# ---- binary_frame_packer ----
--- src/rtl/binary_stream_pkg.sv ---
// Shared definitions for the binary pixel stream: frame geometry defaults,
// packer FSM states and the 10-bit FIFO entry layout {data, sof, eol}.
package binary_stream_pkg;

  localparam int H_ACTIVE_DEFAULT = 640;
  localparam int V_ACTIVE_DEFAULT = 480;
  localparam int ENTRY_W          = 10;
  localparam int EDGE_CNT_W       = 19;

  typedef enum logic [1:0] {
    WAIT_SOF = 2'd0,
    ACTIVE   = 2'd1,
    DONE     = 2'd2
  } state_t;

  typedef struct packed {
    logic [7:0] data;
    logic       sof;
    logic       eol;
  } entry_t;

endpackage

--- src/rtl/sync_fifo.sv ---
// Shift-register FIFO whose head lives in a register, so read data is registered and valid
// the cycle after a push into an empty FIFO; a push while full is taken only alongside a pop.
module sync_fifo #(
  parameter int DEPTH = 4,
  parameter int W     = 10
) (
  input  logic         clk,
  input  logic         rst,
  input  logic         push_i,
  input  logic [W-1:0] din_i,
  input  logic         pop_i,
  output logic [W-1:0] dout_o,
  output logic         full_o,
  output logic         empty_o
);

  localparam int AW = (DEPTH > 1) ? $clog2(DEPTH) : 1;
  localparam int CW = $clog2(DEPTH + 1);

  logic [W-1:0]  mem_q [DEPTH];
  logic [W-1:0]  mem_d [DEPTH];
  logic [CW-1:0] cnt_q, cnt_d;
  logic          do_pop, do_push;
  logic [AW-1:0] wr_idx;

  assign full_o  = (cnt_q == CW'(DEPTH));
  assign empty_o = (cnt_q == '0);
  assign dout_o  = mem_q[0];

  always_comb begin
    do_pop  = pop_i && !empty_o;
    do_push = push_i && (!full_o || do_pop);
    // The write slot moves down by one when the same cycle shifts the queue forward.
    wr_idx  = do_pop ? AW'(cnt_q - CW'(1)) : AW'(cnt_q);
    mem_d   = mem_q;
    if (do_pop) begin
      for (int i = 0; i < DEPTH - 1; i++) mem_d[i] = mem_q[i + 1];
      mem_d[DEPTH - 1] = '0;
    end
    if (do_push) mem_d[wr_idx] = din_i;
    cnt_d = cnt_q + CW'(do_push) - CW'(do_pop);
  end

  always_ff @(posedge clk or posedge rst) begin
    if (rst) begin
      cnt_q <= '0;
      for (int i = 0; i < DEPTH; i++) mem_q[i] <= '0;
    end else begin
      cnt_q <= cnt_d;
      mem_q <= mem_d;
    end
  end

endmodule

--- src/rtl/binary_frame_packer.sv ---
// Packs a 1-bit pixel stream into first-pixel-in-bit-7 bytes tagged sof/eol and counts edge pixels per frame.
// out_valid follows the 8th pixel by one cycle; under out_ready backpressure the FIFO fills, then bytes drop and set overflow.
module binary_frame_packer
  import binary_stream_pkg::*;
#(
  parameter int H_ACTIVE   = H_ACTIVE_DEFAULT,
  parameter int V_ACTIVE   = V_ACTIVE_DEFAULT,
  parameter int FIFO_DEPTH = 4
) (
  input  logic                  clk,
  input  logic                  rst,
  input  logic                  binary_pixel,
  input  logic                  binary_valid,
  input  logic                  frame_start,
  output logic [7:0]            out_data,
  output logic                  out_valid,
  input  logic                  out_ready,
  output logic                  out_sof,
  output logic                  out_eol,
  output logic                  overflow,
  input  logic                  clear_overflow,
  output logic [EDGE_CNT_W-1:0] edge_count,
  output logic                  edge_count_valid
);

  localparam int XW = (H_ACTIVE > 1) ? $clog2(H_ACTIVE) : 1;
  localparam int YW = (V_ACTIVE > 1) ? $clog2(V_ACTIVE) : 1;
  localparam logic [XW-1:0] X_LAST = XW'(H_ACTIVE - 1);
  localparam logic [YW-1:0] Y_LAST = YW'(V_ACTIVE - 1);

  state_t                state_q, state_d;
  logic [XW-1:0]         x_q, x_d;
  logic [YW-1:0]         y_q, y_d;
  logic [6:0]            shift_q, shift_d;
  logic [EDGE_CNT_W-1:0] cnt_q, cnt_d;
  logic [EDGE_CNT_W-1:0] edge_count_q, edge_count_d;
  logic                  ecv_q, ecv_d;
  logic                  ovf_q, ovf_d;

  entry_t push_entry, head;
  logic   push, pop, drop, fifo_full, fifo_empty;

  always_comb begin
    state_d         = state_q;
    x_d             = x_q;
    y_d             = y_q;
    shift_d         = shift_q;
    cnt_d           = cnt_q;
    edge_count_d    = edge_count_q;
    ecv_d           = 1'b0;
    push            = 1'b0;
    push_entry.data = {shift_q, binary_pixel};
    push_entry.sof  = (y_q == '0) && (x_q == XW'(7));
    push_entry.eol  = (x_q == X_LAST);

    unique case (state_q)
      WAIT_SOF: ;
      ACTIVE: begin
        if (!frame_start && binary_valid) begin
          shift_d = {shift_q[5:0], binary_pixel};
          cnt_d   = cnt_q + EDGE_CNT_W'(binary_pixel);
          push    = (x_q[2:0] == 3'd7);
          if (x_q == X_LAST) begin
            x_d = '0;
            if (y_q == Y_LAST) begin
              y_d     = '0;
              state_d = DONE;
            end else begin
              y_d = y_q + YW'(1);
            end
          end else begin
            x_d = x_q + XW'(1);
          end
        end
      end
      DONE: begin
        edge_count_d = cnt_q;
        ecv_d        = 1'b1;
        state_d      = WAIT_SOF;
      end
      default: state_d = WAIT_SOF;
    endcase

    // frame_start always opens a fresh frame; any partial byte and count are abandoned.
    if (frame_start) begin
      state_d = ACTIVE;
      x_d     = '0;
      y_d     = '0;
      shift_d = '0;
      cnt_d   = '0;
    end
  end

  assign pop  = !fifo_empty && out_ready;
  assign drop = push && fifo_full && !pop;

  always_comb begin
    ovf_d = ovf_q;
    if (clear_overflow) ovf_d = 1'b0;
    if (drop)           ovf_d = 1'b1;
  end

  always_ff @(posedge clk or posedge rst) begin
    if (rst) begin
      state_q      <= WAIT_SOF;
      x_q          <= '0;
      y_q          <= '0;
      shift_q      <= '0;
      cnt_q        <= '0;
      edge_count_q <= '0;
      ecv_q        <= 1'b0;
      ovf_q        <= 1'b0;
    end else begin
      state_q      <= state_d;
      x_q          <= x_d;
      y_q          <= y_d;
      shift_q      <= shift_d;
      cnt_q        <= cnt_d;
      edge_count_q <= edge_count_d;
      ecv_q        <= ecv_d;
      ovf_q        <= ovf_d;
    end
  end

  sync_fifo #(
    .DEPTH (FIFO_DEPTH),
    .W     (ENTRY_W)
  ) u_fifo (
    .clk     (clk),
    .rst     (rst),
    .push_i  (push),
    .din_i   (push_entry),
    .pop_i   (pop),
    .dout_o  (head),
    .full_o  (fifo_full),
    .empty_o (fifo_empty)
  );

  assign out_valid        = !fifo_empty;
  assign out_data         = head.data;
  assign out_sof          = head.sof;
  assign out_eol          = head.eol;
  assign overflow         = ovf_q;
  assign edge_count       = edge_count_q;
  assign edge_count_valid = ecv_q;

endmodule
--- config.mk ---
export PLATFORM = sky130hd
export DESIGN_NAME = binary_frame_packer
export DESIGN_NICKNAME = d
export VERILOG_FILES = /design/src/rtl/binary_stream_pkg.sv /design/src/rtl/sync_fifo.sv /design/src/rtl/binary_frame_packer.sv
export SDC_FILE = /design/constraint.sdc
export NUM_CORES = 1
export LEC_CHECK = 0
export CORE_MARGIN = 5
export CORE_UTILIZATION = 63
export CTS_CLUSTER_SIZE = 20
export DETAILED_ROUTE_END_ITERATION = 7
export PLACE_DENSITY = 0.86
export SETUP_SLACK_MARGIN = 0.05
export SKIP_LAST_GASP = 1
export SYNTH_ARGS = -nofsm -noshare
export SYNTH_HDL_FRONTEND = slang
export SYNTH_SLANG_ARGS = --single-unit
--- constraint.sdc ---
create_clock -name clk -period 9.2 [get_ports clk]
set_input_delay 1.84 -clock clk [delete_from_list [all_inputs] [get_ports clk]]
set_output_delay 1.84 -clock clk [all_outputs]
set_load 0.02 [all_outputs]
==> results_dict.tcl <==
# implementation run metrics
set metrics [dict create \
    worstReg2RegEnd "u_fifo.cnt_q[1]" \
    hold_class "reg -> reg" \
    n_all_buffers 42 \
    final_common_cell "dfrtp_1" \
    lay_top_cells "dfrtp_1 (111), mux2i_1 (71), nand2_1 (40), clkdlybuf4s50_1 (38), a21oi_1 (28)" \
    routabilityCongestion 0.881 \
    grt_overflow 0 \
    seq-power_uw 511 \
    top_cell "dfrtp_1" \
    first_pass_iters 4 \
    placed_cells 599 \
    finalMaxSlewViolations 0 \
    crit_slowest_cell "clkdlybuf4s50_1" \
    topCellsByArea "dfrtp_1 (52%), mux2i_1 (13%), mux2_2 (4.2%), nand2_1 (2.9%), a21oi_1 (2.6%)" \
    largest_reg_flops 30 \
    edf_count 0 \
    r2r_start "u_fifo.cnt_q[0]" \
    criticalPathCategory "reg -> out" \
    hold_viol_final 0 \
    cap_violations 0 \
    n_tap_cell 105 \
    status "finished, final reports clean" \
    die-height_um 102 \
    warnings 28 \
    ys.flops 111 \
]
[per-layer routing]
| metal | global-route usage | wire (um) |
|---|---|---|
| met4 | 0.0646 | 114 |
| met3 | 0.0539 | 407 |
| met1 | 0.291 | 4520 |
| met5 | 0 | 0 |
| met2 | 0.324 | 4890 |
[worst max-delay path: cells and delay by family (launching register included)]
family	cells	cell delay, ns
adders and majority gates	1	0.18
buffers and inverters	3	1.07
DFF	1	0.45
and+or+nand+nor	1	0.29
binary_frame_packer, M1 wires:
The bar under the picture is 20 um long. Cells faint in the background.
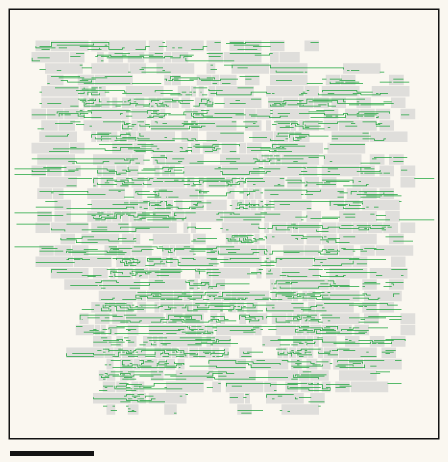
share of all routed wire: 46%
longest straight run: 22.5 um
wire length on this layer: 4520 um
nets with wire on the layer: 472
main direction: horizontal

binary_frame_packer, the metal 2 layer:
The bar under the picture is 20 um long. Cells faint in the background.
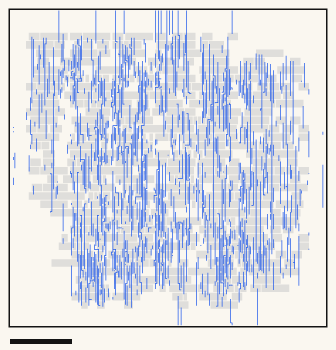
main direction: vertical
share of all routed wire: 49%
nets with wire on the layer: 440
wire length on this layer: 4890 um
Vias: 3663
met2 Use GR: 0.324
Routed WL: 9.94 mm

binary_frame_packer, metal 3:
The bar under the picture is 20 um long. Cells faint in the background.
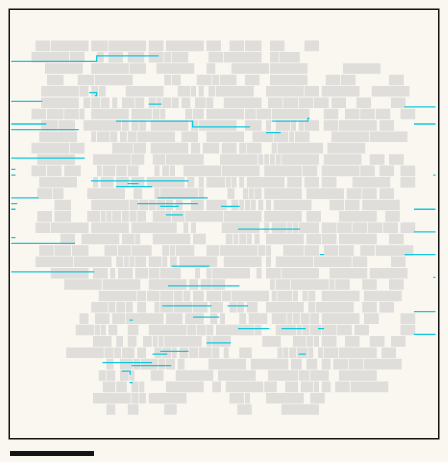
longest straight run: 23.0 um
nets with wire on the layer: 45
wire length on this layer: 407 um
share of all routed wire: 4.1%
main direction: horizontal
GR Layer Usage met3: 0.0539


# ---- node_id_allocator ----
### src/rtl/node_id_allocator_pkg.sv
`default_nettype none
// ============================================================================
//  Module   : node_id_allocator_pkg
//  Brief    : Shared types and constants for the node ID allocator.
//  Revision : 1.0  initial release
// ============================================================================
package node_id_allocator_pkg;

  // Node ID width used by the router header path
  localparam int NODE_ID_WIDTH = 8;

  typedef logic [NODE_ID_WIDTH-1:0] node_id_t;

  // Reserved IDs that may never be committed as a node address
  localparam node_id_t ID_NONE      = {NODE_ID_WIDTH{1'b0}};
  localparam node_id_t ID_BROADCAST = {NODE_ID_WIDTH{1'b1}};

  // Allocation state machine encoding
  typedef enum logic [2:0] {
    ST_IDLE     = 3'd0,
    ST_REQ_RAND = 3'd1,
    ST_ANNOUNCE = 3'd2,
    ST_LISTEN   = 3'd3,
    ST_DONE     = 3'd4,
    ST_FAIL     = 3'd5
  } alloc_state_e;

endpackage : node_id_allocator_pkg
`default_nettype wire

### src/rtl/node_id_allocator_listen_timer.sv
`default_nettype none
// ============================================================================
//  Module   : listen_timer
//  Brief    : Loadable down-counter timing the conflict listen window.
//             Stops at zero; expired_o is high while the count is zero.
//  Revision : 1.0  initial release
// ============================================================================
module listen_timer #(
  parameter int WIDTH = 6
) (
  input  logic             clk,
  input  logic             rst,
  input  logic             load_i,
  input  logic [WIDTH-1:0] load_val_i,
  input  logic             en_i,
  output logic             expired_o
);

  logic [WIDTH-1:0] count_q;
  logic [WIDTH-1:0] count_d;

  // Next count: load has priority, otherwise count down while enabled
  always_comb begin
    count_d = count_q;
    if (load_i) begin
      count_d = load_val_i;
    end else if (en_i && (count_q != '0)) begin
      count_d = count_q - 1'b1;
    end
  end

  // Count register
  always_ff @(posedge clk) begin
    if (rst) begin
      count_q <= '0;
    end else begin
      count_q <= count_d;
    end
  end

  assign expired_o = (count_q == '0);

endmodule : listen_timer
`default_nettype wire

### src/rtl/node_id_allocator.sv
`default_nettype none
// ============================================================================
//  Module   : node_id_allocator
//  Brief    : Takes random candidate IDs, announces each one, listens for a
//             collision report over a fixed window and commits the ID when
//             nobody objects; retries a bounded number of times otherwise.
//  Revision : 1.0  initial release
// ============================================================================
module node_id_allocator
  import node_id_allocator_pkg::*;
#(
  parameter int ID_WIDTH       = 8,
  parameter int TIMEOUT_CYCLES = 64,
  parameter int MAX_RETRY      = 7
) (
  input  logic                             clk,
  input  logic                             rst,
  input  logic                             start_i,
  input  logic                             rand_valid_i,
  input  logic [ID_WIDTH-1:0]              rand_id_i,
  output logic                             rand_ready_o,
  output logic                             announce_valid_o,
  output logic [ID_WIDTH-1:0]              announce_id_o,
  input  logic                             announce_ready_i,
  input  logic                             conflict_valid_i,
  input  logic [ID_WIDTH-1:0]              conflict_id_i,
  output logic                             id_valid_o,
  output logic [ID_WIDTH-1:0]              id_o,
  output logic                             busy_o,
  output logic                             fail_o,
  output logic [$clog2(MAX_RETRY+1)-1:0]   retry_count_o
);

  localparam int RC_W  = $clog2(MAX_RETRY + 1);
  localparam int TMR_W = (TIMEOUT_CYCLES > 1) ? $clog2(TIMEOUT_CYCLES) : 1;

  localparam logic [TMR_W-1:0] TMR_LOAD = TMR_W'(TIMEOUT_CYCLES - 1);
  localparam logic [RC_W-1:0]  RC_MAX   = RC_W'(MAX_RETRY);

  alloc_state_e        state_q, state_d;
  logic [ID_WIDTH-1:0] cand_q,  cand_d;
  logic [RC_W-1:0]     retry_q, retry_d;

  logic match;
  logic rand_reserved;
  logic timer_load;
  logic timer_en;
  logic timer_expired;

  // A report only matters if it names the ID we currently hold
  assign match         = conflict_valid_i && (conflict_id_i == cand_q);
  assign rand_reserved = (rand_id_i == {ID_WIDTH{1'b0}}) ||
                         (rand_id_i == {ID_WIDTH{1'b1}});

  // Window starts on the announce handshake; the final count of zero is the
  // last listen cycle, giving exactly TIMEOUT_CYCLES cycles in LISTEN
  assign timer_load = (state_q == ST_ANNOUNCE) && announce_ready_i;
  assign timer_en   = (state_q == ST_LISTEN);

  listen_timer #(
    .WIDTH (TMR_W)
  ) u_listen_timer (
    .clk        (clk),
    .rst        (rst),
    .load_i     (timer_load),
    .load_val_i (TMR_LOAD),
    .en_i       (timer_en),
    .expired_o  (timer_expired)
  );

  // Next-state, candidate and retry-count logic
  always_comb begin
    state_d = state_q;
    cand_d  = cand_q;
    retry_d = retry_q;
    case (state_q)
      ST_IDLE, ST_FAIL: begin
        if (start_i) begin
          state_d = ST_REQ_RAND;
          retry_d = '0;
        end
      end
      ST_REQ_RAND: begin
        // Reserved candidates are dropped silently and cost no retry
        if (rand_valid_i && !rand_reserved) begin
          cand_d  = rand_id_i;
          state_d = ST_ANNOUNCE;
        end
      end
      ST_ANNOUNCE, ST_LISTEN: begin
        // A collision beats both the handshake and the window expiry
        if (match) begin
          if (retry_q == RC_MAX) begin
            state_d = ST_FAIL;
          end else begin
            retry_d = retry_q + 1'b1;
            state_d = ST_REQ_RAND;
          end
        end else if ((state_q == ST_ANNOUNCE) && announce_ready_i) begin
          state_d = ST_LISTEN;
        end else if ((state_q == ST_LISTEN) && timer_expired) begin
          state_d = ST_DONE;
        end
      end
      ST_DONE: begin
        // Someone else claims our committed ID: start over from scratch
        if (match) begin
          state_d = ST_REQ_RAND;
          retry_d = '0;
        end
      end
      default: begin
        state_d = ST_IDLE;
      end
    endcase
  end

  // State, candidate and retry registers
  always_ff @(posedge clk) begin
    if (rst) begin
      state_q <= ST_IDLE;
      cand_q  <= '0;
      retry_q <= '0;
    end else begin
      state_q <= state_d;
      cand_q  <= cand_d;
      retry_q <= retry_d;
    end
  end

  // Outputs are pure decodes of the registered state
  assign rand_ready_o     = (state_q == ST_REQ_RAND);
  assign announce_valid_o = (state_q == ST_ANNOUNCE);
  assign announce_id_o    = (state_q == ST_ANNOUNCE) ? cand_q : '0;
  assign id_valid_o       = (state_q == ST_DONE);
  assign id_o             = (state_q == ST_DONE) ? cand_q : '0;
  assign busy_o           = (state_q == ST_REQ_RAND) || (state_q == ST_ANNOUNCE) ||
                            (state_q == ST_LISTEN);
  assign fail_o           = (state_q == ST_FAIL);
  assign retry_count_o    = retry_q;

endmodule : node_id_allocator
`default_nettype wire
### config.mk
export PLATFORM = sky130hd
export DESIGN_NAME = node_id_allocator
export DESIGN_NICKNAME = d
export VERILOG_FILES = /design/src/rtl/node_id_allocator_pkg.sv /design/src/rtl/node_id_allocator_listen_timer.sv /design/src/rtl/node_id_allocator.sv
export SDC_FILE = /design/constraint.sdc
export NUM_CORES = 1
export LEC_CHECK = 0
export CAP_MARGIN = 20
export CORE_ASPECT_RATIO = 1.4
export CORE_MARGIN = 2
export CORE_UTILIZATION = 47
export CTS_BUF_LIST = sky130_fd_sc_hd__clkbuf_4
export CTS_CLUSTER_DIAMETER = 40
export DETAILED_ROUTE_END_ITERATION = 8
export GPL_TIMING_DRIVEN = 0
export PLACE_DENSITY = 0.86
export SLEW_MARGIN = 20
export SYNTH_ARGS = -nofsm -noshare
export SYNTH_HDL_FRONTEND = slang
export SYNTH_SLANG_ARGS = --single-unit
### constraint.sdc
create_clock -name clk -period 2.1 [get_ports clk]
set_clock_uncertainty 0.15 [all_clocks]
set_input_delay 0.42 -clock clk [delete_from_list [all_inputs] [get_ports clk]]
set_output_delay 0.42 -clock clk [all_outputs]
set_load 0.005 [all_outputs]
node_id_allocator, M1 wires:
The bar under the picture is 20 um long. Cells faint in the background.
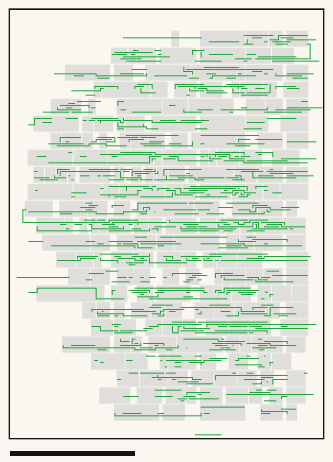
main direction: horizontal
nets with wire on the layer: 222

node_id_allocator, the metal 2 layer:
The bar under the picture is 20 um long. Cells faint in the background.
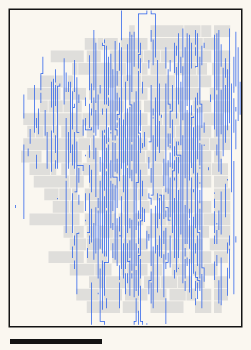
share of all routed wire: 55%
main direction: vertical
wire length on this layer: 2530 um
longest straight run: 42.2 um
nets with wire on the layer: 223

==> results_dict.tcl <==
# implementation run metrics
set metrics [dict create \
    fin_cells 259 \
    grt.total_usage 0.241 \
    top_register "cand_q" \
    final_common_cell "clkdlybuf4s50_1" \
    r2r_start "state_q[0]" \
    ir_worst_vdd_uv 794 \
    seq-power_uw 450 \
    worst_hold_path.num_cells 1 \
    cts.repair.resized 32 \
    logic_area_um2 977 \
    cts_root_buffer "clkbuf_4" \
    setup_viol 2 \
    criticalPathCategory "reg -> out" \
    worst_slack_ns -0.0423 \
    pwr-share-seq 0.334 \
    die-height_um 68.5 \
    violations "negative setup slack" \
    num_antenna_cells 0 \
    status "finished with violations" \
    power_density_nw_per_um2 619 \
]
-- layout make-up --
class / count / share of cell area
well taps: 37 / 0.0213
clock inverters: 1 / 0.0138
multi-input cells: 123 / 0.449
repair buffers: 63 / 0.276
flip-flops and latches: 20 / 0.186
plain buffers: 6 / 0.0316
inverters: 6 / 0.0121
clock buffers: 3 / 0.0104
-- metal layers --
layer  global-route usage  vias up
li1                     -      690
met1                0.248      693
met2                0.479       68
met3               0.0302       13
met4                0.111        0
met5                    0        -
-- final timing paths --
kind,endpoint
min,retry_count_o[2]
max,announce_id_o[1]
min reg2reg,retry_count_o[2]
max reg2reg,cand_q[2]

# ---- frame_fetch_ctrl_flat ----
frame_fetch_ctrl_flat, M1 wires:
The bar under the picture is 50 um long. Cells faint in the background.
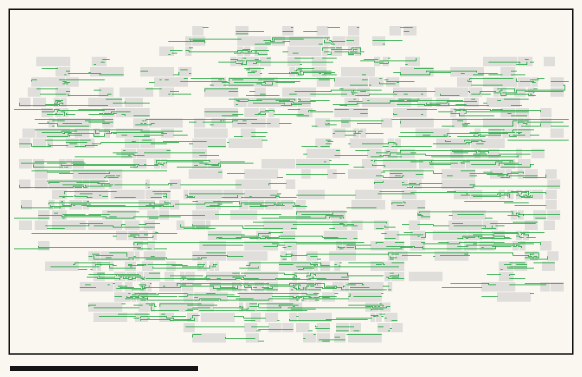
==> config.mk <==
export PLATFORM = sky130hd
export DESIGN_NAME = frame_fetch_ctrl_flat
export DESIGN_NICKNAME = d
export VERILOG_FILES = /design/src/rtl/frame_fetch_ctrl_if.sv /design/src/rtl/frame_fetch_ctrl.sv /design/src/flat_wrapper.sv
export SDC_FILE = /design/constraint.sdc
export NUM_CORES = 1
export LEC_CHECK = 0
export CORE_ASPECT_RATIO = 0.6
export CORE_MARGIN = 2
export CORE_UTILIZATION = 35
export DETAILED_ROUTE_END_ITERATION = 16
export MAX_ROUTING_LAYER = met4
export REMOVE_ABC_BUFFERS = 1
export SYNTH_ARGS = -nofsm -noshare
export SYNTH_HDL_FRONTEND = slang
export SYNTH_SLANG_ARGS = --single-unit
==> constraint.sdc <==
create_clock -name clock -period 2.2 [get_ports clock]
set_input_delay 0.33 -clock clock [delete_from_list [all_inputs] [get_ports clock]]
set_output_delay 0.33 -clock clock [all_outputs]
set_load 0.02 [all_outputs]
==> src/rtl/frame_fetch_ctrl_if.sv <==
// Image RAM read port plus display-path pixel stream used by frame_fetch_ctrl.
interface frame_fetch_ctrl_if #(
  parameter int ADDR_W = 8
);
  logic              mem_rd_en;
  logic [ADDR_W-1:0] mem_addr;
  logic [31:0]       mem_rdata;
  logic [31:0]       out_data;
  logic              out_valid;
  logic              out_ready;
  logic              out_sol;
  logic              out_eof;

  modport master (
    output mem_rd_en, mem_addr, out_data, out_valid, out_sol, out_eof,
    input  mem_rdata, out_ready
  );

  modport slave (
    input  mem_rd_en, mem_addr, out_data, out_valid, out_sol, out_eof,
    output mem_rdata, out_ready
  );
endinterface

==> src/rtl/frame_fetch_ctrl.sv <==
// Streams one frame of image RAM words to the display path through a 2-entry FIFO.
// Define FRAME_FETCH_LOOP_EN to restart the frame at address 0 after every out_eof transfer.
module frame_fetch_ctrl #(
  parameter int WORDS_PER_LINE  = 20,
  parameter int LINES_PER_FRAME = 10,
  parameter int ADDR_W          = 8
) (
  input  logic               clock,
  input  logic               reset_n,
  input  logic               start,
  output logic               busy,
  output logic               done,
  frame_fetch_ctrl_if.master bus
);

  localparam int N  = WORDS_PER_LINE * LINES_PER_FRAME;
  localparam int CW = (WORDS_PER_LINE > 1) ? $clog2(WORDS_PER_LINE) : 1;
  localparam logic [ADDR_W-1:0] LAST_ADDR = ADDR_W'(N - 1);
  localparam logic [CW-1:0]     LAST_COL  = CW'(WORDS_PER_LINE - 1);

  if (N < 1 || N > (1 << ADDR_W)) begin : g_frame_size_check
    $error("frame_fetch_ctrl: frame of %0d words does not fit ADDR_W=%0d", N, ADDR_W);
  end

  typedef enum logic [1:0] {IDLE, FETCH, DRAIN} state_t;

  state_t            state_q, state_d;
  logic [ADDR_W-1:0] addr_q, addr_d;
  logic [CW-1:0]     col_q, col_d;
  logic              infl_q, infl_d;
  logic              infl_sol_q, infl_sol_d;
  logic              infl_eof_q, infl_eof_d;
  logic [1:0][31:0]  fdata_q, fdata_d;
  logic [1:0]        fsol_q, fsol_d;
  logic [1:0]        feof_q, feof_d;
  logic              wr_ptr_q, wr_ptr_d;
  logic              rd_ptr_q, rd_ptr_d;
  logic [1:0]        cnt_q, cnt_d;
  logic              done_q, done_d;

  logic        issue, credit, fifo_empty, valid, xfer, eof_xfer, push, pop;
  logic [31:0] head_data;
  logic        head_sol, head_eof;

  // With the FIFO empty the returning RAM word is presented directly, which is
  // what gives 2-cycle start latency and one word per cycle with only 2 credits.
  always_comb begin
    fifo_empty = (cnt_q == 2'd0);
    valid      = !fifo_empty || infl_q;
    head_data  = fifo_empty ? bus.mem_rdata : fdata_q[rd_ptr_q];
    head_sol   = fifo_empty ? infl_sol_q    : fsol_q[rd_ptr_q];
    head_eof   = fifo_empty ? infl_eof_q    : feof_q[rd_ptr_q];
    xfer       = valid && bus.out_ready;
    eof_xfer   = xfer && head_eof;
    push       = infl_q && !(fifo_empty && bus.out_ready);
    pop        = xfer && !fifo_empty;
    credit     = (cnt_q + {1'b0, infl_q}) < 2'd2;
  end

  always_ff @(posedge clock or negedge reset_n) begin
    if (!reset_n) state_q <= IDLE;
    else          state_q <= state_d;
  end

  always_comb begin
    state_d = state_q;
    case (state_q)
      IDLE:    if (start) state_d = FETCH;
      FETCH:   if (issue && addr_q == LAST_ADDR) state_d = DRAIN;
      DRAIN: begin
        if (eof_xfer) begin
`ifdef FRAME_FETCH_LOOP_EN
          state_d = (issue && addr_q == LAST_ADDR) ? DRAIN : FETCH;
`else
          state_d = IDLE;
`endif
        end
      end
      default: state_d = IDLE;
    endcase
  end

  // In loop mode the first read of the next frame goes out in the eof transfer cycle.
  always_comb begin
    issue = (state_q == FETCH) && credit;
`ifdef FRAME_FETCH_LOOP_EN
    if (state_q == DRAIN && eof_xfer && credit) issue = 1'b1;
`endif
    busy = (state_q != IDLE);
    done = done_q;
  end

  assign bus.mem_rd_en = issue;
  assign bus.mem_addr  = addr_q;
  assign bus.out_valid = valid;
  assign bus.out_data  = valid ? head_data : 32'd0;
  assign bus.out_sol   = valid && head_sol;
  assign bus.out_eof   = valid && head_eof;

  always_comb begin
    addr_d     = addr_q;
    col_d      = col_q;
    infl_d     = issue;
    infl_sol_d = infl_sol_q;
    infl_eof_d = infl_eof_q;
    if (issue) begin
      infl_sol_d = (col_q == '0);
      infl_eof_d = (addr_q == LAST_ADDR);
      addr_d     = (addr_q == LAST_ADDR) ? '0 : addr_q + ADDR_W'(1);
      col_d      = (col_q == LAST_COL || addr_q == LAST_ADDR) ? '0 : col_q + CW'(1);
    end
    fdata_d = fdata_q;
    fsol_d  = fsol_q;
    feof_d  = feof_q;
    if (push) begin
      fdata_d[wr_ptr_q] = bus.mem_rdata;
      fsol_d[wr_ptr_q]  = infl_sol_q;
      feof_d[wr_ptr_q]  = infl_eof_q;
    end
    wr_ptr_d = wr_ptr_q ^ push;
    rd_ptr_d = rd_ptr_q ^ pop;
    cnt_d    = cnt_q + 2'(push) - 2'(pop);
    done_d   = eof_xfer;
  end

  always_ff @(posedge clock or negedge reset_n) begin
    if (!reset_n) begin
      addr_q     <= '0;
      col_q      <= '0;
      infl_q     <= 1'b0;
      infl_sol_q <= 1'b0;
      infl_eof_q <= 1'b0;
      fdata_q    <= '0;
      fsol_q     <= '0;
      feof_q     <= '0;
      wr_ptr_q   <= 1'b0;
      rd_ptr_q   <= 1'b0;
      cnt_q      <= 2'd0;
      done_q     <= 1'b0;
    end else begin
      addr_q     <= addr_d;
      col_q      <= col_d;
      infl_q     <= infl_d;
      infl_sol_q <= infl_sol_d;
      infl_eof_q <= infl_eof_d;
      fdata_q    <= fdata_d;
      fsol_q     <= fsol_d;
      feof_q     <= feof_d;
      wr_ptr_q   <= wr_ptr_d;
      rd_ptr_q   <= rd_ptr_d;
      cnt_q      <= cnt_d;
      done_q     <= done_d;
    end
  end

endmodule

==> src/flat_wrapper.sv <==
// flat-port wrapper written by rule: the top's interface ports become plain ports
module frame_fetch_ctrl_flat 
#(
  parameter int WORDS_PER_LINE  = 20,
  parameter int LINES_PER_FRAME = 10,
  parameter int ADDR_W          = 8
)
  (clock, reset_n, start, busy, done, bus_mem_rd_en, bus_mem_addr, bus_out_data, bus_out_valid, bus_out_sol, bus_out_eof, bus_mem_rdata, bus_out_ready);
  frame_fetch_ctrl_if #(.ADDR_W(ADDR_W)) bus_i ();
  input  logic clock;
  input  logic reset_n;
  input  logic start;
  output logic busy;
  output logic done;
  output wire logic [$bits(bus_i.mem_rd_en)-1:0] bus_mem_rd_en;
  output wire logic [$bits(bus_i.mem_addr)-1:0] bus_mem_addr;
  output wire logic [$bits(bus_i.out_data)-1:0] bus_out_data;
  output wire logic [$bits(bus_i.out_valid)-1:0] bus_out_valid;
  output wire logic [$bits(bus_i.out_sol)-1:0] bus_out_sol;
  output wire logic [$bits(bus_i.out_eof)-1:0] bus_out_eof;
  input wire logic [$bits(bus_i.mem_rdata)-1:0] bus_mem_rdata;
  input wire logic [$bits(bus_i.out_ready)-1:0] bus_out_ready;
  assign bus_mem_rd_en = bus_i.mem_rd_en;
  assign bus_mem_addr = bus_i.mem_addr;
  assign bus_out_data = bus_i.out_data;
  assign bus_out_valid = bus_i.out_valid;
  assign bus_out_sol = bus_i.out_sol;
  assign bus_out_eof = bus_i.out_eof;
  assign bus_i.mem_rdata = bus_mem_rdata;
  assign bus_i.out_ready = bus_out_ready;
  frame_fetch_ctrl #(.WORDS_PER_LINE(WORDS_PER_LINE), .LINES_PER_FRAME(LINES_PER_FRAME), .ADDR_W(ADDR_W)) u_core (.clock(clock), .reset_n(reset_n), .start(start), .busy(busy), .done(done), .bus(bus_i));
endmodule
==> results_dict.tcl <==
# implementation run metrics
set metrics [dict create \
    grt_overflow 0 \
    grtUsageMet3 0.0387 \
    antenna_found_initial 0 \
    common_cells "dfrtp_1 (91), mux2_2 (69), mux2i_1 (35)" \
    postSynthAreaPerCell_um2 12.1 \
    crit_path_end "bus_out_data[0]" \
    yosys_area_um2 4430 \
    ys_async_sr_fraction 1.00 \
    final_core_util 0.478 \
    required_ns 1.87 \
    finalSetupTns_ns 0 \
    die-height_um 91.2 \
    fp_util 0.363 \
    status "finished with violations" \
    violations "negative hold slack" \
    num_antenna_cells 0 \
    finalMaxSlewViolations 0 \
    leakage_nw 2.53 \
    crit_chain "nor2_4 > buf_12 > nand3_1 > o21ai_0 > dlygate4sd2_1" \
    sh_seq_area 0.390 \
    hpwlAfterDp_mm 6.98 \
    portBuffers 81 \
    hold_viol_final 21 \
    netlist_instances 365 \
    worst_slack_ns 0.129 \
    die_w_um 149 \
    holdWs_ns -0.0180 \
    crit_slowest_cell "dfrtp_1" \
    placed_cells 607 \
    comb_share 0.346 \
    seq_cells 91 \
    syn_area_um2 4430 \
]
Notes on 'M1 wires' of frame_fetch_ctrl_flat above:
nets with wire on the layer: 434
share of all routed wire: 53%
Vias: 3018
grt met1 use: 0.235
Routed WL: 10.1 mm

-- power breakdown --
part	switching [mW]	total [mW]	internal (mW)	leakage (nW)
registers	0.478	3.00	2.52	1.09
logic	2.83	5.42	2.58	1.29
clock network	0.675	1.60	0.923	0.150
-- cell families (layout without fill, tap and decap cells) --
logic type	count (synthesis)	count (layout)	share of synthesized area
flip-flops	91	91	0.514
AND/OR/NAND/NOR	69	69	0.0827
buffers and inverters	34	127	0.0344
adder cells (fa/ha/maj)	7	7	0.0198
multiplexers	104	104	0.254
XOR/XNOR	11	11	0.0217
AND-OR/OR-AND	49	49	0.0736

# ---- turn_signal_ctrl_flat ----
**src/rtl/turn_signal_ctrl_if.sv**
```systemverilog
// Switch inputs and sequencer enables of the turn-signal controller, bundled
// so the controller and its driver share one connection point.
interface turn_signal_ctrl_if;
  logic left_sw;
  logic right_sw;
  logic hazard_sw;
  logic left_ena;
  logic right_ena;
  logic hazard_active;

  // Drives the switches and observes the enables.
  modport master (
    output left_sw,
    output right_sw,
    output hazard_sw,
    input  left_ena,
    input  right_ena,
    input  hazard_active
  );

  // The controller itself.
  modport slave (
    input  left_sw,
    input  right_sw,
    input  hazard_sw,
    output left_ena,
    output right_ena,
    output hazard_active
  );
endinterface

```
**src/rtl/turn_signal_ctrl.sv**
```systemverilog
// Turn-signal mode controller: synchronizes and debounces the three stalk switches,
// arbitrates left/right/hazard, and forces a dead gap between different active modes.
module turn_signal_ctrl #(
  parameter int DEBOUNCE_CYCLES = 20,
  parameter int GAP_CYCLES      = 2
) (
  input logic               clk,
  input logic               rst,
  turn_signal_ctrl_if.slave bus
);

  localparam int              CW       = $clog2(DEBOUNCE_CYCLES);
  localparam logic [CW-1:0]   CNT_MAX  = CW'(DEBOUNCE_CYCLES - 1);
  localparam logic [3:0]      GAP_MAX  = 4'(GAP_CYCLES - 1);
  localparam int              SW_LEFT  = 0;
  localparam int              SW_RIGHT = 1;
  localparam int              SW_HAZ   = 2;

  typedef enum logic [2:0] {
    IDLE   = 3'd0,
    GAP    = 3'd1,
    LEFT   = 3'd2,
    RIGHT  = 3'd3,
    HAZARD = 3'd4
  } state_e;

  logic [2:0]    raw_s;
  logic [2:0]    sync1_q;
  logic [2:0]    sync2_q;
  logic [2:0]    deb_q;
  logic [2:0]    deb_d;
  logic [CW-1:0] cnt_q [3];
  logic [CW-1:0] cnt_d [3];
  state_e        state_q;
  state_e        state_d;
  state_e        req_s;
  logic [3:0]    gap_cnt_q;
  logic [3:0]    gap_cnt_d;
  logic          left_ena_q;
  logic          left_ena_d;
  logic          right_ena_q;
  logic          right_ena_d;
  logic          hazard_q;
  logic          hazard_d;

  assign raw_s = {bus.hazard_sw, bus.right_sw, bus.left_sw};

  // Two-flop synchronizer on every raw switch.
  always_ff @(posedge clk) begin
    if (rst) begin
      sync1_q <= 3'b000;
      sync2_q <= 3'b000;
    end else begin
      sync1_q <= raw_s;
      sync2_q <= sync1_q;
    end
  end

  // Per-switch debounce: accept a new level only after it has differed for DEBOUNCE_CYCLES cycles.
  always_comb begin
    deb_d = deb_q;
    for (int i = 0; i < 3; i++) begin
      cnt_d[i] = '0;
      if (sync2_q[i] == deb_q[i]) begin
        cnt_d[i] = '0;
      end else if (cnt_q[i] == CNT_MAX) begin
        deb_d[i] = sync2_q[i];
        cnt_d[i] = '0;
      end else begin
        cnt_d[i] = cnt_q[i] + CW'(1);
      end
    end
  end

  // Debounced levels and their counters.
  always_ff @(posedge clk) begin
    if (rst) begin
      deb_q <= 3'b000;
      for (int i = 0; i < 3; i++) begin
        cnt_q[i] <= '0;
      end
    end else begin
      deb_q <= deb_d;
      for (int i = 0; i < 3; i++) begin
        cnt_q[i] <= cnt_d[i];
      end
    end
  end

  // Requested mode; hazard wins, and left+right together is treated as no request.
  always_comb begin
    req_s = IDLE;
    if (deb_q[SW_HAZ]) begin
      req_s = HAZARD;
    end else if (deb_q[SW_LEFT] && deb_q[SW_RIGHT]) begin
      req_s = IDLE;
    end else if (deb_q[SW_LEFT]) begin
      req_s = LEFT;
    end else if (deb_q[SW_RIGHT]) begin
      req_s = RIGHT;
    end else begin
      req_s = IDLE;
    end
  end

  // Mode FSM next-state; switching between two active modes always passes through GAP.
  always_comb begin
    state_d   = state_q;
    gap_cnt_d = gap_cnt_q;
    case (state_q)
      IDLE: begin
        state_d   = req_s;
        gap_cnt_d = 4'd0;
      end
      LEFT, RIGHT, HAZARD: begin
        if (req_s == IDLE) begin
          state_d = IDLE;
        end else if (req_s != state_q) begin
          state_d   = GAP;
          gap_cnt_d = 4'd0;
        end else begin
          state_d = state_q;
        end
      end
      GAP: begin
        if (gap_cnt_q == GAP_MAX) begin
          state_d   = req_s;
          gap_cnt_d = 4'd0;
        end else begin
          gap_cnt_d = gap_cnt_q + 4'd1;
        end
      end
      default: begin
        state_d   = IDLE;
        gap_cnt_d = 4'd0;
      end
    endcase
  end

  // Mode FSM state and gap counter.
  always_ff @(posedge clk) begin
    if (rst) begin
      state_q   <= IDLE;
      gap_cnt_q <= 4'd0;
    end else begin
      state_q   <= state_d;
      gap_cnt_q <= gap_cnt_d;
    end
  end

  // Output decode of the current state; unknown encodings decode to all-off.
  always_comb begin
    left_ena_d  = 1'b0;
    right_ena_d = 1'b0;
    hazard_d    = 1'b0;
    case (state_q)
      LEFT: begin
        left_ena_d = 1'b1;
      end
      RIGHT: begin
        right_ena_d = 1'b1;
      end
      HAZARD: begin
        left_ena_d  = 1'b1;
        right_ena_d = 1'b1;
        hazard_d    = 1'b1;
      end
      default: begin
        left_ena_d  = 1'b0;
        right_ena_d = 1'b0;
        hazard_d    = 1'b0;
      end
    endcase
  end

  // Registered outputs.
  always_ff @(posedge clk) begin
    if (rst) begin
      left_ena_q  <= 1'b0;
      right_ena_q <= 1'b0;
      hazard_q    <= 1'b0;
    end else begin
      left_ena_q  <= left_ena_d;
      right_ena_q <= right_ena_d;
      hazard_q    <= hazard_d;
    end
  end

  assign bus.left_ena      = left_ena_q;
  assign bus.right_ena     = right_ena_q;
  assign bus.hazard_active = hazard_q;

endmodule

```
**src/flat_wrapper.sv**
```systemverilog
// flat-port wrapper written by rule: the top's interface ports become plain ports
module turn_signal_ctrl_flat 
#(
  parameter int DEBOUNCE_CYCLES = 20,
  parameter int GAP_CYCLES      = 2
)
  (clk, rst, bus_left_sw, bus_right_sw, bus_hazard_sw, bus_left_ena, bus_right_ena, bus_hazard_active);
  turn_signal_ctrl_if bus_i ();
  input logic clk;
  input logic rst;
  input wire logic [$bits(bus_i.left_sw)-1:0] bus_left_sw;
  input wire logic [$bits(bus_i.right_sw)-1:0] bus_right_sw;
  input wire logic [$bits(bus_i.hazard_sw)-1:0] bus_hazard_sw;
  output wire logic [$bits(bus_i.left_ena)-1:0] bus_left_ena;
  output wire logic [$bits(bus_i.right_ena)-1:0] bus_right_ena;
  output wire logic [$bits(bus_i.hazard_active)-1:0] bus_hazard_active;
  assign bus_i.left_sw = bus_left_sw;
  assign bus_i.right_sw = bus_right_sw;
  assign bus_i.hazard_sw = bus_hazard_sw;
  assign bus_left_ena = bus_i.left_ena;
  assign bus_right_ena = bus_i.right_ena;
  assign bus_hazard_active = bus_i.hazard_active;
  turn_signal_ctrl #(.DEBOUNCE_CYCLES(DEBOUNCE_CYCLES), .GAP_CYCLES(GAP_CYCLES)) u_core (.clk(clk), .rst(rst), .bus(bus_i));
endmodule
```
**config.mk**
```make
export PLATFORM = sky130hd
export DESIGN_NAME = turn_signal_ctrl_flat
export DESIGN_NICKNAME = d
export VERILOG_FILES = /design/src/rtl/turn_signal_ctrl_if.sv /design/src/rtl/turn_signal_ctrl.sv /design/src/flat_wrapper.sv
export SDC_FILE = /design/constraint.sdc
export NUM_CORES = 1
export LEC_CHECK = 0
export CORE_MARGIN = 10
export CORE_UTILIZATION = 38
export DETAILED_ROUTE_END_ITERATION = 8
export GPL_ROUTABILITY_DRIVEN = 1
export HOLD_SLACK_MARGIN = 0.1
export MAX_ROUTING_LAYER = met4
export PLACE_DENSITY_LB_ADDON = 0.3
export SLEW_MARGIN = 20
export SYNTH_ARGS = -nofsm -noshare
export SYNTH_HDL_FRONTEND = slang
export SYNTH_SLANG_ARGS = --single-unit
```
**constraint.sdc**
```tcl
create_clock -name clk -period 4.1 [get_ports clk]
set_input_delay 0.82 -clock clk [delete_from_list [all_inputs] [get_ports clk]]
set_output_delay 0.82 -clock clk [all_outputs]
set_load 0.005 [all_outputs]
```
turn_signal_ctrl_flat, metal 3:
The bar under the picture is 20 um long. Cells faint in the background.
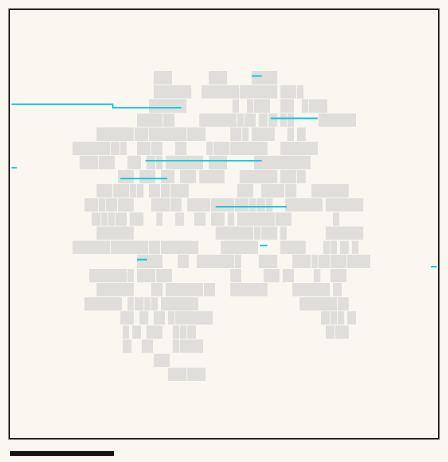
share of all routed wire: 3.8%
wire length on this layer: 91.9 um

==> results_dict.tcl <==
# implementation run metrics
set metrics [dict create \
    grt_max_degree 24 \
    final_common_cell "dfxtp_1" \
    topCellsByArea "dfxtp_1 (46%), nor2_1 (6.1%), ha_1 (5.1%), xnor2_1 (3.6%), nor2b_1 (3.4%)" \
    setup_viol 0 \
    r2r_start "u_core.gap_cnt_q[0]" \
    first_global_vias 1025 \
    status "finished, final reports clean" \
    common_cells "dfxtp_1 (34), nor2_1 (24), inv_1 (10)" \
    yosys_warnings 0 \
    min_from "u_core.sync1_q[0]" \
    fp-row-count 22 \
    dp_slack_ns 1.61 \
    die-height_um 82.4 \
    dr_wl_met3_um 91 \
    hold_buffers 0 \
    yosysTopAreaCellShare 0.460 \
    warnings 27 \
    first_pass_iters 4 \
    htree_levels 2 \
]
turn_signal_ctrl_flat, M1 wires:
The bar under the picture is 20 um long. Cells faint in the background.
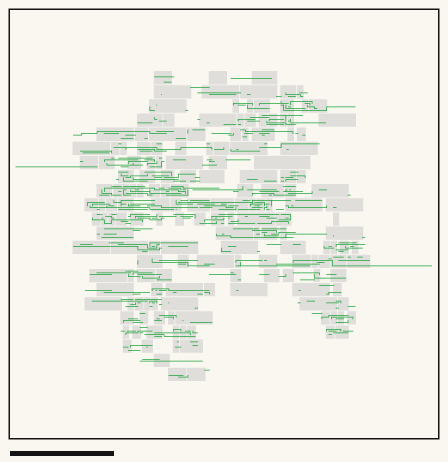
main direction: horizontal
longest straight run: 19.1 um
share of all routed wire: 50%
Routed WL: 2.40 mm
Vias: 1102
grt met1 use: 0.0899

-- final cells by class --
| class | count | area, um2 | area share |
|---|---|---|---|
| clock buffers | 6 | 72.6 | 0.0430 |
| clock inverters | 2 | 37.5 | 0.0222 |
| inverters | 10 | 37.5 | 0.0222 |
| multi-input cells | 113 | 729 | 0.432 |
| flip-flops and latches | 34 | 681 | 0.403 |
| well taps | 48 | 60.1 | 0.0356 |
| repair buffers | 7 | 70.1 | 0.0415 |
-- critical path, stage by stage --
cell and delay (ns):
clkdlybuf4s50_1 0.80, nand2b_1 0.35, or2_2 0.32, nor2_1 0.11

# ---- dmem_access_unit ----
===== config.mk =====
export PLATFORM = sky130hd
export DESIGN_NAME = dmem_access_unit
export DESIGN_NICKNAME = d
export VERILOG_FILES = /design/src/rtl/dmem_access_unit.sv
export SDC_FILE = /design/constraint.sdc
export NUM_CORES = 1
export LEC_CHECK = 0
export CAP_MARGIN = 10
export CORE_MARGIN = 2
export CORE_UTILIZATION = 30
export DETAILED_ROUTE_END_ITERATION = 16
export PLACE_DENSITY = 0.7
export SYNTH_ARGS = -nofsm -noshare
export SYNTH_HDL_FRONTEND = slang
export SYNTH_SLANG_ARGS = --single-unit

===== constraint.sdc =====
create_clock -name CLK -period 2.7 [get_ports CLK]
set_clock_uncertainty 0.05 [all_clocks]
set_input_delay 0.54 -clock CLK [delete_from_list [all_inputs] [get_ports CLK]]
set_output_delay 0.54 -clock CLK [all_outputs]
set_load 0.05 [all_outputs]

===== src/rtl/dmem_access_unit.sv =====
// dmem_access_unit: MEM-stage sequencer for LW/SW/LL/SC.
// Drives the dcache port, pulses dhit, owns the LL/SC link.
module dmem_access_unit (
  input  logic        CLK,
  input  logic        RST,
  input  logic [5:0]  opcode,
  input  logic [31:0] addr,
  input  logic [31:0] store_data,
  input  logic        flushed,
  input  logic        cache_hit,
  input  logic [31:0] dmemload,
  input  logic        ccinv,
  input  logic [31:0] ccsnoopaddr,
  output logic        dmemREN,
  output logic        dmemWEN,
  output logic [31:0] dmemaddr,
  output logic [31:0] dmemstore,
  output logic        dhit,
  output logic [31:0] load_data,
  output logic        link_valid
);

  localparam logic [5:0] OP_LW = 6'h23;
  localparam logic [5:0] OP_SW = 6'h2B;
  localparam logic [5:0] OP_LL = 6'h30;
  localparam logic [5:0] OP_SC = 6'h38;

  typedef enum logic [1:0] {
    S_IDLE,
    S_ACCESS,
    S_DONE
  } state_e;

  state_e      state_q, state_d;
  logic [31:0] link_q, link_d;
  logic [31:0] result_q, result_d;
  logic        valid_q, valid_d;

  logic is_lw, is_sw, is_ll, is_sc, is_mem;
  logic link_match, snoop_hit;

  assign is_lw  = (opcode == OP_LW);
  assign is_sw  = (opcode == OP_SW);
  assign is_ll  = (opcode == OP_LL);
  assign is_sc  = (opcode == OP_SC);
  assign is_mem = is_lw | is_sw | is_ll | is_sc;

  assign link_match = valid_q && (link_q == addr);
  assign snoop_hit  = ccinv && (ccsnoopaddr == link_q);

  always_comb begin
    state_d   = state_q;
    link_d    = link_q;
    valid_d   = valid_q;
    result_d  = result_q;
    dmemREN   = 1'b0;
    dmemWEN   = 1'b0;
    dmemaddr  = '0;
    dmemstore = '0;
    dhit      = 1'b0;

    // Commits below override a same-cycle snoop clear.
    if (snoop_hit) valid_d = 1'b0;

    unique case (state_q)
      S_IDLE: begin
        if (is_mem && !flushed) begin
          if (is_sc && !link_match) begin
            result_d = '0;
            state_d  = S_DONE;
          end else begin
            state_d = S_ACCESS;
          end
        end
      end
      S_ACCESS: begin
        dmemaddr  = addr;
        dmemstore = store_data;
        dmemREN   = is_lw | is_ll;
        dmemWEN   = is_sw | is_sc;
        if (cache_hit) begin
          state_d = S_DONE;
          unique case (1'b1)
            is_lw: result_d = dmemload;
            is_ll: begin
              result_d = dmemload;
              link_d   = addr;
              valid_d  = 1'b1;
            end
            is_sw: begin
              if (link_q == addr) valid_d = 1'b0;
            end
            is_sc: begin
              result_d = 32'd1;
              valid_d  = 1'b0;
            end
            default: ;
          endcase
        end else if (is_sc && snoop_hit) begin
          // Link lost before the write landed: withdraw it.
          dmemWEN  = 1'b0;
          result_d = '0;
          state_d  = S_DONE;
        end
      end
      S_DONE: begin
        dhit    = 1'b1;
        state_d = S_IDLE;
      end
      default: state_d = S_IDLE;
    endcase

    if (RST) begin
      dmemREN   = 1'b0;
      dmemWEN   = 1'b0;
      dmemaddr  = '0;
      dmemstore = '0;
      dhit      = 1'b0;
    end
  end

  always_ff @(posedge CLK) begin
    if (RST) begin
      state_q  <= S_IDLE;
      link_q   <= '0;
      valid_q  <= 1'b0;
      result_q <= '0;
    end else begin
      state_q  <= state_d;
      link_q   <= link_d;
      valid_q  <= valid_d;
      result_q <= result_d;
    end
  end

  assign load_data  = result_q;
  assign link_valid = valid_q;

endmodule


dmem_access_unit, M1 wires:
The bar under the picture is 20 um long. Cells faint in the background.
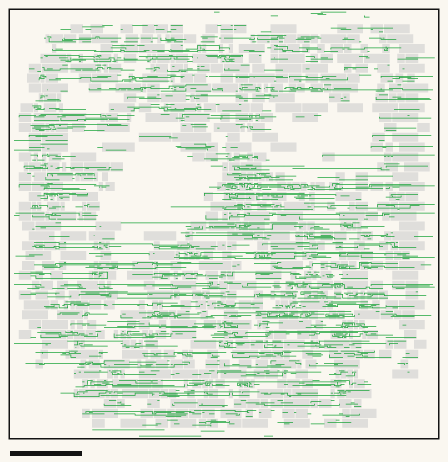
longest straight run: 48.8 um
nets with wire on the layer: 782
share of all routed wire: 41%
wire length on this layer: 6190 um
main direction: horizontal
Vias: 4446
grt met1 use: 0.255
Routed WL: 15.1 mm

==> results_dict.tcl <==
# implementation run metrics
set metrics [dict create \
    worst_slack_ns -0.318 \
    yosys_warnings 0 \
    postLayoutCellArea_um2 7820 \
    clock_buffers 9 \
    setup_viol 1 \
    num_antenna_cells 0 \
    status "finished with violations" \
    fin_cells 945 \
    drc 0 \
    fp_util 0.308 \
    path_max_fanout 3 \
    power_density_nw_per_um2 327 \
    cap_violations 0 \
    grt_overflow 0 \
    lay_top_cells "clkdlybuf4s50_1 (167), nand2_1 (133), buf_12 (72), and2_1 (64), dfxtp_1 (64)" \
    crit_buf_inv 2 \
    leakage_nw 3.05 \
    seq_cells 67 \
    yosysTopAreaCellShare 0.344 \
    ys_sh_adder 0 \
    placed_cells 926 \
    syn_area_um2 3900 \
    cts.clk_slew.worst_paths_ns 0.06 \
    endpoint_kind "output port" \
    relSlewSlack 0.539 \
    nets 907 \
    top_logic_kind "simple AND/OR/NAND/NOR gates" \
    first_pass_iters 4 \
    warnings 29 \
    power_leader "the clock network" \
    pg_clk_mw 1.17 \
    cts_root_buffer "clkbuf_16" \
    rsz0062_at_grt "yes" \
    routedWlPerCell_um 15.9 \
    min_period_ns 3.02 \
    holdPathEnd "load_data[28]" \
    clkPwrFrac 0.457 \
    crit_slowest_cell "or4_1" \
    netlist_instances 509 \
    ys.flops 67 \
    logic_area_um2 2520 \
    comb_share 0.323 \
    slowest_delay_ns 0.54 \
    clock-sinks 67 \
    final-nonclk-buf-share 0.438 \
    cp.depth 7 \
    min_from "load_data[28]" \
    path_delay_family "simple AND/OR/NAND/NOR gates" \
    regArea_um2 1350 \
    numCtsBuffers 9 \
    worst_setup_path_start_kind "flip-flop" \
    clk_share 0.0376 \
    fill_cells 1047 \
    synth_top_cell_by_area "dfxtp_1" \
    placed_area_um2 7420 \
    finalMaxSlewViolations 0 \
    violations "negative setup slack" \
    synth_nets 648 \
]
[metal layers]
layer | GRT usage | vias to the layer above | share of wire
met5 | 0 | - | 0
met4 | 0.0791 | 0 | 0.022
met3 | 0.0494 | 23 | 0.059
met2 | 0.377 | 158 | 0.51
met1 | 0.255 | 2069 | 0.41
li1 | - | 2196 | -
[timing repair]
| action | CTS | global route |
|---|---|---|
| buffers inserted | 1 | 1 |
| setup endpoints to repair | 2 | 32 |
| gates cloned | 0 | 1 |
| pin swaps | 6 | 3 |
| gates resized | 21 | 8 |

# ---- rsa_host_ctrl ----
rsa_host_ctrl, M1 wires:
The bar under the picture is 20 um long. Cells faint in the background.
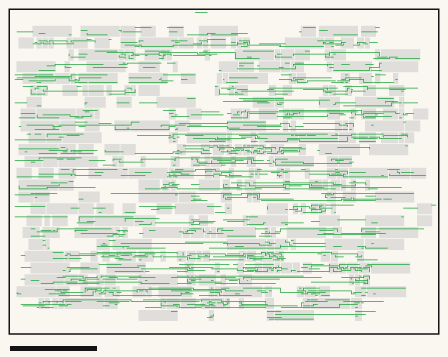
rsa_host_ctrl, the metal 2 layer:
The bar under the picture is 20 um long. Cells faint in the background.
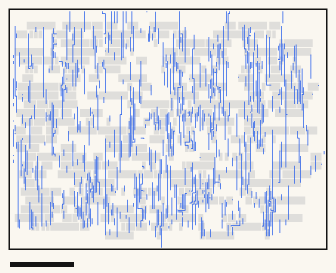
rsa_host_ctrl, metal 3:
The bar under the picture is 20 um long. Cells faint in the background.
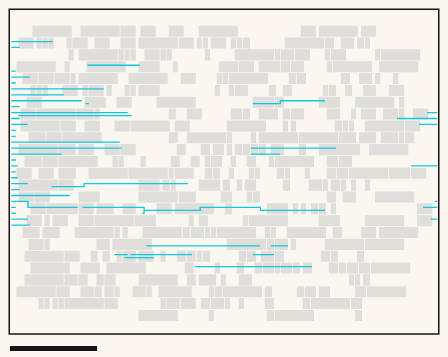
<file path="config.mk">
export PLATFORM = sky130hd
export DESIGN_NAME = rsa_host_ctrl
export DESIGN_NICKNAME = d
export VERILOG_FILES = /design/src/rtl/rsa_host_pkg.sv /design/src/rtl/rsa_host_watchdog.sv /design/src/rtl/rsa_host_ctrl.sv
export SDC_FILE = /design/constraint.sdc
export NUM_CORES = 1
export LEC_CHECK = 0
export CELL_PAD_IN_SITES_DETAIL_PLACEMENT = 0
export CELL_PAD_IN_SITES_GLOBAL_PLACEMENT = 1
export CORE_ASPECT_RATIO = 0.75
export CORE_UTILIZATION = 44
export CTS_CLUSTER_DIAMETER = 80
export DETAILED_ROUTE_END_ITERATION = 7
export GPL_TIMING_DRIVEN = 0
export PLACE_DENSITY_LB_ADDON = 0.1
export SYNTH_ARGS = -nofsm -noshare
export SYNTH_HDL_FRONTEND = slang
export SYNTH_HIERARCHICAL = 1
export SYNTH_SLANG_ARGS = --single-unit
</file>
<file path="constraint.sdc">
create_clock -name clk -period 6.05 [get_ports clk]
set_input_delay 1.21 -clock clk [delete_from_list [all_inputs] [get_ports clk]]
set_output_delay 1.21 -clock clk [all_outputs]
set_load 0.01 [all_outputs]
</file>
<file path="src/rtl/rsa_host_pkg.sv">
// Shared types and constants for the exp2_rsa host-side bus driver.
package rsa_host_pkg;

  localparam int unsigned NBYTES = 32;

  localparam logic [1:0] RS_MSG = 2'b01;
  localparam logic [1:0] RS_EXP = 2'b10;
  localparam logic [1:0] RS_MOD = 2'b11;

  typedef enum logic [2:0] {
    ST_LOAD,
    ST_START,
    ST_WAIT_LO,
    ST_WAIT_HI,
    ST_RD_ADDR,
    ST_RD_CAP,
    ST_EMIT,
    ST_RELEASE
  } state_e;

endpackage

</file>
<file path="src/rtl/rsa_host_watchdog.sv">
// Cycle watchdog: counts enabled cycles since the last clear and flags the last allowed cycle.
module rsa_host_watchdog #(
  parameter int unsigned TIMEOUT = 1000000,
  parameter int unsigned TO_W    = 20
) (
  input  logic clk,
  input  logic reset,
  input  logic clear,
  input  logic enable,
  output logic expired
);

  logic [TO_W-1:0] cnt_q, cnt_d;

  always_comb begin
    cnt_d = cnt_q;
    if (clear) begin
      cnt_d = '0;
    end else if (enable) begin
      cnt_d = cnt_q + TO_W'(1);
    end
  end

  always_ff @(posedge clk or posedge reset) begin
    if (reset) begin
      cnt_q <= '0;
    end else begin
      cnt_q <= cnt_d;
    end
  end

  assign expired = enable && (cnt_q == TO_W'(TIMEOUT - 1));

endmodule

</file>
<file path="src/rtl/rsa_host_ctrl.sv">
// Host-side driver for the exp2_rsa register bus: loads 96 operand bytes, starts the core,
// waits for completion and streams the 32 result bytes out with backpressure.
module rsa_host_ctrl
  import rsa_host_pkg::*;
#(
  parameter int unsigned TIMEOUT     = 1000000,
  parameter int unsigned TO_W        = 20,
  parameter int unsigned TOTAL_CNT_W = 7
) (
  input  logic       clk,
  input  logic       reset,
  input  logic       in_valid,
  input  logic [7:0] in_data,
  output logic       in_ready,
  output logic       out_valid,
  output logic [7:0] out_data,
  input  logic       out_ready,
  output logic       busy,
  output logic       err_timeout,
  output logic       core_we,
  output logic       core_oe,
  output logic       core_start,
  output logic [1:0] core_reg_sel,
  output logic [4:0] core_addr,
  output logic [7:0] core_data_w,
  input  logic [7:0] core_data_r,
  input  logic       core_ready
);

  localparam logic [TOTAL_CNT_W-1:0] LAST_C = TOTAL_CNT_W'(3 * NBYTES - 1);
  localparam logic [4:0]             LAST_K = 5'(NBYTES - 1);

  state_e                 state_q, state_d;
  logic [TOTAL_CNT_W-1:0] c_q, c_d;
  logic [4:0]             k_q, k_d;
  logic                   we_q, we_d;
  logic                   oe_q, oe_d;
  logic                   start_q, start_d;
  logic [1:0]             sel_q, sel_d;
  logic [4:0]             addr_q, addr_d;
  logic [7:0]             wdata_q, wdata_d;
  logic                   out_valid_q, out_valid_d;
  logic [7:0]             out_data_q, out_data_d;
  logic                   err_q, err_d;
  logic                   wd_clear, wd_en, wd_expired;

  rsa_host_watchdog #(
    .TIMEOUT (TIMEOUT),
    .TO_W    (TO_W)
  ) u_watchdog (
    .clk     (clk),
    .reset   (reset),
    .clear   (wd_clear),
    .enable  (wd_en),
    .expired (wd_expired)
  );

  // Next state and next registered outputs; bus fields hold unless explicitly updated.
  always_comb begin
    state_d     = state_q;
    c_d         = c_q;
    k_d         = k_q;
    we_d        = 1'b0;
    start_d     = 1'b0;
    sel_d       = sel_q;
    addr_d      = addr_q;
    wdata_d     = wdata_q;
    out_valid_d = out_valid_q;
    out_data_d  = out_data_q;
    err_d       = 1'b0;
    wd_clear    = 1'b0;
    wd_en       = 1'b0;

    case (state_q)
      ST_LOAD: begin
        if (in_valid) begin
          we_d    = 1'b1;
          sel_d   = RS_MSG + c_q[TOTAL_CNT_W-1 -: 2];
          addr_d  = c_q[4:0];
          wdata_d = in_data;
          if (c_q == LAST_C) begin
            c_d     = '0;
            state_d = ST_START;
          end else begin
            c_d = c_q + TOTAL_CNT_W'(1);
          end
        end
      end
      ST_START: begin
        start_d  = 1'b1;
        wd_clear = 1'b1;
        state_d  = ST_WAIT_LO;
      end
      ST_WAIT_LO: begin
        wd_en = 1'b1;
        if (wd_expired) begin
          err_d   = 1'b1;
          state_d = ST_RELEASE;
        end else if (!core_ready) begin
          state_d = ST_WAIT_HI;
        end
      end
      ST_WAIT_HI: begin
        wd_en = 1'b1;
        if (wd_expired) begin
          err_d   = 1'b1;
          state_d = ST_RELEASE;
        end else if (core_ready) begin
          k_d     = '0;
          state_d = ST_RD_ADDR;
        end
      end
      ST_RD_ADDR: begin
        state_d = ST_RD_CAP;
      end
      ST_RD_CAP: begin
        out_data_d  = core_data_r;
        out_valid_d = 1'b1;
        state_d     = ST_EMIT;
      end
      ST_EMIT: begin
        if (out_ready) begin
          out_valid_d = 1'b0;
          if (k_q == LAST_K) begin
            state_d = ST_RELEASE;
          end else begin
            k_d     = k_q + 5'd1;
            state_d = ST_RD_ADDR;
          end
        end
      end
      ST_RELEASE: begin
        c_d     = '0;
        k_d     = '0;
        state_d = ST_LOAD;
      end
      default: begin
        state_d = ST_LOAD;
      end
    endcase

    // Read-side bus is decoded from the next state so it is valid throughout the state.
    if (state_d == ST_RD_ADDR) begin
      addr_d = k_d;
    end
    oe_d = (state_d == ST_RD_ADDR) || (state_d == ST_RD_CAP) || (state_d == ST_EMIT);
  end

  always_ff @(posedge clk or posedge reset) begin
    if (reset) begin
      state_q     <= ST_LOAD;
      c_q         <= '0;
      k_q         <= '0;
      we_q        <= 1'b0;
      oe_q        <= 1'b0;
      start_q     <= 1'b0;
      sel_q       <= '0;
      addr_q      <= '0;
      wdata_q     <= '0;
      out_valid_q <= 1'b0;
      out_data_q  <= '0;
      err_q       <= 1'b0;
    end else begin
      state_q     <= state_d;
      c_q         <= c_d;
      k_q         <= k_d;
      we_q        <= we_d;
      oe_q        <= oe_d;
      start_q     <= start_d;
      sel_q       <= sel_d;
      addr_q      <= addr_d;
      wdata_q     <= wdata_d;
      out_valid_q <= out_valid_d;
      out_data_q  <= out_data_d;
      err_q       <= err_d;
    end
  end

  assign in_ready     = (state_q == ST_LOAD);
  assign busy         = (state_q != ST_LOAD) || (c_q != '0);
  assign out_valid    = out_valid_q;
  assign out_data     = out_data_q;
  assign err_timeout  = err_q;
  assign core_we      = we_q;
  assign core_oe      = oe_q;
  assign core_start   = start_q;
  assign core_reg_sel = sel_q;
  assign core_addr    = addr_q;
  assign core_data_w  = wdata_q;

endmodule

</file>
==> results_dict.tcl <==
# implementation run metrics
set metrics [dict create \
    status "finished, final reports clean" \
    comb_power_share 0.394 \
    dp_slack_ns 2.81 \
    final_core_util 0.592 \
    hold_buffers 0 \
    hold_class "reg -> reg" \
    relSlewSlack 0.468 \
    clock_latency_ns 0.33 \
    routedWlPerCell_um 14.8 \
    synth_top_cell_by_area "dfrtp_1" \
    routabilityCongestion 0.783 \
    warnings 27 \
    clkPwrFrac 0.203 \
    synth-simple-area-share 0.224 \
    worstReg2RegEnd "core_addr[3]" \
    drc 0 \
    antenna_found_initial 0 \
    slowest_delay_ns 0.50 \
    ys_async_sr_fraction 1.00 \
    endpoint_kind "flip-flop" \
    htree_levels 3 \
    finalSetupTns_ns 0 \
    ys_sh_adder 0.0164 \
    finalMaxSlewViolations 0 \
    min_period_ns 3.24 \
    clock-sinks 63 \
    crit_start "state_q[2]" \
    cts.clk_slew.worst_paths_ns 0.06 \
]
## Picture notes: 'M1 wires' of rsa_host_ctrl
longest straight run: 35.4 um
share of all routed wire: 53%
wire length on this layer: 3550 um
nets with wire on the layer: 347
grt met1 use: 0.312
Vias: 2423
Routed WL: 6.72 mm

## Picture notes: 'the metal 2 layer' of rsa_host_ctrl
wire length on this layer: 2590 um
main direction: vertical
met2 Use GR: 0.280

## Picture notes: 'metal 3' of rsa_host_ctrl
main direction: horizontal
nets with wire on the layer: 46
longest straight run: 26.7 um
wire length on this layer: 486 um

-- registers in the layout, summed over array words and instances, names as in the netlist --
signal	count
c_q	7
core_addr	5
core_data_w	8
core_oe	1
core_reg_sel	2
core_start	1
core_we	1
err_timeout	1
k_q	5
out_data	8
out_valid	1
state_q	3
u_watchdog/cnt_q	20
-- cell type report --
class / instances / area share
sequential: 63 / 0.409
multi-input combinational: 219 / 0.355
timing repair buffer: 51 / 0.135
clock buffer: 12 / 0.0429
tap: 81 / 0.0263
inverter: 16 / 0.0162
buffer: 12 / 0.0143
clock inverter: 1 / 0.00130

# ---- dual_row_shift ----
dual_row_shift, M1 wires:
The bar under the picture is 100 um long. Cells faint in the background.
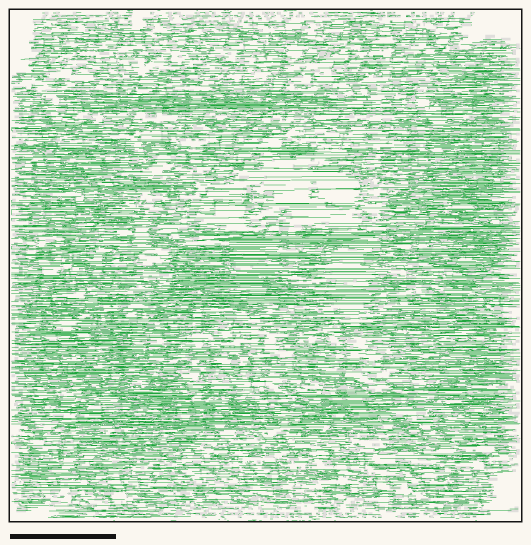
dual_row_shift, the metal 2 layer:
The bar under the picture is 100 um long. Cells faint in the background.
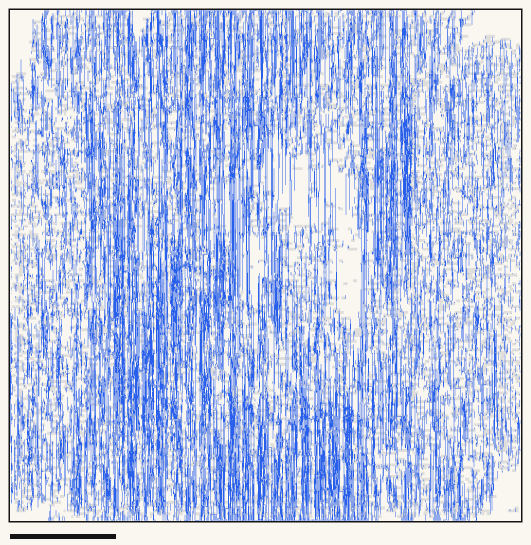
## src/rtl/dual_row_shift_pkg.sv

```systemverilog
// Shared types and constants for the dual-row BRAM loader.
package dual_row_shift_pkg;
  localparam int unsigned WORDS_PER_ROW = 16;
  localparam int unsigned ROW_W         = 512;
  localparam int unsigned WORD_W        = 32;
  localparam int unsigned ROWNUM_W      = 9;
  localparam int unsigned ADDR_W        = 13;
  localparam int unsigned WORDIDX_W     = 4;

  typedef enum logic [1:0] {
    ST_IDLE   = 2'd0,
    ST_FETCH1 = 2'd1,
    ST_FETCH2 = 2'd2,
    ST_DONE   = 2'd3
  } state_e;
endpackage

```

## src/rtl/dual_row_shift_rd_512b_from_bram.sv

```systemverilog
// Reads one 16-word row from BRAM into a 512-bit buffer using the trig/done
// handshake; pulses o_row_done once the last word has been captured.
module rd_512b_from_bram
  import dual_row_shift_pkg::*;
(
  input  logic                i_clk,
  input  logic                i_rstn,
  input  logic                i_start,
  input  logic [ROWNUM_W-1:0] i_row,
  output logic                o_row_done,
  output logic [ROW_W-1:0]    o_buf,
  output logic [ADDR_W-1:0]   o_rd_from_bram_addr,
  output logic                o_rd_from_bram_trig,
  input  logic [WORD_W-1:0]   i_rd_from_bram_data,
  input  logic                i_rd_from_bram_done
);
  logic [ROWNUM_W-1:0]  r_row;
  logic [WORDIDX_W-1:0] r_word;
  logic                 r_trig;
  logic                 r_gap;
  logic                 r_row_done;
  logic [ROW_W-1:0]     r_buf;

  always_ff @(posedge i_clk or negedge i_rstn) begin
    if (!i_rstn) begin
      r_row      <= '0;
      r_word     <= '0;
      r_trig     <= 1'b0;
      r_gap      <= 1'b0;
      r_row_done <= 1'b0;
      r_buf      <= '0;
    end else begin
      r_row_done <= 1'b0;
      if (i_start) begin
        r_row  <= i_row;
        r_word <= '0;
        r_trig <= 1'b1;
        r_gap  <= 1'b0;
      end else if (r_trig && i_rd_from_bram_done) begin
        r_buf[{r_word, 5'd0} +: WORD_W] <= i_rd_from_bram_data;
        r_trig <= 1'b0;
        if (r_word == WORDIDX_W'(WORDS_PER_ROW - 1)) begin
          r_row_done <= 1'b1;
        end else begin
          r_word <= r_word + 4'd1;
          r_gap  <= 1'b1;
        end
      end else if (r_gap) begin
        // trig stays low for exactly this one cycle between words
        r_gap  <= 1'b0;
        r_trig <= 1'b1;
      end
    end
  end

  assign o_row_done          = r_row_done;
  assign o_buf               = r_buf;
  assign o_rd_from_bram_addr = {r_row, r_word};
  assign o_rd_from_bram_trig = r_trig;
endmodule

```

## src/rtl/dual_row_shift.sv

```systemverilog
// Two-row BRAM window: loads (init) or shifts-and-loads a pair of 512-bit rows.
// Optional debug ports enabled by defining DUAL_ROW_SHIFT_DEBUG_EN.
module dual_row_shift
  import dual_row_shift_pkg::*;
(
  input  logic                i_clk,
  input  logic                i_rstn,
  input  logic                i_trig_rd,
  output logic                o_done,
  input  logic [ROWNUM_W-1:0] i_row_num_to_read,
  input  logic [ROWNUM_W-1:0] i_row_num_to_initial_setup,
  input  logic                i_init_en,
  output logic [ROW_W-1:0]    o_1st_row_512b,
  output logic [ROW_W-1:0]    o_2nd_row_512b,
  output logic [ADDR_W-1:0]   u_rd_512b_from_bram_o_rd_from_bram_addr,
  input  logic [WORD_W-1:0]   u_rd_512b_from_bram_i_rd_from_bram_data,
  output logic                u_rd_512b_from_bram_o_rd_from_bram_trig,
  input  logic                u_rd_512b_from_bram_i_rd_from_bram_done
`ifdef DUAL_ROW_SHIFT_DEBUG_EN
  ,
  output logic [7:0]          o_dbg_sm_state,
  output logic [WORD_W-1:0]   o_dbg_bram_data
`endif
);
  state_e              r_state;
  state_e              w_next;
  logic                r_init_en;
  logic [ROWNUM_W-1:0] r_rd_row;
  logic [ROWNUM_W-1:0] r_setup_row;
  logic                r_start;
  logic [ROWNUM_W-1:0] w_row;
  logic                w_row_done;
  logic [ROW_W-1:0]    w_buf;
  logic [ROW_W-1:0]    r_1st_row;
  logic [ROW_W-1:0]    r_2nd_row;

  always_ff @(posedge i_clk or negedge i_rstn) begin
    if (!i_rstn) r_state <= ST_IDLE;
    else         r_state <= w_next;
  end

  always_comb begin
    w_next = r_state;
    unique case (r_state)
      ST_IDLE:   if (i_trig_rd) w_next = i_init_en ? ST_FETCH1 : ST_FETCH2;
      ST_FETCH1: if (w_row_done) w_next = ST_FETCH2;
      ST_FETCH2: if (w_row_done) w_next = ST_DONE;
      ST_DONE:   if (!i_trig_rd) w_next = ST_IDLE;
      default:   w_next = ST_IDLE;
    endcase
  end

  always_comb begin
    o_done = (r_state == ST_DONE);
    w_row  = (r_state == ST_FETCH1) ? r_setup_row : r_rd_row;
  end

  // Start pulses are issued one cycle after entering a fetch state so the
  // row mux above already reflects the new state.
  always_ff @(posedge i_clk or negedge i_rstn) begin
    if (!i_rstn) begin
      r_init_en   <= 1'b0;
      r_rd_row    <= '0;
      r_setup_row <= '0;
      r_start     <= 1'b0;
      r_1st_row   <= '0;
      r_2nd_row   <= '0;
    end else begin
      r_start <= 1'b0;
      if (r_state == ST_IDLE && i_trig_rd) begin
        r_init_en   <= i_init_en;
        r_rd_row    <= i_row_num_to_read;
        r_setup_row <= i_row_num_to_initial_setup;
        r_start     <= 1'b1;
      end else if (r_state == ST_FETCH1 && w_row_done) begin
        r_1st_row <= w_buf;
        r_start   <= 1'b1;
      end else if (r_state == ST_FETCH2 && w_row_done) begin
        r_2nd_row <= w_buf;
        if (!r_init_en) r_1st_row <= r_2nd_row;
      end
    end
  end

  assign o_1st_row_512b = r_1st_row;
  assign o_2nd_row_512b = r_2nd_row;

  rd_512b_from_bram u_rd_512b_from_bram (
    .i_clk               (i_clk),
    .i_rstn              (i_rstn),
    .i_start             (r_start),
    .i_row               (w_row),
    .o_row_done          (w_row_done),
    .o_buf               (w_buf),
    .o_rd_from_bram_addr (u_rd_512b_from_bram_o_rd_from_bram_addr),
    .o_rd_from_bram_trig (u_rd_512b_from_bram_o_rd_from_bram_trig),
    .i_rd_from_bram_data (u_rd_512b_from_bram_i_rd_from_bram_data),
    .i_rd_from_bram_done (u_rd_512b_from_bram_i_rd_from_bram_done)
  );

`ifdef DUAL_ROW_SHIFT_DEBUG_EN
  logic [WORD_W-1:0] r_dbg_bram_data;

  always_ff @(posedge i_clk or negedge i_rstn) begin
    if (!i_rstn) begin
      r_dbg_bram_data <= '0;
    end else if (u_rd_512b_from_bram_o_rd_from_bram_trig &&
                 u_rd_512b_from_bram_i_rd_from_bram_done) begin
      r_dbg_bram_data <= u_rd_512b_from_bram_i_rd_from_bram_data;
    end
  end

  assign o_dbg_sm_state  = {6'd0, r_state};
  assign o_dbg_bram_data = r_dbg_bram_data;
`endif
endmodule

```

## config.mk

```make
export PLATFORM = sky130hd
export DESIGN_NAME = dual_row_shift
export DESIGN_NICKNAME = d
export VERILOG_FILES = /design/src/rtl/dual_row_shift_pkg.sv /design/src/rtl/dual_row_shift_rd_512b_from_bram.sv /design/src/rtl/dual_row_shift.sv
export SDC_FILE = /design/constraint.sdc
export NUM_CORES = 2
export LEC_CHECK = 0
export ABC_AREA = 1
export CAP_MARGIN = 20
export CELL_PAD_IN_SITES_DETAIL_PLACEMENT = 0
export CELL_PAD_IN_SITES_GLOBAL_PLACEMENT = 2
export CORE_UTILIZATION = 30
export DETAILED_ROUTE_END_ITERATION = 6
export PLACE_DENSITY_LB_ADDON = 0.1
export SLEW_MARGIN = 20
export SYNTH_ARGS = -nofsm -noshare
export SYNTH_HDL_FRONTEND = slang
export SYNTH_HIERARCHICAL = 1
export SYNTH_SLANG_ARGS = --single-unit
```

## constraint.sdc

```tcl
create_clock -name i_clk -period 4.01 [get_ports i_clk]
set_input_delay 0.802 -clock i_clk [delete_from_list [all_inputs] [get_ports i_clk]]
set_output_delay 0.802 -clock i_clk [all_outputs]
set_load 0.05 [all_outputs]
```

==> results_dict.tcl <==
# implementation run metrics
set metrics [dict create \
    clkPwrFrac 0.392 \
    crit_buf_inv 3 \
    fp-row-count 176 \
    yosys_area_um2 69500 \
    cts.clk_slew.worst_paths_ns 0.06 \
    seq-power_mw 19.0 \
    n_tap_cell 3026 \
    yosysTopAreaCellShare 0.567 \
    dieArea_um2 233000 \
    dp_slack_ns 0.628 \
    status "finished, final reports clean" \
    top_cell "nand2_1" \
    drtAntennaViolNets 0 \
    hpwlAfterDp_mm 237 \
    grt.total_usage 0.289 \
    sh_seq_area 0.437 \
]
About 'M1 wires' of dual_row_shift:
nets with wire on the layer: 8629
longest straight run: 197 um
share of all routed wire: 44%
main direction: horizontal
wire length on this layer: 151 mm
grt met1 use: 0.387
Routed WL: 343 mm
Vias: 62900

About 'the metal 2 layer' of dual_row_shift:
wire length on this layer: 154 mm
share of all routed wire: 45%
longest straight run: 190 um
main direction: vertical
nets with wire on the layer: 6952
met2 Use GR: 0.445

-- sequential cells by signal, indices dropped and copies added, names as in the netlist --
register,flops
o_1st_row_512b,512
u_rd_512b_from_bram/r_row,9
o_2nd_row_512b,512
u_rd_512b_from_bram/r_gap,1
u_rd_512b_from_bram/o_buf,512
r_rd_row,9
u_rd_512b_from_bram/o_row_done,1
u_rd_512b_from_bram/o_rd_from_bram_trig,1
r_setup_row,9
r_start,1
r_init_en,1
u_rd_512b_from_bram/r_word,4
r_state,2
-- what timing repair did --
action / CTS / global route
setup buffers: 0 / 0
hold buffers: 1 / 0
hold endpoints to repair: 59 / 0

# ---- uart_frame_check ----
===== src/rtl/uart_chk_pkg.sv =====
// Shared encodings for the UART receive-path frame checker.
package uart_chk_pkg;

  localparam logic [1:0] CHK_START = 2'd0;
  localparam logic [1:0] CHK_PAR   = 2'd1;
  localparam logic [1:0] CHK_STOP  = 2'd2;
  localparam logic [1:0] CHK_NONE  = 2'd3;

  localparam logic PAR_EVEN = 1'b0;
  localparam logic PAR_ODD  = 1'b1;

  localparam int MIN_PRESCALE = 4;

endpackage


===== src/rtl/uart_maj_sampler.sv =====
// Mid-bit 3-sample majority voter: captures the line at m-1 and m, votes with
// the live line at m+1 and strobes eval_stb for that one cycle.
module uart_maj_sampler #(
  parameter int PRESCALE_W = 6
) (
  input  logic                  CLK,
  input  logic                  RST,
  input  logic                  rx_in,
  input  logic [PRESCALE_W-1:0] prescale,
  input  logic [PRESCALE_W-1:0] edge_cnt,
  input  logic                  chk_en,
  output logic                  eval_stb,
  output logic                  vote,
  output logic                  split
);

  logic [PRESCALE_W-1:0] mid;
  logic [PRESCALE_W-1:0] pt_lo;
  logic [PRESCALE_W-1:0] pt_hi;
  logic                  at_lo;
  logic                  at_mid;
  logic                  at_hi;
  logic                  s0;
  logic                  s1;
  logic [1:0]            got;

  assign mid    = prescale >> 1;
  assign pt_lo  = mid - PRESCALE_W'(1);
  assign pt_hi  = mid + PRESCALE_W'(1);
  assign at_lo  = (edge_cnt == pt_lo);
  assign at_mid = (edge_cnt == mid);
  assign at_hi  = (edge_cnt == pt_hi);

  // got[0]: sample at m-1 held, got[1]: sample at m held on top of it.
  always_ff @(posedge CLK or negedge RST) begin
    if (!RST) begin
      s0  <= 1'b0;
      s1  <= 1'b0;
      got <= 2'b00;
    end else if (!chk_en || edge_cnt == '0) begin
      got <= 2'b00;
    end else if (at_lo) begin
      s0  <= rx_in;
      got <= 2'b01;
    end else if (at_mid) begin
      s1  <= rx_in;
      got <= {got[0], got[0]};
    end else if (at_hi) begin
      got <= 2'b00;
    end
  end

  assign eval_stb = chk_en && at_hi && (got == 2'b11);
  assign vote     = (s0 & s1) | (s0 & rx_in) | (s1 & rx_in);
  assign split    = !((s0 == s1) && (s1 == rx_in));

endmodule


===== src/rtl/uart_frame_check.sv =====
// UART frame checker: start/parity/stop verdicts from one majority-voted
// sample, per-type error and noise flags, and saturating error counters.
module uart_frame_check
  import uart_chk_pkg::*;
#(
  parameter int PRESCALE_W = 6,
  parameter int DATA_W     = 8,
  parameter int CNT_W      = 8
) (
  input  logic                         CLK,
  input  logic                         RST,
  input  logic                         rx_in,
  input  logic [PRESCALE_W-1:0]        prescale,
  input  logic [PRESCALE_W-1:0]        edge_cnt,
  input  logic                         chk_en,
  input  logic [1:0]                   chk_type,
  input  logic                         par_type,
  input  logic [DATA_W-1:0]            data_word,
  input  logic [$clog2(DATA_W+1)-1:0]  data_len,
  input  logic                         clr_cnt,
  output logic                         sampled_bit,
  output logic                         chk_done,
  output logic                         strt_glitch,
  output logic                         par_err,
  output logic                         stop_err,
  output logic                         noise,
  output logic [CNT_W-1:0]             strt_err_cnt,
  output logic [CNT_W-1:0]             par_err_cnt,
  output logic [CNT_W-1:0]             stop_err_cnt
);

  localparam int LEN_W = $clog2(DATA_W+1);
  localparam logic [CNT_W-1:0] CNT_MAX = {CNT_W{1'b1}};

  logic eval_stb;
  logic vote;
  logic split;
  logic par_exp;
  logic strt_hit;
  logic par_hit;
  logic stop_hit;

  uart_maj_sampler #(.PRESCALE_W(PRESCALE_W)) u_sampler (
    .CLK      (CLK),
    .RST      (RST),
    .rx_in    (rx_in),
    .prescale (prescale),
    .edge_cnt (edge_cnt),
    .chk_en   (chk_en),
    .eval_stb (eval_stb),
    .vote     (vote),
    .split    (split)
  );

  // Expected parity bit over the first data_len received bits.
  function automatic logic calc_par(input logic [DATA_W-1:0] w,
                                    input logic [LEN_W-1:0]  len,
                                    input logic              pt);
    logic p;
    p = pt;
    for (int i = 0; i < DATA_W; i++) begin
      if (i < int'(len)) p = p ^ w[i];
    end
    return p;
  endfunction

  function automatic logic [CNT_W-1:0] sat_inc(input logic [CNT_W-1:0] c);
    return (c == CNT_MAX) ? c : c + CNT_W'(1);
  endfunction

  assign par_exp  = calc_par(data_word, data_len, par_type);
  assign strt_hit = eval_stb && (chk_type == CHK_START) && vote;
  assign par_hit  = eval_stb && (chk_type == CHK_PAR) && (vote != par_exp);
  assign stop_hit = eval_stb && (chk_type == CHK_STOP) && !vote;

  always_ff @(posedge CLK or negedge RST) begin
    if (!RST) begin
      sampled_bit <= 1'b0;
      chk_done    <= 1'b0;
      strt_glitch <= 1'b0;
      par_err     <= 1'b0;
      stop_err    <= 1'b0;
      noise       <= 1'b0;
    end else begin
      chk_done <= eval_stb;
      if (!chk_en) begin
        strt_glitch <= 1'b0;
        par_err     <= 1'b0;
        stop_err    <= 1'b0;
        noise       <= 1'b0;
      end else if (eval_stb) begin
        sampled_bit <= vote;
        noise       <= split;
        case (chk_type)
          CHK_START: strt_glitch <= vote;
          CHK_PAR:   par_err     <= (vote != par_exp);
          CHK_STOP:  stop_err    <= !vote;
          default:   ;
        endcase
      end
    end
  end

  // A clear in the same cycle as an error wins over the increment.
  always_ff @(posedge CLK or negedge RST) begin
    if (!RST) begin
      strt_err_cnt <= '0;
      par_err_cnt  <= '0;
      stop_err_cnt <= '0;
    end else if (clr_cnt) begin
      strt_err_cnt <= '0;
      par_err_cnt  <= '0;
      stop_err_cnt <= '0;
    end else begin
      if (strt_hit) strt_err_cnt <= sat_inc(strt_err_cnt);
      if (par_hit)  par_err_cnt  <= sat_inc(par_err_cnt);
      if (stop_hit) stop_err_cnt <= sat_inc(stop_err_cnt);
    end
  end

endmodule


===== config.mk =====
export PLATFORM = sky130hd
export DESIGN_NAME = uart_frame_check
export DESIGN_NICKNAME = d
export VERILOG_FILES = /design/src/rtl/uart_chk_pkg.sv /design/src/rtl/uart_maj_sampler.sv /design/src/rtl/uart_frame_check.sv
export SDC_FILE = /design/constraint.sdc
export NUM_CORES = 1
export LEC_CHECK = 0
export ABC_AREA = 1
export CELL_PAD_IN_SITES_DETAIL_PLACEMENT = 0
export CELL_PAD_IN_SITES_GLOBAL_PLACEMENT = 1
export CORE_MARGIN = 4
export CORE_UTILIZATION = 35
export DETAILED_ROUTE_END_ITERATION = 8
export GPL_ROUTABILITY_DRIVEN = 0
export PLACE_DENSITY_LB_ADDON = 0.1
export SLEW_MARGIN = 10
export SYNTH_ARGS = -nofsm -noshare
export SYNTH_HDL_FRONTEND = slang
export SYNTH_SLANG_ARGS = --single-unit

===== constraint.sdc =====
create_clock -name CLK -period 2.1 [get_ports CLK]
set_clock_uncertainty 0.15 [all_clocks]
set_input_delay 0.21 -clock CLK [delete_from_list [all_inputs] [get_ports CLK]]
set_output_delay 0.21 -clock CLK [all_outputs]
set_load 0.01 [all_outputs]

uart_frame_check, M1 wires:
The bar under the picture is 20 um long. Cells faint in the background.
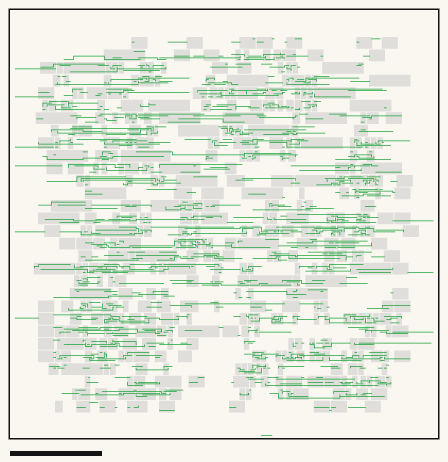
nets with wire on the layer: 437
longest straight run: 24.4 um
main direction: horizontal
Vias: 2586
Routed WL: 6.68 mm
grt met1 use: 0.216

uart_frame_check, the metal 2 layer:
The bar under the picture is 20 um long. Cells faint in the background.
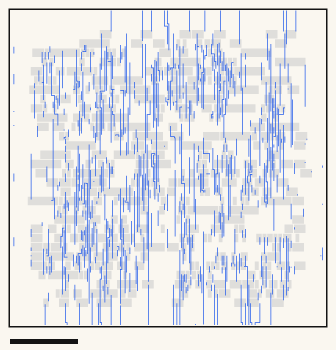
nets with wire on the layer: 382
main direction: vertical
share of all routed wire: 47%
wire length on this layer: 3150 um
longest straight run: 32.0 um
met2 Use GR: 0.258

uart_frame_check, metal 3:
The bar under the picture is 20 um long. Cells faint in the background.
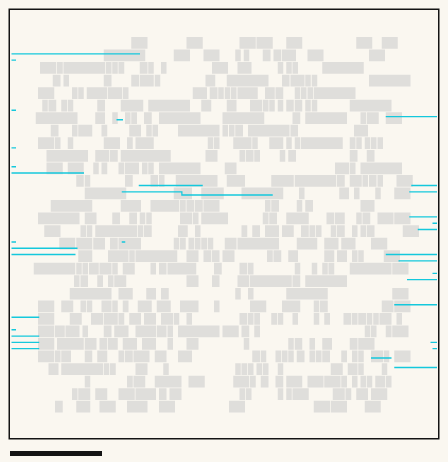
main direction: horizontal
longest straight run: 27.6 um
wire length on this layer: 228 um
nets with wire on the layer: 30
share of all routed wire: 3.4%
GR Layer Usage met3: 0.0333

==> results_dict.tcl <==
# implementation run metrics
set metrics [dict create \
    largest_registers "par_err_cnt (8), stop_err_cnt (8), strt_err_cnt (8)" \
    cpMostUsedCell "nand2_1" \
    crit_start "edge_cnt[0]" \
    logic_area_um2 1560 \
    yosys_warnings 0 \
    tritoncts "built" \
    ys_sh_aoi 0.0537 \
    worst_setup_path_start_kind "primary input" \
    n_tap_cell 96 \
    fin_cells 553 \
    synth_top_cell_by_area "dfrtp_1" \
    endpoint_kind "flip-flop" \
    ys_async_sr_fraction 1.00 \
    status "finished, final reports clean" \
    dominant_cells "logic gates" \
    ff_type "dfrtp_1" \
    clock_latency_ns 0.28 \
    edf_count 0 \
    dieArea_um2 8610 \
    internal-power_mw 1.25 \
    timing_worst_slew_pin_value_ns 0.461 \
    n_all_inverters 38 \
    hold_viol_final 0 \
    r2r_start "u_sampler.s1" \
    postLayoutCellArea_um2 3620 \
    cap_violations 0 \
    path_max_fanout 6 \
    power_leader "registers" \
    setup_viol 0 \
    postCtsSetupBuffers 0 \
    viasPerCell 4.68 \
    lay_top_cells "nand2_1 (110), clkdlybuf4s50_1 (56), nand3_1 (47), inv_1 (36), dfrtp_1 (34)" \
    crit_path_end "stop_err_cnt[6]" \
    nets 495 \
    cp.arrival_ns 2.10 \
    top_logic_kind "simple AND/OR/NAND/NOR gates" \
    fin_crit_sh 0.983 \
    drtAntennaViolNets 0 \
    final-nonclk-buf-share 0.232 \
    worstReg2RegEnd "par_err_cnt[4]" \
    placed_area_um2 3420 \
    grt.total_usage 0.160 \
    clk_share 0.0300 \
    fp-row-count 30 \
]
routing by layer:
layer	vias up	global-route usage	part of all wire
met3	5	0.0333	0.034
met2	34	0.258	0.47
met1	1182	0.216	0.49
met5	-	0	0
li1	1365	-	-
met4	0	0.0452	0.0082
cell usage after synthesis, types with 2 or more instances:
cell	number
o22ai_1	2
nand3_1	47
a21oi_1	7
xnor2_1	6
nand2_4	3
or2_2	2
nand4_1	13
a21boi_0	2
xor2_1	18
nand3_4	2
nor2_4	2
inv_1	37
ha_1	7
nor3_1	6
clkbuf_1	2
nor2_1	33
nand2_1	113
dfrtp_1	34
o21ai_0	7

# ---- step_core ----
step_core, routing congestion:
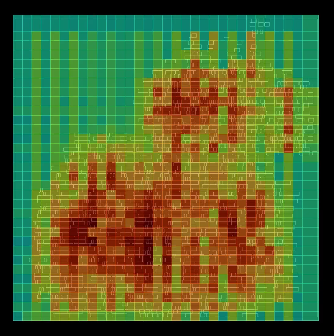
step_core, the metal 2 layer:
The bar under the picture is 50 um long. Cells faint in the background.
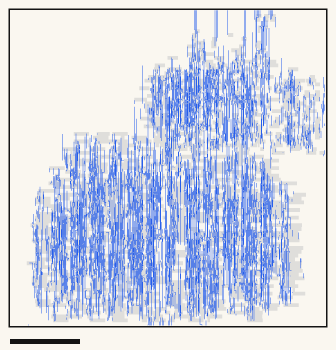
File: config.mk
export PLATFORM = sky130hd
export DESIGN_NAME = step_core
export DESIGN_NICKNAME = d
export VERILOG_FILES = /design/src/rtl/step_core.sv
export SDC_FILE = /design/constraint.sdc
export NUM_CORES = 1
export LEC_CHECK = 0
export CAP_MARGIN = 5
export CORE_UTILIZATION = 35
export DETAILED_ROUTE_END_ITERATION = 8
export SLEW_MARGIN = 0
export SYNTH_ARGS = -nofsm -noshare
export SYNTH_HDL_FRONTEND = slang
export SYNTH_SLANG_ARGS = --single-unit
File: constraint.sdc
create_clock -name oscillator -period 5.05 [get_ports oscillator]
set_input_delay 1.01 -clock oscillator [delete_from_list [all_inputs] [get_ports oscillator]]
set_output_delay 1.01 -clock oscillator [all_outputs]
set_load 0.01 [all_outputs]
File: src/rtl/step_core.sv
// step_core: four-register stepping core with an 8-bit ISA (ADD/LOAD/STORE/JUMP).
// One instruction per fetch/exec pair; data memory reloads its pattern on reset.
module step_core #(
  parameter int DATA_W = 8,
  parameter int MEM_AW = 5,
  parameter int PC_W = 8
) (
  input  logic              oscillator,
  input  logic              reset,
  input  logic              run,
  input  logic              step,
  output logic [PC_W-1:0]   instr_addr,
  output logic              instr_req,
  input  logic              instr_valid,
  input  logic [7:0]        instruction,
  output logic [1:0]        op,
  output logic              mem_read,
  output logic              mem_write,
  output logic              reg_write,
  output logic [1:0]        wb_reg,
  output logic [DATA_W-1:0] wb_data,
  output logic              wb_valid,
  output logic              halted,
  input  logic [MEM_AW-1:0] dbg_addr,
  output logic [DATA_W-1:0] dbg_data
);
  localparam int DEPTH = 1 << MEM_AW;
  typedef enum logic [1:0] {IDLE, FETCH, EXEC, HALT} state_e;
  state_e state_q, state_d;
  logic [PC_W-1:0] pc_q, pc_d, imm_p;
  logic [7:0] ir_q, ir_d;
  logic [DATA_W-1:0] regs_q [4];
  logic [DATA_W-1:0] regs_d [4];
  logic [DATA_W-1:0] mem_q [DEPTH];
  logic [DATA_W-1:0] ra, rb, ld, wb_data_q, wb_data_d;
  logic [MEM_AW-1:0] addr;
  logic [1:0] op_q, op_d, wb_reg_q, wb_reg_d;
  logic [2:0] strb_q, strb_d;
  logic step_q, mem_we, self_jump;
  assign ra = regs_q[ir_q[5:4]];
  assign rb = regs_q[ir_q[3:2]];
  assign addr = MEM_AW'(ra) + {{(MEM_AW-2){ir_q[1]}}, ir_q[1:0]};
  assign imm_p = {{(PC_W-2){ir_q[1]}}, ir_q[1:0]};
  assign ld = mem_q[addr];
  assign mem_we = state_q == EXEC && ir_q[7:6] == 2'b10;
  assign self_jump = ir_q[7:6] == 2'b11 && ir_q[1:0] == 2'b11;
  assign instr_addr = pc_q;
  assign instr_req = state_q == FETCH;
  assign halted = state_q == HALT;
  assign op = op_q;
  assign {mem_read, mem_write, reg_write} = strb_q;
  assign wb_valid = strb_q[0];
  assign wb_reg = wb_reg_q;
  assign wb_data = wb_data_q;
  assign dbg_data = mem_q[dbg_addr];
  always_comb begin
    state_d = state_q;
    pc_d = pc_q;
    ir_d = ir_q;
    regs_d = regs_q;
    op_d = op_q;
    strb_d = 3'b000;
    wb_reg_d = wb_reg_q;
    wb_data_d = wb_data_q;
    case (state_q)
      IDLE: state_d = (run || (step && !step_q)) ? FETCH : IDLE;
      FETCH: begin
        ir_d = instr_valid ? instruction : ir_q;
        state_d = instr_valid ? EXEC : FETCH;
      end
      EXEC: begin
        op_d = ir_q[7:6];
        pc_d = pc_q + PC_W'(1) + (ir_q[7:6] == 2'b11 ? imm_p : '0);
        state_d = self_jump ? HALT : run ? FETCH : IDLE;
        if (ir_q[7:6] == 2'b00) begin
          regs_d[ir_q[1:0]] = ra + rb;
          strb_d = 3'b001;
          wb_reg_d = ir_q[1:0];
          wb_data_d = ra + rb;
        end else if (ir_q[7:6] == 2'b01) begin
          regs_d[ir_q[3:2]] = ld;
          strb_d = 3'b101;
          wb_reg_d = ir_q[3:2];
          wb_data_d = ld;
        end else if (ir_q[7:6] == 2'b10) begin
          strb_d = 3'b010;
        end
      end
      default: state_d = HALT;
    endcase
  end
  always_ff @(posedge oscillator) begin
    if (reset) begin
      state_q <= IDLE;
      pc_q <= '0;
      ir_q <= '0;
      regs_q <= '{default: '0};
      op_q <= '0;
      strb_q <= '0;
      wb_reg_q <= '0;
      wb_data_q <= '0;
      step_q <= 1'b0;
    end else begin
      state_q <= state_d;
      pc_q <= pc_d;
      ir_q <= ir_d;
      regs_q <= regs_d;
      op_q <= op_d;
      strb_q <= strb_d;
      wb_reg_q <= wb_reg_d;
      wb_data_q <= wb_data_d;
      step_q <= step;
    end
  end
  // lower half holds i, upper half holds -(i - DEPTH/2)
  always_ff @(posedge oscillator) begin
    if (reset) begin
      for (int i = 0; i < DEPTH; i++)
        mem_q[i] <= (i < DEPTH / 2) ? DATA_W'(i) : DATA_W'(DEPTH / 2 - i);
    end else if (mem_we) begin
      mem_q[addr] <= rb;
    end
  end
endmodule

==> results_dict.tcl <==
# implementation run metrics
set metrics [dict create \
    portBuffers 51 \
    pwr-share-seq 0.436 \
    pg_clk_mw 2.90 \
    sh_seq_area 0.442 \
    total_power_mw 6.79 \
    n_all_inverters 16 \
    hold_class "reg -> reg" \
    holdWs_ns 0.454 \
    syn_area_um2 17600 \
    fp_util 0.356 \
    ys.flops 322 \
    criticalPathCategory "in -> out" \
    cts_root_buffer "clkbuf_16" \
    drive_gt1_frac 0.230 \
    final-nonclk-buf-share 0.0534 \
    yosysTopAreaCellShare 0.438 \
    first_global_vias 12800 \
    finalMaxSlewViolations 0 \
    seq_cells 322 \
    rsz0062_at_grt "no" \
    comb_power_uw 926 \
    cts.repair.resized 0 \
    ir_worst_vdd_uv 180 \
    logic_gate_count 983 \
    fmax_mhz 221 \
    ys_cells 1431 \
    r2r_start "ir_q[5]" \
    yosys_warnings 0 \
    worst_slack_ns 0.522 \
    path_max_fanout 21 \
    comb_share 0.397 \
    routedWlPerCell_um 26.2 \
    largest_registers "mem_q (256), regs_q (32)" \
    internal-power_mw 5.03 \
    edf_count 256 \
    clkPwrFrac 0.428 \
    drtIter0Drc 1744 \
    netlist_instances 1431 \
    hold_viol_final 0 \
    nets 1524 \
    worst_hold_path.num_cells 2 \
    routabilityCongestion 0.926 \
    warnings 26 \
    cap_violations 0 \
    grt_pass1_wl_mm 84.3 \
    power_leader "registers" \
    comb_power_share 0.136 \
    min_period_ns 4.53 \
    wl_met2_mm 26.9 \
    clk_share 0.0640 \
    postCtsSetupBuffers 0 \
    worst_setup_path_start_kind "primary input" \
    worstReg2RegEnd "mem_q[2][4]" \
    crit_path_end "dbg_data[0]" \
    status "finished, final reports clean" \
    drc 0 \
]
About 'routing congestion' of step_core:
GRT Overall Usage: 0.228
GR Layer Usage met3: 0.0453
met2 Use GR: 0.366

About 'the metal 2 layer' of step_core:
wire length on this layer: 26.9 mm
main direction: vertical
Vias: 13100
Routed WL: 57.1 mm

[cells by family (layout without fill, tap and decap cells)]
kind of cell,count (synthesis),count (layout),synth area share
buffers and inverters,126,209,0.0326
other,0,1,0
xor gates and xnor gates,17,17,0.00934
adders and majority gates,21,21,0.0162
DFF,322,322,0.513
muxes,177,177,0.210
AOI/OAI and AO/OA,221,221,0.0882
and+or+nand+nor,547,547,0.130
[critical path: stages]
cell             delay [ns]
buf_4                  0.37
buf_4                  0.28
mux4_2                 0.55
mux4_2                 0.50
mux2_2                 0.30
clkdlybuf4s50_1        0.49

# ---- fetch_flat ----
fetch_flat, M1 wires:
The bar under the picture is 20 um long. Cells faint in the background.
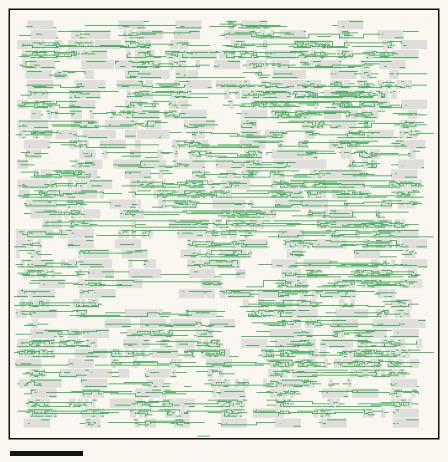
fetch_flat, the metal 2 layer:
The bar under the picture is 20 um long. Cells faint in the background.
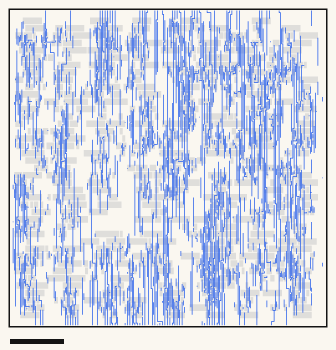
$ cat src/rtl/fetch_if.sv
// Fetch-stage bundle: control from decode/execute, instruction-memory port, decoder-facing outputs.
// The master modport is the fetch stage; the slave modport is its environment.
interface fetch_if;
  logic        run;
  logic        stall;
  logic        redirect_en;
  logic [31:0] redirect_pc;
  logic [31:0] imem_addr;
  logic        imem_re;
  logic [31:0] imem_rdata;
  logic [31:0] insn;
  logic [31:0] pc;
  logic        insn_valid;
  logic [31:0] fetch_count;

  modport master (
    input  run, stall, redirect_en, redirect_pc, imem_rdata,
    output imem_addr, imem_re, insn, pc, insn_valid, fetch_count
  );

  modport slave (
    output run, stall, redirect_en, redirect_pc, imem_rdata,
    input  imem_addr, imem_re, insn, pc, insn_valid, fetch_count
  );
endinterface

$ cat src/rtl/fetch.sv
// Instruction fetch: owns the PC, reads a 1-cycle synchronous imem, holds the output under stall,
// and inserts one NOP bubble after a redirect.
module fetch #(
  parameter logic [31:0] RESET_PC = 32'h0000_0000,
  parameter logic [31:0] NOP_INSN = 32'h0000_0013
) (
  input  logic     clk,
  input  logic     reset,
  fetch_if.master  bus
);
  localparam logic [1:0] IDLE  = 2'd0;
  localparam logic [1:0] FETCH = 2'd1;
  localparam logic [1:0] FLUSH = 2'd2;

  logic [1:0]  state;
  logic [31:0] fpc;
  logic [31:0] rsp_pc;
  logic        rsp_vld;
  logic        hold_vld;
  logic [31:0] hold_insn;
  logic [31:0] count;
  logic        consume;
  logic        issue;
  logic [31:0] target;

  assign consume = rsp_vld & ~bus.stall;
  assign target  = {bus.redirect_pc[31:2], 2'b00};
  // A new read is launched whenever the output slot is empty or being drained this edge.
  assign issue   = (state == FLUSH) || ((state == FETCH) && (!rsp_vld || !bus.stall));

  always_ff @(posedge clk) begin
    if (!reset) begin
      state     <= IDLE;
      fpc       <= RESET_PC;
      rsp_pc    <= RESET_PC;
      rsp_vld   <= 1'b0;
      hold_vld  <= 1'b0;
      hold_insn <= NOP_INSN;
      count     <= 32'd0;
    end else begin
      if (consume)
        count <= count + 32'd1;

      if (bus.redirect_en) begin
        fpc      <= target;
        rsp_vld  <= 1'b0;
        hold_vld <= 1'b0;
        state    <= bus.run ? FLUSH : IDLE;
      end else if (!bus.run) begin
        state    <= IDLE;
        rsp_vld  <= 1'b0;
        hold_vld <= 1'b0;
        // Rewind to the unconsumed instruction so resume re-fetches it.
        if (rsp_vld && bus.stall)
          fpc <= rsp_pc;
      end else begin
        case (state)
          IDLE: state <= FETCH;
          FETCH, FLUSH: begin
            if (issue) begin
              rsp_vld  <= 1'b1;
              rsp_pc   <= fpc;
              fpc      <= fpc + 32'd4;
              hold_vld <= 1'b0;
              state    <= FETCH;
            end else begin
              hold_vld <= 1'b1;
              if (!hold_vld)
                hold_insn <= bus.imem_rdata;
            end
          end
          default: state <= IDLE;
        endcase
      end
    end
  end

  assign bus.imem_addr   = fpc;
  assign bus.imem_re     = (state == FETCH) || (state == FLUSH);
  // The memory output register is the insn register until a stall parks the word in the hold register.
  assign bus.insn        = hold_vld ? hold_insn : (rsp_vld ? bus.imem_rdata : NOP_INSN);
  assign bus.pc          = rsp_pc;
  assign bus.insn_valid  = rsp_vld;
  assign bus.fetch_count = count;
endmodule
$ cat src/flat_wrapper.sv
// flat-port wrapper written by rule: the top's interface ports become plain ports
module fetch_flat 
#(
  parameter logic [31:0] RESET_PC = 32'h0000_0000,
  parameter logic [31:0] NOP_INSN = 32'h0000_0013
)
  (clk, reset, bus_run, bus_stall, bus_redirect_en, bus_redirect_pc, bus_imem_rdata, bus_imem_addr, bus_imem_re, bus_insn, bus_pc, bus_insn_valid, bus_fetch_count);
  fetch_if bus_i ();
  input  logic clk;
  input  logic reset;
  input wire logic [$bits(bus_i.run)-1:0] bus_run;
  input wire logic [$bits(bus_i.stall)-1:0] bus_stall;
  input wire logic [$bits(bus_i.redirect_en)-1:0] bus_redirect_en;
  input wire logic [$bits(bus_i.redirect_pc)-1:0] bus_redirect_pc;
  input wire logic [$bits(bus_i.imem_rdata)-1:0] bus_imem_rdata;
  output wire logic [$bits(bus_i.imem_addr)-1:0] bus_imem_addr;
  output wire logic [$bits(bus_i.imem_re)-1:0] bus_imem_re;
  output wire logic [$bits(bus_i.insn)-1:0] bus_insn;
  output wire logic [$bits(bus_i.pc)-1:0] bus_pc;
  output wire logic [$bits(bus_i.insn_valid)-1:0] bus_insn_valid;
  output wire logic [$bits(bus_i.fetch_count)-1:0] bus_fetch_count;
  assign bus_i.run = bus_run;
  assign bus_i.stall = bus_stall;
  assign bus_i.redirect_en = bus_redirect_en;
  assign bus_i.redirect_pc = bus_redirect_pc;
  assign bus_i.imem_rdata = bus_imem_rdata;
  assign bus_imem_addr = bus_i.imem_addr;
  assign bus_imem_re = bus_i.imem_re;
  assign bus_insn = bus_i.insn;
  assign bus_pc = bus_i.pc;
  assign bus_insn_valid = bus_i.insn_valid;
  assign bus_fetch_count = bus_i.fetch_count;
  fetch #(.RESET_PC(RESET_PC), .NOP_INSN(NOP_INSN)) u_core (.clk(clk), .reset(reset), .bus(bus_i));
endmodule
$ cat config.mk
export PLATFORM = sky130hd
export DESIGN_NAME = fetch_flat
export DESIGN_NICKNAME = d
export VERILOG_FILES = /design/src/rtl/fetch_if.sv /design/src/rtl/fetch.sv /design/src/flat_wrapper.sv
export SDC_FILE = /design/constraint.sdc
export NUM_CORES = 1
export LEC_CHECK = 0
export ABC_CLOCK_PERIOD_IN_PS = 4950
export CAP_MARGIN = 10
export CORE_UTILIZATION = 50
export CTS_CLUSTER_DIAMETER = 40
export DETAILED_ROUTE_END_ITERATION = 10
export DONT_BUFFER_PORTS = 1
export SETUP_SLACK_MARGIN = 0.05
export SYNTH_ARGS = -nofsm -noshare
export SYNTH_HDL_FRONTEND = slang
export SYNTH_SLANG_ARGS = --single-unit
$ cat constraint.sdc
create_clock -name clk -period 4.95 [get_ports clk]
set_input_delay 0.99 -clock clk [delete_from_list [all_inputs] [get_ports clk]]
set_output_delay 0.99 -clock clk [all_outputs]
set_load 0.05 [all_outputs]
==> results_dict.tcl <==
# implementation run metrics
set metrics [dict create \
    fp_util 0.519 \
    grt.total_usage 0.271 \
    tritoncts "built" \
    grt_overflow 0 \
    total_power_mw 2.49 \
    placed_area_um2 6630 \
    drc 0 \
    dp_slack_ns 1.89 \
    fill_cells 1251 \
    slowest_delay_ns 0.85 \
    sh_seq_area 0.369 \
    top_cell "nand2_1" \
    finalSetupTns_ns 0 \
    dr.max_layer_used "met4" \
    ys.flops 132 \
    cts_root_buffer "clkbuf_16" \
    n_all_inverters 15 \
    edf_count 0 \
    wl_met2_mm 8.75 \
    postLayoutCellArea_um2 7170 \
    synth_nets 932 \
    grt_max_degree 77 \
    holdPathEnd "u_core.hold_insn[20]" \
    worst_hold_path.num_cells 2 \
    yosys_area_um2 6600 \
    comb_share 0.511 \
    r2r_slack_ns 2.03 \
    r2r_start "u_core.bus.fetch_count[2]" \
    ys_cells 858 \
    clock_latency_ns 0.41 \
    fin_crit_sh 0.621 \
    r2r_cells 5 \
    worst_slack_ns 1.88 \
    die_w_um 117 \
    ys_async_sr_fraction 0 \
    clockBufferDepth 2 \
    die-height_um 117 \
    topCellsByArea "dfxtp_1 (40%), nand2_1 (10%), a21oi_1 (8.6%), a22o_1 (3.8%), nor2_1 (3.6%)" \
    top_usage_layer "met2" \
    nets 896 \
    dominant_cells "logic gates" \
    yosys.stat.seqShare 0.400 \
    first_pass_iters 5 \
    ios 199 \
    final-nonclk-buf-share 0.00942 \
    leakage_nw 2.43 \
    hold_buffers 0 \
    path_max_fanout 37 \
    fmax_mhz 326 \
    lay_top_cells "nand2_1 (177), dfxtp_1 (132), a21oi_1 (114), nor2_1 (63), o21ai_0 (32)" \
    status "finished, final reports clean" \
    mux_share 0.0178 \
    drtIter0Drc 434 \
    first_global_vias 5587 \
    regArea_um2 2640 \
    postCtsSetupBuffers 0 \
    ff_type "dfxtp_1" \
    m1WireLength_mm 7.76 \
    finalMaxSlewViolations 0 \
    criticalPathCategory "reg -> out" \
    ir_worst_vdd_uv 205 \
    setup_viol 0 \
    worstReg2RegEnd "u_core.bus.fetch_count[31]" \
    num_antenna_cells 0 \
    n_all_buffers 8 \
    yosysTopAreaCellShare 0.400 \
]
## Picture notes: 'M1 wires' of fetch_flat
wire length on this layer: 7760 um
longest straight run: 33.6 um
share of all routed wire: 42%
Routed WL: 18.7 mm
grt met1 use: 0.315
Vias: 6088

## Picture notes: 'the metal 2 layer' of fetch_flat
longest straight run: 49.3 um
wire length on this layer: 8750 um
share of all routed wire: 47%
nets with wire on the layer: 709
main direction: vertical
met2 Use GR: 0.448

-- worst max-delay path by stage --
stage	startpoint	endpoint	depth (start not counted)
floorplan	bus_imem_rdata[31]	bus_insn[31]	2
CTS	u_core.bus.insn_valid	bus_insn[1]	2
detailed placement	bus_redirect_en	u_core.bus.imem_addr[27]	5
global route	u_core.hold_vld	bus_insn[0]	3
global placement	bus_redirect_en	u_core.bus.imem_addr[27]	5
finish	u_core.hold_vld	bus_insn[0]	3
-- where the power goes --
group	switching [mW]	leakage (nW)	internal, mW
clock	0.442	0.263	0.706
combinational	0.0948	1.10	0.0506
sequential	0.105	1.07	1.09

# ---- multiplier_control_flat ----
multiplier_control_flat, M1 wires:
The bar under the picture is 10 um long. Cells faint in the background.
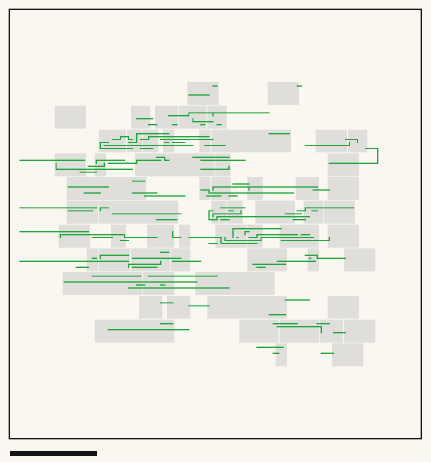
<file path="config.mk">
export PLATFORM = sky130hd
export DESIGN_NAME = multiplier_control_flat
export DESIGN_NICKNAME = d
export VERILOG_FILES = /design/src/rtl/multiplier_control_if.sv /design/src/rtl/multiplier_control.sv /design/src/flat_wrapper.sv
export SDC_FILE = /design/constraint.sdc
export NUM_CORES = 1
export LEC_CHECK = 0
export CORE_AREA = 5 5 42 44
export DETAILED_ROUTE_END_ITERATION = 12
export DIE_AREA = 0 0 47 49
export GPL_TIMING_DRIVEN = 0
export SLEW_MARGIN = 20
export SYNTH_ARGS = -nofsm -noshare
export SYNTH_HDL_FRONTEND = slang
export SYNTH_SLANG_ARGS = --single-unit
</file>
<file path="constraint.sdc">
create_clock -name clk -period 3.4 [get_ports clk]
set_clock_uncertainty 0.1 [all_clocks]
set_input_delay 0.51 -clock clk [delete_from_list [all_inputs] [get_ports clk]]
set_output_delay 0.51 -clock clk [all_outputs]
set_load 0.05 [all_outputs]
</file>
<file path="src/rtl/multiplier_control_if.sv">
// rtl/multiplier_control_if.sv - control/handshake bundle between the multiplier sequencer and its datapath
interface multiplier_control_if #(
  parameter int WIDTH = 32
);
  localparam int CNT_W = $clog2(WIDTH) + 1;

  logic             run;
  logic             prod_lsb;
  logic             ready;
  logic             mcand_w_ctrl;
  logic             prod_init;
  logic             prod_w_ctrl;
  logic             alu_add;
  logic             prod_srl;
  logic [CNT_W-1:0] iter_cnt;
  logic             done;

  // master: the sequencer; slave: the wrapper/datapath side
  modport master (
    input  run, prod_lsb,
    output ready, mcand_w_ctrl, prod_init, prod_w_ctrl, alu_add, prod_srl, iter_cnt, done
  );

  modport slave (
    output run, prod_lsb,
    input  ready, mcand_w_ctrl, prod_init, prod_w_ctrl, alu_add, prod_srl, iter_cnt, done
  );
endinterface

</file>
<file path="src/rtl/multiplier_control.sv">
// rtl/multiplier_control.sv - shift-add multiplier sequencer: load, WIDTH add/shift iterations, done pulse
module multiplier_control #(
  parameter int WIDTH = 32
) (
  input  logic                clk,
  input  logic                reset,
  multiplier_control_if.master bus
);
  localparam int CNT_W = $clog2(WIDTH) + 1;
  localparam logic [CNT_W-1:0] LAST_ITER = CNT_W'(WIDTH - 1);

  typedef enum logic [1:0] {
    IDLE = 2'd0,
    LOAD = 2'd1,
    ITER = 2'd2,
    DONE = 2'd3
  } state_t;

  state_t           state_q, state_d;
  logic [CNT_W-1:0] cnt_q, cnt_d;

  always_ff @(posedge clk or negedge reset) begin
    if (!reset) begin
      state_q <= IDLE;
      cnt_q   <= '0;
    end else begin
      state_q <= state_d;
      cnt_q   <= cnt_d;
    end
  end

  // Counter is cleared on every non-ITER cycle so it is 0 on ITER entry and never wraps
  always_comb begin
    state_d = state_q;
    cnt_d   = '0;
    case (state_q)
      IDLE: begin
        if (bus.run) state_d = LOAD;
      end
      LOAD: begin
        state_d = ITER;
      end
      ITER: begin
        if (cnt_q == LAST_ITER) begin
          state_d = DONE;
        end else begin
          cnt_d = cnt_q + 1'b1;
        end
      end
      DONE: begin
        state_d = IDLE;
      end
      default: begin
        state_d = IDLE;
      end
    endcase
  end

  always_comb begin
    bus.ready        = 1'b0;
    bus.mcand_w_ctrl = 1'b0;
    bus.prod_init    = 1'b0;
    bus.prod_w_ctrl  = 1'b0;
    bus.alu_add      = 1'b0;
    bus.prod_srl     = 1'b0;
    bus.done         = 1'b0;
    bus.iter_cnt     = cnt_q;
    case (state_q)
      IDLE: begin
        bus.ready = 1'b1;
      end
      LOAD: begin
        bus.mcand_w_ctrl = 1'b1;
        bus.prod_w_ctrl  = 1'b1;
        bus.prod_init    = 1'b1;
      end
      ITER: begin
        bus.prod_w_ctrl = 1'b1;
        bus.prod_srl    = 1'b1;
        bus.alu_add     = bus.prod_lsb;
      end
      DONE: begin
        bus.done = 1'b1;
      end
      default: begin
        bus.ready = 1'b0;
      end
    endcase
  end
endmodule

</file>
<file path="src/flat_wrapper.sv">
// flat-port wrapper written by rule: the top's interface ports become plain ports
module multiplier_control_flat 
#(
  parameter int WIDTH = 32
)
  (clk, reset, bus_run, bus_prod_lsb, bus_ready, bus_mcand_w_ctrl, bus_prod_init, bus_prod_w_ctrl, bus_alu_add, bus_prod_srl, bus_iter_cnt, bus_done);
  multiplier_control_if #(.WIDTH(WIDTH)) bus_i ();
  input  logic clk;
  input  logic reset;
  input wire logic [$bits(bus_i.run)-1:0] bus_run;
  input wire logic [$bits(bus_i.prod_lsb)-1:0] bus_prod_lsb;
  output wire logic [$bits(bus_i.ready)-1:0] bus_ready;
  output wire logic [$bits(bus_i.mcand_w_ctrl)-1:0] bus_mcand_w_ctrl;
  output wire logic [$bits(bus_i.prod_init)-1:0] bus_prod_init;
  output wire logic [$bits(bus_i.prod_w_ctrl)-1:0] bus_prod_w_ctrl;
  output wire logic [$bits(bus_i.alu_add)-1:0] bus_alu_add;
  output wire logic [$bits(bus_i.prod_srl)-1:0] bus_prod_srl;
  output wire logic [$bits(bus_i.iter_cnt)-1:0] bus_iter_cnt;
  output wire logic [$bits(bus_i.done)-1:0] bus_done;
  assign bus_i.run = bus_run;
  assign bus_i.prod_lsb = bus_prod_lsb;
  assign bus_ready = bus_i.ready;
  assign bus_mcand_w_ctrl = bus_i.mcand_w_ctrl;
  assign bus_prod_init = bus_i.prod_init;
  assign bus_prod_w_ctrl = bus_i.prod_w_ctrl;
  assign bus_alu_add = bus_i.alu_add;
  assign bus_prod_srl = bus_i.prod_srl;
  assign bus_iter_cnt = bus_i.iter_cnt;
  assign bus_done = bus_i.done;
  multiplier_control #(.WIDTH(WIDTH)) u_core (.clk(clk), .reset(reset), .bus(bus_i));
endmodule
</file>
==> results_dict.tcl <==
# implementation run metrics
set metrics [dict create \
    status "finished, final reports clean" \
    r2r_start "u_core.state_q[0]" \
    lay_top_cells "clkdlybuf4s50_1 (16), dfrtp_1 (8), ha_1 (6), nor2_1 (4), a21oi_1 (4)" \
    seq-power_uw 142 \
    pwr-share-seq 0.215 \
    ios 17 \
    hold_viol_final 0 \
    total_power_uw 658 \
    holdPathEnd "u_core.bus.iter_cnt[0]" \
    grt_overflow 0 \
    fin_crit_sh 0.766 \
    postLayoutCellArea_um2 647 \
    fmax_mhz 384 \
    clkPwrFrac 0.105 \
    tritoncts "built" \
    leakage_nw 0.283 \
    mux_share 0 \
    die_w_um 47 \
    seq_cells 8 \
    portBuffers 16 \
    logic_area_um2 225 \
    path_delay_family "buffers and inverters" \
    worstReg2RegEnd "u_core.state_q[1]" \
    cp.arrival_ns 1.99 \
    sh_seq_area 0.309 \
    r2r_slack_ns 1.76 \
    top_usage_layer "met2" \
    worst_hold_path.num_cells 1 \
    worst_slack_ns 0.796 \
    crit_path_end "bus_alu_add" \
]
## Picture notes: 'M1 wires' of multiplier_control_flat
nets with wire on the layer: 56
longest straight run: 15.2 um
wire length on this layer: 419 um
share of all routed wire: 45%
main direction: horizontal

## synthesized netlist by cell type
cell and instances:
xnor2_1 1, buf_4 1, inv_1 3, nand2_1 1
nand2b_1 2, nand3_2 1, or3_1 2, nor2_1 4
a21oi_1 4, xor2_1 2, a32o_1 1, and2b_1 1
nand3_1 1, and2_1 2, nor3_1 1, dfrtp_1 8
o21ai_0 2, ha_1 6
## metal layers
layer | part of all wire | up-vias
met5 | 0 | -
met4 | 0.038 | 0
met3 | 0.095 | 4
met2 | 0.41 | 17
met1 | 0.45 | 171
li1 | - | 185

# ---- program_counter_seq ----
[config.mk]
export PLATFORM = sky130hd
export DESIGN_NAME = program_counter_seq
export DESIGN_NICKNAME = d
export VERILOG_FILES = /design/src/rtl/pc_pkg.sv /design/src/rtl/pc_return_stack.sv /design/src/rtl/program_counter_seq.sv
export SDC_FILE = /design/constraint.sdc
export NUM_CORES = 1
export LEC_CHECK = 0
export CAP_MARGIN = 20
export CORE_MARGIN = 5
export CORE_UTILIZATION = 43
export DETAILED_ROUTE_END_ITERATION = 10
export GPL_TIMING_DRIVEN = 0
export HOLD_SLACK_MARGIN = 0.02
export PLACE_DENSITY_LB_ADDON = 0.1
export SYNTH_ARGS = -nofsm -noshare
export SYNTH_HDL_FRONTEND = slang
export SYNTH_HIERARCHICAL = 1
export SYNTH_SLANG_ARGS = --single-unit
[constraint.sdc]
create_clock -name clk -period 2.3 [get_ports clk]
set_input_delay 0.46 -clock clk [delete_from_list [all_inputs] [get_ports clk]]
set_output_delay 0.46 -clock clk [all_outputs]
set_load 0.05 [all_outputs]
[src/rtl/pc_pkg.sv]
// Shared types and default sizing for the program counter and its return stack.
package pc_pkg;

  typedef enum logic [1:0] {
    IDLE  = 2'd0,
    FETCH = 2'd1,
    EXEC  = 2'd2,
    HALT  = 2'd3
  } pc_state_t;

  localparam int PC_ADDR_W     = 6;
  localparam int PC_RESET_ADDR = 0;

endpackage

[src/rtl/pc_return_stack.sv]
// LIFO of return addresses for call/ret; the top entry is presented combinationally.
module pc_return_stack #(
  parameter int ADDR_W = 6,
  parameter int DEPTH  = 4
) (
  input  logic              clk,
  input  logic              reset,
  input  logic              clear,
  input  logic              push,
  input  logic              pop,
  input  logic [ADDR_W-1:0] push_data,
  output logic [ADDR_W-1:0] top,
  output logic              full,
  output logic              empty
);

  localparam int CNT_W = $clog2(DEPTH + 1);
  localparam int IDX_W = (DEPTH > 1) ? $clog2(DEPTH) : 1;

  logic [ADDR_W-1:0] mem [DEPTH];
  logic [CNT_W-1:0]  count;
  logic [CNT_W-1:0]  top_idx;

  assign top_idx = count - CNT_W'(1);
  assign full    = (count == CNT_W'(DEPTH));
  assign empty   = (count == '0);
  assign top     = mem[top_idx[IDX_W-1:0]];

  always_ff @(posedge clk) begin
    if (reset || clear) begin
      count <= '0;
    end else if (push && !full) begin
      count <= count + CNT_W'(1);
    end else if (pop && !empty) begin
      count <= top_idx;
    end
  end

  // Entry storage carries no reset; only the occupancy count is control.
  always_ff @(posedge clk) begin
    if (push && !full) begin
      mem[count[IDX_W-1:0]] <= push_data;
    end
  end

endmodule

[src/rtl/program_counter_seq.sv]
// Registered program counter with fetch/execute handshake, branch, halt and wrap pulse.
// Optional call/return stack enabled by defining PC_CALL_STACK_EN.
module program_counter_seq
  import pc_pkg::*;
#(
  parameter int ADDR_W     = PC_ADDR_W,
  parameter int RESET_ADDR = PC_RESET_ADDR,
  parameter int STEP       = 1
`ifdef PC_CALL_STACK_EN
  ,
  parameter int STACK_DEPTH = 4
`endif
) (
  input  logic              clk,
  input  logic              reset,
`ifdef PC_CALL_STACK_EN
  input  logic              call,
  input  logic              ret,
  output logic              stack_err,
`endif
  input  logic              start,
  input  logic              done,
  input  logic              branch_en,
  input  logic [ADDR_W-1:0] branch_addr,
  input  logic              halt,
  output logic [ADDR_W-1:0] output_read_addr,
  output logic              fetch_valid,
  output logic              busy,
  output logic              halted,
  output logic              wrapped
);

  localparam logic [ADDR_W-1:0] RESET_VAL = ADDR_W'(RESET_ADDR);
  localparam logic [ADDR_W:0]   STEP_EXT  = (ADDR_W + 1)'(STEP);

  pc_state_t         state, state_n;
  logic [ADDR_W-1:0] addr_n;
  logic              wrap_n;
  logic [ADDR_W:0]   seq_sum;

  // One extra bit so the carry out of the advance becomes the wrap flag.
  assign seq_sum = {1'b0, output_read_addr} + STEP_EXT;

`ifdef PC_CALL_STACK_EN
  logic              push, pop, clear, full, empty, err_n;
  logic [ADDR_W-1:0] top;

  pc_return_stack #(
    .ADDR_W (ADDR_W),
    .DEPTH  (STACK_DEPTH)
  ) u_stack (
    .clk       (clk),
    .reset     (reset),
    .clear     (clear),
    .push      (push),
    .pop       (pop),
    .push_data (seq_sum[ADDR_W-1:0]),
    .top       (top),
    .full      (full),
    .empty     (empty)
  );
`endif

  always_comb begin
    state_n = state;
    addr_n  = output_read_addr;
    wrap_n  = 1'b0;
`ifdef PC_CALL_STACK_EN
    push  = 1'b0;
    pop   = 1'b0;
    clear = 1'b0;
    err_n = stack_err;
`endif
    case (state)
      IDLE, HALT: begin
        if (start) begin
          state_n = FETCH;
          addr_n  = RESET_VAL;
`ifdef PC_CALL_STACK_EN
          clear = 1'b1;
          err_n = 1'b0;
`endif
        end
      end
      FETCH: state_n = EXEC;
      EXEC: begin
        if (done) begin
          if (halt) begin
            state_n = HALT;
`ifdef PC_CALL_STACK_EN
          end else if (ret) begin
            if (empty) begin
              err_n   = 1'b1;
              state_n = HALT;
            end else begin
              pop     = 1'b1;
              addr_n  = top;
              state_n = FETCH;
            end
          end else if (branch_en && call) begin
            if (full) begin
              err_n   = 1'b1;
              state_n = HALT;
            end else begin
              push    = 1'b1;
              addr_n  = branch_addr;
              state_n = FETCH;
            end
`endif
          end else if (branch_en) begin
            state_n = FETCH;
            addr_n  = branch_addr;
          end else begin
            state_n = FETCH;
            addr_n  = seq_sum[ADDR_W-1:0];
            wrap_n  = seq_sum[ADDR_W];
          end
        end
      end
      default: state_n = IDLE;
    endcase
  end

  // Status outputs are registered from the next state so they align with it.
  always_ff @(posedge clk) begin
    if (reset) begin
      state            <= IDLE;
      output_read_addr <= RESET_VAL;
      fetch_valid      <= 1'b0;
      busy             <= 1'b0;
      halted           <= 1'b0;
      wrapped          <= 1'b0;
    end else begin
      state            <= state_n;
      output_read_addr <= addr_n;
      fetch_valid      <= (state_n == FETCH);
      busy             <= (state_n == FETCH) || (state_n == EXEC);
      halted           <= (state_n == HALT);
      wrapped          <= wrap_n;
    end
  end

`ifdef PC_CALL_STACK_EN
  always_ff @(posedge clk) begin
    if (reset) begin
      stack_err <= 1'b0;
    end else begin
      stack_err <= err_n;
    end
  end
`endif

endmodule

program_counter_seq, M1 wires:
The bar under the picture is 10 um long. Cells faint in the background.
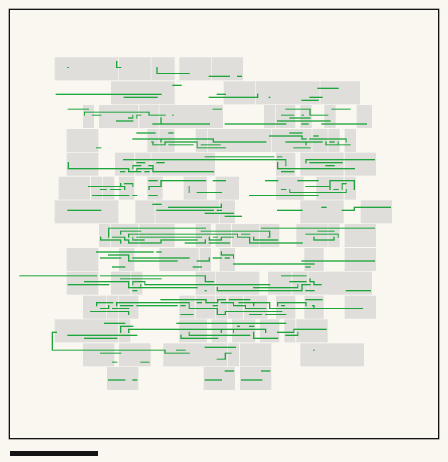
nets with wire on the layer: 101
longest straight run: 18.5 um
share of all routed wire: 50%
main direction: horizontal
Vias: 630
Routed WL: 1.48 mm
grt met1 use: 0.178

==> results_dict.tcl <==
# implementation run metrics
set metrics [dict create \
    crit_path_end "output_read_addr[0]" \
    worst_hold_path.num_cells 2 \
    crit_chain "clkdlybuf4s50_1" \
    drc 0 \
    first_pass_iters 4 \
    ff_type "dfxtp_1" \
    numCtsBuffers 3 \
    topCellsByArea "dfxtp_1 (37%), ha_1 (7.7%), nor2_1 (4.6%), nand2b_1 (3.8%), a21oi_1 (3.1%)" \
    hold_class "reg -> reg" \
    worst_slack_ns 0.307 \
    clockBufferDepth 2 \
    ys_types 30 \
    core_um2 1470 \
    holdPathEnd "wrapped" \
    drtIter0Drc 11 \
    die_w_um 48.9 \
    postSynthAreaPerCell_um2 8.34 \
    dp_slack_ns 0.241 \
    min_from "output_read_addr[5]" \
    cap_violations 0 \
    netlist_instances 78 \
    holdWs_ns 0.523 \
    ys.flops 12 \
    hpwlAfterDp_mm 1.10 \
    required_ns 1.84 \
    dieArea_um2 2390 \
    status "finished, final reports clean" \
    comb_share 0.413 \
]
[sequential cells by signal, summed over array words and instances, names as in the netlist]
name              flops
output_read_addr      6
state                 2
busy                  1
fetch_valid           1
halted                1
wrapped               1
[through the flow]
stage,instances,utilization
floorplan,78,-
finish,119,0.623
detailed placement,115,0.599
CTS,119,0.623
global placement,115,0.599
global route,119,0.623
[metal layers]
layer  global-route usage  vias up  wire (um)
li1                     -      330          -
met5                    0        -          0
met3               0.0428        4         96
met4               0.0404        0         22
met1                0.178      281        734
met2                0.204       15        629

# ---- value_demux_loader ----
==> config.mk <==
export PLATFORM = sky130hd
export DESIGN_NAME = value_demux_loader
export DESIGN_NICKNAME = d
export VERILOG_FILES = /design/src/rtl/value_demux_loader.sv
export SDC_FILE = /design/constraint.sdc
export NUM_CORES = 1
export LEC_CHECK = 0
export ABC_AREA = 1
export CORE_MARGIN = 10
export CORE_UTILIZATION = 45
export CTS_BUF_LIST = sky130_fd_sc_hd__clkbuf_4 sky130_fd_sc_hd__clkbuf_8
export DETAILED_ROUTE_END_ITERATION = 10
export PLACE_DENSITY_LB_ADDON = 0.25
export SETUP_SLACK_MARGIN = 0.05
export SLEW_MARGIN = 0
export SYNTH_ARGS = -nofsm -noshare
export SYNTH_HDL_FRONTEND = slang
export SYNTH_SLANG_ARGS = --single-unit
==> constraint.sdc <==
create_clock -name clk -period 2 [get_ports clk]
set_input_delay 0.3 -clock clk [delete_from_list [all_inputs] [get_ports clk]]
set_output_delay 0.3 -clock clk [all_outputs]
set_load 0.05 [all_outputs]
==> src/rtl/value_demux_loader.sv <==
// Operand loader: steers a valid/ready word stream alternately into two
// held operand slots and presents each completed pair downstream.
module value_demux_loader #(
    parameter int WIDTH     = 5,
    parameter int CNT_WIDTH = 8
) (
    input  logic                 clk,
    input  logic                 reset_n,
    input  logic [WIDTH-1:0]     in_data,
    input  logic                 in_valid,
    output logic                 in_ready,
    input  logic                 clear,
    output logic [WIDTH-1:0]     Output0,
    output logic [WIDTH-1:0]     Output1,
    output logic                 out_valid,
    input  logic                 out_ready,
    output logic                 fill_sel,
    output logic [CNT_WIDTH-1:0] pair_count
);

    localparam logic [1:0] EMPTY = 2'd0;
    localparam logic [1:0] HALF  = 2'd1;
    localparam logic [1:0] FULL  = 2'd2;

    logic [1:0]           state_q, state_d;
    logic [WIDTH-1:0]     out0_q, out0_d;
    logic [WIDTH-1:0]     out1_q, out1_d;
    logic [CNT_WIDTH-1:0] cnt_q, cnt_d;
    logic                 in_xfer;
    logic                 out_xfer;

    // Handshake decode: a held pair only frees the input when it is consumed
    always_comb begin
        in_ready = !clear && (state_q != FULL || out_ready);
        in_xfer  = in_valid && in_ready;
        out_xfer = (state_q == FULL) && out_ready && !clear;
    end

    // Next-state steering of the incoming word into slot 0 or slot 1
    always_comb begin
        state_d = state_q;
        out0_d  = out0_q;
        out1_d  = out1_q;
        cnt_d   = cnt_q;
        if (clear) begin
            state_d = EMPTY;
        end else begin
            unique case (state_q)
                EMPTY: begin
                    if (in_xfer) begin
                        out0_d  = in_data;
                        state_d = HALF;
                    end
                end
                HALF: begin
                    if (in_xfer) begin
                        out1_d  = in_data;
                        state_d = FULL;
                    end
                end
                FULL: begin
                    if (out_xfer) begin
                        cnt_d = cnt_q + CNT_WIDTH'(1);
                        if (in_xfer) begin
                            out0_d  = in_data;
                            state_d = HALF;
                        end else begin
                            state_d = EMPTY;
                        end
                    end
                end
                default: state_d = EMPTY;
            endcase
        end
    end

    // State, operand slots and pair counter
    always_ff @(posedge clk or negedge reset_n) begin
        if (!reset_n) begin
            state_q <= EMPTY;
            out0_q  <= '0;
            out1_q  <= '0;
            cnt_q   <= '0;
        end else begin
            state_q <= state_d;
            out0_q  <= out0_d;
            out1_q  <= out1_d;
            cnt_q   <= cnt_d;
        end
    end

    // Outputs come from registered state only
    always_comb begin
        Output0    = out0_q;
        Output1    = out1_q;
        out_valid  = (state_q == FULL);
        fill_sel   = (state_q == HALF);
        pair_count = cnt_q;
    end

endmodule

value_demux_loader, M1 wires:
The bar under the picture is 20 um long. Cells faint in the background.
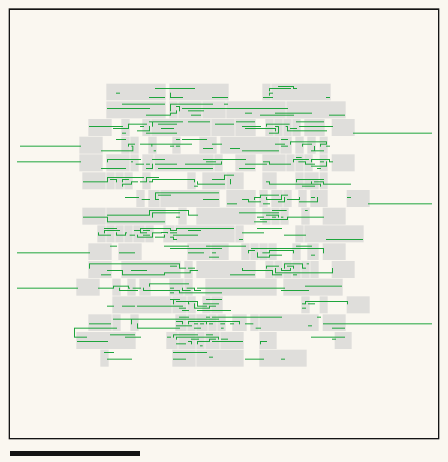
longest straight run: 16.6 um
wire length on this layer: 901 um
main direction: horizontal

value_demux_loader, the metal 2 layer:
The bar under the picture is 20 um long. Cells faint in the background.
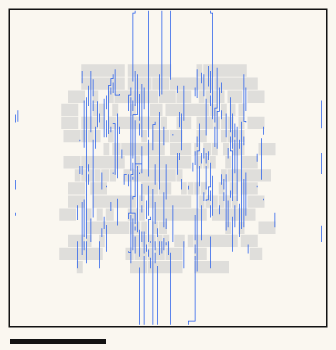
longest straight run: 29.2 um
share of all routed wire: 49%
nets with wire on the layer: 133
wire length on this layer: 1090 um
met2 Use GR: 0.187
Routed WL: 2.22 mm
Vias: 836

==> results_dict.tcl <==
# implementation run metrics
set metrics [dict create \
    status "finished, final reports clean" \
    endpoint_kind "output port" \
    hpwlAfterDp_mm 1.78 \
    finClkSkew_ns 0.00380 \
    synth-simple-area-share 0.313 \
    htree_levels 1 \
    antenna_found_initial 0 \
    top_usage_layer "met2" \
    n_all_buffers 31 \
    grt.total_usage 0.106 \
    fin_crit_sh 0.930 \
    m1WireLength_um 900 \
    cts.clk_slew.worst_paths_ns 0.12 \
    power_density_nw_per_um2 1080 \
    syn_area_um2 936 \
    ff_type "dfrtp_1" \
    nets 162 \
    required_ns 1.70 \
    logic_gate_count 78 \
    edf_count 0 \
    cts_root_buffer "clkbuf_4" \
    ys_cells 116 \
    grt_max_degree 21 \
    postLayoutCellArea_um2 1330 \
    area_growth_pct 42.1 \
    crit_buf_inv 1 \
    pwr-share-seq 0.374 \
    top_logic_kind "simple AND/OR/NAND/NOR gates" \
    seq_cells 20 \
    seq-power_uw 537 \
    top_cell "nand2_1" \
    logic_area_um2 367 \
    path_max_fanout 4 \
    core_um2 1960 \
    fmax_mhz 538 \
    ir_worst_vdd_uv 620 \
    drtAntennaViolNets 0 \
    ys.flops 20 \
    worstReg2RegEnd "Output1[3]" \
    yosys_warnings 0 \
    rsz0062_at_grt "no" \
    relSlewSlack 0.657 \
    yosysTopAreaCellShare 0.535 \
    yosys.stat.seqShare 0.535 \
    grt_pass1_wl_mm 3.68 \
    hold_class "in -> async" \
    drive_gt1_frac 0.100 \
    synth_top_cell_by_area "dfrtp_1" \
    r2r_cells 3 \
    comb_share 0.276 \
    ios 31 \
]
[per-stage QoR]
| stage | power, mW | worst slack (ns) | std cells | util | hold WS [ns] |
|---|---|---|---|---|---|
| 4_1_cts | 1.46 | 0.119 | 177 | 0.678 | 0.330 |
| 6_report | 1.44 | 0.140 | 177 | 0.678 | 0.331 |
| 5_1_grt | 1.51 | 0.0752 | 177 | 0.678 | 0.336 |
| 3_3_place_gp | 1.11 | 0.471 | 173 | 0.651 | 0.463 |
| 2_1_floorplan | 0.898 | 0.593 | 116 | - | 0.00441 |
| 3_5_place_dp | 1.13 | 0.409 | 173 | 0.651 | 0.469 |

# ---- tmr_apb_arbiter ----
tmr_apb_arbiter, M1 wires:
The bar under the picture is 20 um long. Cells faint in the background.
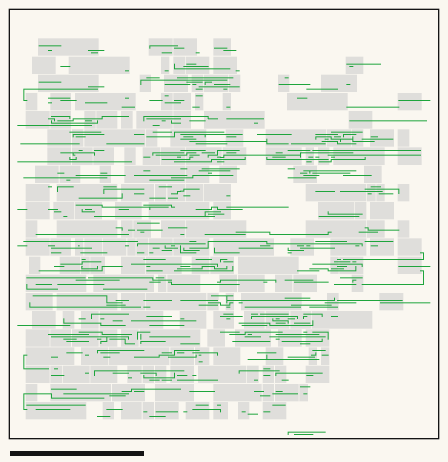
tmr_apb_arbiter, the metal 2 layer:
The bar under the picture is 20 um long. Cells faint in the background.
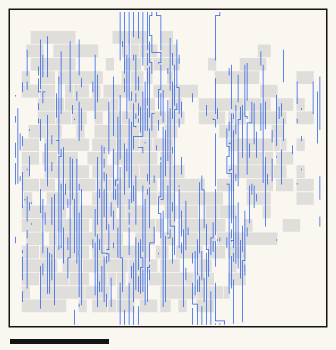
## src/rtl/tmr_apb_arbiter.sv

```systemverilog
// Two-requester round-robin APB master feeding the timer_counter_8bit register port.
// Optional ACCESS-phase timeout abort is enabled by defining APB_TIMEOUT_EN.
module tmr_apb_arbiter #(
    parameter int DATA_WIDTH     = 8,
    parameter int ADDR_WIDTH     = 3,
    parameter int TIMEOUT_CYCLES = 16
) (
    input  logic                    pclk,
    input  logic                    preset_n,
    input  logic [1:0]              req,
    input  logic [1:0]              req_write,
    input  logic [2*ADDR_WIDTH-1:0] req_addr,
    input  logic [2*DATA_WIDTH-1:0] req_wdata,
    output logic [1:0]              req_done,
    output logic [1:0]              req_err,
    output logic [DATA_WIDTH-1:0]   req_rdata,
    output logic                    grant_id,
    output logic                    busy,
    output logic                    psel,
    output logic                    penable,
    output logic                    pwrite,
    output logic [ADDR_WIDTH-1:0]   paddr,
    output logic [DATA_WIDTH-1:0]   pwdata,
    input  logic [DATA_WIDTH-1:0]   prdata,
    input  logic                    pready,
    input  logic                    pslverr
);

    typedef enum logic [1:0] {
        IDLE   = 2'd0,
        SETUP  = 2'd1,
        ACCESS = 2'd2
    } state_t;

    state_t state, next_state;

    logic       last;
    logic [1:0] eligible;
    logic       winner;
    logic       grant_go;
    logic       complete;
    logic       abort;
    logic [1:0] served_mask;

    if (TIMEOUT_CYCLES < 1) begin : g_bad_timeout
        $error("tmr_apb_arbiter: TIMEOUT_CYCLES must be at least 1");
    end

    assign complete    = (state == ACCESS) && pready;
    assign served_mask = grant_id ? 2'b10 : 2'b01;

`ifdef APB_TIMEOUT_EN
    localparam int CNT_W = $clog2(TIMEOUT_CYCLES + 1);
    logic [CNT_W-1:0] timeout_cnt;

    // Counts stalled ACCESS cycles; the abort fires on the stall that would make it TIMEOUT_CYCLES.
    always_ff @(posedge pclk or negedge preset_n) begin
        if (!preset_n) begin
            timeout_cnt <= '0;
        end else if (grant_go) begin
            timeout_cnt <= '0;
        end else if ((state == ACCESS) && !pready) begin
            timeout_cnt <= timeout_cnt + 1'b1;
        end
    end

    assign abort = (state == ACCESS) && !pready &&
                   (timeout_cnt == CNT_W'(TIMEOUT_CYCLES - 1));
`else
    assign abort = 1'b0;
`endif

    // The cycle carrying a done pulse is a turnaround cycle, giving 4 cycles per transfer.
    always_comb begin
        eligible   = req & ~req_done;
        winner     = (eligible == 2'b11) ? ~last : eligible[1];
        grant_go   = (state == IDLE) && (eligible != 2'b00) && (req_done == 2'b00);
        next_state = state;
        case (state)
            IDLE:    if (grant_go) next_state = SETUP;
            SETUP:   next_state = ACCESS;
            ACCESS:  if (complete || abort) next_state = IDLE;
            default: next_state = IDLE;
        endcase
    end

    always_ff @(posedge pclk or negedge preset_n) begin
        if (!preset_n) begin
            state <= IDLE;
        end else begin
            state <= next_state;
        end
    end

    always_ff @(posedge pclk or negedge preset_n) begin
        if (!preset_n) begin
            grant_id <= 1'b0;
            pwrite   <= 1'b0;
            paddr    <= '0;
            pwdata   <= '0;
        end else if (grant_go) begin
            grant_id <= winner;
            pwrite   <= req_write[winner];
            paddr    <= req_addr[winner*ADDR_WIDTH +: ADDR_WIDTH];
            pwdata   <= req_wdata[winner*DATA_WIDTH +: DATA_WIDTH];
        end
    end

    always_ff @(posedge pclk or negedge preset_n) begin
        if (!preset_n) begin
            req_done  <= 2'b00;
            req_err   <= 2'b00;
            req_rdata <= '0;
            last      <= 1'b1;
        end else begin
            req_done  <= 2'b00;
            req_err   <= 2'b00;
            req_rdata <= '0;
            if (complete || abort) begin
                req_done  <= served_mask;
                req_err   <= (abort || pslverr) ? served_mask : 2'b00;
                req_rdata <= (complete && !pwrite) ? prdata : '0;
                last      <= grant_id;
            end
        end
    end

    assign busy    = (state != IDLE);
    assign psel    = busy;
    assign penable = (state == ACCESS);

endmodule

```

## config.mk

```make
export PLATFORM = sky130hd
export DESIGN_NAME = tmr_apb_arbiter
export DESIGN_NICKNAME = d
export VERILOG_FILES = /design/src/rtl/tmr_apb_arbiter.sv
export SDC_FILE = /design/constraint.sdc
export NUM_CORES = 1
export LEC_CHECK = 0
export CAP_MARGIN = 20
export CORE_MARGIN = 2
export CORE_UTILIZATION = 35
export DETAILED_ROUTE_END_ITERATION = 10
export MAX_ROUTING_LAYER = met4
export PLACE_DENSITY = 0.86
export REMOVE_ABC_BUFFERS = 1
export SETUP_SLACK_MARGIN = 0.4
export SYNTH_ARGS = -nofsm -noshare
export SYNTH_HDL_FRONTEND = slang
export SYNTH_SLANG_ARGS = --single-unit
```

## constraint.sdc

```tcl
create_clock -name pclk -period 1.55 [get_ports pclk]
set_clock_uncertainty 0.2 [all_clocks]
set_input_delay 0.2325 -clock pclk [delete_from_list [all_inputs] [get_ports pclk]]
set_output_delay 0.2325 -clock pclk [all_outputs]
set_load 0.005 [all_outputs]
```

==> results_dict.tcl <==
# implementation run metrics
set metrics [dict create \
    status "finished with violations" \
    violations "negative setup slack" \
    path_max_fanout 25 \
    dr_wl_met3_um 263 \
    finalMaxSlewViolations 0 \
    viasPerCell 5.15 \
    power_density_nw_per_um2 1610 \
    cts.clk_slew.worst_paths_ns 0.15 \
    numCtsBuffers 3 \
    dr.max_layer_used "met4" \
    n_tap_cell 46 \
    htree_levels 1 \
    drive_gt1_frac 0.458 \
    routedWlPerCell_um 16.3 \
    synth-simple-area-share 0.107 \
    fin_crit_sh 1.04 \
    cap_violations 0 \
    yosysTopAreaCellShare 0.536 \
    min_period_ns 1.61 \
    relSlewSlack 0.842 \
    path_delay_family "AND-OR/OR-AND gates" \
    fp_util 0.372 \
    worst_slack_ns -0.0649 \
    clock-sinks 28 \
    endpoint_kind "flip-flop" \
    criticalPathCategory "reg -> reg" \
    edf_count 0 \
    postSynthAreaPerCell_um2 11.1 \
    dieArea_um2 4100 \
    crit_buf_inv 2 \
    cts.repair.resized 127 \
    ir_worst_vdd_uv 922 \
    comb_share 0.262 \
    die_w_um 64.0 \
    ys_async_sr_fraction 1.00 \
    setup_viol 14 \
    ys_sh_xor 0 \
    n_all_inverters 14 \
    timing_worst_slew_pin_value_ns 0.235 \
    tritoncts "built" \
    grt_overflow 0 \
    yosys_warnings 0 \
    largest_registers "pwdata (8), req_rdata (8), paddr (3)" \
    ys_sh_aoi 0.251 \
    cts_root_buffer "clkbuf_4" \
    antenna_found_initial 0 \
    total_power_mw 3.59 \
    grt_pass1_wl_mm 6.23 \
]
About 'M1 wires' of tmr_apb_arbiter:
main direction: horizontal
share of all routed wire: 40%
longest straight run: 17.9 um
nets with wire on the layer: 212
wire length on this layer: 1610 um
grt met1 use: 0.233
Routed WL: 4.02 mm

About 'the metal 2 layer' of tmr_apb_arbiter:
nets with wire on the layer: 215
longest straight run: 23.8 um
main direction: vertical
Vias: 1272
met2 Use GR: 0.344

-- through the flow --
| step | setup WS (ns) | TNS (ns) |
|---|---|---|
| after detailed placement | -0.280 | -2.95 |
| after floorplan | -0.120 | -1.56 |
| after global routing | -0.119 | -1.35 |
| final | -0.0649 | -0.567 |
| after CTS | -0.0437 | -0.276 |
| after global placement | -0.197 | -2.32 |
-- power breakdown --
| part | switching (mW) | internal [mW] | leakage, nW |
|---|---|---|---|
| sequential | 0.170 | 0.977 | 0.348 |
| combinational | 0.837 | 1.25 | 0.698 |
| clock | 0.216 | 0.144 | 0.0210 |

# ---- jstk_sprite_motion ----
jstk_sprite_motion, M1 wires:
The bar under the picture is 20 um long. Cells faint in the background.
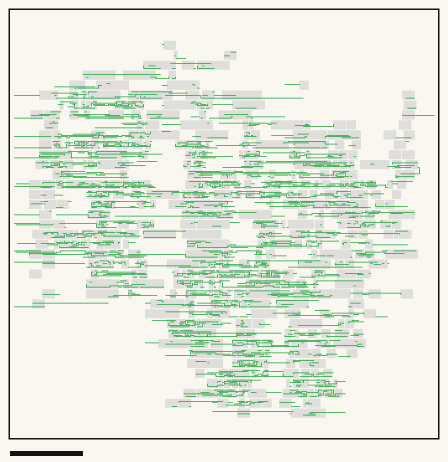
jstk_sprite_motion, the metal 2 layer:
The bar under the picture is 20 um long. Cells faint in the background.
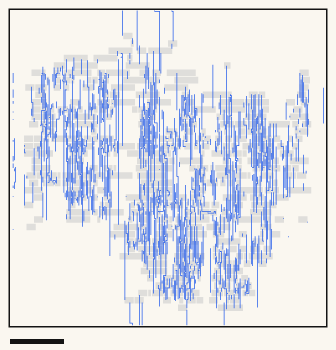
$ cat src/rtl/jstk_sprite_motion.sv
// Converts PmodJSTK frames, sampled on each 5 Hz strobe, into the sprite's top-left position:
// horizontal stepping from the X axis and a button-triggered jump with gravity on Y.
module jstk_sprite_motion #(
    parameter int IMG_W   = 160,
    parameter int IMG_H   = 120,
    parameter int SCR_W   = 640,
    parameter int SCR_H   = 480,
    parameter int STEP    = 3,
    parameter int DEAD_LO = 400,
    parameter int DEAD_HI = 600,
    parameter int JUMP_V  = 12,
    parameter int GRAVITY = 1,
    parameter int VMAX    = 15
) (
    input  logic        clk,
    input  logic        rst,
    input  logic        sample_tick,
    input  logic [39:0] jstk_data,
    output logic [9:0]  img_x,
    output logic [9:0]  img_y,
    output logic        airborne,
    output logic        jump_start
);
    localparam logic [10:0] FLOOR  = 11'(SCR_H - IMG_H);
    localparam logic [10:0] XMAX   = 11'(SCR_W - IMG_W);
    localparam logic [10:0] STEP_W = 11'(STEP);
    localparam logic [10:0] DLO    = 11'(DEAD_LO);
    localparam logic [10:0] DHI    = 11'(DEAD_HI);
    localparam logic [10:0] GRAV_W = 11'(GRAVITY);
    localparam logic [10:0] VMAX_W = 11'(VMAX);
    localparam logic [4:0]  JUMP5  = 5'(JUMP_V);
    localparam logic [4:0]  GRAV5  = 5'(GRAVITY);

    typedef enum logic [1:0] {GROUND, RISE, FALL} state_t;
    state_t state, state_next;

    logic sync1, sync2, sync3, tick;
    logic btn_prev;
    logic [4:0] vel, vel_next;
    logic [10:0] x_w, y_w, vel_w, x_next, y_next;
    logic [10:0] v_up, v_one, v_dn, v_fall;
    logic js_next;

    // Strobe is asynchronous: two flops to synchronise, a third to find the rising edge.
    always_ff @(posedge clk or posedge rst) begin
        if (rst) begin
            sync1 <= 1'b0;
            sync2 <= 1'b0;
            sync3 <= 1'b0;
            tick  <= 1'b0;
        end else begin
            sync1 <= sample_tick;
            sync2 <= sync1;
            sync3 <= sync2;
            tick  <= sync2 & ~sync3;
        end
    end

    logic [10:0] jx, jy;
    logic btn, left, right, down;
    assign jx    = {1'b0, jstk_data[9:8], jstk_data[23:16]};
    assign jy    = {1'b0, jstk_data[25:24], jstk_data[39:32]};
    assign btn   = jstk_data[0];
    assign left  = jx < DLO;
    assign right = jx > DHI;
    assign down  = jy > DHI;

    assign x_w   = {1'b0, img_x};
    assign y_w   = {1'b0, img_y};
    assign vel_w = {6'd0, vel};

    always_comb begin
        x_next = x_w;
        if (left)
            x_next = (x_w < STEP_W) ? 11'd0 : x_w - STEP_W;
        else if (right)
            x_next = (x_w + STEP_W > XMAX) ? XMAX : x_w + STEP_W;
    end

    // Fall velocity: one gravity step, a second one while the stick is held down, both capped.
    always_comb begin
        v_up   = vel_w + GRAV_W;
        v_one  = (v_up > VMAX_W) ? VMAX_W : v_up;
        v_dn   = v_one + GRAV_W;
        v_fall = down ? ((v_dn > VMAX_W) ? VMAX_W : v_dn) : v_one;
    end

    always_comb begin
        state_next = state;
        y_next     = y_w;
        vel_next   = vel;
        js_next    = 1'b0;
        case (state)
            GROUND: begin
                y_next = FLOOR;
                if (btn & ~btn_prev) begin
                    vel_next   = JUMP5;
                    state_next = RISE;
                    js_next    = 1'b1;
                end
            end
            RISE: begin
                if (y_w < vel_w) begin
                    y_next     = 11'd0;
                    vel_next   = 5'd0;
                    state_next = FALL;
                end else begin
                    y_next   = y_w - vel_w;
                    vel_next = vel - GRAV5;
                    if (vel_w <= GRAV_W)
                        state_next = FALL;
                end
            end
            FALL: begin
                if (y_w + v_fall >= FLOOR) begin
                    y_next     = FLOOR;
                    vel_next   = 5'd0;
                    state_next = GROUND;
                end else begin
                    y_next   = y_w + v_fall;
                    vel_next = v_fall[4:0];
                end
            end
            default: state_next = GROUND;
        endcase
    end

    always_ff @(posedge clk or posedge rst) begin
        if (rst)
            state <= GROUND;
        else if (tick)
            state <= state_next;
    end

    always_ff @(posedge clk or posedge rst) begin
        if (rst) begin
            img_x      <= 10'd0;
            img_y      <= FLOOR[9:0];
            vel        <= 5'd0;
            btn_prev   <= 1'b0;
            airborne   <= 1'b0;
            jump_start <= 1'b0;
        end else begin
            jump_start <= tick & js_next;
            if (tick) begin
                img_x    <= x_next[9:0];
                img_y    <= y_next[9:0];
                vel      <= vel_next;
                btn_prev <= btn;
                airborne <= (state_next != GROUND);
            end
        end
    end

    // Frame bits outside the decoded fields, and headroom bits that clamping keeps at zero.
    logic unused_bits;
    assign unused_bits = ^{jstk_data[31:26], jstk_data[15:10], jstk_data[7:1],
                           x_next[10], y_next[10], v_fall[10:5]};
endmodule

$ cat config.mk
export PLATFORM = sky130hd
export DESIGN_NAME = jstk_sprite_motion
export DESIGN_NICKNAME = d
export VERILOG_FILES = /design/src/rtl/jstk_sprite_motion.sv
export SDC_FILE = /design/constraint.sdc
export NUM_CORES = 1
export LEC_CHECK = 0
export CORE_MARGIN = 5
export CORE_UTILIZATION = 30
export CTS_CLUSTER_DIAMETER = 120
export DETAILED_ROUTE_END_ITERATION = 16
export SLEW_MARGIN = 10
export SYNTH_ARGS = -nofsm -noshare
export SYNTH_HDL_FRONTEND = slang
export SYNTH_SLANG_ARGS = --single-unit
$ cat constraint.sdc
create_clock -name clk -period 3.5 [get_ports clk]
set_clock_uncertainty 0.1 [all_clocks]
set_input_delay 0.35 -clock clk [delete_from_list [all_inputs] [get_ports clk]]
set_output_delay 0.35 -clock clk [all_outputs]
set_load 0.03 [all_outputs]
==> results_dict.tcl <==
# implementation run metrics
set metrics [dict create \
    final-nonclk-buf-share 0.175 \
    grt_pass1_wl_mm 17.0 \
    placed_area_um2 4380 \
    warnings 55 \
    crit_slowest_cell "dfrtp_2" \
    routedWlPerCell_um 15.8 \
    yosys.stat.seqShare 0.249 \
    clock-sinks 34 \
    clk_share 0.0401 \
    ys_sh_aoi 0.330 \
    n_all_buffers 95 \
    finalSetupTns_ns -1.78 \
    crit_path_end "img_y[2]" \
    worst_slack_ns -0.169 \
    ys_types 81 \
    fin_crit_sh 1.05 \
    required_ns 3.59 \
    r2r_start "vel[0]" \
    leakage_nw 1.88 \
    r2r_slack_ns -0.17 \
    netlist_instances 412 \
    clock_latency_ns 0.28 \
    fin_cells 641 \
    m1WireLength_mm 4.54 \
    die_w_um 117 \
    portBuffers 45 \
    edf_count 0 \
    hold_class "reg -> reg" \
    wl_met2_mm 5.02 \
    die-height_um 117 \
    postSynthAreaPerCell_um2 8.35 \
    cts.repair.resized 26 \
    lay_top_cells "buf_4 (47), clkdlybuf4s50_1 (45), nor2_1 (28), dfrtp_1 (28), o21ai_0 (24)" \
    fill_cells 1112 \
    ys.flops 34 \
    slowest_delay_ns 0.44 \
    syn_area_um2 3440 \
    top_logic_kind "AND-OR/OR-AND gates" \
    power_density_nw_per_um2 943 \
    setup_viol 16 \
    antenna_found_initial 0 \
    worst_hold_path.num_cells 0 \
    hold_viol_final 0 \
    grt.total_usage 0.152 \
    final_common_cell "buf_4" \
    drc 0 \
    nets 565 \
    yosys_warnings 0 \
    cts_root_buffer "clkbuf_16" \
    violations "negative setup slack" \
    ys_async_sr_fraction 1.00 \
    status "finished with violations" \
    top_usage_layer "met2" \
    comb_share 0.553 \
    dr_wl_met3_um 480 \
    num_antenna_cells 0 \
    final_core_util 0.427 \
    synth-simple-area-share 0.224 \
    n_tap_cell 143 \
]
## Picture notes: 'M1 wires' of jstk_sprite_motion
main direction: horizontal
wire length on this layer: 4540 um
share of all routed wire: 45%
Vias: 3580
grt met1 use: 0.194
Routed WL: 10.2 mm

## Picture notes: 'the metal 2 layer' of jstk_sprite_motion
wire length on this layer: 5020 um
nets with wire on the layer: 479
share of all routed wire: 49%
longest straight run: 61.2 um
met2 Use GR: 0.268

==> registers in the layout (all words and copies together), names as in the netlist <==
signal and count:
img_y 10, sync3 1, tick 1, sync2 1, jump_start 1, sync1 1, btn_prev 1, vel 5
state 2, img_x 10, airborne 1
==> where the power goes <==
| part | internal (mW) | leakage, nW | switching [mW] |
|---|---|---|---|
| Clock | 0.409 | 0.0940 | 0.175 |
| Combinational | 1.48 | 1.37 | 1.66 |
| Sequential | 0.539 | 0.416 | 0.302 |
| Total | 2.42 | 1.88 | 2.13 |

# ---- pulse_train_generator ----
pulse_train_generator, M1 wires:
The bar under the picture is 20 um long. Cells faint in the background.
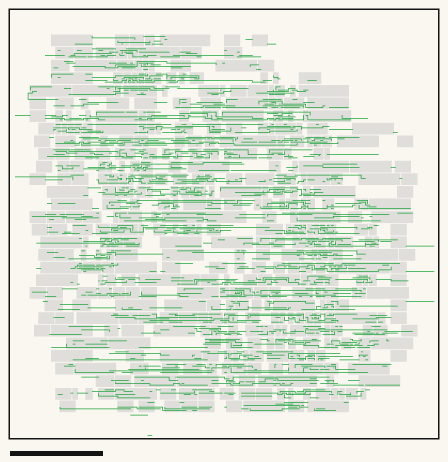
pulse_train_generator, the metal 2 layer:
The bar under the picture is 20 um long. Cells faint in the background.
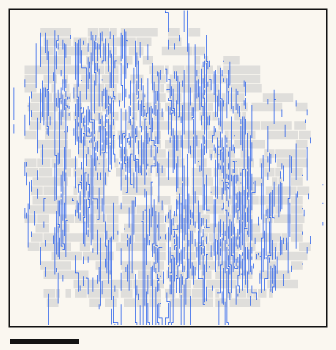
## config.mk

```make
export PLATFORM = sky130hd
export DESIGN_NAME = pulse_train_generator
export DESIGN_NICKNAME = d
export VERILOG_FILES = /design/src/rtl/pulse_gen_pkg.sv /design/src/rtl/pulse_gen_lfsr.sv /design/src/rtl/pulse_train_generator.sv
export SDC_FILE = /design/constraint.sdc
export NUM_CORES = 1
export LEC_CHECK = 0
export CAP_MARGIN = 40
export CORE_MARGIN = 4
export CORE_UTILIZATION = 55
export CTS_CLUSTER_SIZE = 8
export DETAILED_ROUTE_END_ITERATION = 16
export PLACE_DENSITY = 0.83
export RECOVER_POWER = 50
export REMOVE_ABC_BUFFERS = 1
export SLEW_MARGIN = 10
export SYNTH_ARGS = -nofsm -noshare
export SYNTH_HDL_FRONTEND = slang
export SYNTH_HIERARCHICAL = 1
export SYNTH_SLANG_ARGS = --single-unit
```

## constraint.sdc

```tcl
create_clock -name clk -period 3.35 [get_ports clk]
set_input_delay 0.8375 -clock clk [delete_from_list [all_inputs] [get_ports clk]]
set_output_delay 0.8375 -clock clk [all_outputs]
set_load 0.02 [all_outputs]
```

## src/rtl/pulse_gen_pkg.sv

```systemverilog
// Shared definitions for the pulse train generator: FSM state encoding and
// the LFSR seed/taps used by the optional PRBS gap mode (PULSE_GEN_PRBS_EN).
package pulse_gen_pkg;

  typedef enum logic [1:0] {
    IDLE = 2'd0,
    HIGH = 2'd1,
    LOW  = 2'd2
  } state_t;

  localparam logic [15:0] LFSR_SEED = 16'hACE1;
  // Taps 16,14,13,11 expressed as bit positions 15,13,12,10.
  localparam logic [15:0] LFSR_TAPS = 16'hB400;

  // One Fibonacci shift. A non-zero state can never map to zero: an all-zero
  // result needs v[14:0]=0, i.e. v=16'h8000, whose feedback bit is 1.
  function automatic logic [15:0] lfsr_step(input logic [15:0] v);
    return {v[14:0], ^(v & LFSR_TAPS)};
  endfunction

endpackage

```

## src/rtl/pulse_gen_lfsr.sv

```systemverilog
// 16-bit Fibonacci LFSR that steps once per advance strobe. Only used when
// PULSE_GEN_PRBS_EN is defined, to randomise the gap between test pulses.
module pulse_gen_lfsr
  import pulse_gen_pkg::*;
(
  input  logic        clk,
  input  logic        reset,
  input  logic        advance,
  output logic [15:0] value
);

  logic [15:0] value_q;
  logic [15:0] value_d;

  // Next LFSR state: shift only when asked to.
  always_comb begin
    value_d = value_q;
    if (advance) value_d = lfsr_step(value_q);
  end

  // LFSR register, reseeded on reset.
  always_ff @(posedge clk or posedge reset) begin
    if (reset) value_q <= LFSR_SEED;
    else       value_q <= value_d;
  end

  assign value = value_q;

endmodule

```

## src/rtl/pulse_train_generator.sv

```systemverilog
// Programmable test pulse source: bursts of fixed-width pulses separated by
// programmable gaps, with busy/done/sent_count progress reporting.
// Optional feature macro: PULSE_GEN_PRBS_EN (adds prbs_mode and an LFSR that
// masks the gap value to give randomised pulse spacing).
module pulse_train_generator
  import pulse_gen_pkg::*;
#(
  parameter int WIDTH_W = 8,
  parameter int GAP_W   = 8,
  parameter int COUNT_W = 16
) (
  input  logic               clk,
  input  logic               reset,
  input  logic               start,
  input  logic               abort,
  input  logic [WIDTH_W-1:0] pulse_width,
  input  logic [GAP_W-1:0]   gap,
  input  logic [COUNT_W-1:0] burst_len,
`ifdef PULSE_GEN_PRBS_EN
  input  logic               prbs_mode,
`endif
  output logic               pulse_out,
  output logic               busy,
  output logic               done,
  output logic [COUNT_W-1:0] sent_count
);

  localparam int CNT_W = (WIDTH_W > GAP_W) ? WIDTH_W : GAP_W;

  state_t             state_q, state_d;
  logic [CNT_W-1:0]   cnt_q, cnt_d;
  logic [WIDTH_W-1:0] width_q, width_d;
  logic [GAP_W-1:0]   gap_q, gap_d;
  logic [COUNT_W-1:0] len_q, len_d;
  logic [COUNT_W-1:0] sent_q, sent_d;
  logic               pulse_q, pulse_d;
  logic               busy_q, busy_d;
  logic               done_q, done_d;
  logic [COUNT_W-1:0] sent_inc;
  logic [GAP_W-1:0]   gap_eff;

  // Counters are loaded with length-1; a zero length behaves as one cycle.
  function automatic logic [CNT_W-1:0] width_load(input logic [WIDTH_W-1:0] w);
    return (w == '0) ? '0 : CNT_W'(w - WIDTH_W'(1));
  endfunction

  function automatic logic [CNT_W-1:0] gap_load(input logic [GAP_W-1:0] g);
    return (g == '0) ? '0 : CNT_W'(g - GAP_W'(1));
  endfunction

  assign sent_inc = sent_q + COUNT_W'(1);

`ifdef PULSE_GEN_PRBS_EN
  logic        prbs_q, prbs_d;
  logic        lfsr_adv;
  logic [15:0] lfsr_value;

  pulse_gen_lfsr u_lfsr (
    .clk     (clk),
    .reset   (reset),
    .advance (lfsr_adv),
    .value   (lfsr_value)
  );

  // In PRBS mode the gap field masks the current LFSR value.
  assign gap_eff = prbs_q ? (lfsr_value[GAP_W-1:0] & gap_q) : gap_q;
`else
  assign gap_eff = gap_q;
`endif

  // Next-state, counter and output logic of the burst FSM.
  always_comb begin
    state_d = state_q;
    cnt_d   = cnt_q;
    width_d = width_q;
    gap_d   = gap_q;
    len_d   = len_q;
    sent_d  = sent_q;
    done_d  = 1'b0;
`ifdef PULSE_GEN_PRBS_EN
    prbs_d   = prbs_q;
    lfsr_adv = 1'b0;
`endif
    case (state_q)
      IDLE: begin
        if (start && !abort) begin
          state_d = HIGH;
          width_d = pulse_width;
          gap_d   = gap;
          len_d   = burst_len;
          sent_d  = '0;
          cnt_d   = width_load(pulse_width);
`ifdef PULSE_GEN_PRBS_EN
          prbs_d  = prbs_mode;
`endif
        end
      end
      HIGH: begin
        if (abort) begin
          state_d = IDLE;
        end else if (cnt_q == '0) begin
          sent_d = sent_inc;
          if (len_q == '0 || sent_inc != len_q) begin
            state_d = LOW;
            cnt_d   = gap_load(gap_eff);
`ifdef PULSE_GEN_PRBS_EN
            lfsr_adv = 1'b1;
`endif
          end else begin
            state_d = IDLE;
            done_d  = 1'b1;
          end
        end else begin
          cnt_d = cnt_q - CNT_W'(1);
        end
      end
      LOW: begin
        if (abort) begin
          state_d = IDLE;
        end else if (cnt_q == '0) begin
          state_d = HIGH;
          cnt_d   = width_load(width_q);
        end else begin
          cnt_d = cnt_q - CNT_W'(1);
        end
      end
      default: state_d = IDLE;
    endcase
    pulse_d = (state_d == HIGH);
    busy_d  = (state_d != IDLE);
  end

  // State and output registers; reset returns everything to idle values.
  always_ff @(posedge clk or posedge reset) begin
    if (reset) begin
      state_q <= IDLE;
      cnt_q   <= '0;
      width_q <= '0;
      gap_q   <= '0;
      len_q   <= '0;
      sent_q  <= '0;
      pulse_q <= 1'b0;
      busy_q  <= 1'b0;
      done_q  <= 1'b0;
`ifdef PULSE_GEN_PRBS_EN
      prbs_q  <= 1'b0;
`endif
    end else begin
      state_q <= state_d;
      cnt_q   <= cnt_d;
      width_q <= width_d;
      gap_q   <= gap_d;
      len_q   <= len_d;
      sent_q  <= sent_d;
      pulse_q <= pulse_d;
      busy_q  <= busy_d;
      done_q  <= done_d;
`ifdef PULSE_GEN_PRBS_EN
      prbs_q  <= prbs_d;
`endif
    end
  end

  assign pulse_out  = pulse_q;
  assign busy       = busy_q;
  assign done       = done_q;
  assign sent_count = sent_q;

endmodule
```

==> results_dict.tcl <==
# implementation run metrics
set metrics [dict create \
    core_um2 6830 \
    fin_cells 558 \
    internal-power_mw 2.24 \
    criticalPathCategory "reg -> reg" \
    fp_util 0.571 \
    drtAntennaViolNets 0 \
    nets 505 \
    endpoint_kind "flip-flop" \
    final_common_cell "dfrtp_1" \
    synth_top_cell_by_area "dfrtp_1" \
    fmax_mhz 332 \
    ys_types 61 \
    ir_worst_vdd_uv 539 \
    clock-sinks 61 \
    hold_buffers 0 \
    finalMaxSlewViolations 62 \
    cap_violations 1 \
    dp_slack_ns 0.403 \
    slowest_delay_ns 0.60 \
    crit_buf_inv 1 \
    clockBufferDepth 2 \
    grt_max_degree 62 \
    top_logic_kind "simple AND/OR/NAND/NOR gates" \
    die-height_um 92.2 \
    m1WireLength_mm 4.17 \
    violations "max-capacitance violations, max-slew violations" \
    total_power_mw 3.62 \
    mux_share 0.101 \
    placed_cells 542 \
    worst_setup_path_start_kind "flip-flop" \
    crit_chain "ha_1 > inv_1 > o31a_1 > or3_1 > a21boi_0 > o2111ai_2 > nor3_1 > o31ai_1" \
    status "finished with violations" \
    portBuffers 54 \
    rsz0062_at_grt "no" \
    seq-power_mw 1.33 \
    r2r_start "sent_count[0]" \
    path_max_fanout 8 \
    yosys.stat.seqShare 0.391 \
]
About 'M1 wires' of pulse_train_generator:
longest straight run: 29.4 um
nets with wire on the layer: 451
main direction: horizontal
wire length on this layer: 4170 um

About 'the metal 2 layer' of pulse_train_generator:
main direction: vertical
nets with wire on the layer: 436
share of all routed wire: 48%
Routed WL: 9.50 mm
met2 Use GR: 0.380
Vias: 3359

registers in the layout (all words and copies together) (netlist names):
register,flops
len_q,16
sent_count,16
cnt_q,8
gap_eff,8
width_q,8
state_q,2
busy,1
done,1
pulse_out,1
cell type report:
cell class / count / area (um2) / share of cell area
multi-input cells: 310 / 2240 / 0.471
well taps: 96 / 120 / 0.0253
inverters: 19 / 71.3 / 0.0150
repair buffers: 56 / 551 / 0.116
clock buffers: 10 / 138 / 0.0289
clock inverters: 6 / 110 / 0.0232
flip-flops and latches: 61 / 1530 / 0.321

# ---- inst_queue ----
inst_queue, M1 wires:
The bar under the picture is 50 um long. Cells faint in the background.
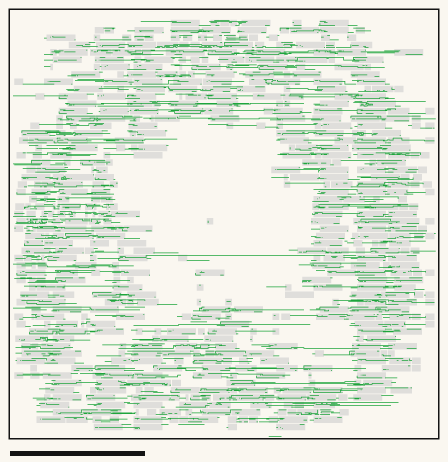
inst_queue, the metal 2 layer:
The bar under the picture is 50 um long. Cells faint in the background.
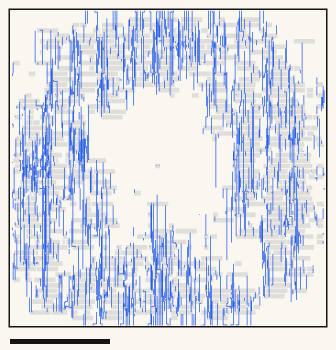
### config.mk
export PLATFORM = sky130hd
export DESIGN_NAME = inst_queue
export DESIGN_NICKNAME = d
export VERILOG_FILES = /design/src/rtl/inst_queue_pkg.sv /design/src/rtl/ifq_mem.sv /design/src/rtl/inst_queue.sv
export SDC_FILE = /design/constraint.sdc
export NUM_CORES = 1
export LEC_CHECK = 0
export CAP_MARGIN = 20
export CORE_UTILIZATION = 40
export CTS_BUF_LIST = sky130_fd_sc_hd__clkbuf_4
export DETAILED_ROUTE_END_ITERATION = 12
export PLACE_DENSITY = 0.74
export SYNTH_ARGS = -nofsm -noshare
export SYNTH_HDL_FRONTEND = slang
export SYNTH_SLANG_ARGS = --single-unit
### constraint.sdc
create_clock -name clk -period 6.8 [get_ports clk]
set_input_delay 1.36 -clock clk [delete_from_list [all_inputs] [get_ports clk]]
set_output_delay 1.36 -clock clk [all_outputs]
set_load 0.1 [all_outputs]
### src/rtl/inst_queue_pkg.sv
// Shared defines for the instruction fetch queue: depth default, common constants
// and the queued entry payload.
package inst_queue_pkg;

    localparam int unsigned IFQ_DEPTH = 4;

    localparam logic        Valid     = 1'b1;
    localparam logic        RstEnable = 1'b1;
    localparam logic [31:0] Zero      = 32'h0000_0000;

    localparam int unsigned PC_W   = 32;
    localparam int unsigned INST_W = 32;

    typedef struct packed {
        logic [PC_W-1:0]   pc;
        logic [INST_W-1:0] inst;
    } ifq_entry_t;

endpackage

### src/rtl/ifq_mem.sv
// Entry storage for inst_queue: DEPTH x 64 register array, synchronous write,
// asynchronous read. Contents are never cleared; validity lives in the pointers.
module ifq_mem
    import inst_queue_pkg::*;
#(
    parameter int unsigned DEPTH = IFQ_DEPTH,
    localparam int unsigned ADDR_W = $clog2(DEPTH)
) (
    input  logic              clk,
    input  logic              we,
    input  logic [ADDR_W-1:0] waddr,
    input  ifq_entry_t        wdata,
    input  logic [ADDR_W-1:0] raddr,
    output ifq_entry_t        rdata
);

    ifq_entry_t mem [DEPTH];

    always_ff @(posedge clk) begin
        if (we) begin
            mem[waddr] <= wdata;
        end
    end

    assign rdata = mem[raddr];

endmodule

### src/rtl/inst_queue.sv
// Instruction fetch queue between fetch and decode: strict FIFO with flush.
// Optional stall counter enabled by defining IFQ_STALL_CNT_EN.
module inst_queue
    import inst_queue_pkg::*;
#(
    parameter int unsigned DEPTH = IFQ_DEPTH,
    localparam int unsigned PTR_W = $clog2(DEPTH),
    localparam int unsigned CNT_W = PTR_W + 1
) (
    input  logic              clk,
    input  logic              rst,
    input  logic              in_valid,
    input  logic [PC_W-1:0]   in_pc,
    input  logic [INST_W-1:0] in_inst,
    output logic              in_ready,
    input  logic              flush,
    output logic              out_valid,
    output logic [PC_W-1:0]   out_pc,
    output logic [INST_W-1:0] out_inst,
    input  logic              out_ready,
    output logic [CNT_W-1:0]  count
`ifdef IFQ_STALL_CNT_EN
    ,
    output logic [31:0]       stall_cnt
`endif
);

    logic [PTR_W-1:0] rd_ptr, rd_ptr_nxt;
    logic [PTR_W-1:0] wr_ptr, wr_ptr_nxt;
    logic [CNT_W-1:0] count_nxt;
    logic             push, pop;
    ifq_entry_t       wr_entry, rd_entry;

    // Handshake flags derive only from the registered count.
    assign in_ready  = (count < CNT_W'(DEPTH));
    assign out_valid = (count != CNT_W'(Zero));

    assign push = (in_valid == Valid) && in_ready && !flush;
    assign pop  = out_valid && out_ready && !flush;

    always_comb begin
        rd_ptr_nxt = rd_ptr;
        wr_ptr_nxt = wr_ptr;
        count_nxt  = count;
        if (push) begin
            wr_ptr_nxt = wr_ptr + PTR_W'(1);
        end
        if (pop) begin
            rd_ptr_nxt = rd_ptr + PTR_W'(1);
        end
        case ({push, pop})
            2'b10:   count_nxt = count + CNT_W'(1);
            2'b01:   count_nxt = count - CNT_W'(1);
            default: count_nxt = count;
        endcase
    end

    // Reset outranks flush; both drop every queued entry.
    always_ff @(posedge clk) begin
        if (rst == RstEnable) begin
            rd_ptr <= PTR_W'(Zero);
            wr_ptr <= PTR_W'(Zero);
            count  <= CNT_W'(Zero);
        end else if (flush) begin
            rd_ptr <= PTR_W'(Zero);
            wr_ptr <= PTR_W'(Zero);
            count  <= CNT_W'(Zero);
        end else begin
            rd_ptr <= rd_ptr_nxt;
            wr_ptr <= wr_ptr_nxt;
            count  <= count_nxt;
        end
    end

    assign wr_entry.pc   = in_pc;
    assign wr_entry.inst = in_inst;

    ifq_mem #(
        .DEPTH (DEPTH)
    ) u_mem (
        .clk   (clk),
        .we    (push && (rst != RstEnable)),
        .waddr (wr_ptr),
        .wdata (wr_entry),
        .raddr (rd_ptr),
        .rdata (rd_entry)
    );

    assign out_pc   = rd_entry.pc;
    assign out_inst = rd_entry.inst;

`ifdef IFQ_STALL_CNT_EN
    // Cycles fetch offered but was blocked by a full queue; saturating, flush-immune.
    always_ff @(posedge clk) begin
        if (rst == RstEnable) begin
            stall_cnt <= Zero;
        end else if ((in_valid == Valid) && !in_ready && (stall_cnt != 32'hFFFF_FFFF)) begin
            stall_cnt <= stall_cnt + 32'd1;
        end
    end
`endif

endmodule

==> results_dict.tcl <==
# implementation run metrics
set metrics [dict create \
    synth-simple-area-share 0.0103 \
    clock_latency_ns 0.62 \
    die_w_um 158 \
    fp-row-count 56 \
    netlist_instances 386 \
    holdWs_ns 0.536 \
    dp_slack_ns 2.34 \
    comb_power_share 0.064 \
    drtIter0Drc 184 \
    ir_worst_vdd_uv 136 \
    cts.clk_slew.worst_paths_ns 0.06 \
    dr_wl_met3_mm 1.05 \
    rsz0062_at_grt "no" \
    routedWlPerCell_um 18.4 \
    clock-sinks 265 \
    tritoncts "built" \
    largest_registers "u_mem.mem (256), count (3)" \
    ff_type "edfxtp_1" \
    finalMaxSlewViolations 0 \
    wl_met2_mm 8.95 \
    postCtsSetupBuffers 0 \
    status "finished, final reports clean" \
    drive_gt1_frac 0.279 \
    placed_cells 828 \
    portBuffers 137 \
    edf_count 256 \
    ys_sh_xor 0.00447 \
    finalSetupTns_ns 0 \
    postLayoutCellArea_um2 12300 \
    topCellsByArea "edfxtp_1 (78%), mux4_2 (14%), dfxtp_1 (1.8%), buf_12 (1.2%), mux4_1 (1.1%)" \
]
About 'M1 wires' of inst_queue:
nets with wire on the layer: 594
share of all routed wire: 41%
wire length on this layer: 7150 um
grt met1 use: 0.166
Vias: 4538
Routed WL: 17.4 mm

About 'the metal 2 layer' of inst_queue:
main direction: vertical
nets with wire on the layer: 609
share of all routed wire: 51%
longest straight run: 91.5 um
wire length on this layer: 8950 um
met2 Use GR: 0.243

power groups by stage:
stage	registers, mW	logic [mW]	clock network [mW]
after floorplan	1.85	0.134	0
after global placement	1.84	0.216	0
after detailed placement	1.85	0.221	0
after CTS	1.81	0.222	1.44
after global routing	1.81	0.229	1.52
final	1.81	0.220	1.39
cell type report:
type                    count  area, um2
diodes                      1       2.50
clock buffers              96        721
clock inverters            19        180
fillers                  1847      11400
inverters                   7       26.3
multi-input cells          99       1740
flip-flops and latches    265       7880
well taps                 319        399
repair buffers            138       1380

# ---- rr_packet_scheduler ----
==> src/rtl/router_pkg.sv <==
// rtl/router_pkg.sv - shared router constants and scheduler types
package router_pkg;
   localparam int N_PORTS = 16;
   localparam int IDX_W   = 4;

   typedef enum logic {IDLE, LOCKED} sched_state_t;
   typedef logic [N_PORTS-1:0] port_vec_t;
endpackage

==> src/rtl/rr_pick.sv <==
// rtl/rr_pick.sv - rotate-priority encoder: first request at or after ptr wins
module rr_pick
   import router_pkg::*;
(
   input  port_vec_t        req,
   input  logic [IDX_W-1:0] ptr,
   output port_vec_t        winner,
   output logic [IDX_W-1:0] winner_idx,
   output logic             any
);
   logic [2*N_PORTS-1:0] req_dbl;
   port_vec_t            rot;
   logic [IDX_W-1:0]     rot_idx;

   // rot[k] holds req[(ptr+k) mod N_PORTS], so the lowest set bit is the winner
   assign req_dbl = {req, req};
   assign rot     = req_dbl[ptr +: N_PORTS];

   always_comb begin
      rot_idx = '0;
      for (int k = N_PORTS - 1; k >= 0; k--) begin
         if (rot[k]) rot_idx = IDX_W'(k);
      end
   end

   assign any        = |req;
   assign winner_idx = rot_idx + ptr;
   assign winner     = any ? (port_vec_t'(1'b1) << winner_idx) : '0;
endmodule

==> src/rtl/rr_packet_scheduler.sv <==
// rtl/rr_packet_scheduler.sv - round-robin output-port scheduler with packet lock and stall watchdog
module rr_packet_scheduler #(
   parameter int N_PORTS = 16,
   parameter int IDX_W   = 4,
   parameter int TIMEOUT = 255
) (
   input  logic               clk,
   input  logic               reset_n,
   input  logic [N_PORTS-1:0] request,
   input  logic [N_PORTS-1:0] last,
   input  logic               out_ready,
   output logic [N_PORTS-1:0] grant,
   output logic [IDX_W-1:0]   grant_idx,
   output logic               fire,
   output logic               busy,
   output logic               timeout_err
);
   import router_pkg::*;

   localparam logic [7:0] WD_LAST = 8'(TIMEOUT - 1);

   sched_state_t       state, state_nxt;
   logic [IDX_W-1:0]   ptr, ptr_nxt, idx_nxt;
   logic [N_PORTS-1:0] grant_nxt, pick_winner;
   logic [IDX_W-1:0]   pick_idx;
   logic               pick_any;
   logic [7:0]         wd, wd_nxt;
   logic               terr_nxt, withdrawn, eop, wd_expired;

   rr_pick u_pick (
      .req        (request),
      .ptr        (ptr),
      .winner     (pick_winner),
      .winner_idx (pick_idx),
      .any        (pick_any)
   );

   assign fire       = out_ready & |(grant & request);
   assign busy       = (state == LOCKED);
   assign withdrawn  = ~request[grant_idx];
   assign eop        = fire & last[grant_idx];
   assign wd_expired = ~fire & (wd == WD_LAST);

   always_comb begin
      state_nxt = state;
      grant_nxt = grant;
      idx_nxt   = grant_idx;
      ptr_nxt   = ptr;
      wd_nxt    = wd;
      terr_nxt  = 1'b0;
      case (state)
         IDLE: begin
            if (pick_any) begin
               grant_nxt = pick_winner;
               idx_nxt   = pick_idx;
               wd_nxt    = '0;
               state_nxt = LOCKED;
            end
         end
         LOCKED: begin
            if (withdrawn || eop || wd_expired) begin
               grant_nxt = '0;
               ptr_nxt   = grant_idx + 1'b1;
               state_nxt = IDLE;
               // withdrawal outranks the watchdog, so it never reports an error
               terr_nxt  = ~withdrawn & ~eop & wd_expired;
            end else if (fire) begin
               wd_nxt = '0;
            end else if (wd != 8'hFF) begin
               wd_nxt = wd + 8'd1;
            end
         end
         default: state_nxt = IDLE;
      endcase
   end

   always_ff @(posedge clk or negedge reset_n) begin
      if (!reset_n) begin
         state       <= IDLE;
         grant       <= '0;
         grant_idx   <= '0;
         ptr         <= '0;
         wd          <= '0;
         timeout_err <= 1'b0;
      end else begin
         state       <= state_nxt;
         grant       <= grant_nxt;
         grant_idx   <= idx_nxt;
         ptr         <= ptr_nxt;
         wd          <= wd_nxt;
         timeout_err <= terr_nxt;
      end
   end
endmodule

==> config.mk <==
export PLATFORM = sky130hd
export DESIGN_NAME = rr_packet_scheduler
export DESIGN_NICKNAME = d
export VERILOG_FILES = /design/src/rtl/router_pkg.sv /design/src/rtl/rr_pick.sv /design/src/rtl/rr_packet_scheduler.sv
export SDC_FILE = /design/constraint.sdc
export NUM_CORES = 1
export LEC_CHECK = 0
export CORE_ASPECT_RATIO = 1.2
export CORE_MARGIN = 2
export CORE_UTILIZATION = 50
export CTS_BUF_LIST = sky130_fd_sc_hd__clkbuf_16
export CTS_CLUSTER_DIAMETER = 60
export CTS_CLUSTER_SIZE = 24
export DETAILED_ROUTE_END_ITERATION = 12
export PLACE_DENSITY = 0.77
export SLEW_MARGIN = 20
export SYNTH_ARGS = -nofsm -noshare
export SYNTH_HDL_FRONTEND = slang
export SYNTH_SLANG_ARGS = --single-unit
==> constraint.sdc <==
create_clock -name clk -period 5.7 [get_ports clk]
set_input_delay 1.14 -clock clk [delete_from_list [all_inputs] [get_ports clk]]
set_output_delay 1.14 -clock clk [all_outputs]
set_load 0.01 [all_outputs]
rr_packet_scheduler, M1 wires:
The bar under the picture is 20 um long. Cells faint in the background.
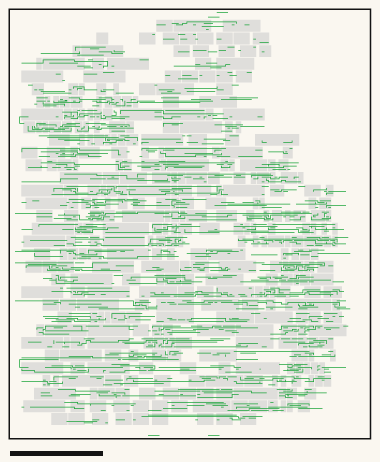
nets with wire on the layer: 388
wire length on this layer: 3490 um
longest straight run: 28.5 um
main direction: horizontal
share of all routed wire: 41%

==> results_dict.tcl <==
# implementation run metrics
set metrics [dict create \
    seq_cells 34 \
    nets 420 \
    dieArea_um2 7080 \
    area_growth_pct 23.6 \
    fin_crit_sh 0.889 \
    netlist_instances 326 \
    ys_types 59 \
    fill_cells 543 \
    status "finished, final reports clean" \
    cts.clk_slew.worst_paths_ns 0.05 \
    path_max_fanout 10 \
    final_common_cell "clkdlybuf4s50_1" \
    cp.arrival_ns 5.23 \
    postLayoutCellArea_um2 3970 \
    viasPerCell 6.36 \
    setup_viol 0 \
]
rr_packet_scheduler, the metal 2 layer:
The bar under the picture is 20 um long. Cells faint in the background.
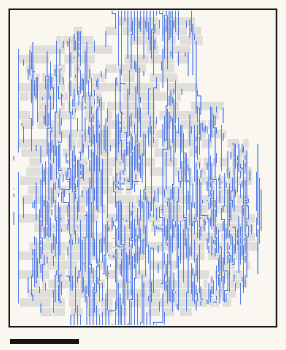
longest straight run: 38.1 um
main direction: vertical
nets with wire on the layer: 367
met2 Use GR: 0.441
Routed WL: 8.62 mm
Vias: 2950

## kinds of logic after synthesis
family / after synthesis / synth area share
multiplexers: 48 / 0.255
adder cells (fa/ha/maj): 7 / 0.0273
buffers and inverters: 26 / 0.0397
AND-OR/OR-AND: 86 / 0.203
AND/OR/NAND/NOR: 117 / 0.180
flip-flops: 34 / 0.265
XOR/XNOR: 8 / 0.0300
## where the power goes
group / switching (mW) / total, mW / internal (mW)
clock network: 0.0977 / 0.255 / 0.158
registers: 0.156 / 0.459 / 0.303
logic: 0.862 / 1.60 / 0.740
total: 1.12 / 2.32 / 1.20

# ---- comparador_serial_der_a_izq ----
comparador_serial_der_a_izq, the metal 2 layer:
The bar under the picture is 10 um long. Cells faint in the background.
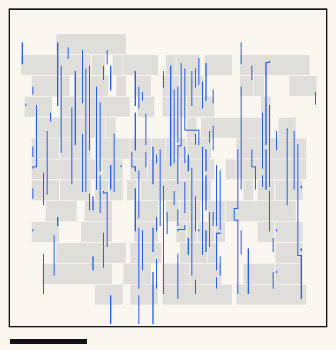
comparador_serial_der_a_izq, pin placement:
The bar under the picture is 10 um long. Pins as bars across the die edge, other pins in grey.
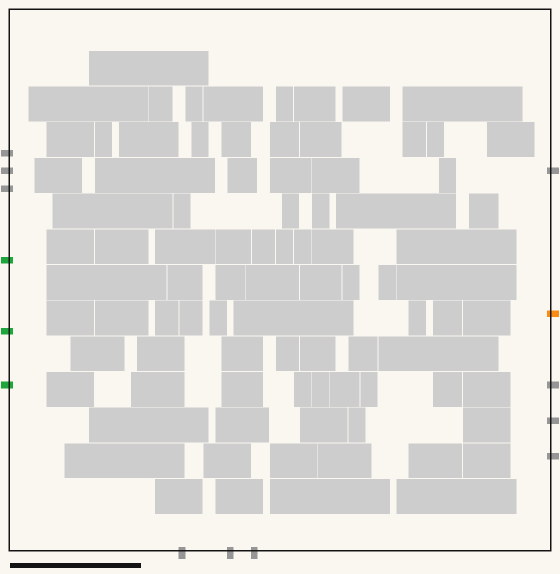
**src/rtl/comparador_pkg.sv**
```systemverilog
// Shared encodings for the serial right-to-left magnitude comparator.
package comparador_pkg;

  // Mode encodings for {y,z}; 2'b00 is reserved and always yields f = 0
  localparam logic [1:0] MODE_GT = 2'b01;
  localparam logic [1:0] MODE_LT = 2'b10;
  localparam logic [1:0] MODE_EQ = 2'b11;

  // Running relation between the bits of A and B examined so far
  typedef enum logic [1:0] {
    REL_EQ = 2'b00,
    REL_GT = 2'b01,
    REL_LT = 2'b10
  } rel_t;

  // Handshake FSM states
  typedef enum logic [1:0] {
    S_IDLE = 2'b00,
    S_RUN  = 2'b01,
    S_DONE = 2'b10
  } state_t;

endpackage

```
**src/rtl/celda_der_a_izq.sv**
```systemverilog
// One right-to-left comparison cell: a differing bit replaces the relation
// accumulated from the less significant bits, equal bits pass it through.
module celda_der_a_izq
  import comparador_pkg::*;
(
  input  logic a_bit,
  input  logic b_bit,
  input  rel_t rel_in,
  output rel_t rel_out
);

  // Relation update for the current bit
  always_comb begin
    rel_out = rel_in;
    if (a_bit && !b_bit) begin
      rel_out = REL_GT;
    end else if (!a_bit && b_bit) begin
      rel_out = REL_LT;
    end
  end

endmodule

```
**src/rtl/comparador_serial_der_a_izq.sv**
```systemverilog
// Bit-serial magnitude comparator, LSB first, one bit per clock, with a
// start/busy/done handshake. f holds the last result until the next done.
module comparador_serial_der_a_izq
  import comparador_pkg::*;
#(
  parameter int unsigned N = 3
) (
  input  logic         clk,
  input  logic         rst_n,
  input  logic         start,
  input  logic [N-1:0] A,
  input  logic [N-1:0] B,
  input  logic         y,
  input  logic         z,
  output logic         busy,
  output logic         done,
  output logic         f
);

  localparam int unsigned CW = (N > 1) ? $clog2(N) : 1;

  state_t         state;
  state_t         state_next;
  logic [CW-1:0]  cnt;
  rel_t           rel;
  rel_t           rel_step;
  logic [N-1:0]   a_sh;
  logic [N-1:0]   b_sh;
  logic [1:0]     mode_sh;
  logic           accept;
  logic           last_bit;

  // Final predicate from mode and relation; reserved mode gives 0
  function automatic logic pred(input logic [1:0] mode, input rel_t r);
    case (mode)
      MODE_GT: pred = (r == REL_GT);
      MODE_LT: pred = (r == REL_LT);
      MODE_EQ: pred = (r == REL_EQ);
      default: pred = 1'b0;
    endcase
  endfunction

  assign accept   = start && ((state == S_IDLE) || (state == S_DONE));
  assign last_bit = (cnt == CW'(N - 1));

  celda_der_a_izq u_celda (
    .a_bit   (a_sh[cnt]),
    .b_bit   (b_sh[cnt]),
    .rel_in  (rel),
    .rel_out (rel_step)
  );

  // State register
  always_ff @(posedge clk or negedge rst_n) begin
    if (!rst_n) begin
      state <= S_IDLE;
    end else begin
      state <= state_next;
    end
  end

  // Next-state logic; start is only honoured in IDLE and DONE
  always_comb begin
    state_next = state;
    case (state)
      S_IDLE:  state_next = start ? S_RUN : S_IDLE;
      S_RUN:   state_next = last_bit ? S_DONE : S_RUN;
      S_DONE:  state_next = start ? S_RUN : S_IDLE;
      default: state_next = S_IDLE;
    endcase
  end

  // Handshake outputs decoded from state
  always_comb begin
    busy = 1'b0;
    done = 1'b0;
    case (state)
      S_RUN:   busy = 1'b1;
      S_DONE:  done = 1'b1;
      default: ;
    endcase
  end

  // Operand capture, bit counter, relation accumulation and result register
  always_ff @(posedge clk or negedge rst_n) begin
    if (!rst_n) begin
      a_sh    <= '0;
      b_sh    <= '0;
      mode_sh <= '0;
      cnt     <= '0;
      rel     <= REL_EQ;
      f       <= 1'b0;
    end else if (accept) begin
      a_sh    <= A;
      b_sh    <= B;
      mode_sh <= {y, z};
      cnt     <= '0;
      rel     <= REL_EQ;
    end else if (state == S_RUN) begin
      rel <= rel_step;
      // counter parks at 0 on the last bit so it never wraps past N-1
      cnt <= last_bit ? '0 : cnt + 1'b1;
      if (last_bit) begin
        f <= pred(mode_sh, rel_step);
      end
    end
  end

endmodule
```
**config.mk**
```make
export PLATFORM = sky130hd
export DESIGN_NAME = comparador_serial_der_a_izq
export DESIGN_NICKNAME = d
export VERILOG_FILES = /design/src/rtl/comparador_pkg.sv /design/src/rtl/celda_der_a_izq.sv /design/src/rtl/comparador_serial_der_a_izq.sv
export SDC_FILE = /design/constraint.sdc
export NUM_CORES = 1
export LEC_CHECK = 0
export CORE_MARGIN = 1
export CORE_UTILIZATION = 50
export CTS_CLUSTER_DIAMETER = 120
export DETAILED_ROUTE_END_ITERATION = 10
export GPL_TIMING_DRIVEN = 0
export PLACE_DENSITY = 0.77
export SETUP_SLACK_MARGIN = 0.02
export SLEW_MARGIN = 20
export SYNTH_ARGS = -nofsm -noshare
export SYNTH_HDL_FRONTEND = slang
export SYNTH_SLANG_ARGS = --single-unit
export TNS_END_PERCENT = 10
```
**constraint.sdc**
```tcl
create_clock -name clk -period 2.6 [get_ports clk]
set_input_delay 0.65 -clock clk [delete_from_list [all_inputs] [get_ports clk]]
set_output_delay 0.65 -clock clk [all_outputs]
set_load 0.01 [all_outputs]
```
==> results_dict.tcl <==
# implementation run metrics
set metrics [dict create \
    routedWlPerCell_um 12.4 \
    switchingPower_uw 393 \
    numCtsBuffers 3 \
    comb_share 0.383 \
    leakage_nw 0.443 \
    cts.clk_slew.worst_paths_ns 0.09 \
    placed_cells 99 \
    postCtsSetupBuffers 0 \
    hold_viol_final 0 \
    fin_crit_sh 0.900 \
    cap_violations 0 \
    first_pass_iters 4 \
    n_all_buffers 16 \
    clock_buffers 3 \
    antenna_found_initial 0 \
    finClkSkew_ns 0.00485 \
    endpoint_kind "output port" \
    total_power_mw 1.08 \
    slowest_delay_ns 0.60 \
    yosysTopAreaCellShare 0.489 \
    sh_seq_area 0.398 \
    postLayoutCellArea_um2 943 \
    status "finished, final reports clean" \
    ys_sh_adder 0.0489 \
    power_density_nw_per_um2 1140 \
    clkPwrFrac 0.120 \
    nets 103 \
    synth_nets 85 \
    drc 0 \
    die-height_um 41.2 \
    setup_viol 0 \
    ys_sh_xor 0 \
    cts.repair.resized 0 \
    finalSetupTns_ns 0 \
    drtIter0Drc 5 \
    cts_root_buffer "clkbuf_4" \
    swShare 0.364 \
]
About 'the metal 2 layer' of comparador_serial_der_a_izq:
share of all routed wire: 47%
nets with wire on the layer: 82
longest straight run: 16.0 um

About 'pin placement' of comparador_serial_der_a_izq:
legend:
  `A`:
    colour: green
    pins: 3
    direction: input
    edge: left
  `done`:
    colour: orange
    pins: 1
    direction: output
    edge: right
all pins by edge: 6 left, 5 right, 3 bottom

[layer usage]
metal,GRT usage,vias up,part of all wire
met3,0.0652,0,0.048
met5,0,-,0
met2,0.305,16,0.47
met4,0.0242,0,0
met1,0.227,264,0.48
li1,-,277,-
[worst paths after layout]
| kind | endpoint | slack (ns) | depth (start not counted) |
|---|---|---|---|
| worst max-delay path | busy | 0.26 | 3 |
| worst min-delay path | f | 0.49 | 2 |
| worst max register to register | f | 0.91 | 7 |
| worst min register to register | f | 0.49 | 2 |
| max in group asynchronous | a_sh[0] | 1.39 | 1 |
| min in group asynchronous | cnt[0] | 0.77 | 1 |

# ---- sram_1p_rmw_arbiter ----
sram_1p_rmw_arbiter, M1 wires:
The bar under the picture is 20 um long. Cells faint in the background.
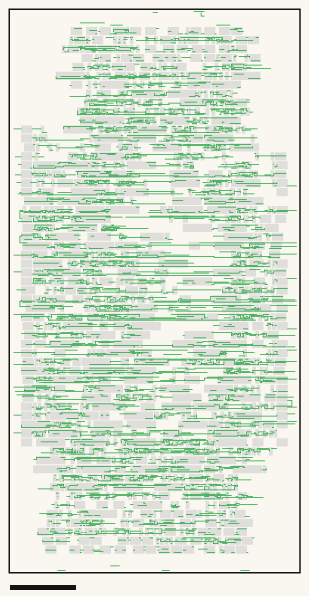
sram_1p_rmw_arbiter, the metal 2 layer:
The bar under the picture is 20 um long. Cells faint in the background.
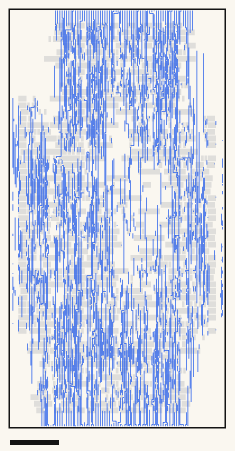
sram_1p_rmw_arbiter, metal 3:
The bar under the picture is 20 um long. Cells faint in the background.
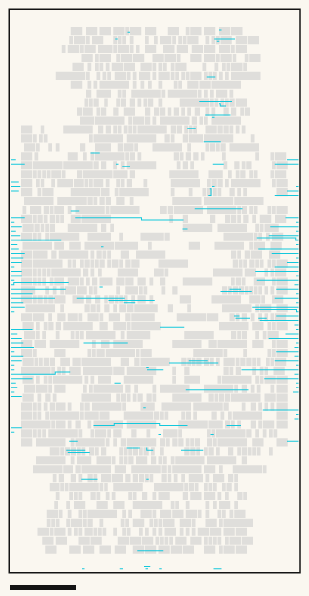
### src/rtl/sram_1p_ctrl_pkg.sv
// Shared types and default geometry for the single-port SRAM RMW arbiter.
//   state_e        : arbiter FSM state encoding
//   SramAddrWidth  : default word-address width of the 8192x32 macro
//   SramDataWidth  : default word width of the macro
package sram_1p_ctrl_pkg;

   typedef enum logic [1:0] {
      IDLE   = 2'd0,
      RMW_RD = 2'd1,
      RMW_WR = 2'd2
   } state_e;

   localparam int SramAddrWidth = 13;
   localparam int SramDataWidth = 32;

endpackage

### src/rtl/sram_rr_picker.sv
// Combinational round-robin picker. Scans the request vector starting at
// rr_ptr (wrapping) and grants the first requester found.
//   req     : per-port request vector
//   rr_ptr  : index of the highest-priority port this cycle
//   enable  : when low, no grant is produced
//   gnt     : one-hot grant
//   idx     : index of the granted port (0 when none)
module sram_rr_picker #(
   parameter int NumPorts = 2,
   parameter int PtrWidth = 1
) (
   input  logic [NumPorts-1:0] req,
   input  logic [PtrWidth-1:0] rr_ptr,
   input  logic                enable,
   output logic [NumPorts-1:0] gnt,
   output logic [PtrWidth-1:0] idx
);

   always_comb begin
      logic                found;
      int                  kk;
      logic [PtrWidth-1:0] k;
      gnt   = '0;
      idx   = '0;
      found = 1'b0;
      kk    = 0;
      k     = '0;
      for (int i = 0; i < NumPorts; i++) begin
         kk = int'(rr_ptr) + i;
         if (kk >= NumPorts) kk = kk - NumPorts;
         k = PtrWidth'(kk);
         if (enable && !found && req[k]) begin
            found  = 1'b1;
            gnt[k] = 1'b1;
            idx    = k;
         end
      end
   end

endmodule

### src/rtl/sram_1p_rmw_arbiter.sv
// Shares one single-port SRAM macro between NumPorts req/gnt requesters with
// round-robin arbitration. Partial writes become an internal read-modify-write
// because the macro has no byte enables.
//   clk_i/rst_ni            : clock (also macro clock), async active-low reset
//   req_i/we_i/addr_i/...   : flattened per-port request bus
//   gnt_o                   : combinational one-hot grant
//   rvalid_o/rdata_o        : one-hot response valid, shared read data
//   sram_*_o / sram_dout_i  : macro interface (A_MEN/A_WEN/A_REN/A_ADDR/A_DIN/A_DLY/A_DOUT)
//
// state  | meaning
// IDLE   | arbitrate; single-cycle reads/writes issued directly
// RMW_RD | old word is on sram_dout_i; write the merged word, no grant
// RMW_WR | merged write done; respond to the RMW owner and arbitrate again
module sram_1p_rmw_arbiter
   import sram_1p_ctrl_pkg::*;
#(
   parameter int NumPorts  = 2,
   parameter int AddrWidth = SramAddrWidth,
   parameter int DataWidth = SramDataWidth
) (
   input  logic                              clk_i,
   input  logic                              rst_ni,
   input  logic [NumPorts-1:0]               req_i,
   input  logic [NumPorts-1:0]               we_i,
   input  logic [NumPorts*AddrWidth-1:0]     addr_i,
   input  logic [NumPorts*DataWidth-1:0]     wdata_i,
   input  logic [NumPorts*(DataWidth/8)-1:0] be_i,
   output logic [NumPorts-1:0]               gnt_o,
   output logic [NumPorts-1:0]               rvalid_o,
   output logic [DataWidth-1:0]              rdata_o,
   output logic                              sram_men_o,
   output logic                              sram_wen_o,
   output logic                              sram_ren_o,
   output logic [AddrWidth-1:0]              sram_addr_o,
   output logic [DataWidth-1:0]              sram_din_o,
   output logic                              sram_dly_o,
   input  logic [DataWidth-1:0]              sram_dout_i
);

   localparam int BeWidth  = DataWidth / 8;
   localparam int PtrWidth = (NumPorts > 1) ? $clog2(NumPorts) : 1;

   state_e                state_q, state_d;
   logic [PtrWidth-1:0]   rr_ptr_q;
   logic [PtrWidth-1:0]   pick_idx;
   logic                  pick_en;
   logic [PtrWidth-1:0]   cap_port_q;
   logic [AddrWidth-1:0]  cap_addr_q;
   logic [DataWidth-1:0]  cap_wdata_q;
   logic [BeWidth-1:0]    cap_be_q;
   logic                  cap_load;
   logic [NumPorts-1:0]   rv_q, rv_d;
   logic                  rd_q, rd_d;
   logic [AddrWidth-1:0]  addr_hold_q;
   logic [DataWidth-1:0]  din_hold_q;
   logic                  sel_we;
   logic [AddrWidth-1:0]  sel_addr;
   logic [DataWidth-1:0]  sel_wdata;
   logic [BeWidth-1:0]    sel_be;
   logic [DataWidth-1:0]  merged;

   // Gating with rst_ni keeps every combinational output quiet while in reset.
   assign pick_en = rst_ni && (state_q != RMW_RD);

   sram_rr_picker #(
      .NumPorts (NumPorts),
      .PtrWidth (PtrWidth)
   ) u_picker (
      .req    (req_i),
      .rr_ptr (rr_ptr_q),
      .enable (pick_en),
      .gnt    (gnt_o),
      .idx    (pick_idx)
   );

   always_comb begin
      sel_we    = 1'b0;
      sel_addr  = '0;
      sel_wdata = '0;
      sel_be    = '0;
      for (int p = 0; p < NumPorts; p++) begin
         if (gnt_o[p]) begin
            sel_we    = we_i[p];
            sel_addr  = addr_i[p*AddrWidth +: AddrWidth];
            sel_wdata = wdata_i[p*DataWidth +: DataWidth];
            sel_be    = be_i[p*BeWidth +: BeWidth];
         end
      end
   end

   always_comb begin
      merged = '0;
      for (int b = 0; b < BeWidth; b++) begin
         merged[b*8 +: 8] = cap_be_q[b] ? cap_wdata_q[b*8 +: 8] : sram_dout_i[b*8 +: 8];
      end
   end

   always_comb begin
      state_d     = state_q;
      sram_men_o  = 1'b0;
      sram_wen_o  = 1'b0;
      sram_ren_o  = 1'b0;
      sram_addr_o = addr_hold_q;
      sram_din_o  = din_hold_q;
      rv_d        = '0;
      rd_d        = 1'b0;
      cap_load    = 1'b0;
      case (state_q)
         RMW_RD: begin
            sram_men_o       = 1'b1;
            sram_wen_o       = 1'b1;
            sram_addr_o      = cap_addr_q;
            sram_din_o       = merged;
            rv_d[cap_port_q] = 1'b1;
            state_d          = RMW_WR;
         end
         default: begin
            // RMW_WR arbitrates like IDLE; the RMW response leaves rv_q this cycle.
            state_d = IDLE;
            if (|gnt_o) begin
               rv_d = gnt_o;
               if (!sel_we) begin
                  sram_men_o  = 1'b1;
                  sram_ren_o  = 1'b1;
                  sram_addr_o = sel_addr;
                  rd_d        = 1'b1;
               end else if (&sel_be) begin
                  sram_men_o  = 1'b1;
                  sram_wen_o  = 1'b1;
                  sram_addr_o = sel_addr;
                  sram_din_o  = sel_wdata;
               end else if (|sel_be) begin
                  rv_d        = '0;
                  sram_men_o  = 1'b1;
                  sram_ren_o  = 1'b1;
                  sram_addr_o = sel_addr;
                  cap_load    = 1'b1;
                  state_d     = RMW_RD;
               end
            end
         end
      endcase
   end

   always_ff @(posedge clk_i or negedge rst_ni) begin
      if (!rst_ni) begin
         state_q     <= IDLE;
         rr_ptr_q    <= '0;
         cap_port_q  <= '0;
         cap_addr_q  <= '0;
         cap_wdata_q <= '0;
         cap_be_q    <= '0;
         rv_q        <= '0;
         rd_q        <= 1'b0;
         addr_hold_q <= '0;
         din_hold_q  <= '0;
      end else begin
         state_q     <= state_d;
         rv_q        <= rv_d;
         rd_q        <= rd_d;
         addr_hold_q <= sram_addr_o;
         din_hold_q  <= sram_din_o;
         if (|gnt_o) begin
            rr_ptr_q <= (pick_idx == PtrWidth'(NumPorts - 1)) ? '0 : pick_idx + 1'b1;
         end
         if (cap_load) begin
            cap_port_q  <= pick_idx;
            cap_addr_q  <= sel_addr;
            cap_wdata_q <= sel_wdata;
            cap_be_q    <= sel_be;
         end
      end
   end

   assign rvalid_o   = rv_q;
   assign rdata_o    = rd_q ? sram_dout_i : '0;
   assign sram_dly_o = 1'b1;

endmodule
### config.mk
export PLATFORM = sky130hd
export DESIGN_NAME = sram_1p_rmw_arbiter
export DESIGN_NICKNAME = d
export VERILOG_FILES = /design/src/rtl/sram_1p_ctrl_pkg.sv /design/src/rtl/sram_rr_picker.sv /design/src/rtl/sram_1p_rmw_arbiter.sv
export SDC_FILE = /design/constraint.sdc
export NUM_CORES = 1
export LEC_CHECK = 0
export ABC_AREA = 1
export CAP_MARGIN = 20
export CORE_AREA = 3 3 85 168
export DETAILED_ROUTE_END_ITERATION = 8
export DIE_AREA = 0 0 88 171
export GPL_ROUTABILITY_DRIVEN = 0
export PLACE_DENSITY = 0.88
export SYNTH_ARGS = -nofsm -noshare
export SYNTH_HDL_FRONTEND = slang
export SYNTH_SLANG_ARGS = --single-unit
### constraint.sdc
create_clock -name clk_i -period 3.5 [get_ports clk_i]
set_clock_uncertainty 0.2 [all_clocks]
set_input_delay 0.35 -clock clk_i [delete_from_list [all_inputs] [get_ports clk_i]]
set_output_delay 0.35 -clock clk_i [all_outputs]
set_load 0.02 [all_outputs]
==> results_dict.tcl <==
# implementation run metrics
set metrics [dict create \
    fill_cells 1126 \
    common_cells "nand2_1 (303), dfrtp_1 (101), nor2_1 (101)" \
    r2r_start "state_q[0]" \
    ys_sh_xor 0 \
    crit_buf_inv 5 \
    r2r_cells 12 \
    postCtsSetupBuffers 0 \
    ys_async_sr_fraction 1.00 \
    finalSetupTns_ns 0 \
    wl_met2_mm 10.3 \
    leakage_nw 4.47 \
    worst_setup_path_start_kind "primary input" \
    dp_slack_ns 0.0183 \
    cts.repair.resized 0 \
    ff_type "dfrtp_1" \
    rsz0062_at_grt "no" \
    lay_top_cells "nand2_1 (303), clkdlybuf4s50_1 (202), nor2_1 (101), dfrtp_1 (101), inv_1 (70)" \
    fp_util 0.447 \
    crit_chain "clkdlybuf4s50_1 > inv_2 > a21oi_2 > nand3_1 > nand2_1 > nand2_1 > nor2_4 > nand2_2 > clkinv_2 > buf_12 > nor2_1 > o21ai_1 > clkdlybuf4s50_1" \
    worst_hold_path.num_cells 2 \
    first_global_vias 5975 \
    numCtsBuffers 9 \
    syn_area_um2 5840 \
    nets 1197 \
    ys_sh_aoi 0.115 \
    criticalPathCategory "in -> out" \
    hold_class "reg -> reg" \
    ir_worst_vdd_uv 434 \
    postSynthAreaPerCell_um2 6.83 \
    drtAntennaViolNets 0 \
    yosysTopAreaCellShare 0.432 \
    hold_viol_final 0 \
    grt_max_degree 60 \
    cts_root_buffer "clkbuf_16" \
    portBuffers 219 \
    worst_slack_ns 0.132 \
    hpwlAfterDp_mm 13.7 \
    final_common_cell "nand2_1" \
    fp-row-count 59 \
    grt.total_usage 0.247 \
    worstReg2RegEnd "cap_wdata_q[7]" \
    dr.max_layer_used "met4" \
    r2r_slack_ns 0.89 \
    min_period_ns 3.37 \
    cap_violations 0 \
    drtIter0Drc 281 \
    timing_worst_slew_pin_value_ns 0.751 \
    holdPathEnd "cap_wdata_q[29]" \
    mux_share 0 \
    status "finished, final reports clean" \
    yosys.stat.seqShare 0.432 \
    placed_cells 1200 \
    drc 0 \
    core_um2 13100 \
    setup_viol 0 \
    ys_sh_adder 0 \
    synth-simple-area-share 0.330 \
    cts.clk_slew.worst_paths_ns 0.06 \
    viasPerCell 5.00 \
]
About 'M1 wires' of sram_1p_rmw_arbiter:
wire length on this layer: 7160 um
nets with wire on the layer: 1085
main direction: horizontal
share of all routed wire: 38%
longest straight run: 51.1 um
Vias: 6089
Routed WL: 18.8 mm

About 'the metal 2 layer' of sram_1p_rmw_arbiter:
main direction: vertical
wire length on this layer: 10300 um
longest straight run: 66.3 um

About 'metal 3' of sram_1p_rmw_arbiter:
main direction: horizontal
longest straight run: 20.0 um
wire length on this layer: 727 um
share of all routed wire: 3.9%

area by class of cell:
type,instances,area [um2],share of cell area
Tap cell,152,190,0.0223
Clock buffer,14,274,0.0321
Multi-Input combinational cell,600,2620,0.307
Inverter,106,402,0.0471
Sequential cell,101,2530,0.296
Timing Repair Buffer,243,2500,0.294
Clock inverter,1,5.00,0.000587
Antenna cell,1,2.50,0.000293
where the power goes:
part / total (mW) / switching, mW / internal [mW]
Combinational: 2.15 / 1.22 / 0.936
Clock: 0.943 / 0.406 / 0.537
Sequential: 1.76 / 0.193 / 1.57
Total: 4.85 / 1.82 / 3.04

# ---- ifu_npc ----
ifu_npc, M1 wires:
The bar under the picture is 50 um long. Cells faint in the background.
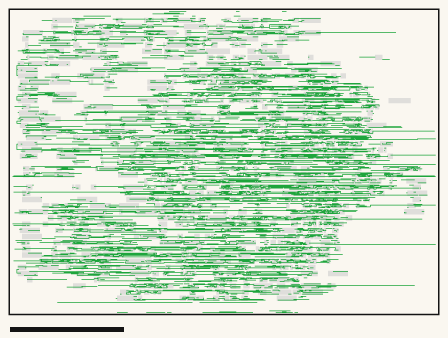
**config.mk**
```make
export PLATFORM = sky130hd
export DESIGN_NAME = ifu_npc
export DESIGN_NICKNAME = d
export VERILOG_FILES = /design/src/rtl/ifu_npc.sv
export SDC_FILE = /design/constraint.sdc
export NUM_CORES = 1
export LEC_CHECK = 0
export CAP_MARGIN = 5
export CORE_ASPECT_RATIO = 0.7
export CORE_MARGIN = 3
export CORE_UTILIZATION = 35
export CTS_CLUSTER_DIAMETER = 150
export CTS_CLUSTER_SIZE = 10
export DETAILED_ROUTE_END_ITERATION = 12
export DONT_BUFFER_PORTS = 1
export HOLD_SLACK_MARGIN = 0.1
export PLACE_DENSITY_LB_ADDON = 0.2
export SLEW_MARGIN = 15
export SYNTH_ARGS = -nofsm -noshare
export SYNTH_HDL_FRONTEND = slang
export SYNTH_SLANG_ARGS = --single-unit
```
**constraint.sdc**
```tcl
create_clock -name clk -period 4.4 [get_ports clk]
set_input_delay 0.44 -clock clk [delete_from_list [all_inputs] [get_ports clk]]
set_output_delay 0.44 -clock clk [all_outputs]
set_load 0.02 [all_outputs]
```
**src/rtl/ifu_npc.sv**
```systemverilog
// ifu_npc: instruction fetch and next-PC selection for the P4 MIPS core.
// Fetches over a req/ack port, strobes each instruction for one cycle.
module ifu_npc #(
  parameter logic [31:0] RESET_PC   = 32'h0000_3000,
  parameter logic [31:0] IMEM_BASE  = 32'h0000_3000,
  parameter int unsigned IMEM_WORDS = 4096
) (
  input  logic        clk,
  input  logic        reset,
  output logic        imem_req,
  output logic [31:0] imem_addr,
  input  logic        imem_ack,
  input  logic [31:0] imem_rdata,
  output logic [31:0] instr,
  output logic        instr_valid,
  output logic [31:0] pc,
  output logic [31:0] pc_plus4,
  input  logic [1:0]  npc_op,
  input  logic [2:0]  cmp_op,
  input  logic [31:0] rd1,
  input  logic [31:0] rd2,
  output logic        branch_taken,
  output logic        fetch_fault,
  output logic [31:0] retired
);

  localparam logic [31:0] IMEM_LAST =
    IMEM_BASE + 32'(IMEM_WORDS * 4) - 32'd4;

  typedef enum logic [1:0] {
    S_IDLE,
    S_FETCH,
    S_EXEC,
    S_HALT
  } state_t;

  state_t      state;
  state_t      state_nx;
  logic [31:0] npc;
  logic [31:0] br_off;
  logic        rd1_zero;
  logic        npc_legal;
  logic        jr_misal;

  assign pc_plus4  = pc + 32'd4;
  assign imem_addr = pc;
  assign br_off    = {{14{instr[15]}}, instr[15:0], 2'b00};
  assign rd1_zero  = (rd1 == 32'd0);
  assign jr_misal  = (npc_op == 2'b11) && (rd1[1:0] != 2'b00);
  assign npc_legal = (npc >= IMEM_BASE) && (npc <= IMEM_LAST)
                  && (npc[1:0] == 2'b00);

  // branch comparator, signed tests use rd1 sign and zero flags
  always_comb begin
    branch_taken = 1'b0;
    case (cmp_op)
      3'b000:  branch_taken = (rd1 == rd2);
      3'b001:  branch_taken = (rd1 != rd2);
      3'b010:  branch_taken = rd1[31] | rd1_zero;
      3'b011:  branch_taken = ~rd1[31] & ~rd1_zero;
      3'b100:  branch_taken = rd1[31];
      3'b101:  branch_taken = ~rd1[31];
      3'b110:  branch_taken = ~rd1_zero;
      default: branch_taken = 1'b0;
    endcase
  end

  // next-pc select for the instruction in execute
  always_comb begin
    npc = pc_plus4;
    unique case (npc_op)
      2'b00: npc = pc_plus4;
      2'b01: npc = {pc[31:28], instr[25:0], 2'b00};
      2'b10: npc = branch_taken ? pc_plus4 + br_off : pc_plus4;
      2'b11: npc = {rd1[31:2], 2'b00};
    endcase
  end

  // fsm state register
  always_ff @(posedge clk or negedge reset) begin
    if (!reset) state <= S_IDLE;
    else        state <= state_nx;
  end

  // fsm next state
  always_comb begin
    state_nx = state;
    unique case (state)
      S_IDLE:  state_nx = S_FETCH;
      S_FETCH: state_nx = imem_ack ? S_EXEC : S_FETCH;
      S_EXEC:  state_nx = npc_legal ? S_FETCH : S_HALT;
      S_HALT:  state_nx = S_HALT;
    endcase
  end

  // fsm outputs
  always_comb begin
    imem_req    = 1'b0;
    instr_valid = 1'b0;
    unique case (1'b1)
      (state == S_FETCH): imem_req    = 1'b1;
      (state == S_EXEC):  instr_valid = 1'b1;
      default: ;
    endcase
  end

  // instruction latch, pc update, retire count and sticky fault
  always_ff @(posedge clk or negedge reset) begin
    if (!reset) begin
      pc          <= RESET_PC;
      instr       <= 32'd0;
      retired     <= 32'd0;
      fetch_fault <= 1'b0;
    end else begin
      if (state == S_FETCH && imem_ack) instr <= imem_rdata;
      if (state == S_EXEC) begin
        pc      <= npc;
        retired <= retired + 32'd1;
        if (jr_misal || !npc_legal) fetch_fault <= 1'b1;
      end
    end
  end

endmodule

```
==> results_dict.tcl <==
# implementation run metrics
set metrics [dict create \
    status "finished, final reports clean" \
    yosys_warnings 0 \
    fp_util 0.358 \
    crit_path_end "state[1]" \
    fin_crit_sh 0.962 \
    postLayoutCellArea_um2 9790 \
    final_common_cell "buf_4" \
    grt.total_usage 0.255 \
    crit_start "imem_addr[3]" \
    power_leader "combinational cells" \
    ys_sh_xor 0.122 \
    internal-power_mw 2.34 \
    pg_clk_uw 874 \
    htree_levels 3 \
    vias 7615 \
    seq-power_mw 1.19 \
    setup_viol 0 \
    timing_worst_slew_pin_value_ns 1.05 \
    swShare 0.454 \
    endpoint_kind "flip-flop" \
    grt_max_degree 100 \
    r2r_slack_ns 0.17 \
    total_power_mw 4.30 \
    ys_sh_aoi 0.169 \
    cts.repair.resized 6 \
    clkPwrFrac 0.203 \
    netlist_instances 940 \
    r2r_start "imem_addr[3]" \
    fin_cells 1315 \
    routabilityCongestion 0.954 \
    path_max_fanout 4 \
]
Notes on 'M1 wires' of ifu_npc above:
nets with wire on the layer: 1059
main direction: horizontal
longest straight run: 74.5 um
wire length on this layer: 15100 um

==> routing by layer <==
| metal | part of all wire | vias to the layer above |
|---|---|---|
| met5 | 0.00039 | - |
| met2 | 0.41 | 379 |
| met3 | 0.11 | 44 |
| met4 | 0.024 | 2 |
| li1 | - | 3479 |
| met1 | 0.46 | 3711 |
==> layout make-up <==
class | count | area (um2) | share of cell area
clock buffers | 10 | 229 | 0.0234
clock inverters | 6 | 82.6 | 0.00844
inverters | 21 | 78.8 | 0.00805
multi-input cells | 749 | 5610 | 0.573
flip-flops and latches | 99 | 2480 | 0.254
well taps | 312 | 390 | 0.0399
repair buffers | 118 | 912 | 0.0932

# ---- serial_mag_cmp ----
serial_mag_cmp, PDN straps and rails:
Pins as bars on the die edge.
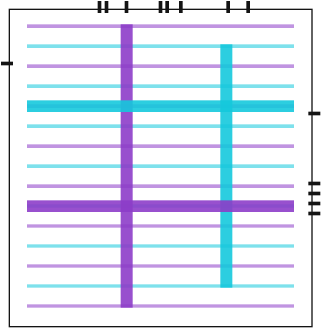
serial_mag_cmp, M1 wires:
The bar under the picture is 10 um long. Cells faint in the background.
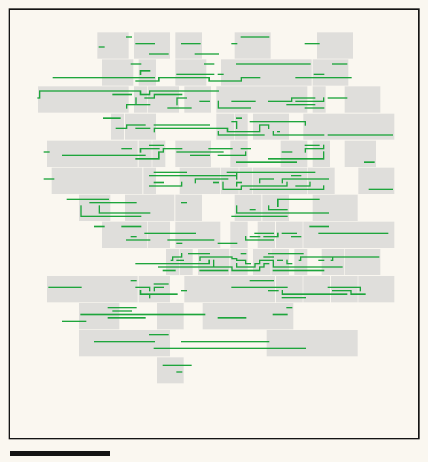
`src/rtl/serial_mag_cmp.sv`:
```
//------------------------------------------------------------------------------
// serial_mag_cmp : MSB-first serial magnitude resolver over 2-bit digit compares
// Optional: SERIAL_CMP_EARLY_EXIT_EN ends the frame after the first decisive digit
// Rev 1.0
//------------------------------------------------------------------------------
`default_nettype none

module serial_mag_cmp #(
   parameter int DIGITS = 4
) (
   input  logic clk,
   input  logic reset_n,
   input  logic inStart,
   input  logic inValid,
   input  logic inGT,
   input  logic inEQ,
   input  logic inLT,
   output logic outReady,
   output logic outBusy,
   output logic outDone,
   output logic outGT,
   output logic outEQ,
   output logic outLT,
   output logic outErr
);

   localparam int            CW   = $clog2(DIGITS + 1);
   localparam logic [CW-1:0] LAST = CW'(DIGITS - 1);
`ifdef SERIAL_CMP_EARLY_EXIT_EN
   localparam bit EARLY_EXIT = 1'b1;
`else
   localparam bit EARLY_EXIT = 1'b0;
`endif

   typedef enum logic [1:0] {
      S_IDLE = 2'd0,
      S_RUN  = 2'd1,
      S_DONE = 2'd2
   } state_t;

   state_t        state_q, state_d;
   logic [CW-1:0] count_q, count_d;
   logic          decided_q, decided_d;
   logic          dir_gt_q, dir_gt_d;
   logic          res_gt_q, res_gt_d;
   logic          res_eq_q, res_eq_d;
   logic          res_lt_q, res_lt_d;
   logic          err_q, err_d;

   logic accept;
   logic code_ok;
   logic decisive;

   assign accept   = (state_q == S_RUN) && inValid;
   assign code_ok  = (inGT ^ inEQ ^ inLT) & ~(inGT & inEQ & inLT);
   assign decisive = code_ok & (inGT | inLT);

   always_comb begin
      state_d   = state_q;
      count_d   = count_q;
      decided_d = decided_q;
      dir_gt_d  = dir_gt_q;
      res_gt_d  = res_gt_q;
      res_eq_d  = res_eq_q;
      res_lt_d  = res_lt_q;
      err_d     = err_q;

      case (state_q)
         S_RUN: begin
            if (accept) begin
               count_d = count_q + CW'(1);
               if (!code_ok) begin
                  err_d = 1'b1;
               end
               if (!decided_q && decisive) begin
                  decided_d = 1'b1;
                  dir_gt_d  = inGT;
               end
               // The final digit's own decision is folded in before the result is latched.
               if ((count_q == LAST) || (EARLY_EXIT && !decided_q && decisive)) begin
                  state_d  = S_DONE;
                  res_gt_d = decided_d & dir_gt_d;
                  res_lt_d = decided_d & ~dir_gt_d;
                  res_eq_d = ~decided_d;
               end
            end
         end
         default: begin
            if (state_q == S_DONE) begin
               state_d = S_IDLE;
            end
            if (inStart) begin
               state_d   = S_RUN;
               count_d   = '0;
               decided_d = 1'b0;
               dir_gt_d  = 1'b0;
               res_gt_d  = 1'b0;
               res_eq_d  = 1'b0;
               res_lt_d  = 1'b0;
               err_d     = 1'b0;
            end
         end
      endcase
   end

   always_ff @(posedge clk or negedge reset_n) begin
      if (!reset_n) begin
         state_q   <= S_IDLE;
         count_q   <= '0;
         decided_q <= 1'b0;
         dir_gt_q  <= 1'b0;
         res_gt_q  <= 1'b0;
         res_eq_q  <= 1'b0;
         res_lt_q  <= 1'b0;
         err_q     <= 1'b0;
      end else begin
         state_q   <= state_d;
         count_q   <= count_d;
         decided_q <= decided_d;
         dir_gt_q  <= dir_gt_d;
         res_gt_q  <= res_gt_d;
         res_eq_q  <= res_eq_d;
         res_lt_q  <= res_lt_d;
         err_q     <= err_d;
      end
   end

   assign outReady = (state_q == S_RUN);
   assign outBusy  = (state_q == S_RUN);
   assign outDone  = (state_q == S_DONE);
   assign outGT    = res_gt_q;
   assign outEQ    = res_eq_q;
   assign outLT    = res_lt_q;
   assign outErr   = err_q;

endmodule

`default_nettype wire

```
`config.mk`:
```
export PLATFORM = sky130hd
export DESIGN_NAME = serial_mag_cmp
export DESIGN_NICKNAME = d
export VERILOG_FILES = /design/src/rtl/serial_mag_cmp.sv
export SDC_FILE = /design/constraint.sdc
export NUM_CORES = 1
export LEC_CHECK = 0
export CORE_AREA = 2 2 39 41
export CTS_BUF_LIST = sky130_fd_sc_hd__clkbuf_2 sky130_fd_sc_hd__clkbuf_4 sky130_fd_sc_hd__clkbuf_8
export DETAILED_ROUTE_END_ITERATION = 8
export DIE_AREA = 0 0 41 43
export PLACE_DENSITY = 0.8
export SYNTH_ARGS = -nofsm -noshare
export SYNTH_HDL_FRONTEND = slang
export SYNTH_SLANG_ARGS = --single-unit
```
`constraint.sdc`:
```
create_clock -name clk -period 1.55 [get_ports clk]
set_clock_uncertainty 0.05 [all_clocks]
set_input_delay 0.2325 -clock clk [delete_from_list [all_inputs] [get_ports clk]]
set_output_delay 0.2325 -clock clk [all_outputs]
set_load 0.01 [all_outputs]
```
==> results_dict.tcl <==
# implementation run metrics
set metrics [dict create \
    clock_latency_ns 0.27 \
    n_all_inverters 4 \
    viasPerCell 5.16 \
    path_delay_family "AND-OR/OR-AND gates" \
    syn_area_um2 567 \
    ys_types 23 \
    finalSetupTns_ns 0 \
    regArea_um2 275 \
    r2r_start "state_q[0]" \
    yosys_warnings 0 \
    cts.clk_slew.worst_paths_ns 0.07 \
    hold_class "in -> async" \
    edf_count 0 \
    status "finished, final reports clean" \
    leakage_nw 0.372 \
    fp_util 0.410 \
    comb_share 0.363 \
    logic_gate_count 37 \
    min_period_ns 1.49 \
    cap_violations 0 \
    portBuffers 13 \
    final_common_cell "dfrtp_1" \
    path_max_fanout 3 \
    die_w_um 41 \
    ys_cells 54 \
    n_tap_cell 16 \
    tritoncts "built" \
    n_all_buffers 18 \
    fmax_mhz 673 \
    ys.flops 11 \
    endpoint_kind "flip-flop" \
    r2r_slack_ns 0.21 \
    yosys.stat.seqShare 0.486 \
    area_growth_pct 39.3 \
    nets 85 \
    total_power_mw 1.27 \
    clock_buffers 4 \
    timing_worst_slew_pin_value_ns 0.488 \
    crit_chain "clkdlybuf4s50_1 > ha_4 > nor3b_2 > a311oi_2 > nor2_1 > a32o_1" \
    synth-simple-area-share 0.190 \
    common_cells "dfrtp_1 (11), nand2_1 (5), inv_1 (4), nand3_1 (4)" \
    synth_top_cell_by_area "dfrtp_1" \
    crit_slowest_cell "clkdlybuf4s50_1" \
    routedWlPerCell_um 12.4 \
    drc 0 \
    rsz0062_at_grt "no" \
    fin_cells 90 \
    postCtsSetupBuffers 1 \
    fill_cells 125 \
    logic_area_um2 287 \
    yosys_area_um2 567 \
    postSynthAreaPerCell_um2 10.5 \
    worstReg2RegEnd "outGT" \
    finalMaxSlewViolations 0 \
    placed_area_um2 732 \
    ios 14 \
    final_core_util 0.571 \
    grt_max_degree 12 \
    htree_levels 1 \
]
## Picture notes: 'PDN straps and rails' of serial_mag_cmp
legend:
  VDD:
    colour: cyan
  VSS:
    colour: purple
met4 straps: 2
signal pins: 14
met1 rails: 15

## Picture notes: 'M1 wires' of serial_mag_cmp
main direction: horizontal
wire length on this layer: 520 um
share of all routed wire: 46%
Vias: 464
Routed WL: 1.12 mm
grt met1 use: 0.205

[routing by layer]
layer | share of wire | GRT usage
met5 | 0 | 0
met4 | 0.0080 | 0.120
met1 | 0.46 | 0.205
met2 | 0.49 | 0.213
met3 | 0.038 | 0.0314
[registers in the layout, summed over array words and instances, names as in the netlist]
| name | flops |
|---|---|
| count_q | 3 |
| decided_q | 1 |
| dir_gt_q | 1 |
| outEQ | 1 |
| outErr | 1 |
| outGT | 1 |
| outLT | 1 |
| state_q | 2 |
[power breakdown]
group          internal, mW  total, mW  switching [mW]
clock network         0.117      0.210          0.0930
registers             0.399      0.482          0.0829
logic                 0.313      0.576           0.263

# ---- cam_match_scanner ----
`config.mk`:
```
export PLATFORM = sky130hd
export DESIGN_NAME = cam_match_scanner
export DESIGN_NICKNAME = d
export VERILOG_FILES = /design/src/rtl/cam_match_scanner.sv
export SDC_FILE = /design/constraint.sdc
export NUM_CORES = 1
export LEC_CHECK = 0
export ABC_AREA = 1
export CORE_AREA = 2 2 42 59
export DETAILED_ROUTE_END_ITERATION = 7
export DIE_AREA = 0 0 44 61
export DONT_BUFFER_PORTS = 1
export PLACE_DENSITY = 0.8
export SLEW_MARGIN = 20
export SYNTH_ARGS = -nofsm -noshare
export SYNTH_HDL_FRONTEND = slang
export SYNTH_SLANG_ARGS = --single-unit
```
`constraint.sdc`:
```
create_clock -name clk -period 2.5 [get_ports clk]
set_clock_uncertainty 0.1 [all_clocks]
set_input_delay 0.25 -clock clk [delete_from_list [all_inputs] [get_ports clk]]
set_output_delay 0.25 -clock clk [all_outputs]
set_load 0.005 [all_outputs]
```
`src/rtl/cam_match_scanner.sv`:
```
// Serial CAM match-line scanner: walks the 32:1 match mux, hands each
// asserted line out over valid/ready and reports the hit total on done.
module cam_match_scanner #(
  parameter int SEL_WIDTH = 5
) (
  input  logic                 clk,
  input  logic                 reset,
  input  logic                 start,
  input  logic                 first_only,
  input  logic                 abort,
  output logic [SEL_WIDTH-1:0] mux_sel,
  input  logic                 mux_line,
  output logic                 hit_valid,
  input  logic                 hit_ready,
  output logic [SEL_WIDTH-1:0] hit_index,
  output logic                 busy,
  output logic                 done,
  output logic [SEL_WIDTH:0]   hit_count
);

  typedef enum logic [1:0] {
    IDLE = 2'd0,
    SCAN = 2'd1,
    HOLD = 2'd2,
    DONE = 2'd3
  } state_t;

  localparam logic [SEL_WIDTH-1:0] SEL_LAST = '1;
  localparam logic [SEL_WIDTH-1:0] SEL_ONE  = {{(SEL_WIDTH-1){1'b0}}, 1'b1};
  localparam logic [SEL_WIDTH:0]   CNT_ONE  = {{SEL_WIDTH{1'b0}}, 1'b1};

  state_t                 r_state;
  logic [SEL_WIDTH-1:0]   r_sel;
  logic                   r_valid;
  logic [SEL_WIDTH-1:0]   r_index;
  logic                   r_busy;
  logic                   r_done;
  logic [SEL_WIDTH:0]     r_count;
  logic                   r_first;

  wire w_last = (r_sel == SEL_LAST);

  always_ff @(posedge clk) begin
    if (reset) begin
      r_state <= IDLE;
      r_sel   <= '0;
      r_valid <= 1'b0;
      r_index <= '0;
      r_busy  <= 1'b0;
      r_done  <= 1'b0;
      r_count <= '0;
      r_first <= 1'b0;
    end else begin
      r_done <= 1'b0;
      if (abort && r_state != IDLE) begin
        // abort beats a same-cycle accept; hit_count is left as is
        r_state <= IDLE;
        r_sel   <= '0;
        r_valid <= 1'b0;
        r_busy  <= 1'b0;
      end else begin
        unique case (r_state)
          IDLE: begin
            r_sel <= '0;
            if (start) begin
              r_state <= SCAN;
              r_busy  <= 1'b1;
              r_count <= '0;
              r_first <= first_only;
            end
          end
          SCAN: begin
            if (mux_line) begin
              r_state <= HOLD;
              r_valid <= 1'b1;
              r_index <= r_sel;
            end else if (w_last) begin
              r_state <= DONE;
              r_done  <= 1'b1;
            end else begin
              r_sel <= r_sel + SEL_ONE;
            end
          end
          HOLD: begin
            if (hit_ready) begin
              r_valid <= 1'b0;
              r_count <= r_count + CNT_ONE;
              if (r_first || w_last) begin
                r_state <= DONE;
                r_done  <= 1'b1;
              end else begin
                r_state <= SCAN;
                r_sel   <= r_sel + SEL_ONE;
              end
            end
          end
          DONE: begin
            r_state <= IDLE;
            r_sel   <= '0;
            r_busy  <= 1'b0;
          end
          default: begin
            r_state <= IDLE;
            r_sel   <= '0;
            r_valid <= 1'b0;
            r_busy  <= 1'b0;
          end
        endcase
      end
    end
  end

  assign mux_sel   = r_sel;
  assign hit_valid = r_valid;
  assign hit_index = r_index;
  assign busy      = r_busy;
  assign done      = r_done;
  assign hit_count = r_count;

endmodule

```
cam_match_scanner, M1 wires:
The bar under the picture is 10 um long. Cells faint in the background.
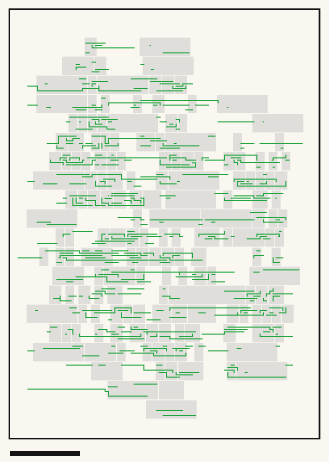
share of all routed wire: 36%
longest straight run: 17.5 um
main direction: horizontal

cam_match_scanner, the metal 2 layer:
The bar under the picture is 10 um long. Cells faint in the background.
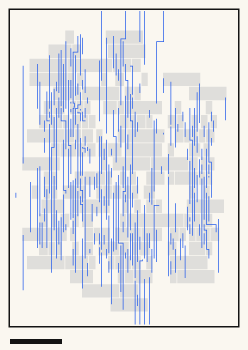
nets with wire on the layer: 150
longest straight run: 24.1 um
share of all routed wire: 56%
wire length on this layer: 1340 um

==> results_dict.tcl <==
# implementation run metrics
set metrics [dict create \
    status "finished, final reports clean" \
    postSynthAreaPerCell_um2 6.87 \
    ys_types 17 \
    topCellsByArea "dfxtp_1 (39%), nand2_1 (11%), ha_1 (7.7%), inv_1 (7.6%), a21oi_1 (7.0%)" \
    ys_sh_xor 0.00768 \
    r2r_slack_ns 0.51 \
    core_um2 2150 \
    n_all_inverters 29 \
    placed_area_um2 1170 \
    required_ns 2.62 \
    edf_count 0 \
    ir_worst_vdd_uv 558 \
    timing_worst_slew_pin_value_ns 0.288 \
    tritoncts "built" \
    fp-row-count 20 \
    finalMaxSlewViolations 0 \
    dp_slack_ns 0.600 \
    grt.total_usage 0.196 \
    wl_met2_mm 1.34 \
    ys.flops 22 \
    drive_gt1_frac 0.105 \
    worstReg2RegEnd "mux_sel[3]" \
    top_cell "nand2_1" \
    postLayoutCellArea_um2 1240 \
    total_power_mw 1.21 \
    final_core_util 0.577 \
    finalSetupTns_ns 0 \
    finalWirelength_mm 2.41 \
    largest_reg_flops 6 \
    ios 26 \
    cp.arrival_ns 2.10 \
    n_tap_cell 22 \
    routedWlPerCell_um 12.4 \
    top_usage_layer "met2" \
    min_period_ns 1.99 \
    clock_buffers 3 \
    min_from "mux_line" \
    clk_share 0.0423 \
    common_cells "nand2_1 (33), inv_1 (23), dfxtp_1 (22)" \
    mux_share 0 \
    worst_slack_ns 0.514 \
    holdPathEnd "done" \
    clockBufferDepth 2 \
    placed_cells 188 \
    final-nonclk-buf-share 0.0161 \
]
## worst max-delay path: cells and delay by family, from the launching register on
kind                     cells  cell delay [ns]
AND-OR/OR-AND                1             0.27
adder cells (fa/ha/maj)      2             0.46
flip-flops                   1             0.38
AND/OR/NAND/NOR              7             0.69
## what timing repair did
item	CTS	global route
hold endpoints to repair	3	0
setup buffers	0	0
hold buffers	2	0
endpoints found under the setup margin	0	0
## power breakdown
group / internal (mW) / switching [mW]
clock: 0.162 / 0.108
sequential: 0.413 / 0.0643
combinational: 0.156 / 0.310

# ---- vga_pixel_scheduler ----
vga_pixel_scheduler, M1 wires:
The bar under the picture is 20 um long. Cells faint in the background.
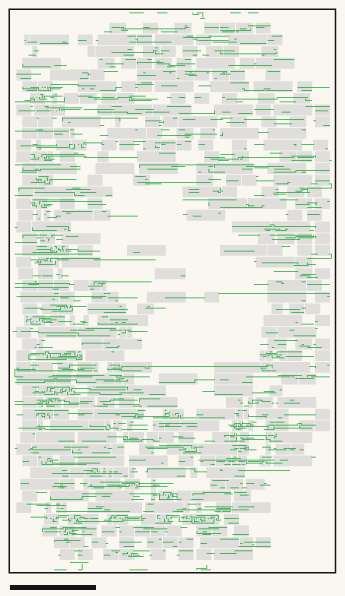
vga_pixel_scheduler, the metal 2 layer:
The bar under the picture is 20 um long. Cells faint in the background.
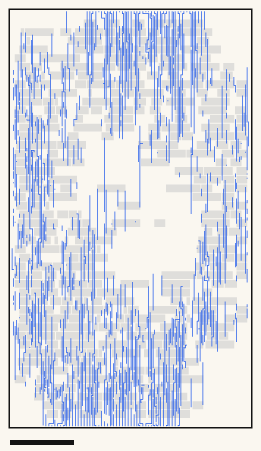
vga_pixel_scheduler, metal 3:
The bar under the picture is 20 um long. Cells faint in the background.
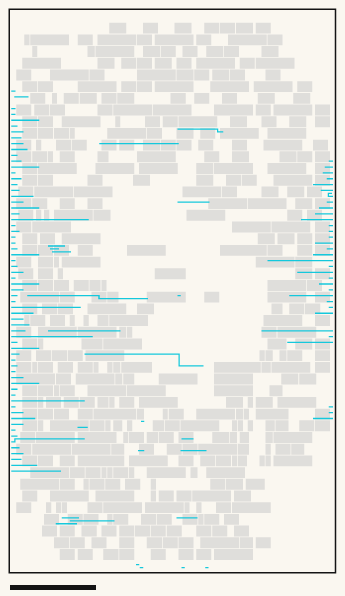
**src/rtl/vga_pixel_scheduler.sv**
```systemverilog
// Round-robin arbiter that time-shares one combinational vga_pixels converter
// between two vertex requesters, forwarding good pixels and counting drops.
module vga_pixel_scheduler #(
  parameter int SETTLE_CYCLES = 2,
  parameter int CNT_W         = 8
) (
  input  logic             i_Clk,
  input  logic             i_Reset,
  input  logic             i_Req0Valid,
  input  logic             i_Req1Valid,
  input  logic [15:0]      i_Req0X,
  input  logic [15:0]      i_Req0Y,
  input  logic [15:0]      i_Req1X,
  input  logic [15:0]      i_Req1Y,
  output logic             o_Req0Ready,
  output logic             o_Req1Ready,
  output logic [15:0]      o_ConvX,
  output logic [15:0]      o_ConvY,
  input  logic [16:0]      i_ConvPixX,
  input  logic [16:0]      i_ConvPixY,
  input  logic             i_ConvValid,
  input  logic             i_ConvException,
  output logic             o_PixValid,
  output logic [16:0]      o_PixX,
  output logic [16:0]      o_PixY,
  output logic             o_PixSrc,
  input  logic             i_PixReady,
  output logic             o_Busy,
  output logic [CNT_W-1:0] o_DropCount,
  output logic             o_LastDropExc
);

  localparam int SW = (SETTLE_CYCLES > 1) ? $clog2(SETTLE_CYCLES) : 1;
  localparam logic [SW-1:0] CNT_LAST = SW'(SETTLE_CYCLES - 1);

  typedef enum logic [1:0] {
    IDLE,
    SETTLE,
    OUTPUT
  } state_t;

  state_t        state;
  state_t        state_nx;
  logic          rr;
  logic          grant;
  logic          accept;
  logic          sample;
  logic          keep;
  logic          src_q;
  logic [SW-1:0] cnt;

  // With a single valid requester it wins outright; rr only breaks ties.
  always_comb begin
    grant = rr;
    if (i_Req0Valid && !i_Req1Valid)      grant = 1'b0;
    else if (i_Req1Valid && !i_Req0Valid) grant = 1'b1;
  end

  assign o_Req0Ready = (state == IDLE) && i_Req0Valid && !grant;
  assign o_Req1Ready = (state == IDLE) && i_Req1Valid && grant;
  assign accept      = o_Req0Ready || o_Req1Ready;
  assign sample      = (state == SETTLE) && (cnt == CNT_LAST);
  assign keep        = i_ConvValid && !i_ConvException;

  assign o_PixValid  = (state == OUTPUT);
  assign o_Busy      = (state != IDLE);

  always_ff @(posedge i_Clk or posedge i_Reset) begin
    if (i_Reset) state <= IDLE;
    else         state <= state_nx;
  end

  always_comb begin
    state_nx = state;
    case (state)
      IDLE:    if (accept) state_nx = SETTLE;
      SETTLE:  if (sample) state_nx = keep ? OUTPUT : IDLE;
      OUTPUT:  if (i_PixReady) state_nx = IDLE;
      default: state_nx = IDLE;
    endcase
  end

  always_ff @(posedge i_Clk or posedge i_Reset) begin
    if (i_Reset) begin
      o_ConvX       <= '0;
      o_ConvY       <= '0;
      src_q         <= 1'b0;
      rr            <= 1'b0;
      cnt           <= '0;
      o_PixX        <= '0;
      o_PixY        <= '0;
      o_PixSrc      <= 1'b0;
      o_DropCount   <= '0;
      o_LastDropExc <= 1'b0;
    end else begin
      if (accept) begin
        o_ConvX <= grant ? i_Req1X : i_Req0X;
        o_ConvY <= grant ? i_Req1Y : i_Req0Y;
        src_q   <= grant;
        rr      <= ~grant;
        cnt     <= '0;
      end
      if (state == SETTLE) begin
        if (sample) begin
          if (keep) begin
            o_PixX   <= i_ConvPixX;
            o_PixY   <= i_ConvPixY;
            o_PixSrc <= src_q;
          end else begin
            if (o_DropCount != '1) o_DropCount <= o_DropCount + 1'b1;
            o_LastDropExc <= i_ConvException;
          end
        end else begin
          cnt <= cnt + SW'(1);
        end
      end
    end
  end

endmodule

```
**config.mk**
```make
export PLATFORM = sky130hd
export DESIGN_NAME = vga_pixel_scheduler
export DESIGN_NICKNAME = d
export VERILOG_FILES = /design/src/rtl/vga_pixel_scheduler.sv
export SDC_FILE = /design/constraint.sdc
export NUM_CORES = 1
export LEC_CHECK = 0
export CORE_ASPECT_RATIO = 1.75
export CORE_UTILIZATION = 35
export CTS_CLUSTER_DIAMETER = 120
export DETAILED_ROUTE_END_ITERATION = 6
export GPL_ROUTABILITY_DRIVEN = 0
export MAX_ROUTING_LAYER = met4
export PLACE_DENSITY = 0.79
export SYNTH_ARGS = -nofsm -noshare
export SYNTH_HDL_FRONTEND = slang
export SYNTH_SLANG_ARGS = --single-unit
```
**constraint.sdc**
```tcl
create_clock -name i_Clk -period 2.8 [get_ports i_Clk]
set_input_delay 0.56 -clock i_Clk [delete_from_list [all_inputs] [get_ports i_Clk]]
set_output_delay 0.56 -clock i_Clk [all_outputs]
set_load 0.01 [all_outputs]
```
==> results_dict.tcl <==
# implementation run metrics
set metrics [dict create \
    sh_seq_area 0.359 \
    ys_types 29 \
    dominant_cells "flip-flops and latches" \
    finalMaxSlewViolations 0 \
    warnings 26 \
    drtIter0Drc 178 \
    yosys.stat.seqShare 0.612 \
    hold_viol_final 0 \
    die-height_um 131 \
    ys_cells 247 \
    ff_type "dfrtp_1" \
    mux_share 0.133 \
    fp-row-count 46 \
    n_tap_cell 120 \
    clock_latency_ns 0.33 \
    synth-simple-area-share 0.0491 \
    crit_start "i_Req1Valid" \
    area_growth_pct 70.2 \
    cts_root_buffer "clkbuf_16" \
    hpwlAfterDp_mm 6.82 \
    cp.arrival_ns 2.12 \
    first_global_vias 2962 \
    placed_cells 543 \
    yosys_area_um2 3310 \
    ys_sh_adder 0.00378 \
    required_ns 2.24 \
    viasPerCell 5.01 \
    comb_share 0.189 \
    r2r_slack_ns 0.98 \
    numCtsBuffers 9 \
    num_antenna_cells 0 \
    hold_buffers 0 \
    pwr-share-seq 0.340 \
    endpoint_kind "output port" \
    n_all_buffers 190 \
    ios 185 \
    top_logic_kind "multiplexers" \
    slowest_delay_ns 0.64 \
    finClkSkew_ns 0.00631 \
    pg_clk_mw 1.34 \
    min_from "o_DropCount[7]" \
    grt_max_degree 40 \
    routedWlPerCell_um 16.2 \
    placed_area_um2 5290 \
    netlist_instances 247 \
    dr.max_layer_used "met4" \
    cap_violations 0 \
    drtAntennaViolNets 0 \
    worst_slack_ns 0.118 \
    yosys_warnings 0 \
    regArea_um2 2030 \
    total_power_mw 6.12 \
    first_pass_iters 6 \
    seq-power_mw 2.08 \
    relSlewSlack 0.599 \
    timing_worst_slew_pin_value_ns 0.600 \
    cts.clk_slew.worst_paths_ns 0.06 \
    ys.flops 81 \
    switchingPower_mw 1.89 \
    comb_power_mw 2.70 \
    status "finished, final reports clean" \
    die_w_um 75.5 \
    final_common_cell "clkdlybuf4s50_1" \
    ys_sh_aoi 0.123 \
    postSynthAreaPerCell_um2 13.4 \
    finalSetupTns_ns 0 \
    htree_levels 3 \
    dp_slack_ns 0.164 \
    logic_area_um2 1070 \
    leakage_nw 2.48 \
]
## Picture notes: 'M1 wires' of vga_pixel_scheduler
share of all routed wire: 35%
nets with wire on the layer: 470
longest straight run: 28.1 um
main direction: horizontal
Routed WL: 9.07 mm
grt met1 use: 0.197
Vias: 2799

## Picture notes: 'the metal 2 layer' of vga_pixel_scheduler
main direction: vertical
nets with wire on the layer: 500
longest straight run: 45.2 um
met2 Use GR: 0.354

## Picture notes: 'metal 3' of vga_pixel_scheduler
longest straight run: 21.9 um
wire length on this layer: 514 um
GR Layer Usage met3: 0.0437

-- final timing paths --
| kind | end | cells after the start |
|---|---|---|
| min in group asynchronous | o_ConvX[0] | 2 |
| max in group asynchronous | o_PixX[4] | 3 |
| min | o_DropCount[7] | 1 |
| max | o_Req1Ready | 4 |
| max reg2reg | o_DropCount[1] | 4 |
| min reg2reg | o_DropCount[7] | 1 |
-- registers in the layout, indices dropped and copies added, names as in the netlist --
signal / flops
rr: 1
o_PixX: 17
o_PixSrc: 1
cnt: 1
state: 2
o_PixY: 17
o_ConvY: 16
o_LastDropExc: 1
src_q: 1
o_ConvX: 16
o_DropCount: 8

# ---- fmlarb_rr ----
fmlarb_rr, M1 wires:
The bar under the picture is 50 um long. Cells faint in the background.
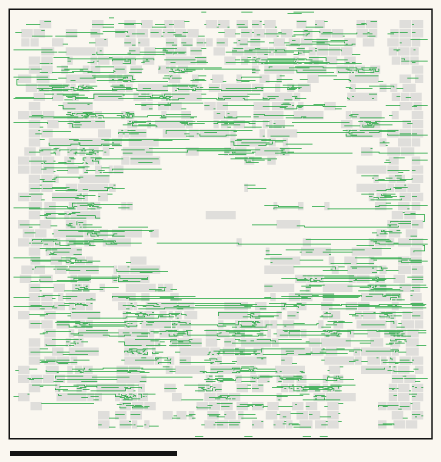
fmlarb_rr, the metal 2 layer:
The bar under the picture is 50 um long. Cells faint in the background.
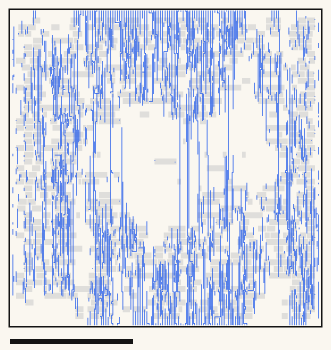
fmlarb_rr, metal 3:
The bar under the picture is 50 um long. Cells faint in the background.
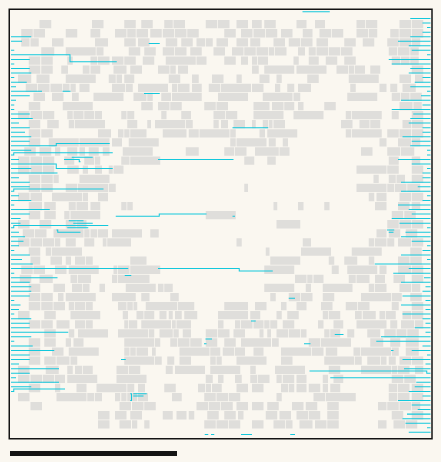
--- src/rtl/fmlarb_rr_pkg.sv ---
// Shared definitions for the 3-port round-robin FML arbiter.
package fmlarb_rr_pkg;

    // Number of requesting masters; fixed by construction of the picker.
    localparam int NPORTS = 3;
    // Width of a port index (0..2).
    localparam int IDX_W  = 2;
    // FML data and byte-select widths.
    localparam int FML_DW = 32;
    localparam int FML_SW = 4;

    typedef enum logic {
        ST_IDLE = 1'b0,
        ST_BUSY = 1'b1
    } state_t;

    // Successor of a port index in round-robin order (wraps 2 -> 0).
    function automatic logic [IDX_W-1:0] next_port(input logic [IDX_W-1:0] p);
        return (p == IDX_W'(NPORTS - 1)) ? '0 : p + 1'b1;
    endfunction

endpackage

--- src/rtl/fmlarb_rr_pick.sv ---
// Combinational round-robin selector: searches last+1, last+2, last+3 (mod 3)
// and returns the first requesting port as one-hot grant and index.
module fmlarb_rr_pick
    import fmlarb_rr_pkg::*;
(
    input  logic [NPORTS-1:0] i_stb,
    input  logic [IDX_W-1:0]  i_last,
    output logic [NPORTS-1:0] o_grant,
    output logic [IDX_W-1:0]  o_idx,
    output logic              o_valid
);

    // Walk the candidates in priority order; the first requester wins.
    always_comb begin
        logic [IDX_W-1:0] cand;
        o_grant = '0;
        o_idx   = '0;
        o_valid = 1'b0;
        cand    = i_last;
        for (int k = 0; k < NPORTS; k++) begin
            cand = next_port(cand);
            if (!o_valid && i_stb[cand]) begin
                o_valid       = 1'b1;
                o_idx         = cand;
                o_grant[cand] = 1'b1;
            end
        end
    end

endmodule

--- src/rtl/fmlarb_rr.sv ---
// Round-robin arbiter letting three FML masters share one FML slave.
// One IDLE cycle arbitrates and captures the winner's request; BUSY drives the
// slave from the captured copy until the slave acknowledges.
module fmlarb_rr
    import fmlarb_rr_pkg::*;
#(
    parameter  int fml_depth = 25,
    localparam int nports    = NPORTS
) (
    input  logic                        sys_clk,
    input  logic                        sys_rst,

    input  logic [nports*fml_depth-1:0] m_adr,
    input  logic [nports-1:0]           m_stb,
    input  logic [nports-1:0]           m_we,
    input  logic [nports*FML_SW-1:0]    m_sel,
    input  logic [nports*FML_DW-1:0]    m_do,
    output logic [nports-1:0]           m_ack,
    output logic [FML_DW-1:0]           m_di,

    output logic [fml_depth-1:0]        fml_adr,
    output logic                        fml_stb,
    output logic                        fml_we,
    output logic [FML_SW-1:0]           fml_sel,
    output logic [FML_DW-1:0]           fml_do,
    input  logic                        fml_ack,
    input  logic [FML_DW-1:0]           fml_di
);

    state_t                r_state;
    state_t                w_state_next;
    logic                  w_load;
    logic                  w_busy;

    logic [nports-1:0]     r_grant;
    logic [IDX_W-1:0]      r_last;
    logic [fml_depth-1:0]  r_adr;
    logic                  r_we;
    logic [FML_SW-1:0]     r_sel;
    logic [FML_DW-1:0]     r_do;

    logic [nports-1:0]     w_pick_grant;
    logic [IDX_W-1:0]      w_pick_idx;
    logic                  w_pick_valid;

    logic [fml_depth-1:0]  w_port_adr [nports];
    logic [FML_SW-1:0]     w_port_sel [nports];
    logic [FML_DW-1:0]     w_port_do  [nports];

    // Unpack the per-master buses into indexable arrays.
    for (genvar gi = 0; gi < nports; gi++) begin : g_unpack
        assign w_port_adr[gi] = m_adr[gi*fml_depth +: fml_depth];
        assign w_port_sel[gi] = m_sel[gi*FML_SW +: FML_SW];
        assign w_port_do[gi]  = m_do[gi*FML_DW +: FML_DW];
    end

    fmlarb_rr_pick u_pick (
        .i_stb   (m_stb),
        .i_last  (r_last),
        .o_grant (w_pick_grant),
        .o_idx   (w_pick_idx),
        .o_valid (w_pick_valid)
    );

    // State register.
    always_ff @(posedge sys_clk or posedge sys_rst) begin
        if (sys_rst) begin
            r_state <= ST_IDLE;
        end else begin
            r_state <= w_state_next;
        end
    end

    // Next state: arbitrate in IDLE, wait for the slave ack in BUSY.
    always_comb begin
        w_state_next = r_state;
        w_load       = 1'b0;
        case (r_state)
            ST_IDLE: begin
                if (w_pick_valid) begin
                    w_state_next = ST_BUSY;
                    w_load       = 1'b1;
                end
            end
            ST_BUSY: begin
                if (fml_ack) begin
                    w_state_next = ST_IDLE;
                end
            end
            default: w_state_next = ST_IDLE;
        endcase
    end

    // Capture the winner's request and grant; drop the grant when the slave acks.
    always_ff @(posedge sys_clk or posedge sys_rst) begin
        if (sys_rst) begin
            r_grant <= '0;
            r_last  <= IDX_W'(nports - 1);
            r_adr   <= '0;
            r_we    <= 1'b0;
            r_sel   <= '0;
            r_do    <= '0;
        end else if (w_load) begin
            r_grant <= w_pick_grant;
            r_last  <= w_pick_idx;
            r_adr   <= w_port_adr[w_pick_idx];
            r_we    <= m_we[w_pick_idx];
            r_sel   <= w_port_sel[w_pick_idx];
            r_do    <= w_port_do[w_pick_idx];
        end else if (w_busy && fml_ack) begin
            r_grant <= '0;
        end
    end

    // The slave only ever sees the captured copy, and nothing while IDLE.
    assign w_busy  = (r_state == ST_BUSY);
    assign fml_stb = w_busy;
    assign fml_adr = w_busy ? r_adr : '0;
    assign fml_we  = w_busy & r_we;
    assign fml_sel = w_busy ? r_sel : '0;
    assign fml_do  = w_busy ? r_do  : '0;

    // Ack goes only to the granted master; read data is broadcast.
    assign m_ack = (w_busy && fml_ack) ? r_grant : '0;
    assign m_di  = fml_di;

endmodule

--- config.mk ---
export PLATFORM = sky130hd
export DESIGN_NAME = fmlarb_rr
export DESIGN_NICKNAME = d
export VERILOG_FILES = /design/src/rtl/fmlarb_rr_pkg.sv /design/src/rtl/fmlarb_rr_pick.sv /design/src/rtl/fmlarb_rr.sv
export SDC_FILE = /design/constraint.sdc
export NUM_CORES = 1
export LEC_CHECK = 0
export CAP_MARGIN = 20
export CORE_AREA = 2 2 124 126
export DETAILED_ROUTE_END_ITERATION = 8
export DIE_AREA = 0 0 126 128
export GPL_TIMING_DRIVEN = 0
export PLACE_DENSITY = 0.7
export SYNTH_ARGS = -nofsm -noshare
export SYNTH_HDL_FRONTEND = slang
export SYNTH_SLANG_ARGS = --single-unit
--- constraint.sdc ---
create_clock -name sys_clk -period 2.2 [get_ports sys_clk]
set_input_delay 0.33 -clock sys_clk [delete_from_list [all_inputs] [get_ports sys_clk]]
set_output_delay 0.33 -clock sys_clk [all_outputs]
set_load 0.05 [all_outputs]
==> results_dict.tcl <==
# implementation run metrics
set metrics [dict create \
    final_core_util 0.516 \
    hold_viol_final 0 \
    ys.flops 68 \
    clock_latency_ns 0.33 \
    yosys.stat.seqShare 0.398 \
    m1WireLength_mm 6.14 \
    status "finished, final reports clean" \
    fp_util 0.288 \
    cts.clk_slew.worst_paths_ns 0.06 \
    die-height_um 128 \
    leakage_nw 3.33 \
    logic_area_um2 2030 \
    crit_slowest_cell "dfrtp_2" \
    ys_sh_adder 0 \
    area_growth_pct 79.6 \
    routedWlPerCell_um 17.9 \
    cp.arrival_ns 1.74 \
]
Notes on 'M1 wires' of fmlarb_rr above:
share of all routed wire: 38%
nets with wire on the layer: 799
wire length on this layer: 6140 um

Notes on 'the metal 2 layer' of fmlarb_rr above:
main direction: vertical
nets with wire on the layer: 821
longest straight run: 81.6 um
share of all routed wire: 52%
wire length on this layer: 8560 um

Notes on 'metal 3' of fmlarb_rr above:
nets with wire on the layer: 188
share of all routed wire: 7.9%
wire length on this layer: 1280 um
Vias: 4512
Routed WL: 16.3 mm
GR Layer Usage met3: 0.0580

[sequential cells by signal, indices dropped and copies added (netlist names)]
signal   count
r_do        32
r_adr       25
r_sel        4
r_grant      3
r_last       2
fml_stb      1
r_we         1
[power groups by stage]
| stage | logic, mW | registers, mW | clock network (mW) |
|---|---|---|---|
| final | 3.30 | 1.79 | 1.40 |
| after global routing | 3.51 | 1.84 | 1.51 |
| after CTS | 3.34 | 1.79 | 1.44 |
| after detailed placement | 3.46 | 1.81 | 0 |
| after global placement | 3.42 | 1.79 | 0 |
| after floorplan | 2.25 | 1.75 | 0 |

# ---- int_ctrl ----
int_ctrl, M1 wires:
The bar under the picture is 20 um long. Cells faint in the background.
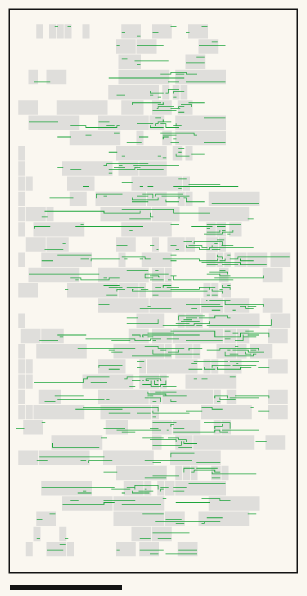
int_ctrl, the metal 2 layer:
The bar under the picture is 20 um long. Cells faint in the background.
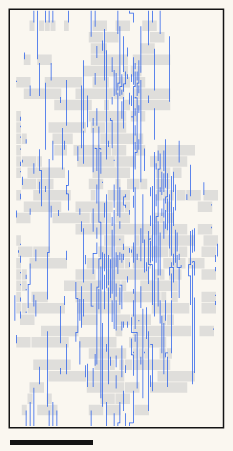
int_ctrl, metal 3:
The bar under the picture is 20 um long. Cells faint in the background.
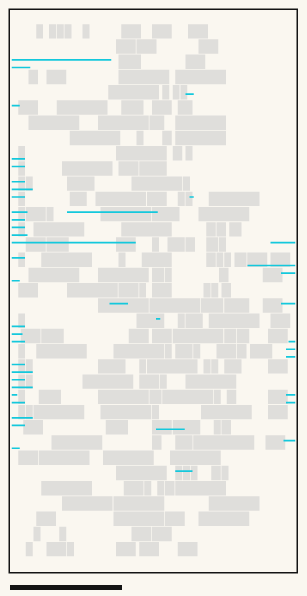
`src/rtl/int_ctrl.sv`:
```
// -----------------------------------------------------------------------------
// int_ctrl -- six-line, rising-edge interrupt controller for a MIPS-style CP0.
//
// Each external line is synchronized (2 flops) and edge-detected.  A detected
// edge latches a pending bit, whatever the mask says.  The lowest-index line
// that is both pending and enabled is offered to the CPU as a registered
// request.  The request holds until the CPU acknowledges it.  ERET retires the
// lowest-index in-service handler.
//
// Optional feature macro: INT_CTRL_NEST_EN
//   When it is defined, a pending enabled line of strictly higher priority
//   (lower index) than every active handler may pre-empt it (nested interrupt).
//   When it is undefined, at most one handler is active and no request is
//   raised while a handler runs.
//
// Ports
//   clk         in   1  clock; all state updates on the rising edge
//   rst_n       in   1  asynchronous active-low reset
//   irq         in   6  external interrupt lines (asynchronous to clk)
//   mask_we     in   1  write strobe for the enable mask
//   mask_wdata  in   6  new enable mask (1 = line enabled)
//   ack         in   1  CPU took the interrupt exception this cycle
//   eret        in   1  CPU executed ERET
//   int_req     out  1  registered interrupt request
//   int_cause   out 32  Cause word: IP[15:10] one-hot selected line, else 0
//   pending     out  6  latched pending lines (mask not applied)
//   in_service  out  6  lines whose handlers are active
// -----------------------------------------------------------------------------
module int_ctrl (
  input  logic        clk,
  input  logic        rst_n,
  input  logic [5:0]  irq,
  input  logic        mask_we,
  input  logic [5:0]  mask_wdata,
  input  logic        ack,
  input  logic        eret,
  output logic        int_req,
  output logic [31:0] int_cause,
  output logic [5:0]  pending,
  output logic [5:0]  in_service
);

  typedef enum logic [1:0] {IDLE, REQ, SERVICE} state_t;

  state_t      state_reg, state_next;
  logic [5:0]  sync1_reg, sync2_reg, prev_reg;
  logic [2:0]  warm_reg;
  logic [5:0]  pending_reg, pending_next;
  logic [5:0]  mask_reg;
  logic [5:0]  in_service_reg, in_service_next;
  logic [5:0]  sel_reg, sel_next;
  logic        int_req_reg, int_req_next;
  logic [5:0]  clr;
  logic [5:0]  rise;
  logic [5:0]  cand, cand_low, svc_low;
`ifdef INT_CTRL_NEST_EN
  logic [5:0]  nest_cand;
`endif

  // Edge detection is held off until both sync2 and prev carry samples taken
  // after reset release.  A line that is already high at release therefore
  // does not register as a rising edge.
  assign rise     = sync2_reg & ~prev_reg & {6{warm_reg[2]}};

  // Enabled pending lines and their lowest-index (highest priority) member.
  assign cand     = pending_reg & mask_reg;
  assign cand_low = cand & (~cand + 6'd1);

  // Lowest-index active handler.  ERET retires this handler.
  assign svc_low  = in_service_reg & (~in_service_reg + 6'd1);

`ifdef INT_CTRL_NEST_EN
  // Candidates that outrank every active handler (all bits below svc_low).
  assign nest_cand = cand & (svc_low - 6'd1);
`endif

  always_ff @(posedge clk or negedge rst_n) begin
    if (!rst_n) begin
      sync1_reg      <= '0;
      sync2_reg      <= '0;
      prev_reg       <= '0;
      warm_reg       <= '0;
      state_reg      <= IDLE;
      pending_reg    <= '0;
      mask_reg       <= '0;
      in_service_reg <= '0;
      sel_reg        <= '0;
      int_req_reg    <= 1'b0;
    end else begin
      sync1_reg      <= irq;
      sync2_reg      <= sync1_reg;
      prev_reg       <= sync2_reg;
      warm_reg       <= {warm_reg[1:0], 1'b1};
      state_reg      <= state_next;
      pending_reg    <= pending_next;
      in_service_reg <= in_service_next;
      sel_reg        <= sel_next;
      int_req_reg    <= int_req_next;
      if (mask_we)
        mask_reg <= mask_wdata;
    end
  end

  always_comb begin
    state_next      = state_reg;
    sel_next        = sel_reg;
    int_req_next    = int_req_reg;
    in_service_next = in_service_reg;
    clr             = '0;

    case (state_reg)
      IDLE: begin
        if (|cand) begin
          state_next   = REQ;
          sel_next     = cand_low;
          int_req_next = 1'b1;
        end
      end

      // The request is committed: it does not track later mask or pending
      // changes.  Only ack moves it on.
      REQ: begin
        if (ack) begin
          clr             = sel_reg;
          in_service_next = in_service_reg | sel_reg;
          state_next      = SERVICE;
          int_req_next    = 1'b0;
          sel_next        = '0;
        end
      end

      SERVICE: begin
        if (eret) begin
          in_service_next = in_service_reg & ~svc_low;
          if (in_service_next == 6'd0)
            state_next = IDLE;
        end
`ifdef INT_CTRL_NEST_EN
        else if (|nest_cand) begin
          state_next   = REQ;
          sel_next     = cand_low;
          int_req_next = 1'b1;
        end
`endif
      end

      default: begin
        state_next   = IDLE;
        sel_next     = '0;
        int_req_next = 1'b0;
      end
    endcase

    // A fresh edge on the line being acknowledged survives the clear.
    pending_next = (pending_reg & ~clr) | rise;
  end

  assign int_req    = int_req_reg;
  // sel_reg is zero outside REQ, so the cause word is zero whenever
  // int_req is low.
  assign int_cause  = {16'd0, sel_reg, 10'd0};
  assign pending    = pending_reg;
  assign in_service = in_service_reg;

endmodule

```
`config.mk`:
```
export PLATFORM = sky130hd
export DESIGN_NAME = int_ctrl
export DESIGN_NICKNAME = d
export VERILOG_FILES = /design/src/rtl/int_ctrl.sv
export SDC_FILE = /design/constraint.sdc
export NUM_CORES = 1
export LEC_CHECK = 0
export CORE_ASPECT_RATIO = 2
export CORE_UTILIZATION = 40
export DETAILED_ROUTE_END_ITERATION = 8
export HOLD_SLACK_MARGIN = 0.05
export PLACE_DENSITY = 0.73
export SYNTH_ARGS = -nofsm -noshare
export SYNTH_HDL_FRONTEND = slang
export SYNTH_SLANG_ARGS = --single-unit
```
`constraint.sdc`:
```
create_clock -name clk -period 4.6 [get_ports clk]
set_input_delay 0.69 -clock clk [delete_from_list [all_inputs] [get_ports clk]]
set_output_delay 0.69 -clock clk [all_outputs]
set_load 0.1 [all_outputs]
```
==> results_dict.tcl <==
# implementation run metrics
set metrics [dict create \
    status "finished, final reports clean" \
    ys_async_sr_fraction 1.00 \
    yosys.stat.seqShare 0.621 \
    path_delay_family "buffers and inverters" \
    setup_viol 0 \
    slowest_delay_ns 1.18 \
    dp_slack_ns 2.27 \
    logic_area_um2 599 \
    num_antenna_cells 0 \
    path_max_fanout 8 \
    finalSetupTns_ns 0 \
    yosysTopAreaCellShare 0.621 \
    fin_cells 255 \
    cp.depth 1 \
    clk_share 0.0514 \
    comb_share 0.254 \
    clockBufferDepth 2 \
    grt_overflow 0 \
    top_logic_kind "buffers and inverters" \
    relSlewSlack 0.315 \
    finalMaxSlewViolations 0 \
    sh_seq_area 0.508 \
    die_w_um 51.2 \
    dieArea_um2 5140 \
    area_growth_pct 22.0 \
    r2r_start "in_service[1]" \
    hold_buffers 0 \
    clock-sinks 48 \
    drtIter0Drc 20 \
    holdWs_ns 0.349 \
    crit_slowest_cell "clkdlybuf4s50_1" \
    postCtsSetupBuffers 0 \
    dominant_cells "flip-flops and latches" \
    fin_crit_sh 0.576 \
    crit_path_end "in_service[2]" \
    seq_cells 48 \
    drtAntennaViolNets 0 \
    crit_buf_inv 1 \
    topCellsByArea "dfrtp_1 (62%), buf_4 (10%), a32o_1 (4.1%), nand2_1 (3.7%), mux2_2 (3.5%)" \
    nets 216 \
    htree_levels 2 \
    drive_gt1_frac 0.105 \
    n_all_buffers 35 \
    ys_sh_adder 0.00517 \
    worst_slack_ns 1.95 \
    logic_gate_count 102 \
    postLayoutCellArea_um2 2360 \
    postSynthAreaPerCell_um2 12.1 \
    synth-simple-area-share 0.101 \
    top_usage_layer "met2" \
]
## Picture notes: 'M1 wires' of int_ctrl
longest straight run: 13.3 um
nets with wire on the layer: 159
share of all routed wire: 38%
main direction: horizontal
wire length on this layer: 1270 um
Vias: 1255
grt met1 use: 0.139
Routed WL: 3.32 mm

## Picture notes: 'the metal 2 layer' of int_ctrl
longest straight run: 39.4 um
wire length on this layer: 1800 um
main direction: vertical
nets with wire on the layer: 193
share of all routed wire: 54%
met2 Use GR: 0.254

## Picture notes: 'metal 3' of int_ctrl
share of all routed wire: 4.4%
longest straight run: 21.8 um
wire length on this layer: 147 um
nets with wire on the layer: 40
main direction: horizontal
GR Layer Usage met3: 0.0364

[synthesized netlist by cell type, types with 2 or more instances]
library cell / n
nor2_1: 7
a21oi_1: 6
and3_1: 2
o21ai_0: 5
dfrtp_1: 48
inv_1: 7
nor4_1: 2
conb_1: 2
nor3_1: 2
mux2_2: 6
buf_4: 26
clkbuf_1: 2
a32o_1: 8
nand2_1: 19

# ---- shared_mem_arbiter ----
shared_mem_arbiter, the metal 2 layer:
The bar under the picture is 20 um long. Cells faint in the background.
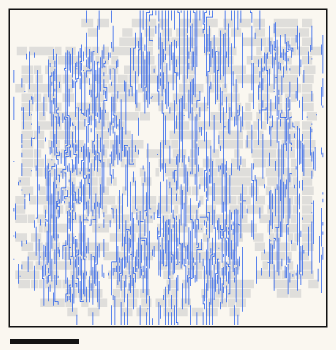
### config.mk
export PLATFORM = sky130hd
export DESIGN_NAME = shared_mem_arbiter
export DESIGN_NICKNAME = d
export VERILOG_FILES = /design/src/rtl/shared_mem_arbiter.sv
export SDC_FILE = /design/constraint.sdc
export NUM_CORES = 1
export LEC_CHECK = 0
export CAP_MARGIN = 0
export CORE_UTILIZATION = 44
export CTS_CLUSTER_DIAMETER = 50
export DETAILED_ROUTE_END_ITERATION = 8
export GPL_TIMING_DRIVEN = 0
export HOLD_SLACK_MARGIN = 0.15
export MAX_ROUTING_LAYER = met4
export PLACE_DENSITY_LB_ADDON = 0.2
export SLEW_MARGIN = 20
export SYNTH_ARGS = -nofsm -noshare
export SYNTH_HDL_FRONTEND = slang
export SYNTH_SLANG_ARGS = --single-unit
export TNS_END_PERCENT = 1
### constraint.sdc
create_clock -name clk -period 1.75 [get_ports clk]
set_input_delay 0.4375 -clock clk [delete_from_list [all_inputs] [get_ports clk]]
set_output_delay 0.4375 -clock clk [all_outputs]
set_load 0.03 [all_outputs]
### src/rtl/shared_mem_arbiter.sv
// Request stage between two cores and the dual-core data memory. It registers private accesses
// directly and serialises shared-bank accesses, using a round-robin priority on conflicts.
module shared_mem_arbiter #(
  parameter int unsigned Ncores = 2,
  parameter int unsigned Lmem   = 8,
  parameter int unsigned TAM    = 16
) (
  input  logic              clk,
  input  logic              rst,
  input  logic [0:Ncores-1] coreLoad,
  input  logic [0:Ncores-1] coreWrite,
  input  logic [0:TAM-1]    coreADDR0,
  input  logic [0:TAM-1]    coreADDR1,
  input  logic [0:TAM-1]    coreIN0,
  input  logic [0:TAM-1]    coreIN1,
  output logic [0:Ncores-1] stall,
  output logic [0:Ncores-1] memLoad,
  output logic [0:Ncores-1] memWrite,
  output logic [0:TAM-1]    memADDR0,
  output logic [0:TAM-1]    memADDR1,
  output logic [0:TAM-1]    memIN0,
  output logic [0:TAM-1]    memIN1,
  output logic              errFlag
);

  // Bank select is the address bit of weight 2**Lmem; vectors are MSB-first ([0:TAM-1]).
  localparam int unsigned BankBit = TAM - 1 - Lmem;

  logic [0:Ncores-1] active;
  logic [0:Ncores-1] shared_req;
  logic [0:Ncores-1] accept;
  logic              conflict;
  logic              prio_q, prio_d;
  logic              err_q, err_d;

  logic [0:Ncores-1] mem_load_q, mem_write_q;
  logic [0:TAM-1]    mem_addr0_q, mem_addr1_q;
  logic [0:TAM-1]    mem_in0_q, mem_in1_q;

  always_comb begin
    active        = coreLoad | coreWrite;
    shared_req[0] = active[0] & coreADDR0[BankBit];
    shared_req[1] = active[1] & coreADDR1[BankBit];
    conflict      = shared_req[0] & shared_req[1];
    // On a conflict only the core named by prio_q gets through.
    accept[0]     = active[0] & ~(conflict & prio_q);
    accept[1]     = active[1] & ~(conflict & ~prio_q);
    prio_d        = conflict ? ~prio_q : prio_q;
    err_d         = err_q | (|(coreLoad & coreWrite));
    stall         = rst ? '0 : (active & ~accept);
  end

  always_ff @(posedge clk) begin
    if (rst) begin
      prio_q      <= 1'b0;
      err_q       <= 1'b0;
      mem_load_q  <= '0;
      mem_write_q <= '0;
      mem_addr0_q <= '0;
      mem_addr1_q <= '0;
      mem_in0_q   <= '0;
      mem_in1_q   <= '0;
    end else begin
      prio_q <= prio_d;
      err_q  <= err_d;
      // Load together with write is demoted to a plain write.
      mem_load_q[0]  <= accept[0] & coreLoad[0] & ~coreWrite[0];
      mem_load_q[1]  <= accept[1] & coreLoad[1] & ~coreWrite[1];
      mem_write_q[0] <= accept[0] & coreWrite[0];
      mem_write_q[1] <= accept[1] & coreWrite[1];
      if (accept[0]) begin
        mem_addr0_q <= coreADDR0;
        mem_in0_q   <= coreIN0;
      end
      if (accept[1]) begin
        mem_addr1_q <= coreADDR1;
        mem_in1_q   <= coreIN1;
      end
    end
  end

  assign memLoad  = mem_load_q;
  assign memWrite = mem_write_q;
  assign memADDR0 = mem_addr0_q;
  assign memADDR1 = mem_addr1_q;
  assign memIN0   = mem_in0_q;
  assign memIN1   = mem_in1_q;
  assign errFlag  = err_q;

endmodule

==> results_dict.tcl <==
# implementation run metrics
set metrics [dict create \
    seq-power_mw 1.80 \
    fmax_mhz 586 \
    worst_slack_ns 0.0423 \
    first_pass_iters 5 \
    clock_latency_ns 0.35 \
    setup_viol 0 \
    internal-power_mw 2.77 \
    htree_levels 3 \
    syn_area_um2 3580 \
    postCtsSetupBuffers 0 \
    m1WireLength_mm 4.86 \
    cts.repair.resized 101 \
    ir_worst_vdd_uv 390 \
    tritoncts "built" \
    drtAntennaViolNets 0 \
    power_density_nw_per_um2 799 \
    antenna_found_initial 1 \
    crit_slowest_cell "buf_4" \
    numCtsBuffers 9 \
    path_delay_family "buffers and inverters" \
    cap_violations 0 \
    seq_cells 70 \
    relSlewSlack 0.660 \
    n_all_buffers 194 \
    postSynthAreaPerCell_um2 8.27 \
    dr.max_layer_used "met4" \
    netlist_instances 433 \
    required_ns 1.31 \
    r2r_slack_ns 0.36 \
    lay_top_cells "dfxtp_1 (70), dlygate4sd2_1 (69), clkdlybuf4s50_1 (62)" \
    cp.arrival_ns 1.27 \
    fin_cells 689 \
    top_usage_layer "met2" \
    worst_hold_path.num_cells 2 \
    edf_count 0 \
    wl_met2_mm 5.45 \
    leakage_nw 2.08 \
    holdWs_ns 0.352 \
    clock-sinks 70 \
    finalSetupTns_ns 0 \
    drtIter0Drc 294 \
    status "finished, final reports clean" \
    sh_seq_area 0.269 \
]
About 'the metal 2 layer' of shared_mem_arbiter:
longest straight run: 44.2 um
wire length on this layer: 5450 um
nets with wire on the layer: 563
Routed WL: 11.3 mm
Vias: 4033
met2 Use GR: 0.437

-- metrics by stage --
step                       util  instance area [um2]
after floorplan               -                 3590
after global placement    0.651                 5080
after detailed placement  0.651                 5080
after CTS                 0.662                 5170
after global routing      0.666                 5200
final                     0.666                 5200
-- logic make-up after synthesis --
family,count (synthesis),share of synthesized area
muxes,2,0.00594
AOI/OAI and AO/OA,131,0.226
DFF,70,0.391
buffers and inverters,59,0.0884
and+or+nand+nor,171,0.289


==> screenshots <==
Signal wires on met4.
(a)
The bar under the picture is 20 um long.
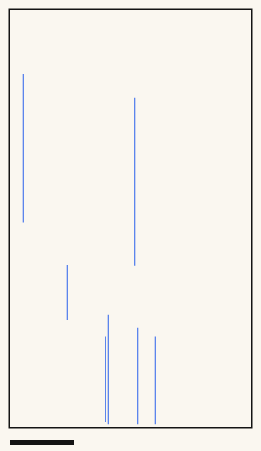
(b)
The bar under the picture is 20 um long.
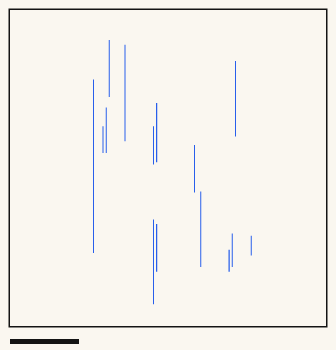
(c)
The bar under the picture is 50 um long.
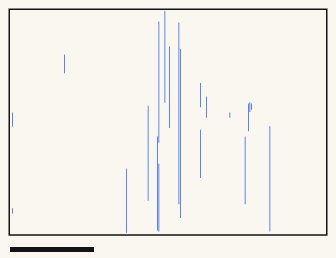
(d)
The bar under the picture is 20 um long.
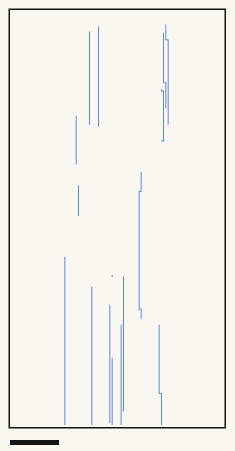
(e)
The bar under the picture is 50 um long.
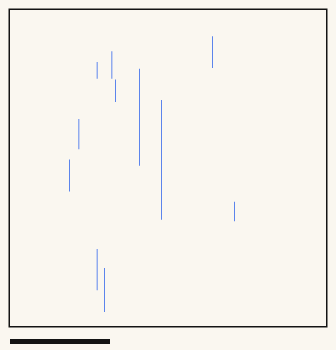
(f)
The bar under the picture is 50 um long.
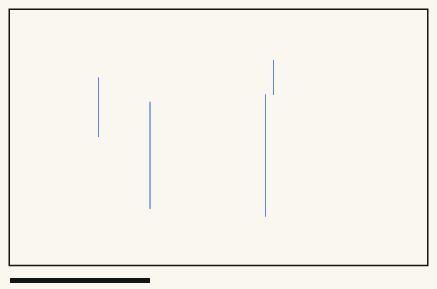
- smallest die: (b)
(a) comes from vga_pixel_scheduler.
(e) comes from inst_queue.
(c) comes from ifu_npc.
(b) comes from pulse_train_generator.
(d) comes from sram_1p_rmw_arbiter.
(f) comes from frame_fetch_ctrl_flat.

Key to (e):
nets with wire on the layer: 10
longest straight run: 59.8 um
share of all routed wire: 1.4%
wire length on this layer: 239 um


==> layout pictures side by side <==
M1 wires.
image #1
The bar under the picture is 10 um long. Cells faint in the background.
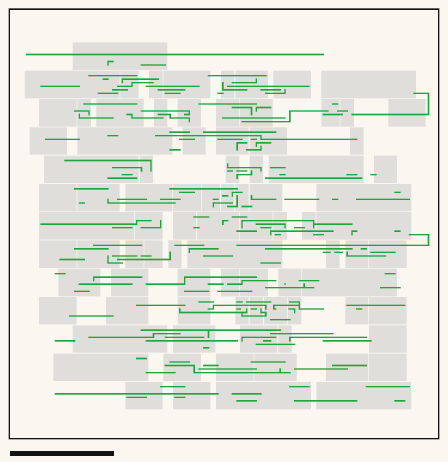
image #2
The bar under the picture is 20 um long. Cells faint in the background.
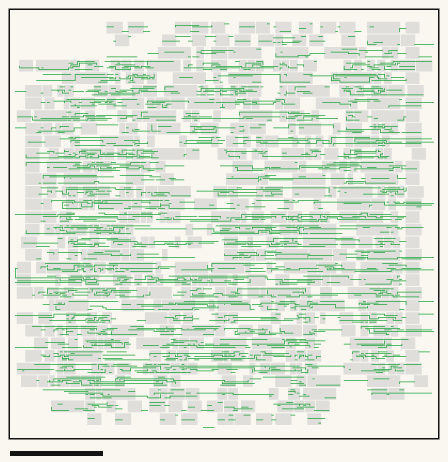
image #3
The bar under the picture is 50 um long. Cells faint in the background.
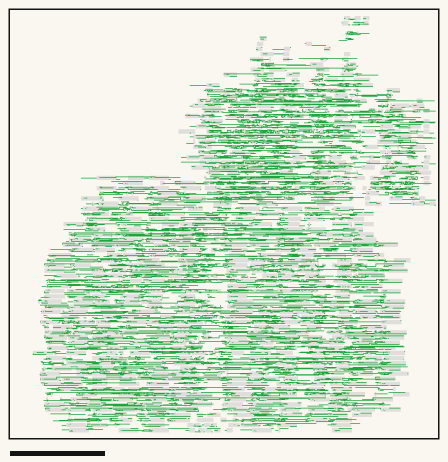
- smallest die: image #1
| picture | from |
|---|---|
| image #2 | shared_mem_arbiter |
| image #1 | comparador_serial_der_a_izq |
| image #3 | step_core |

Key to image #3:
main direction: horizontal
longest straight run: 55.7 um

Power figures rest on the tool's default switching activity, not on a simulated workload.
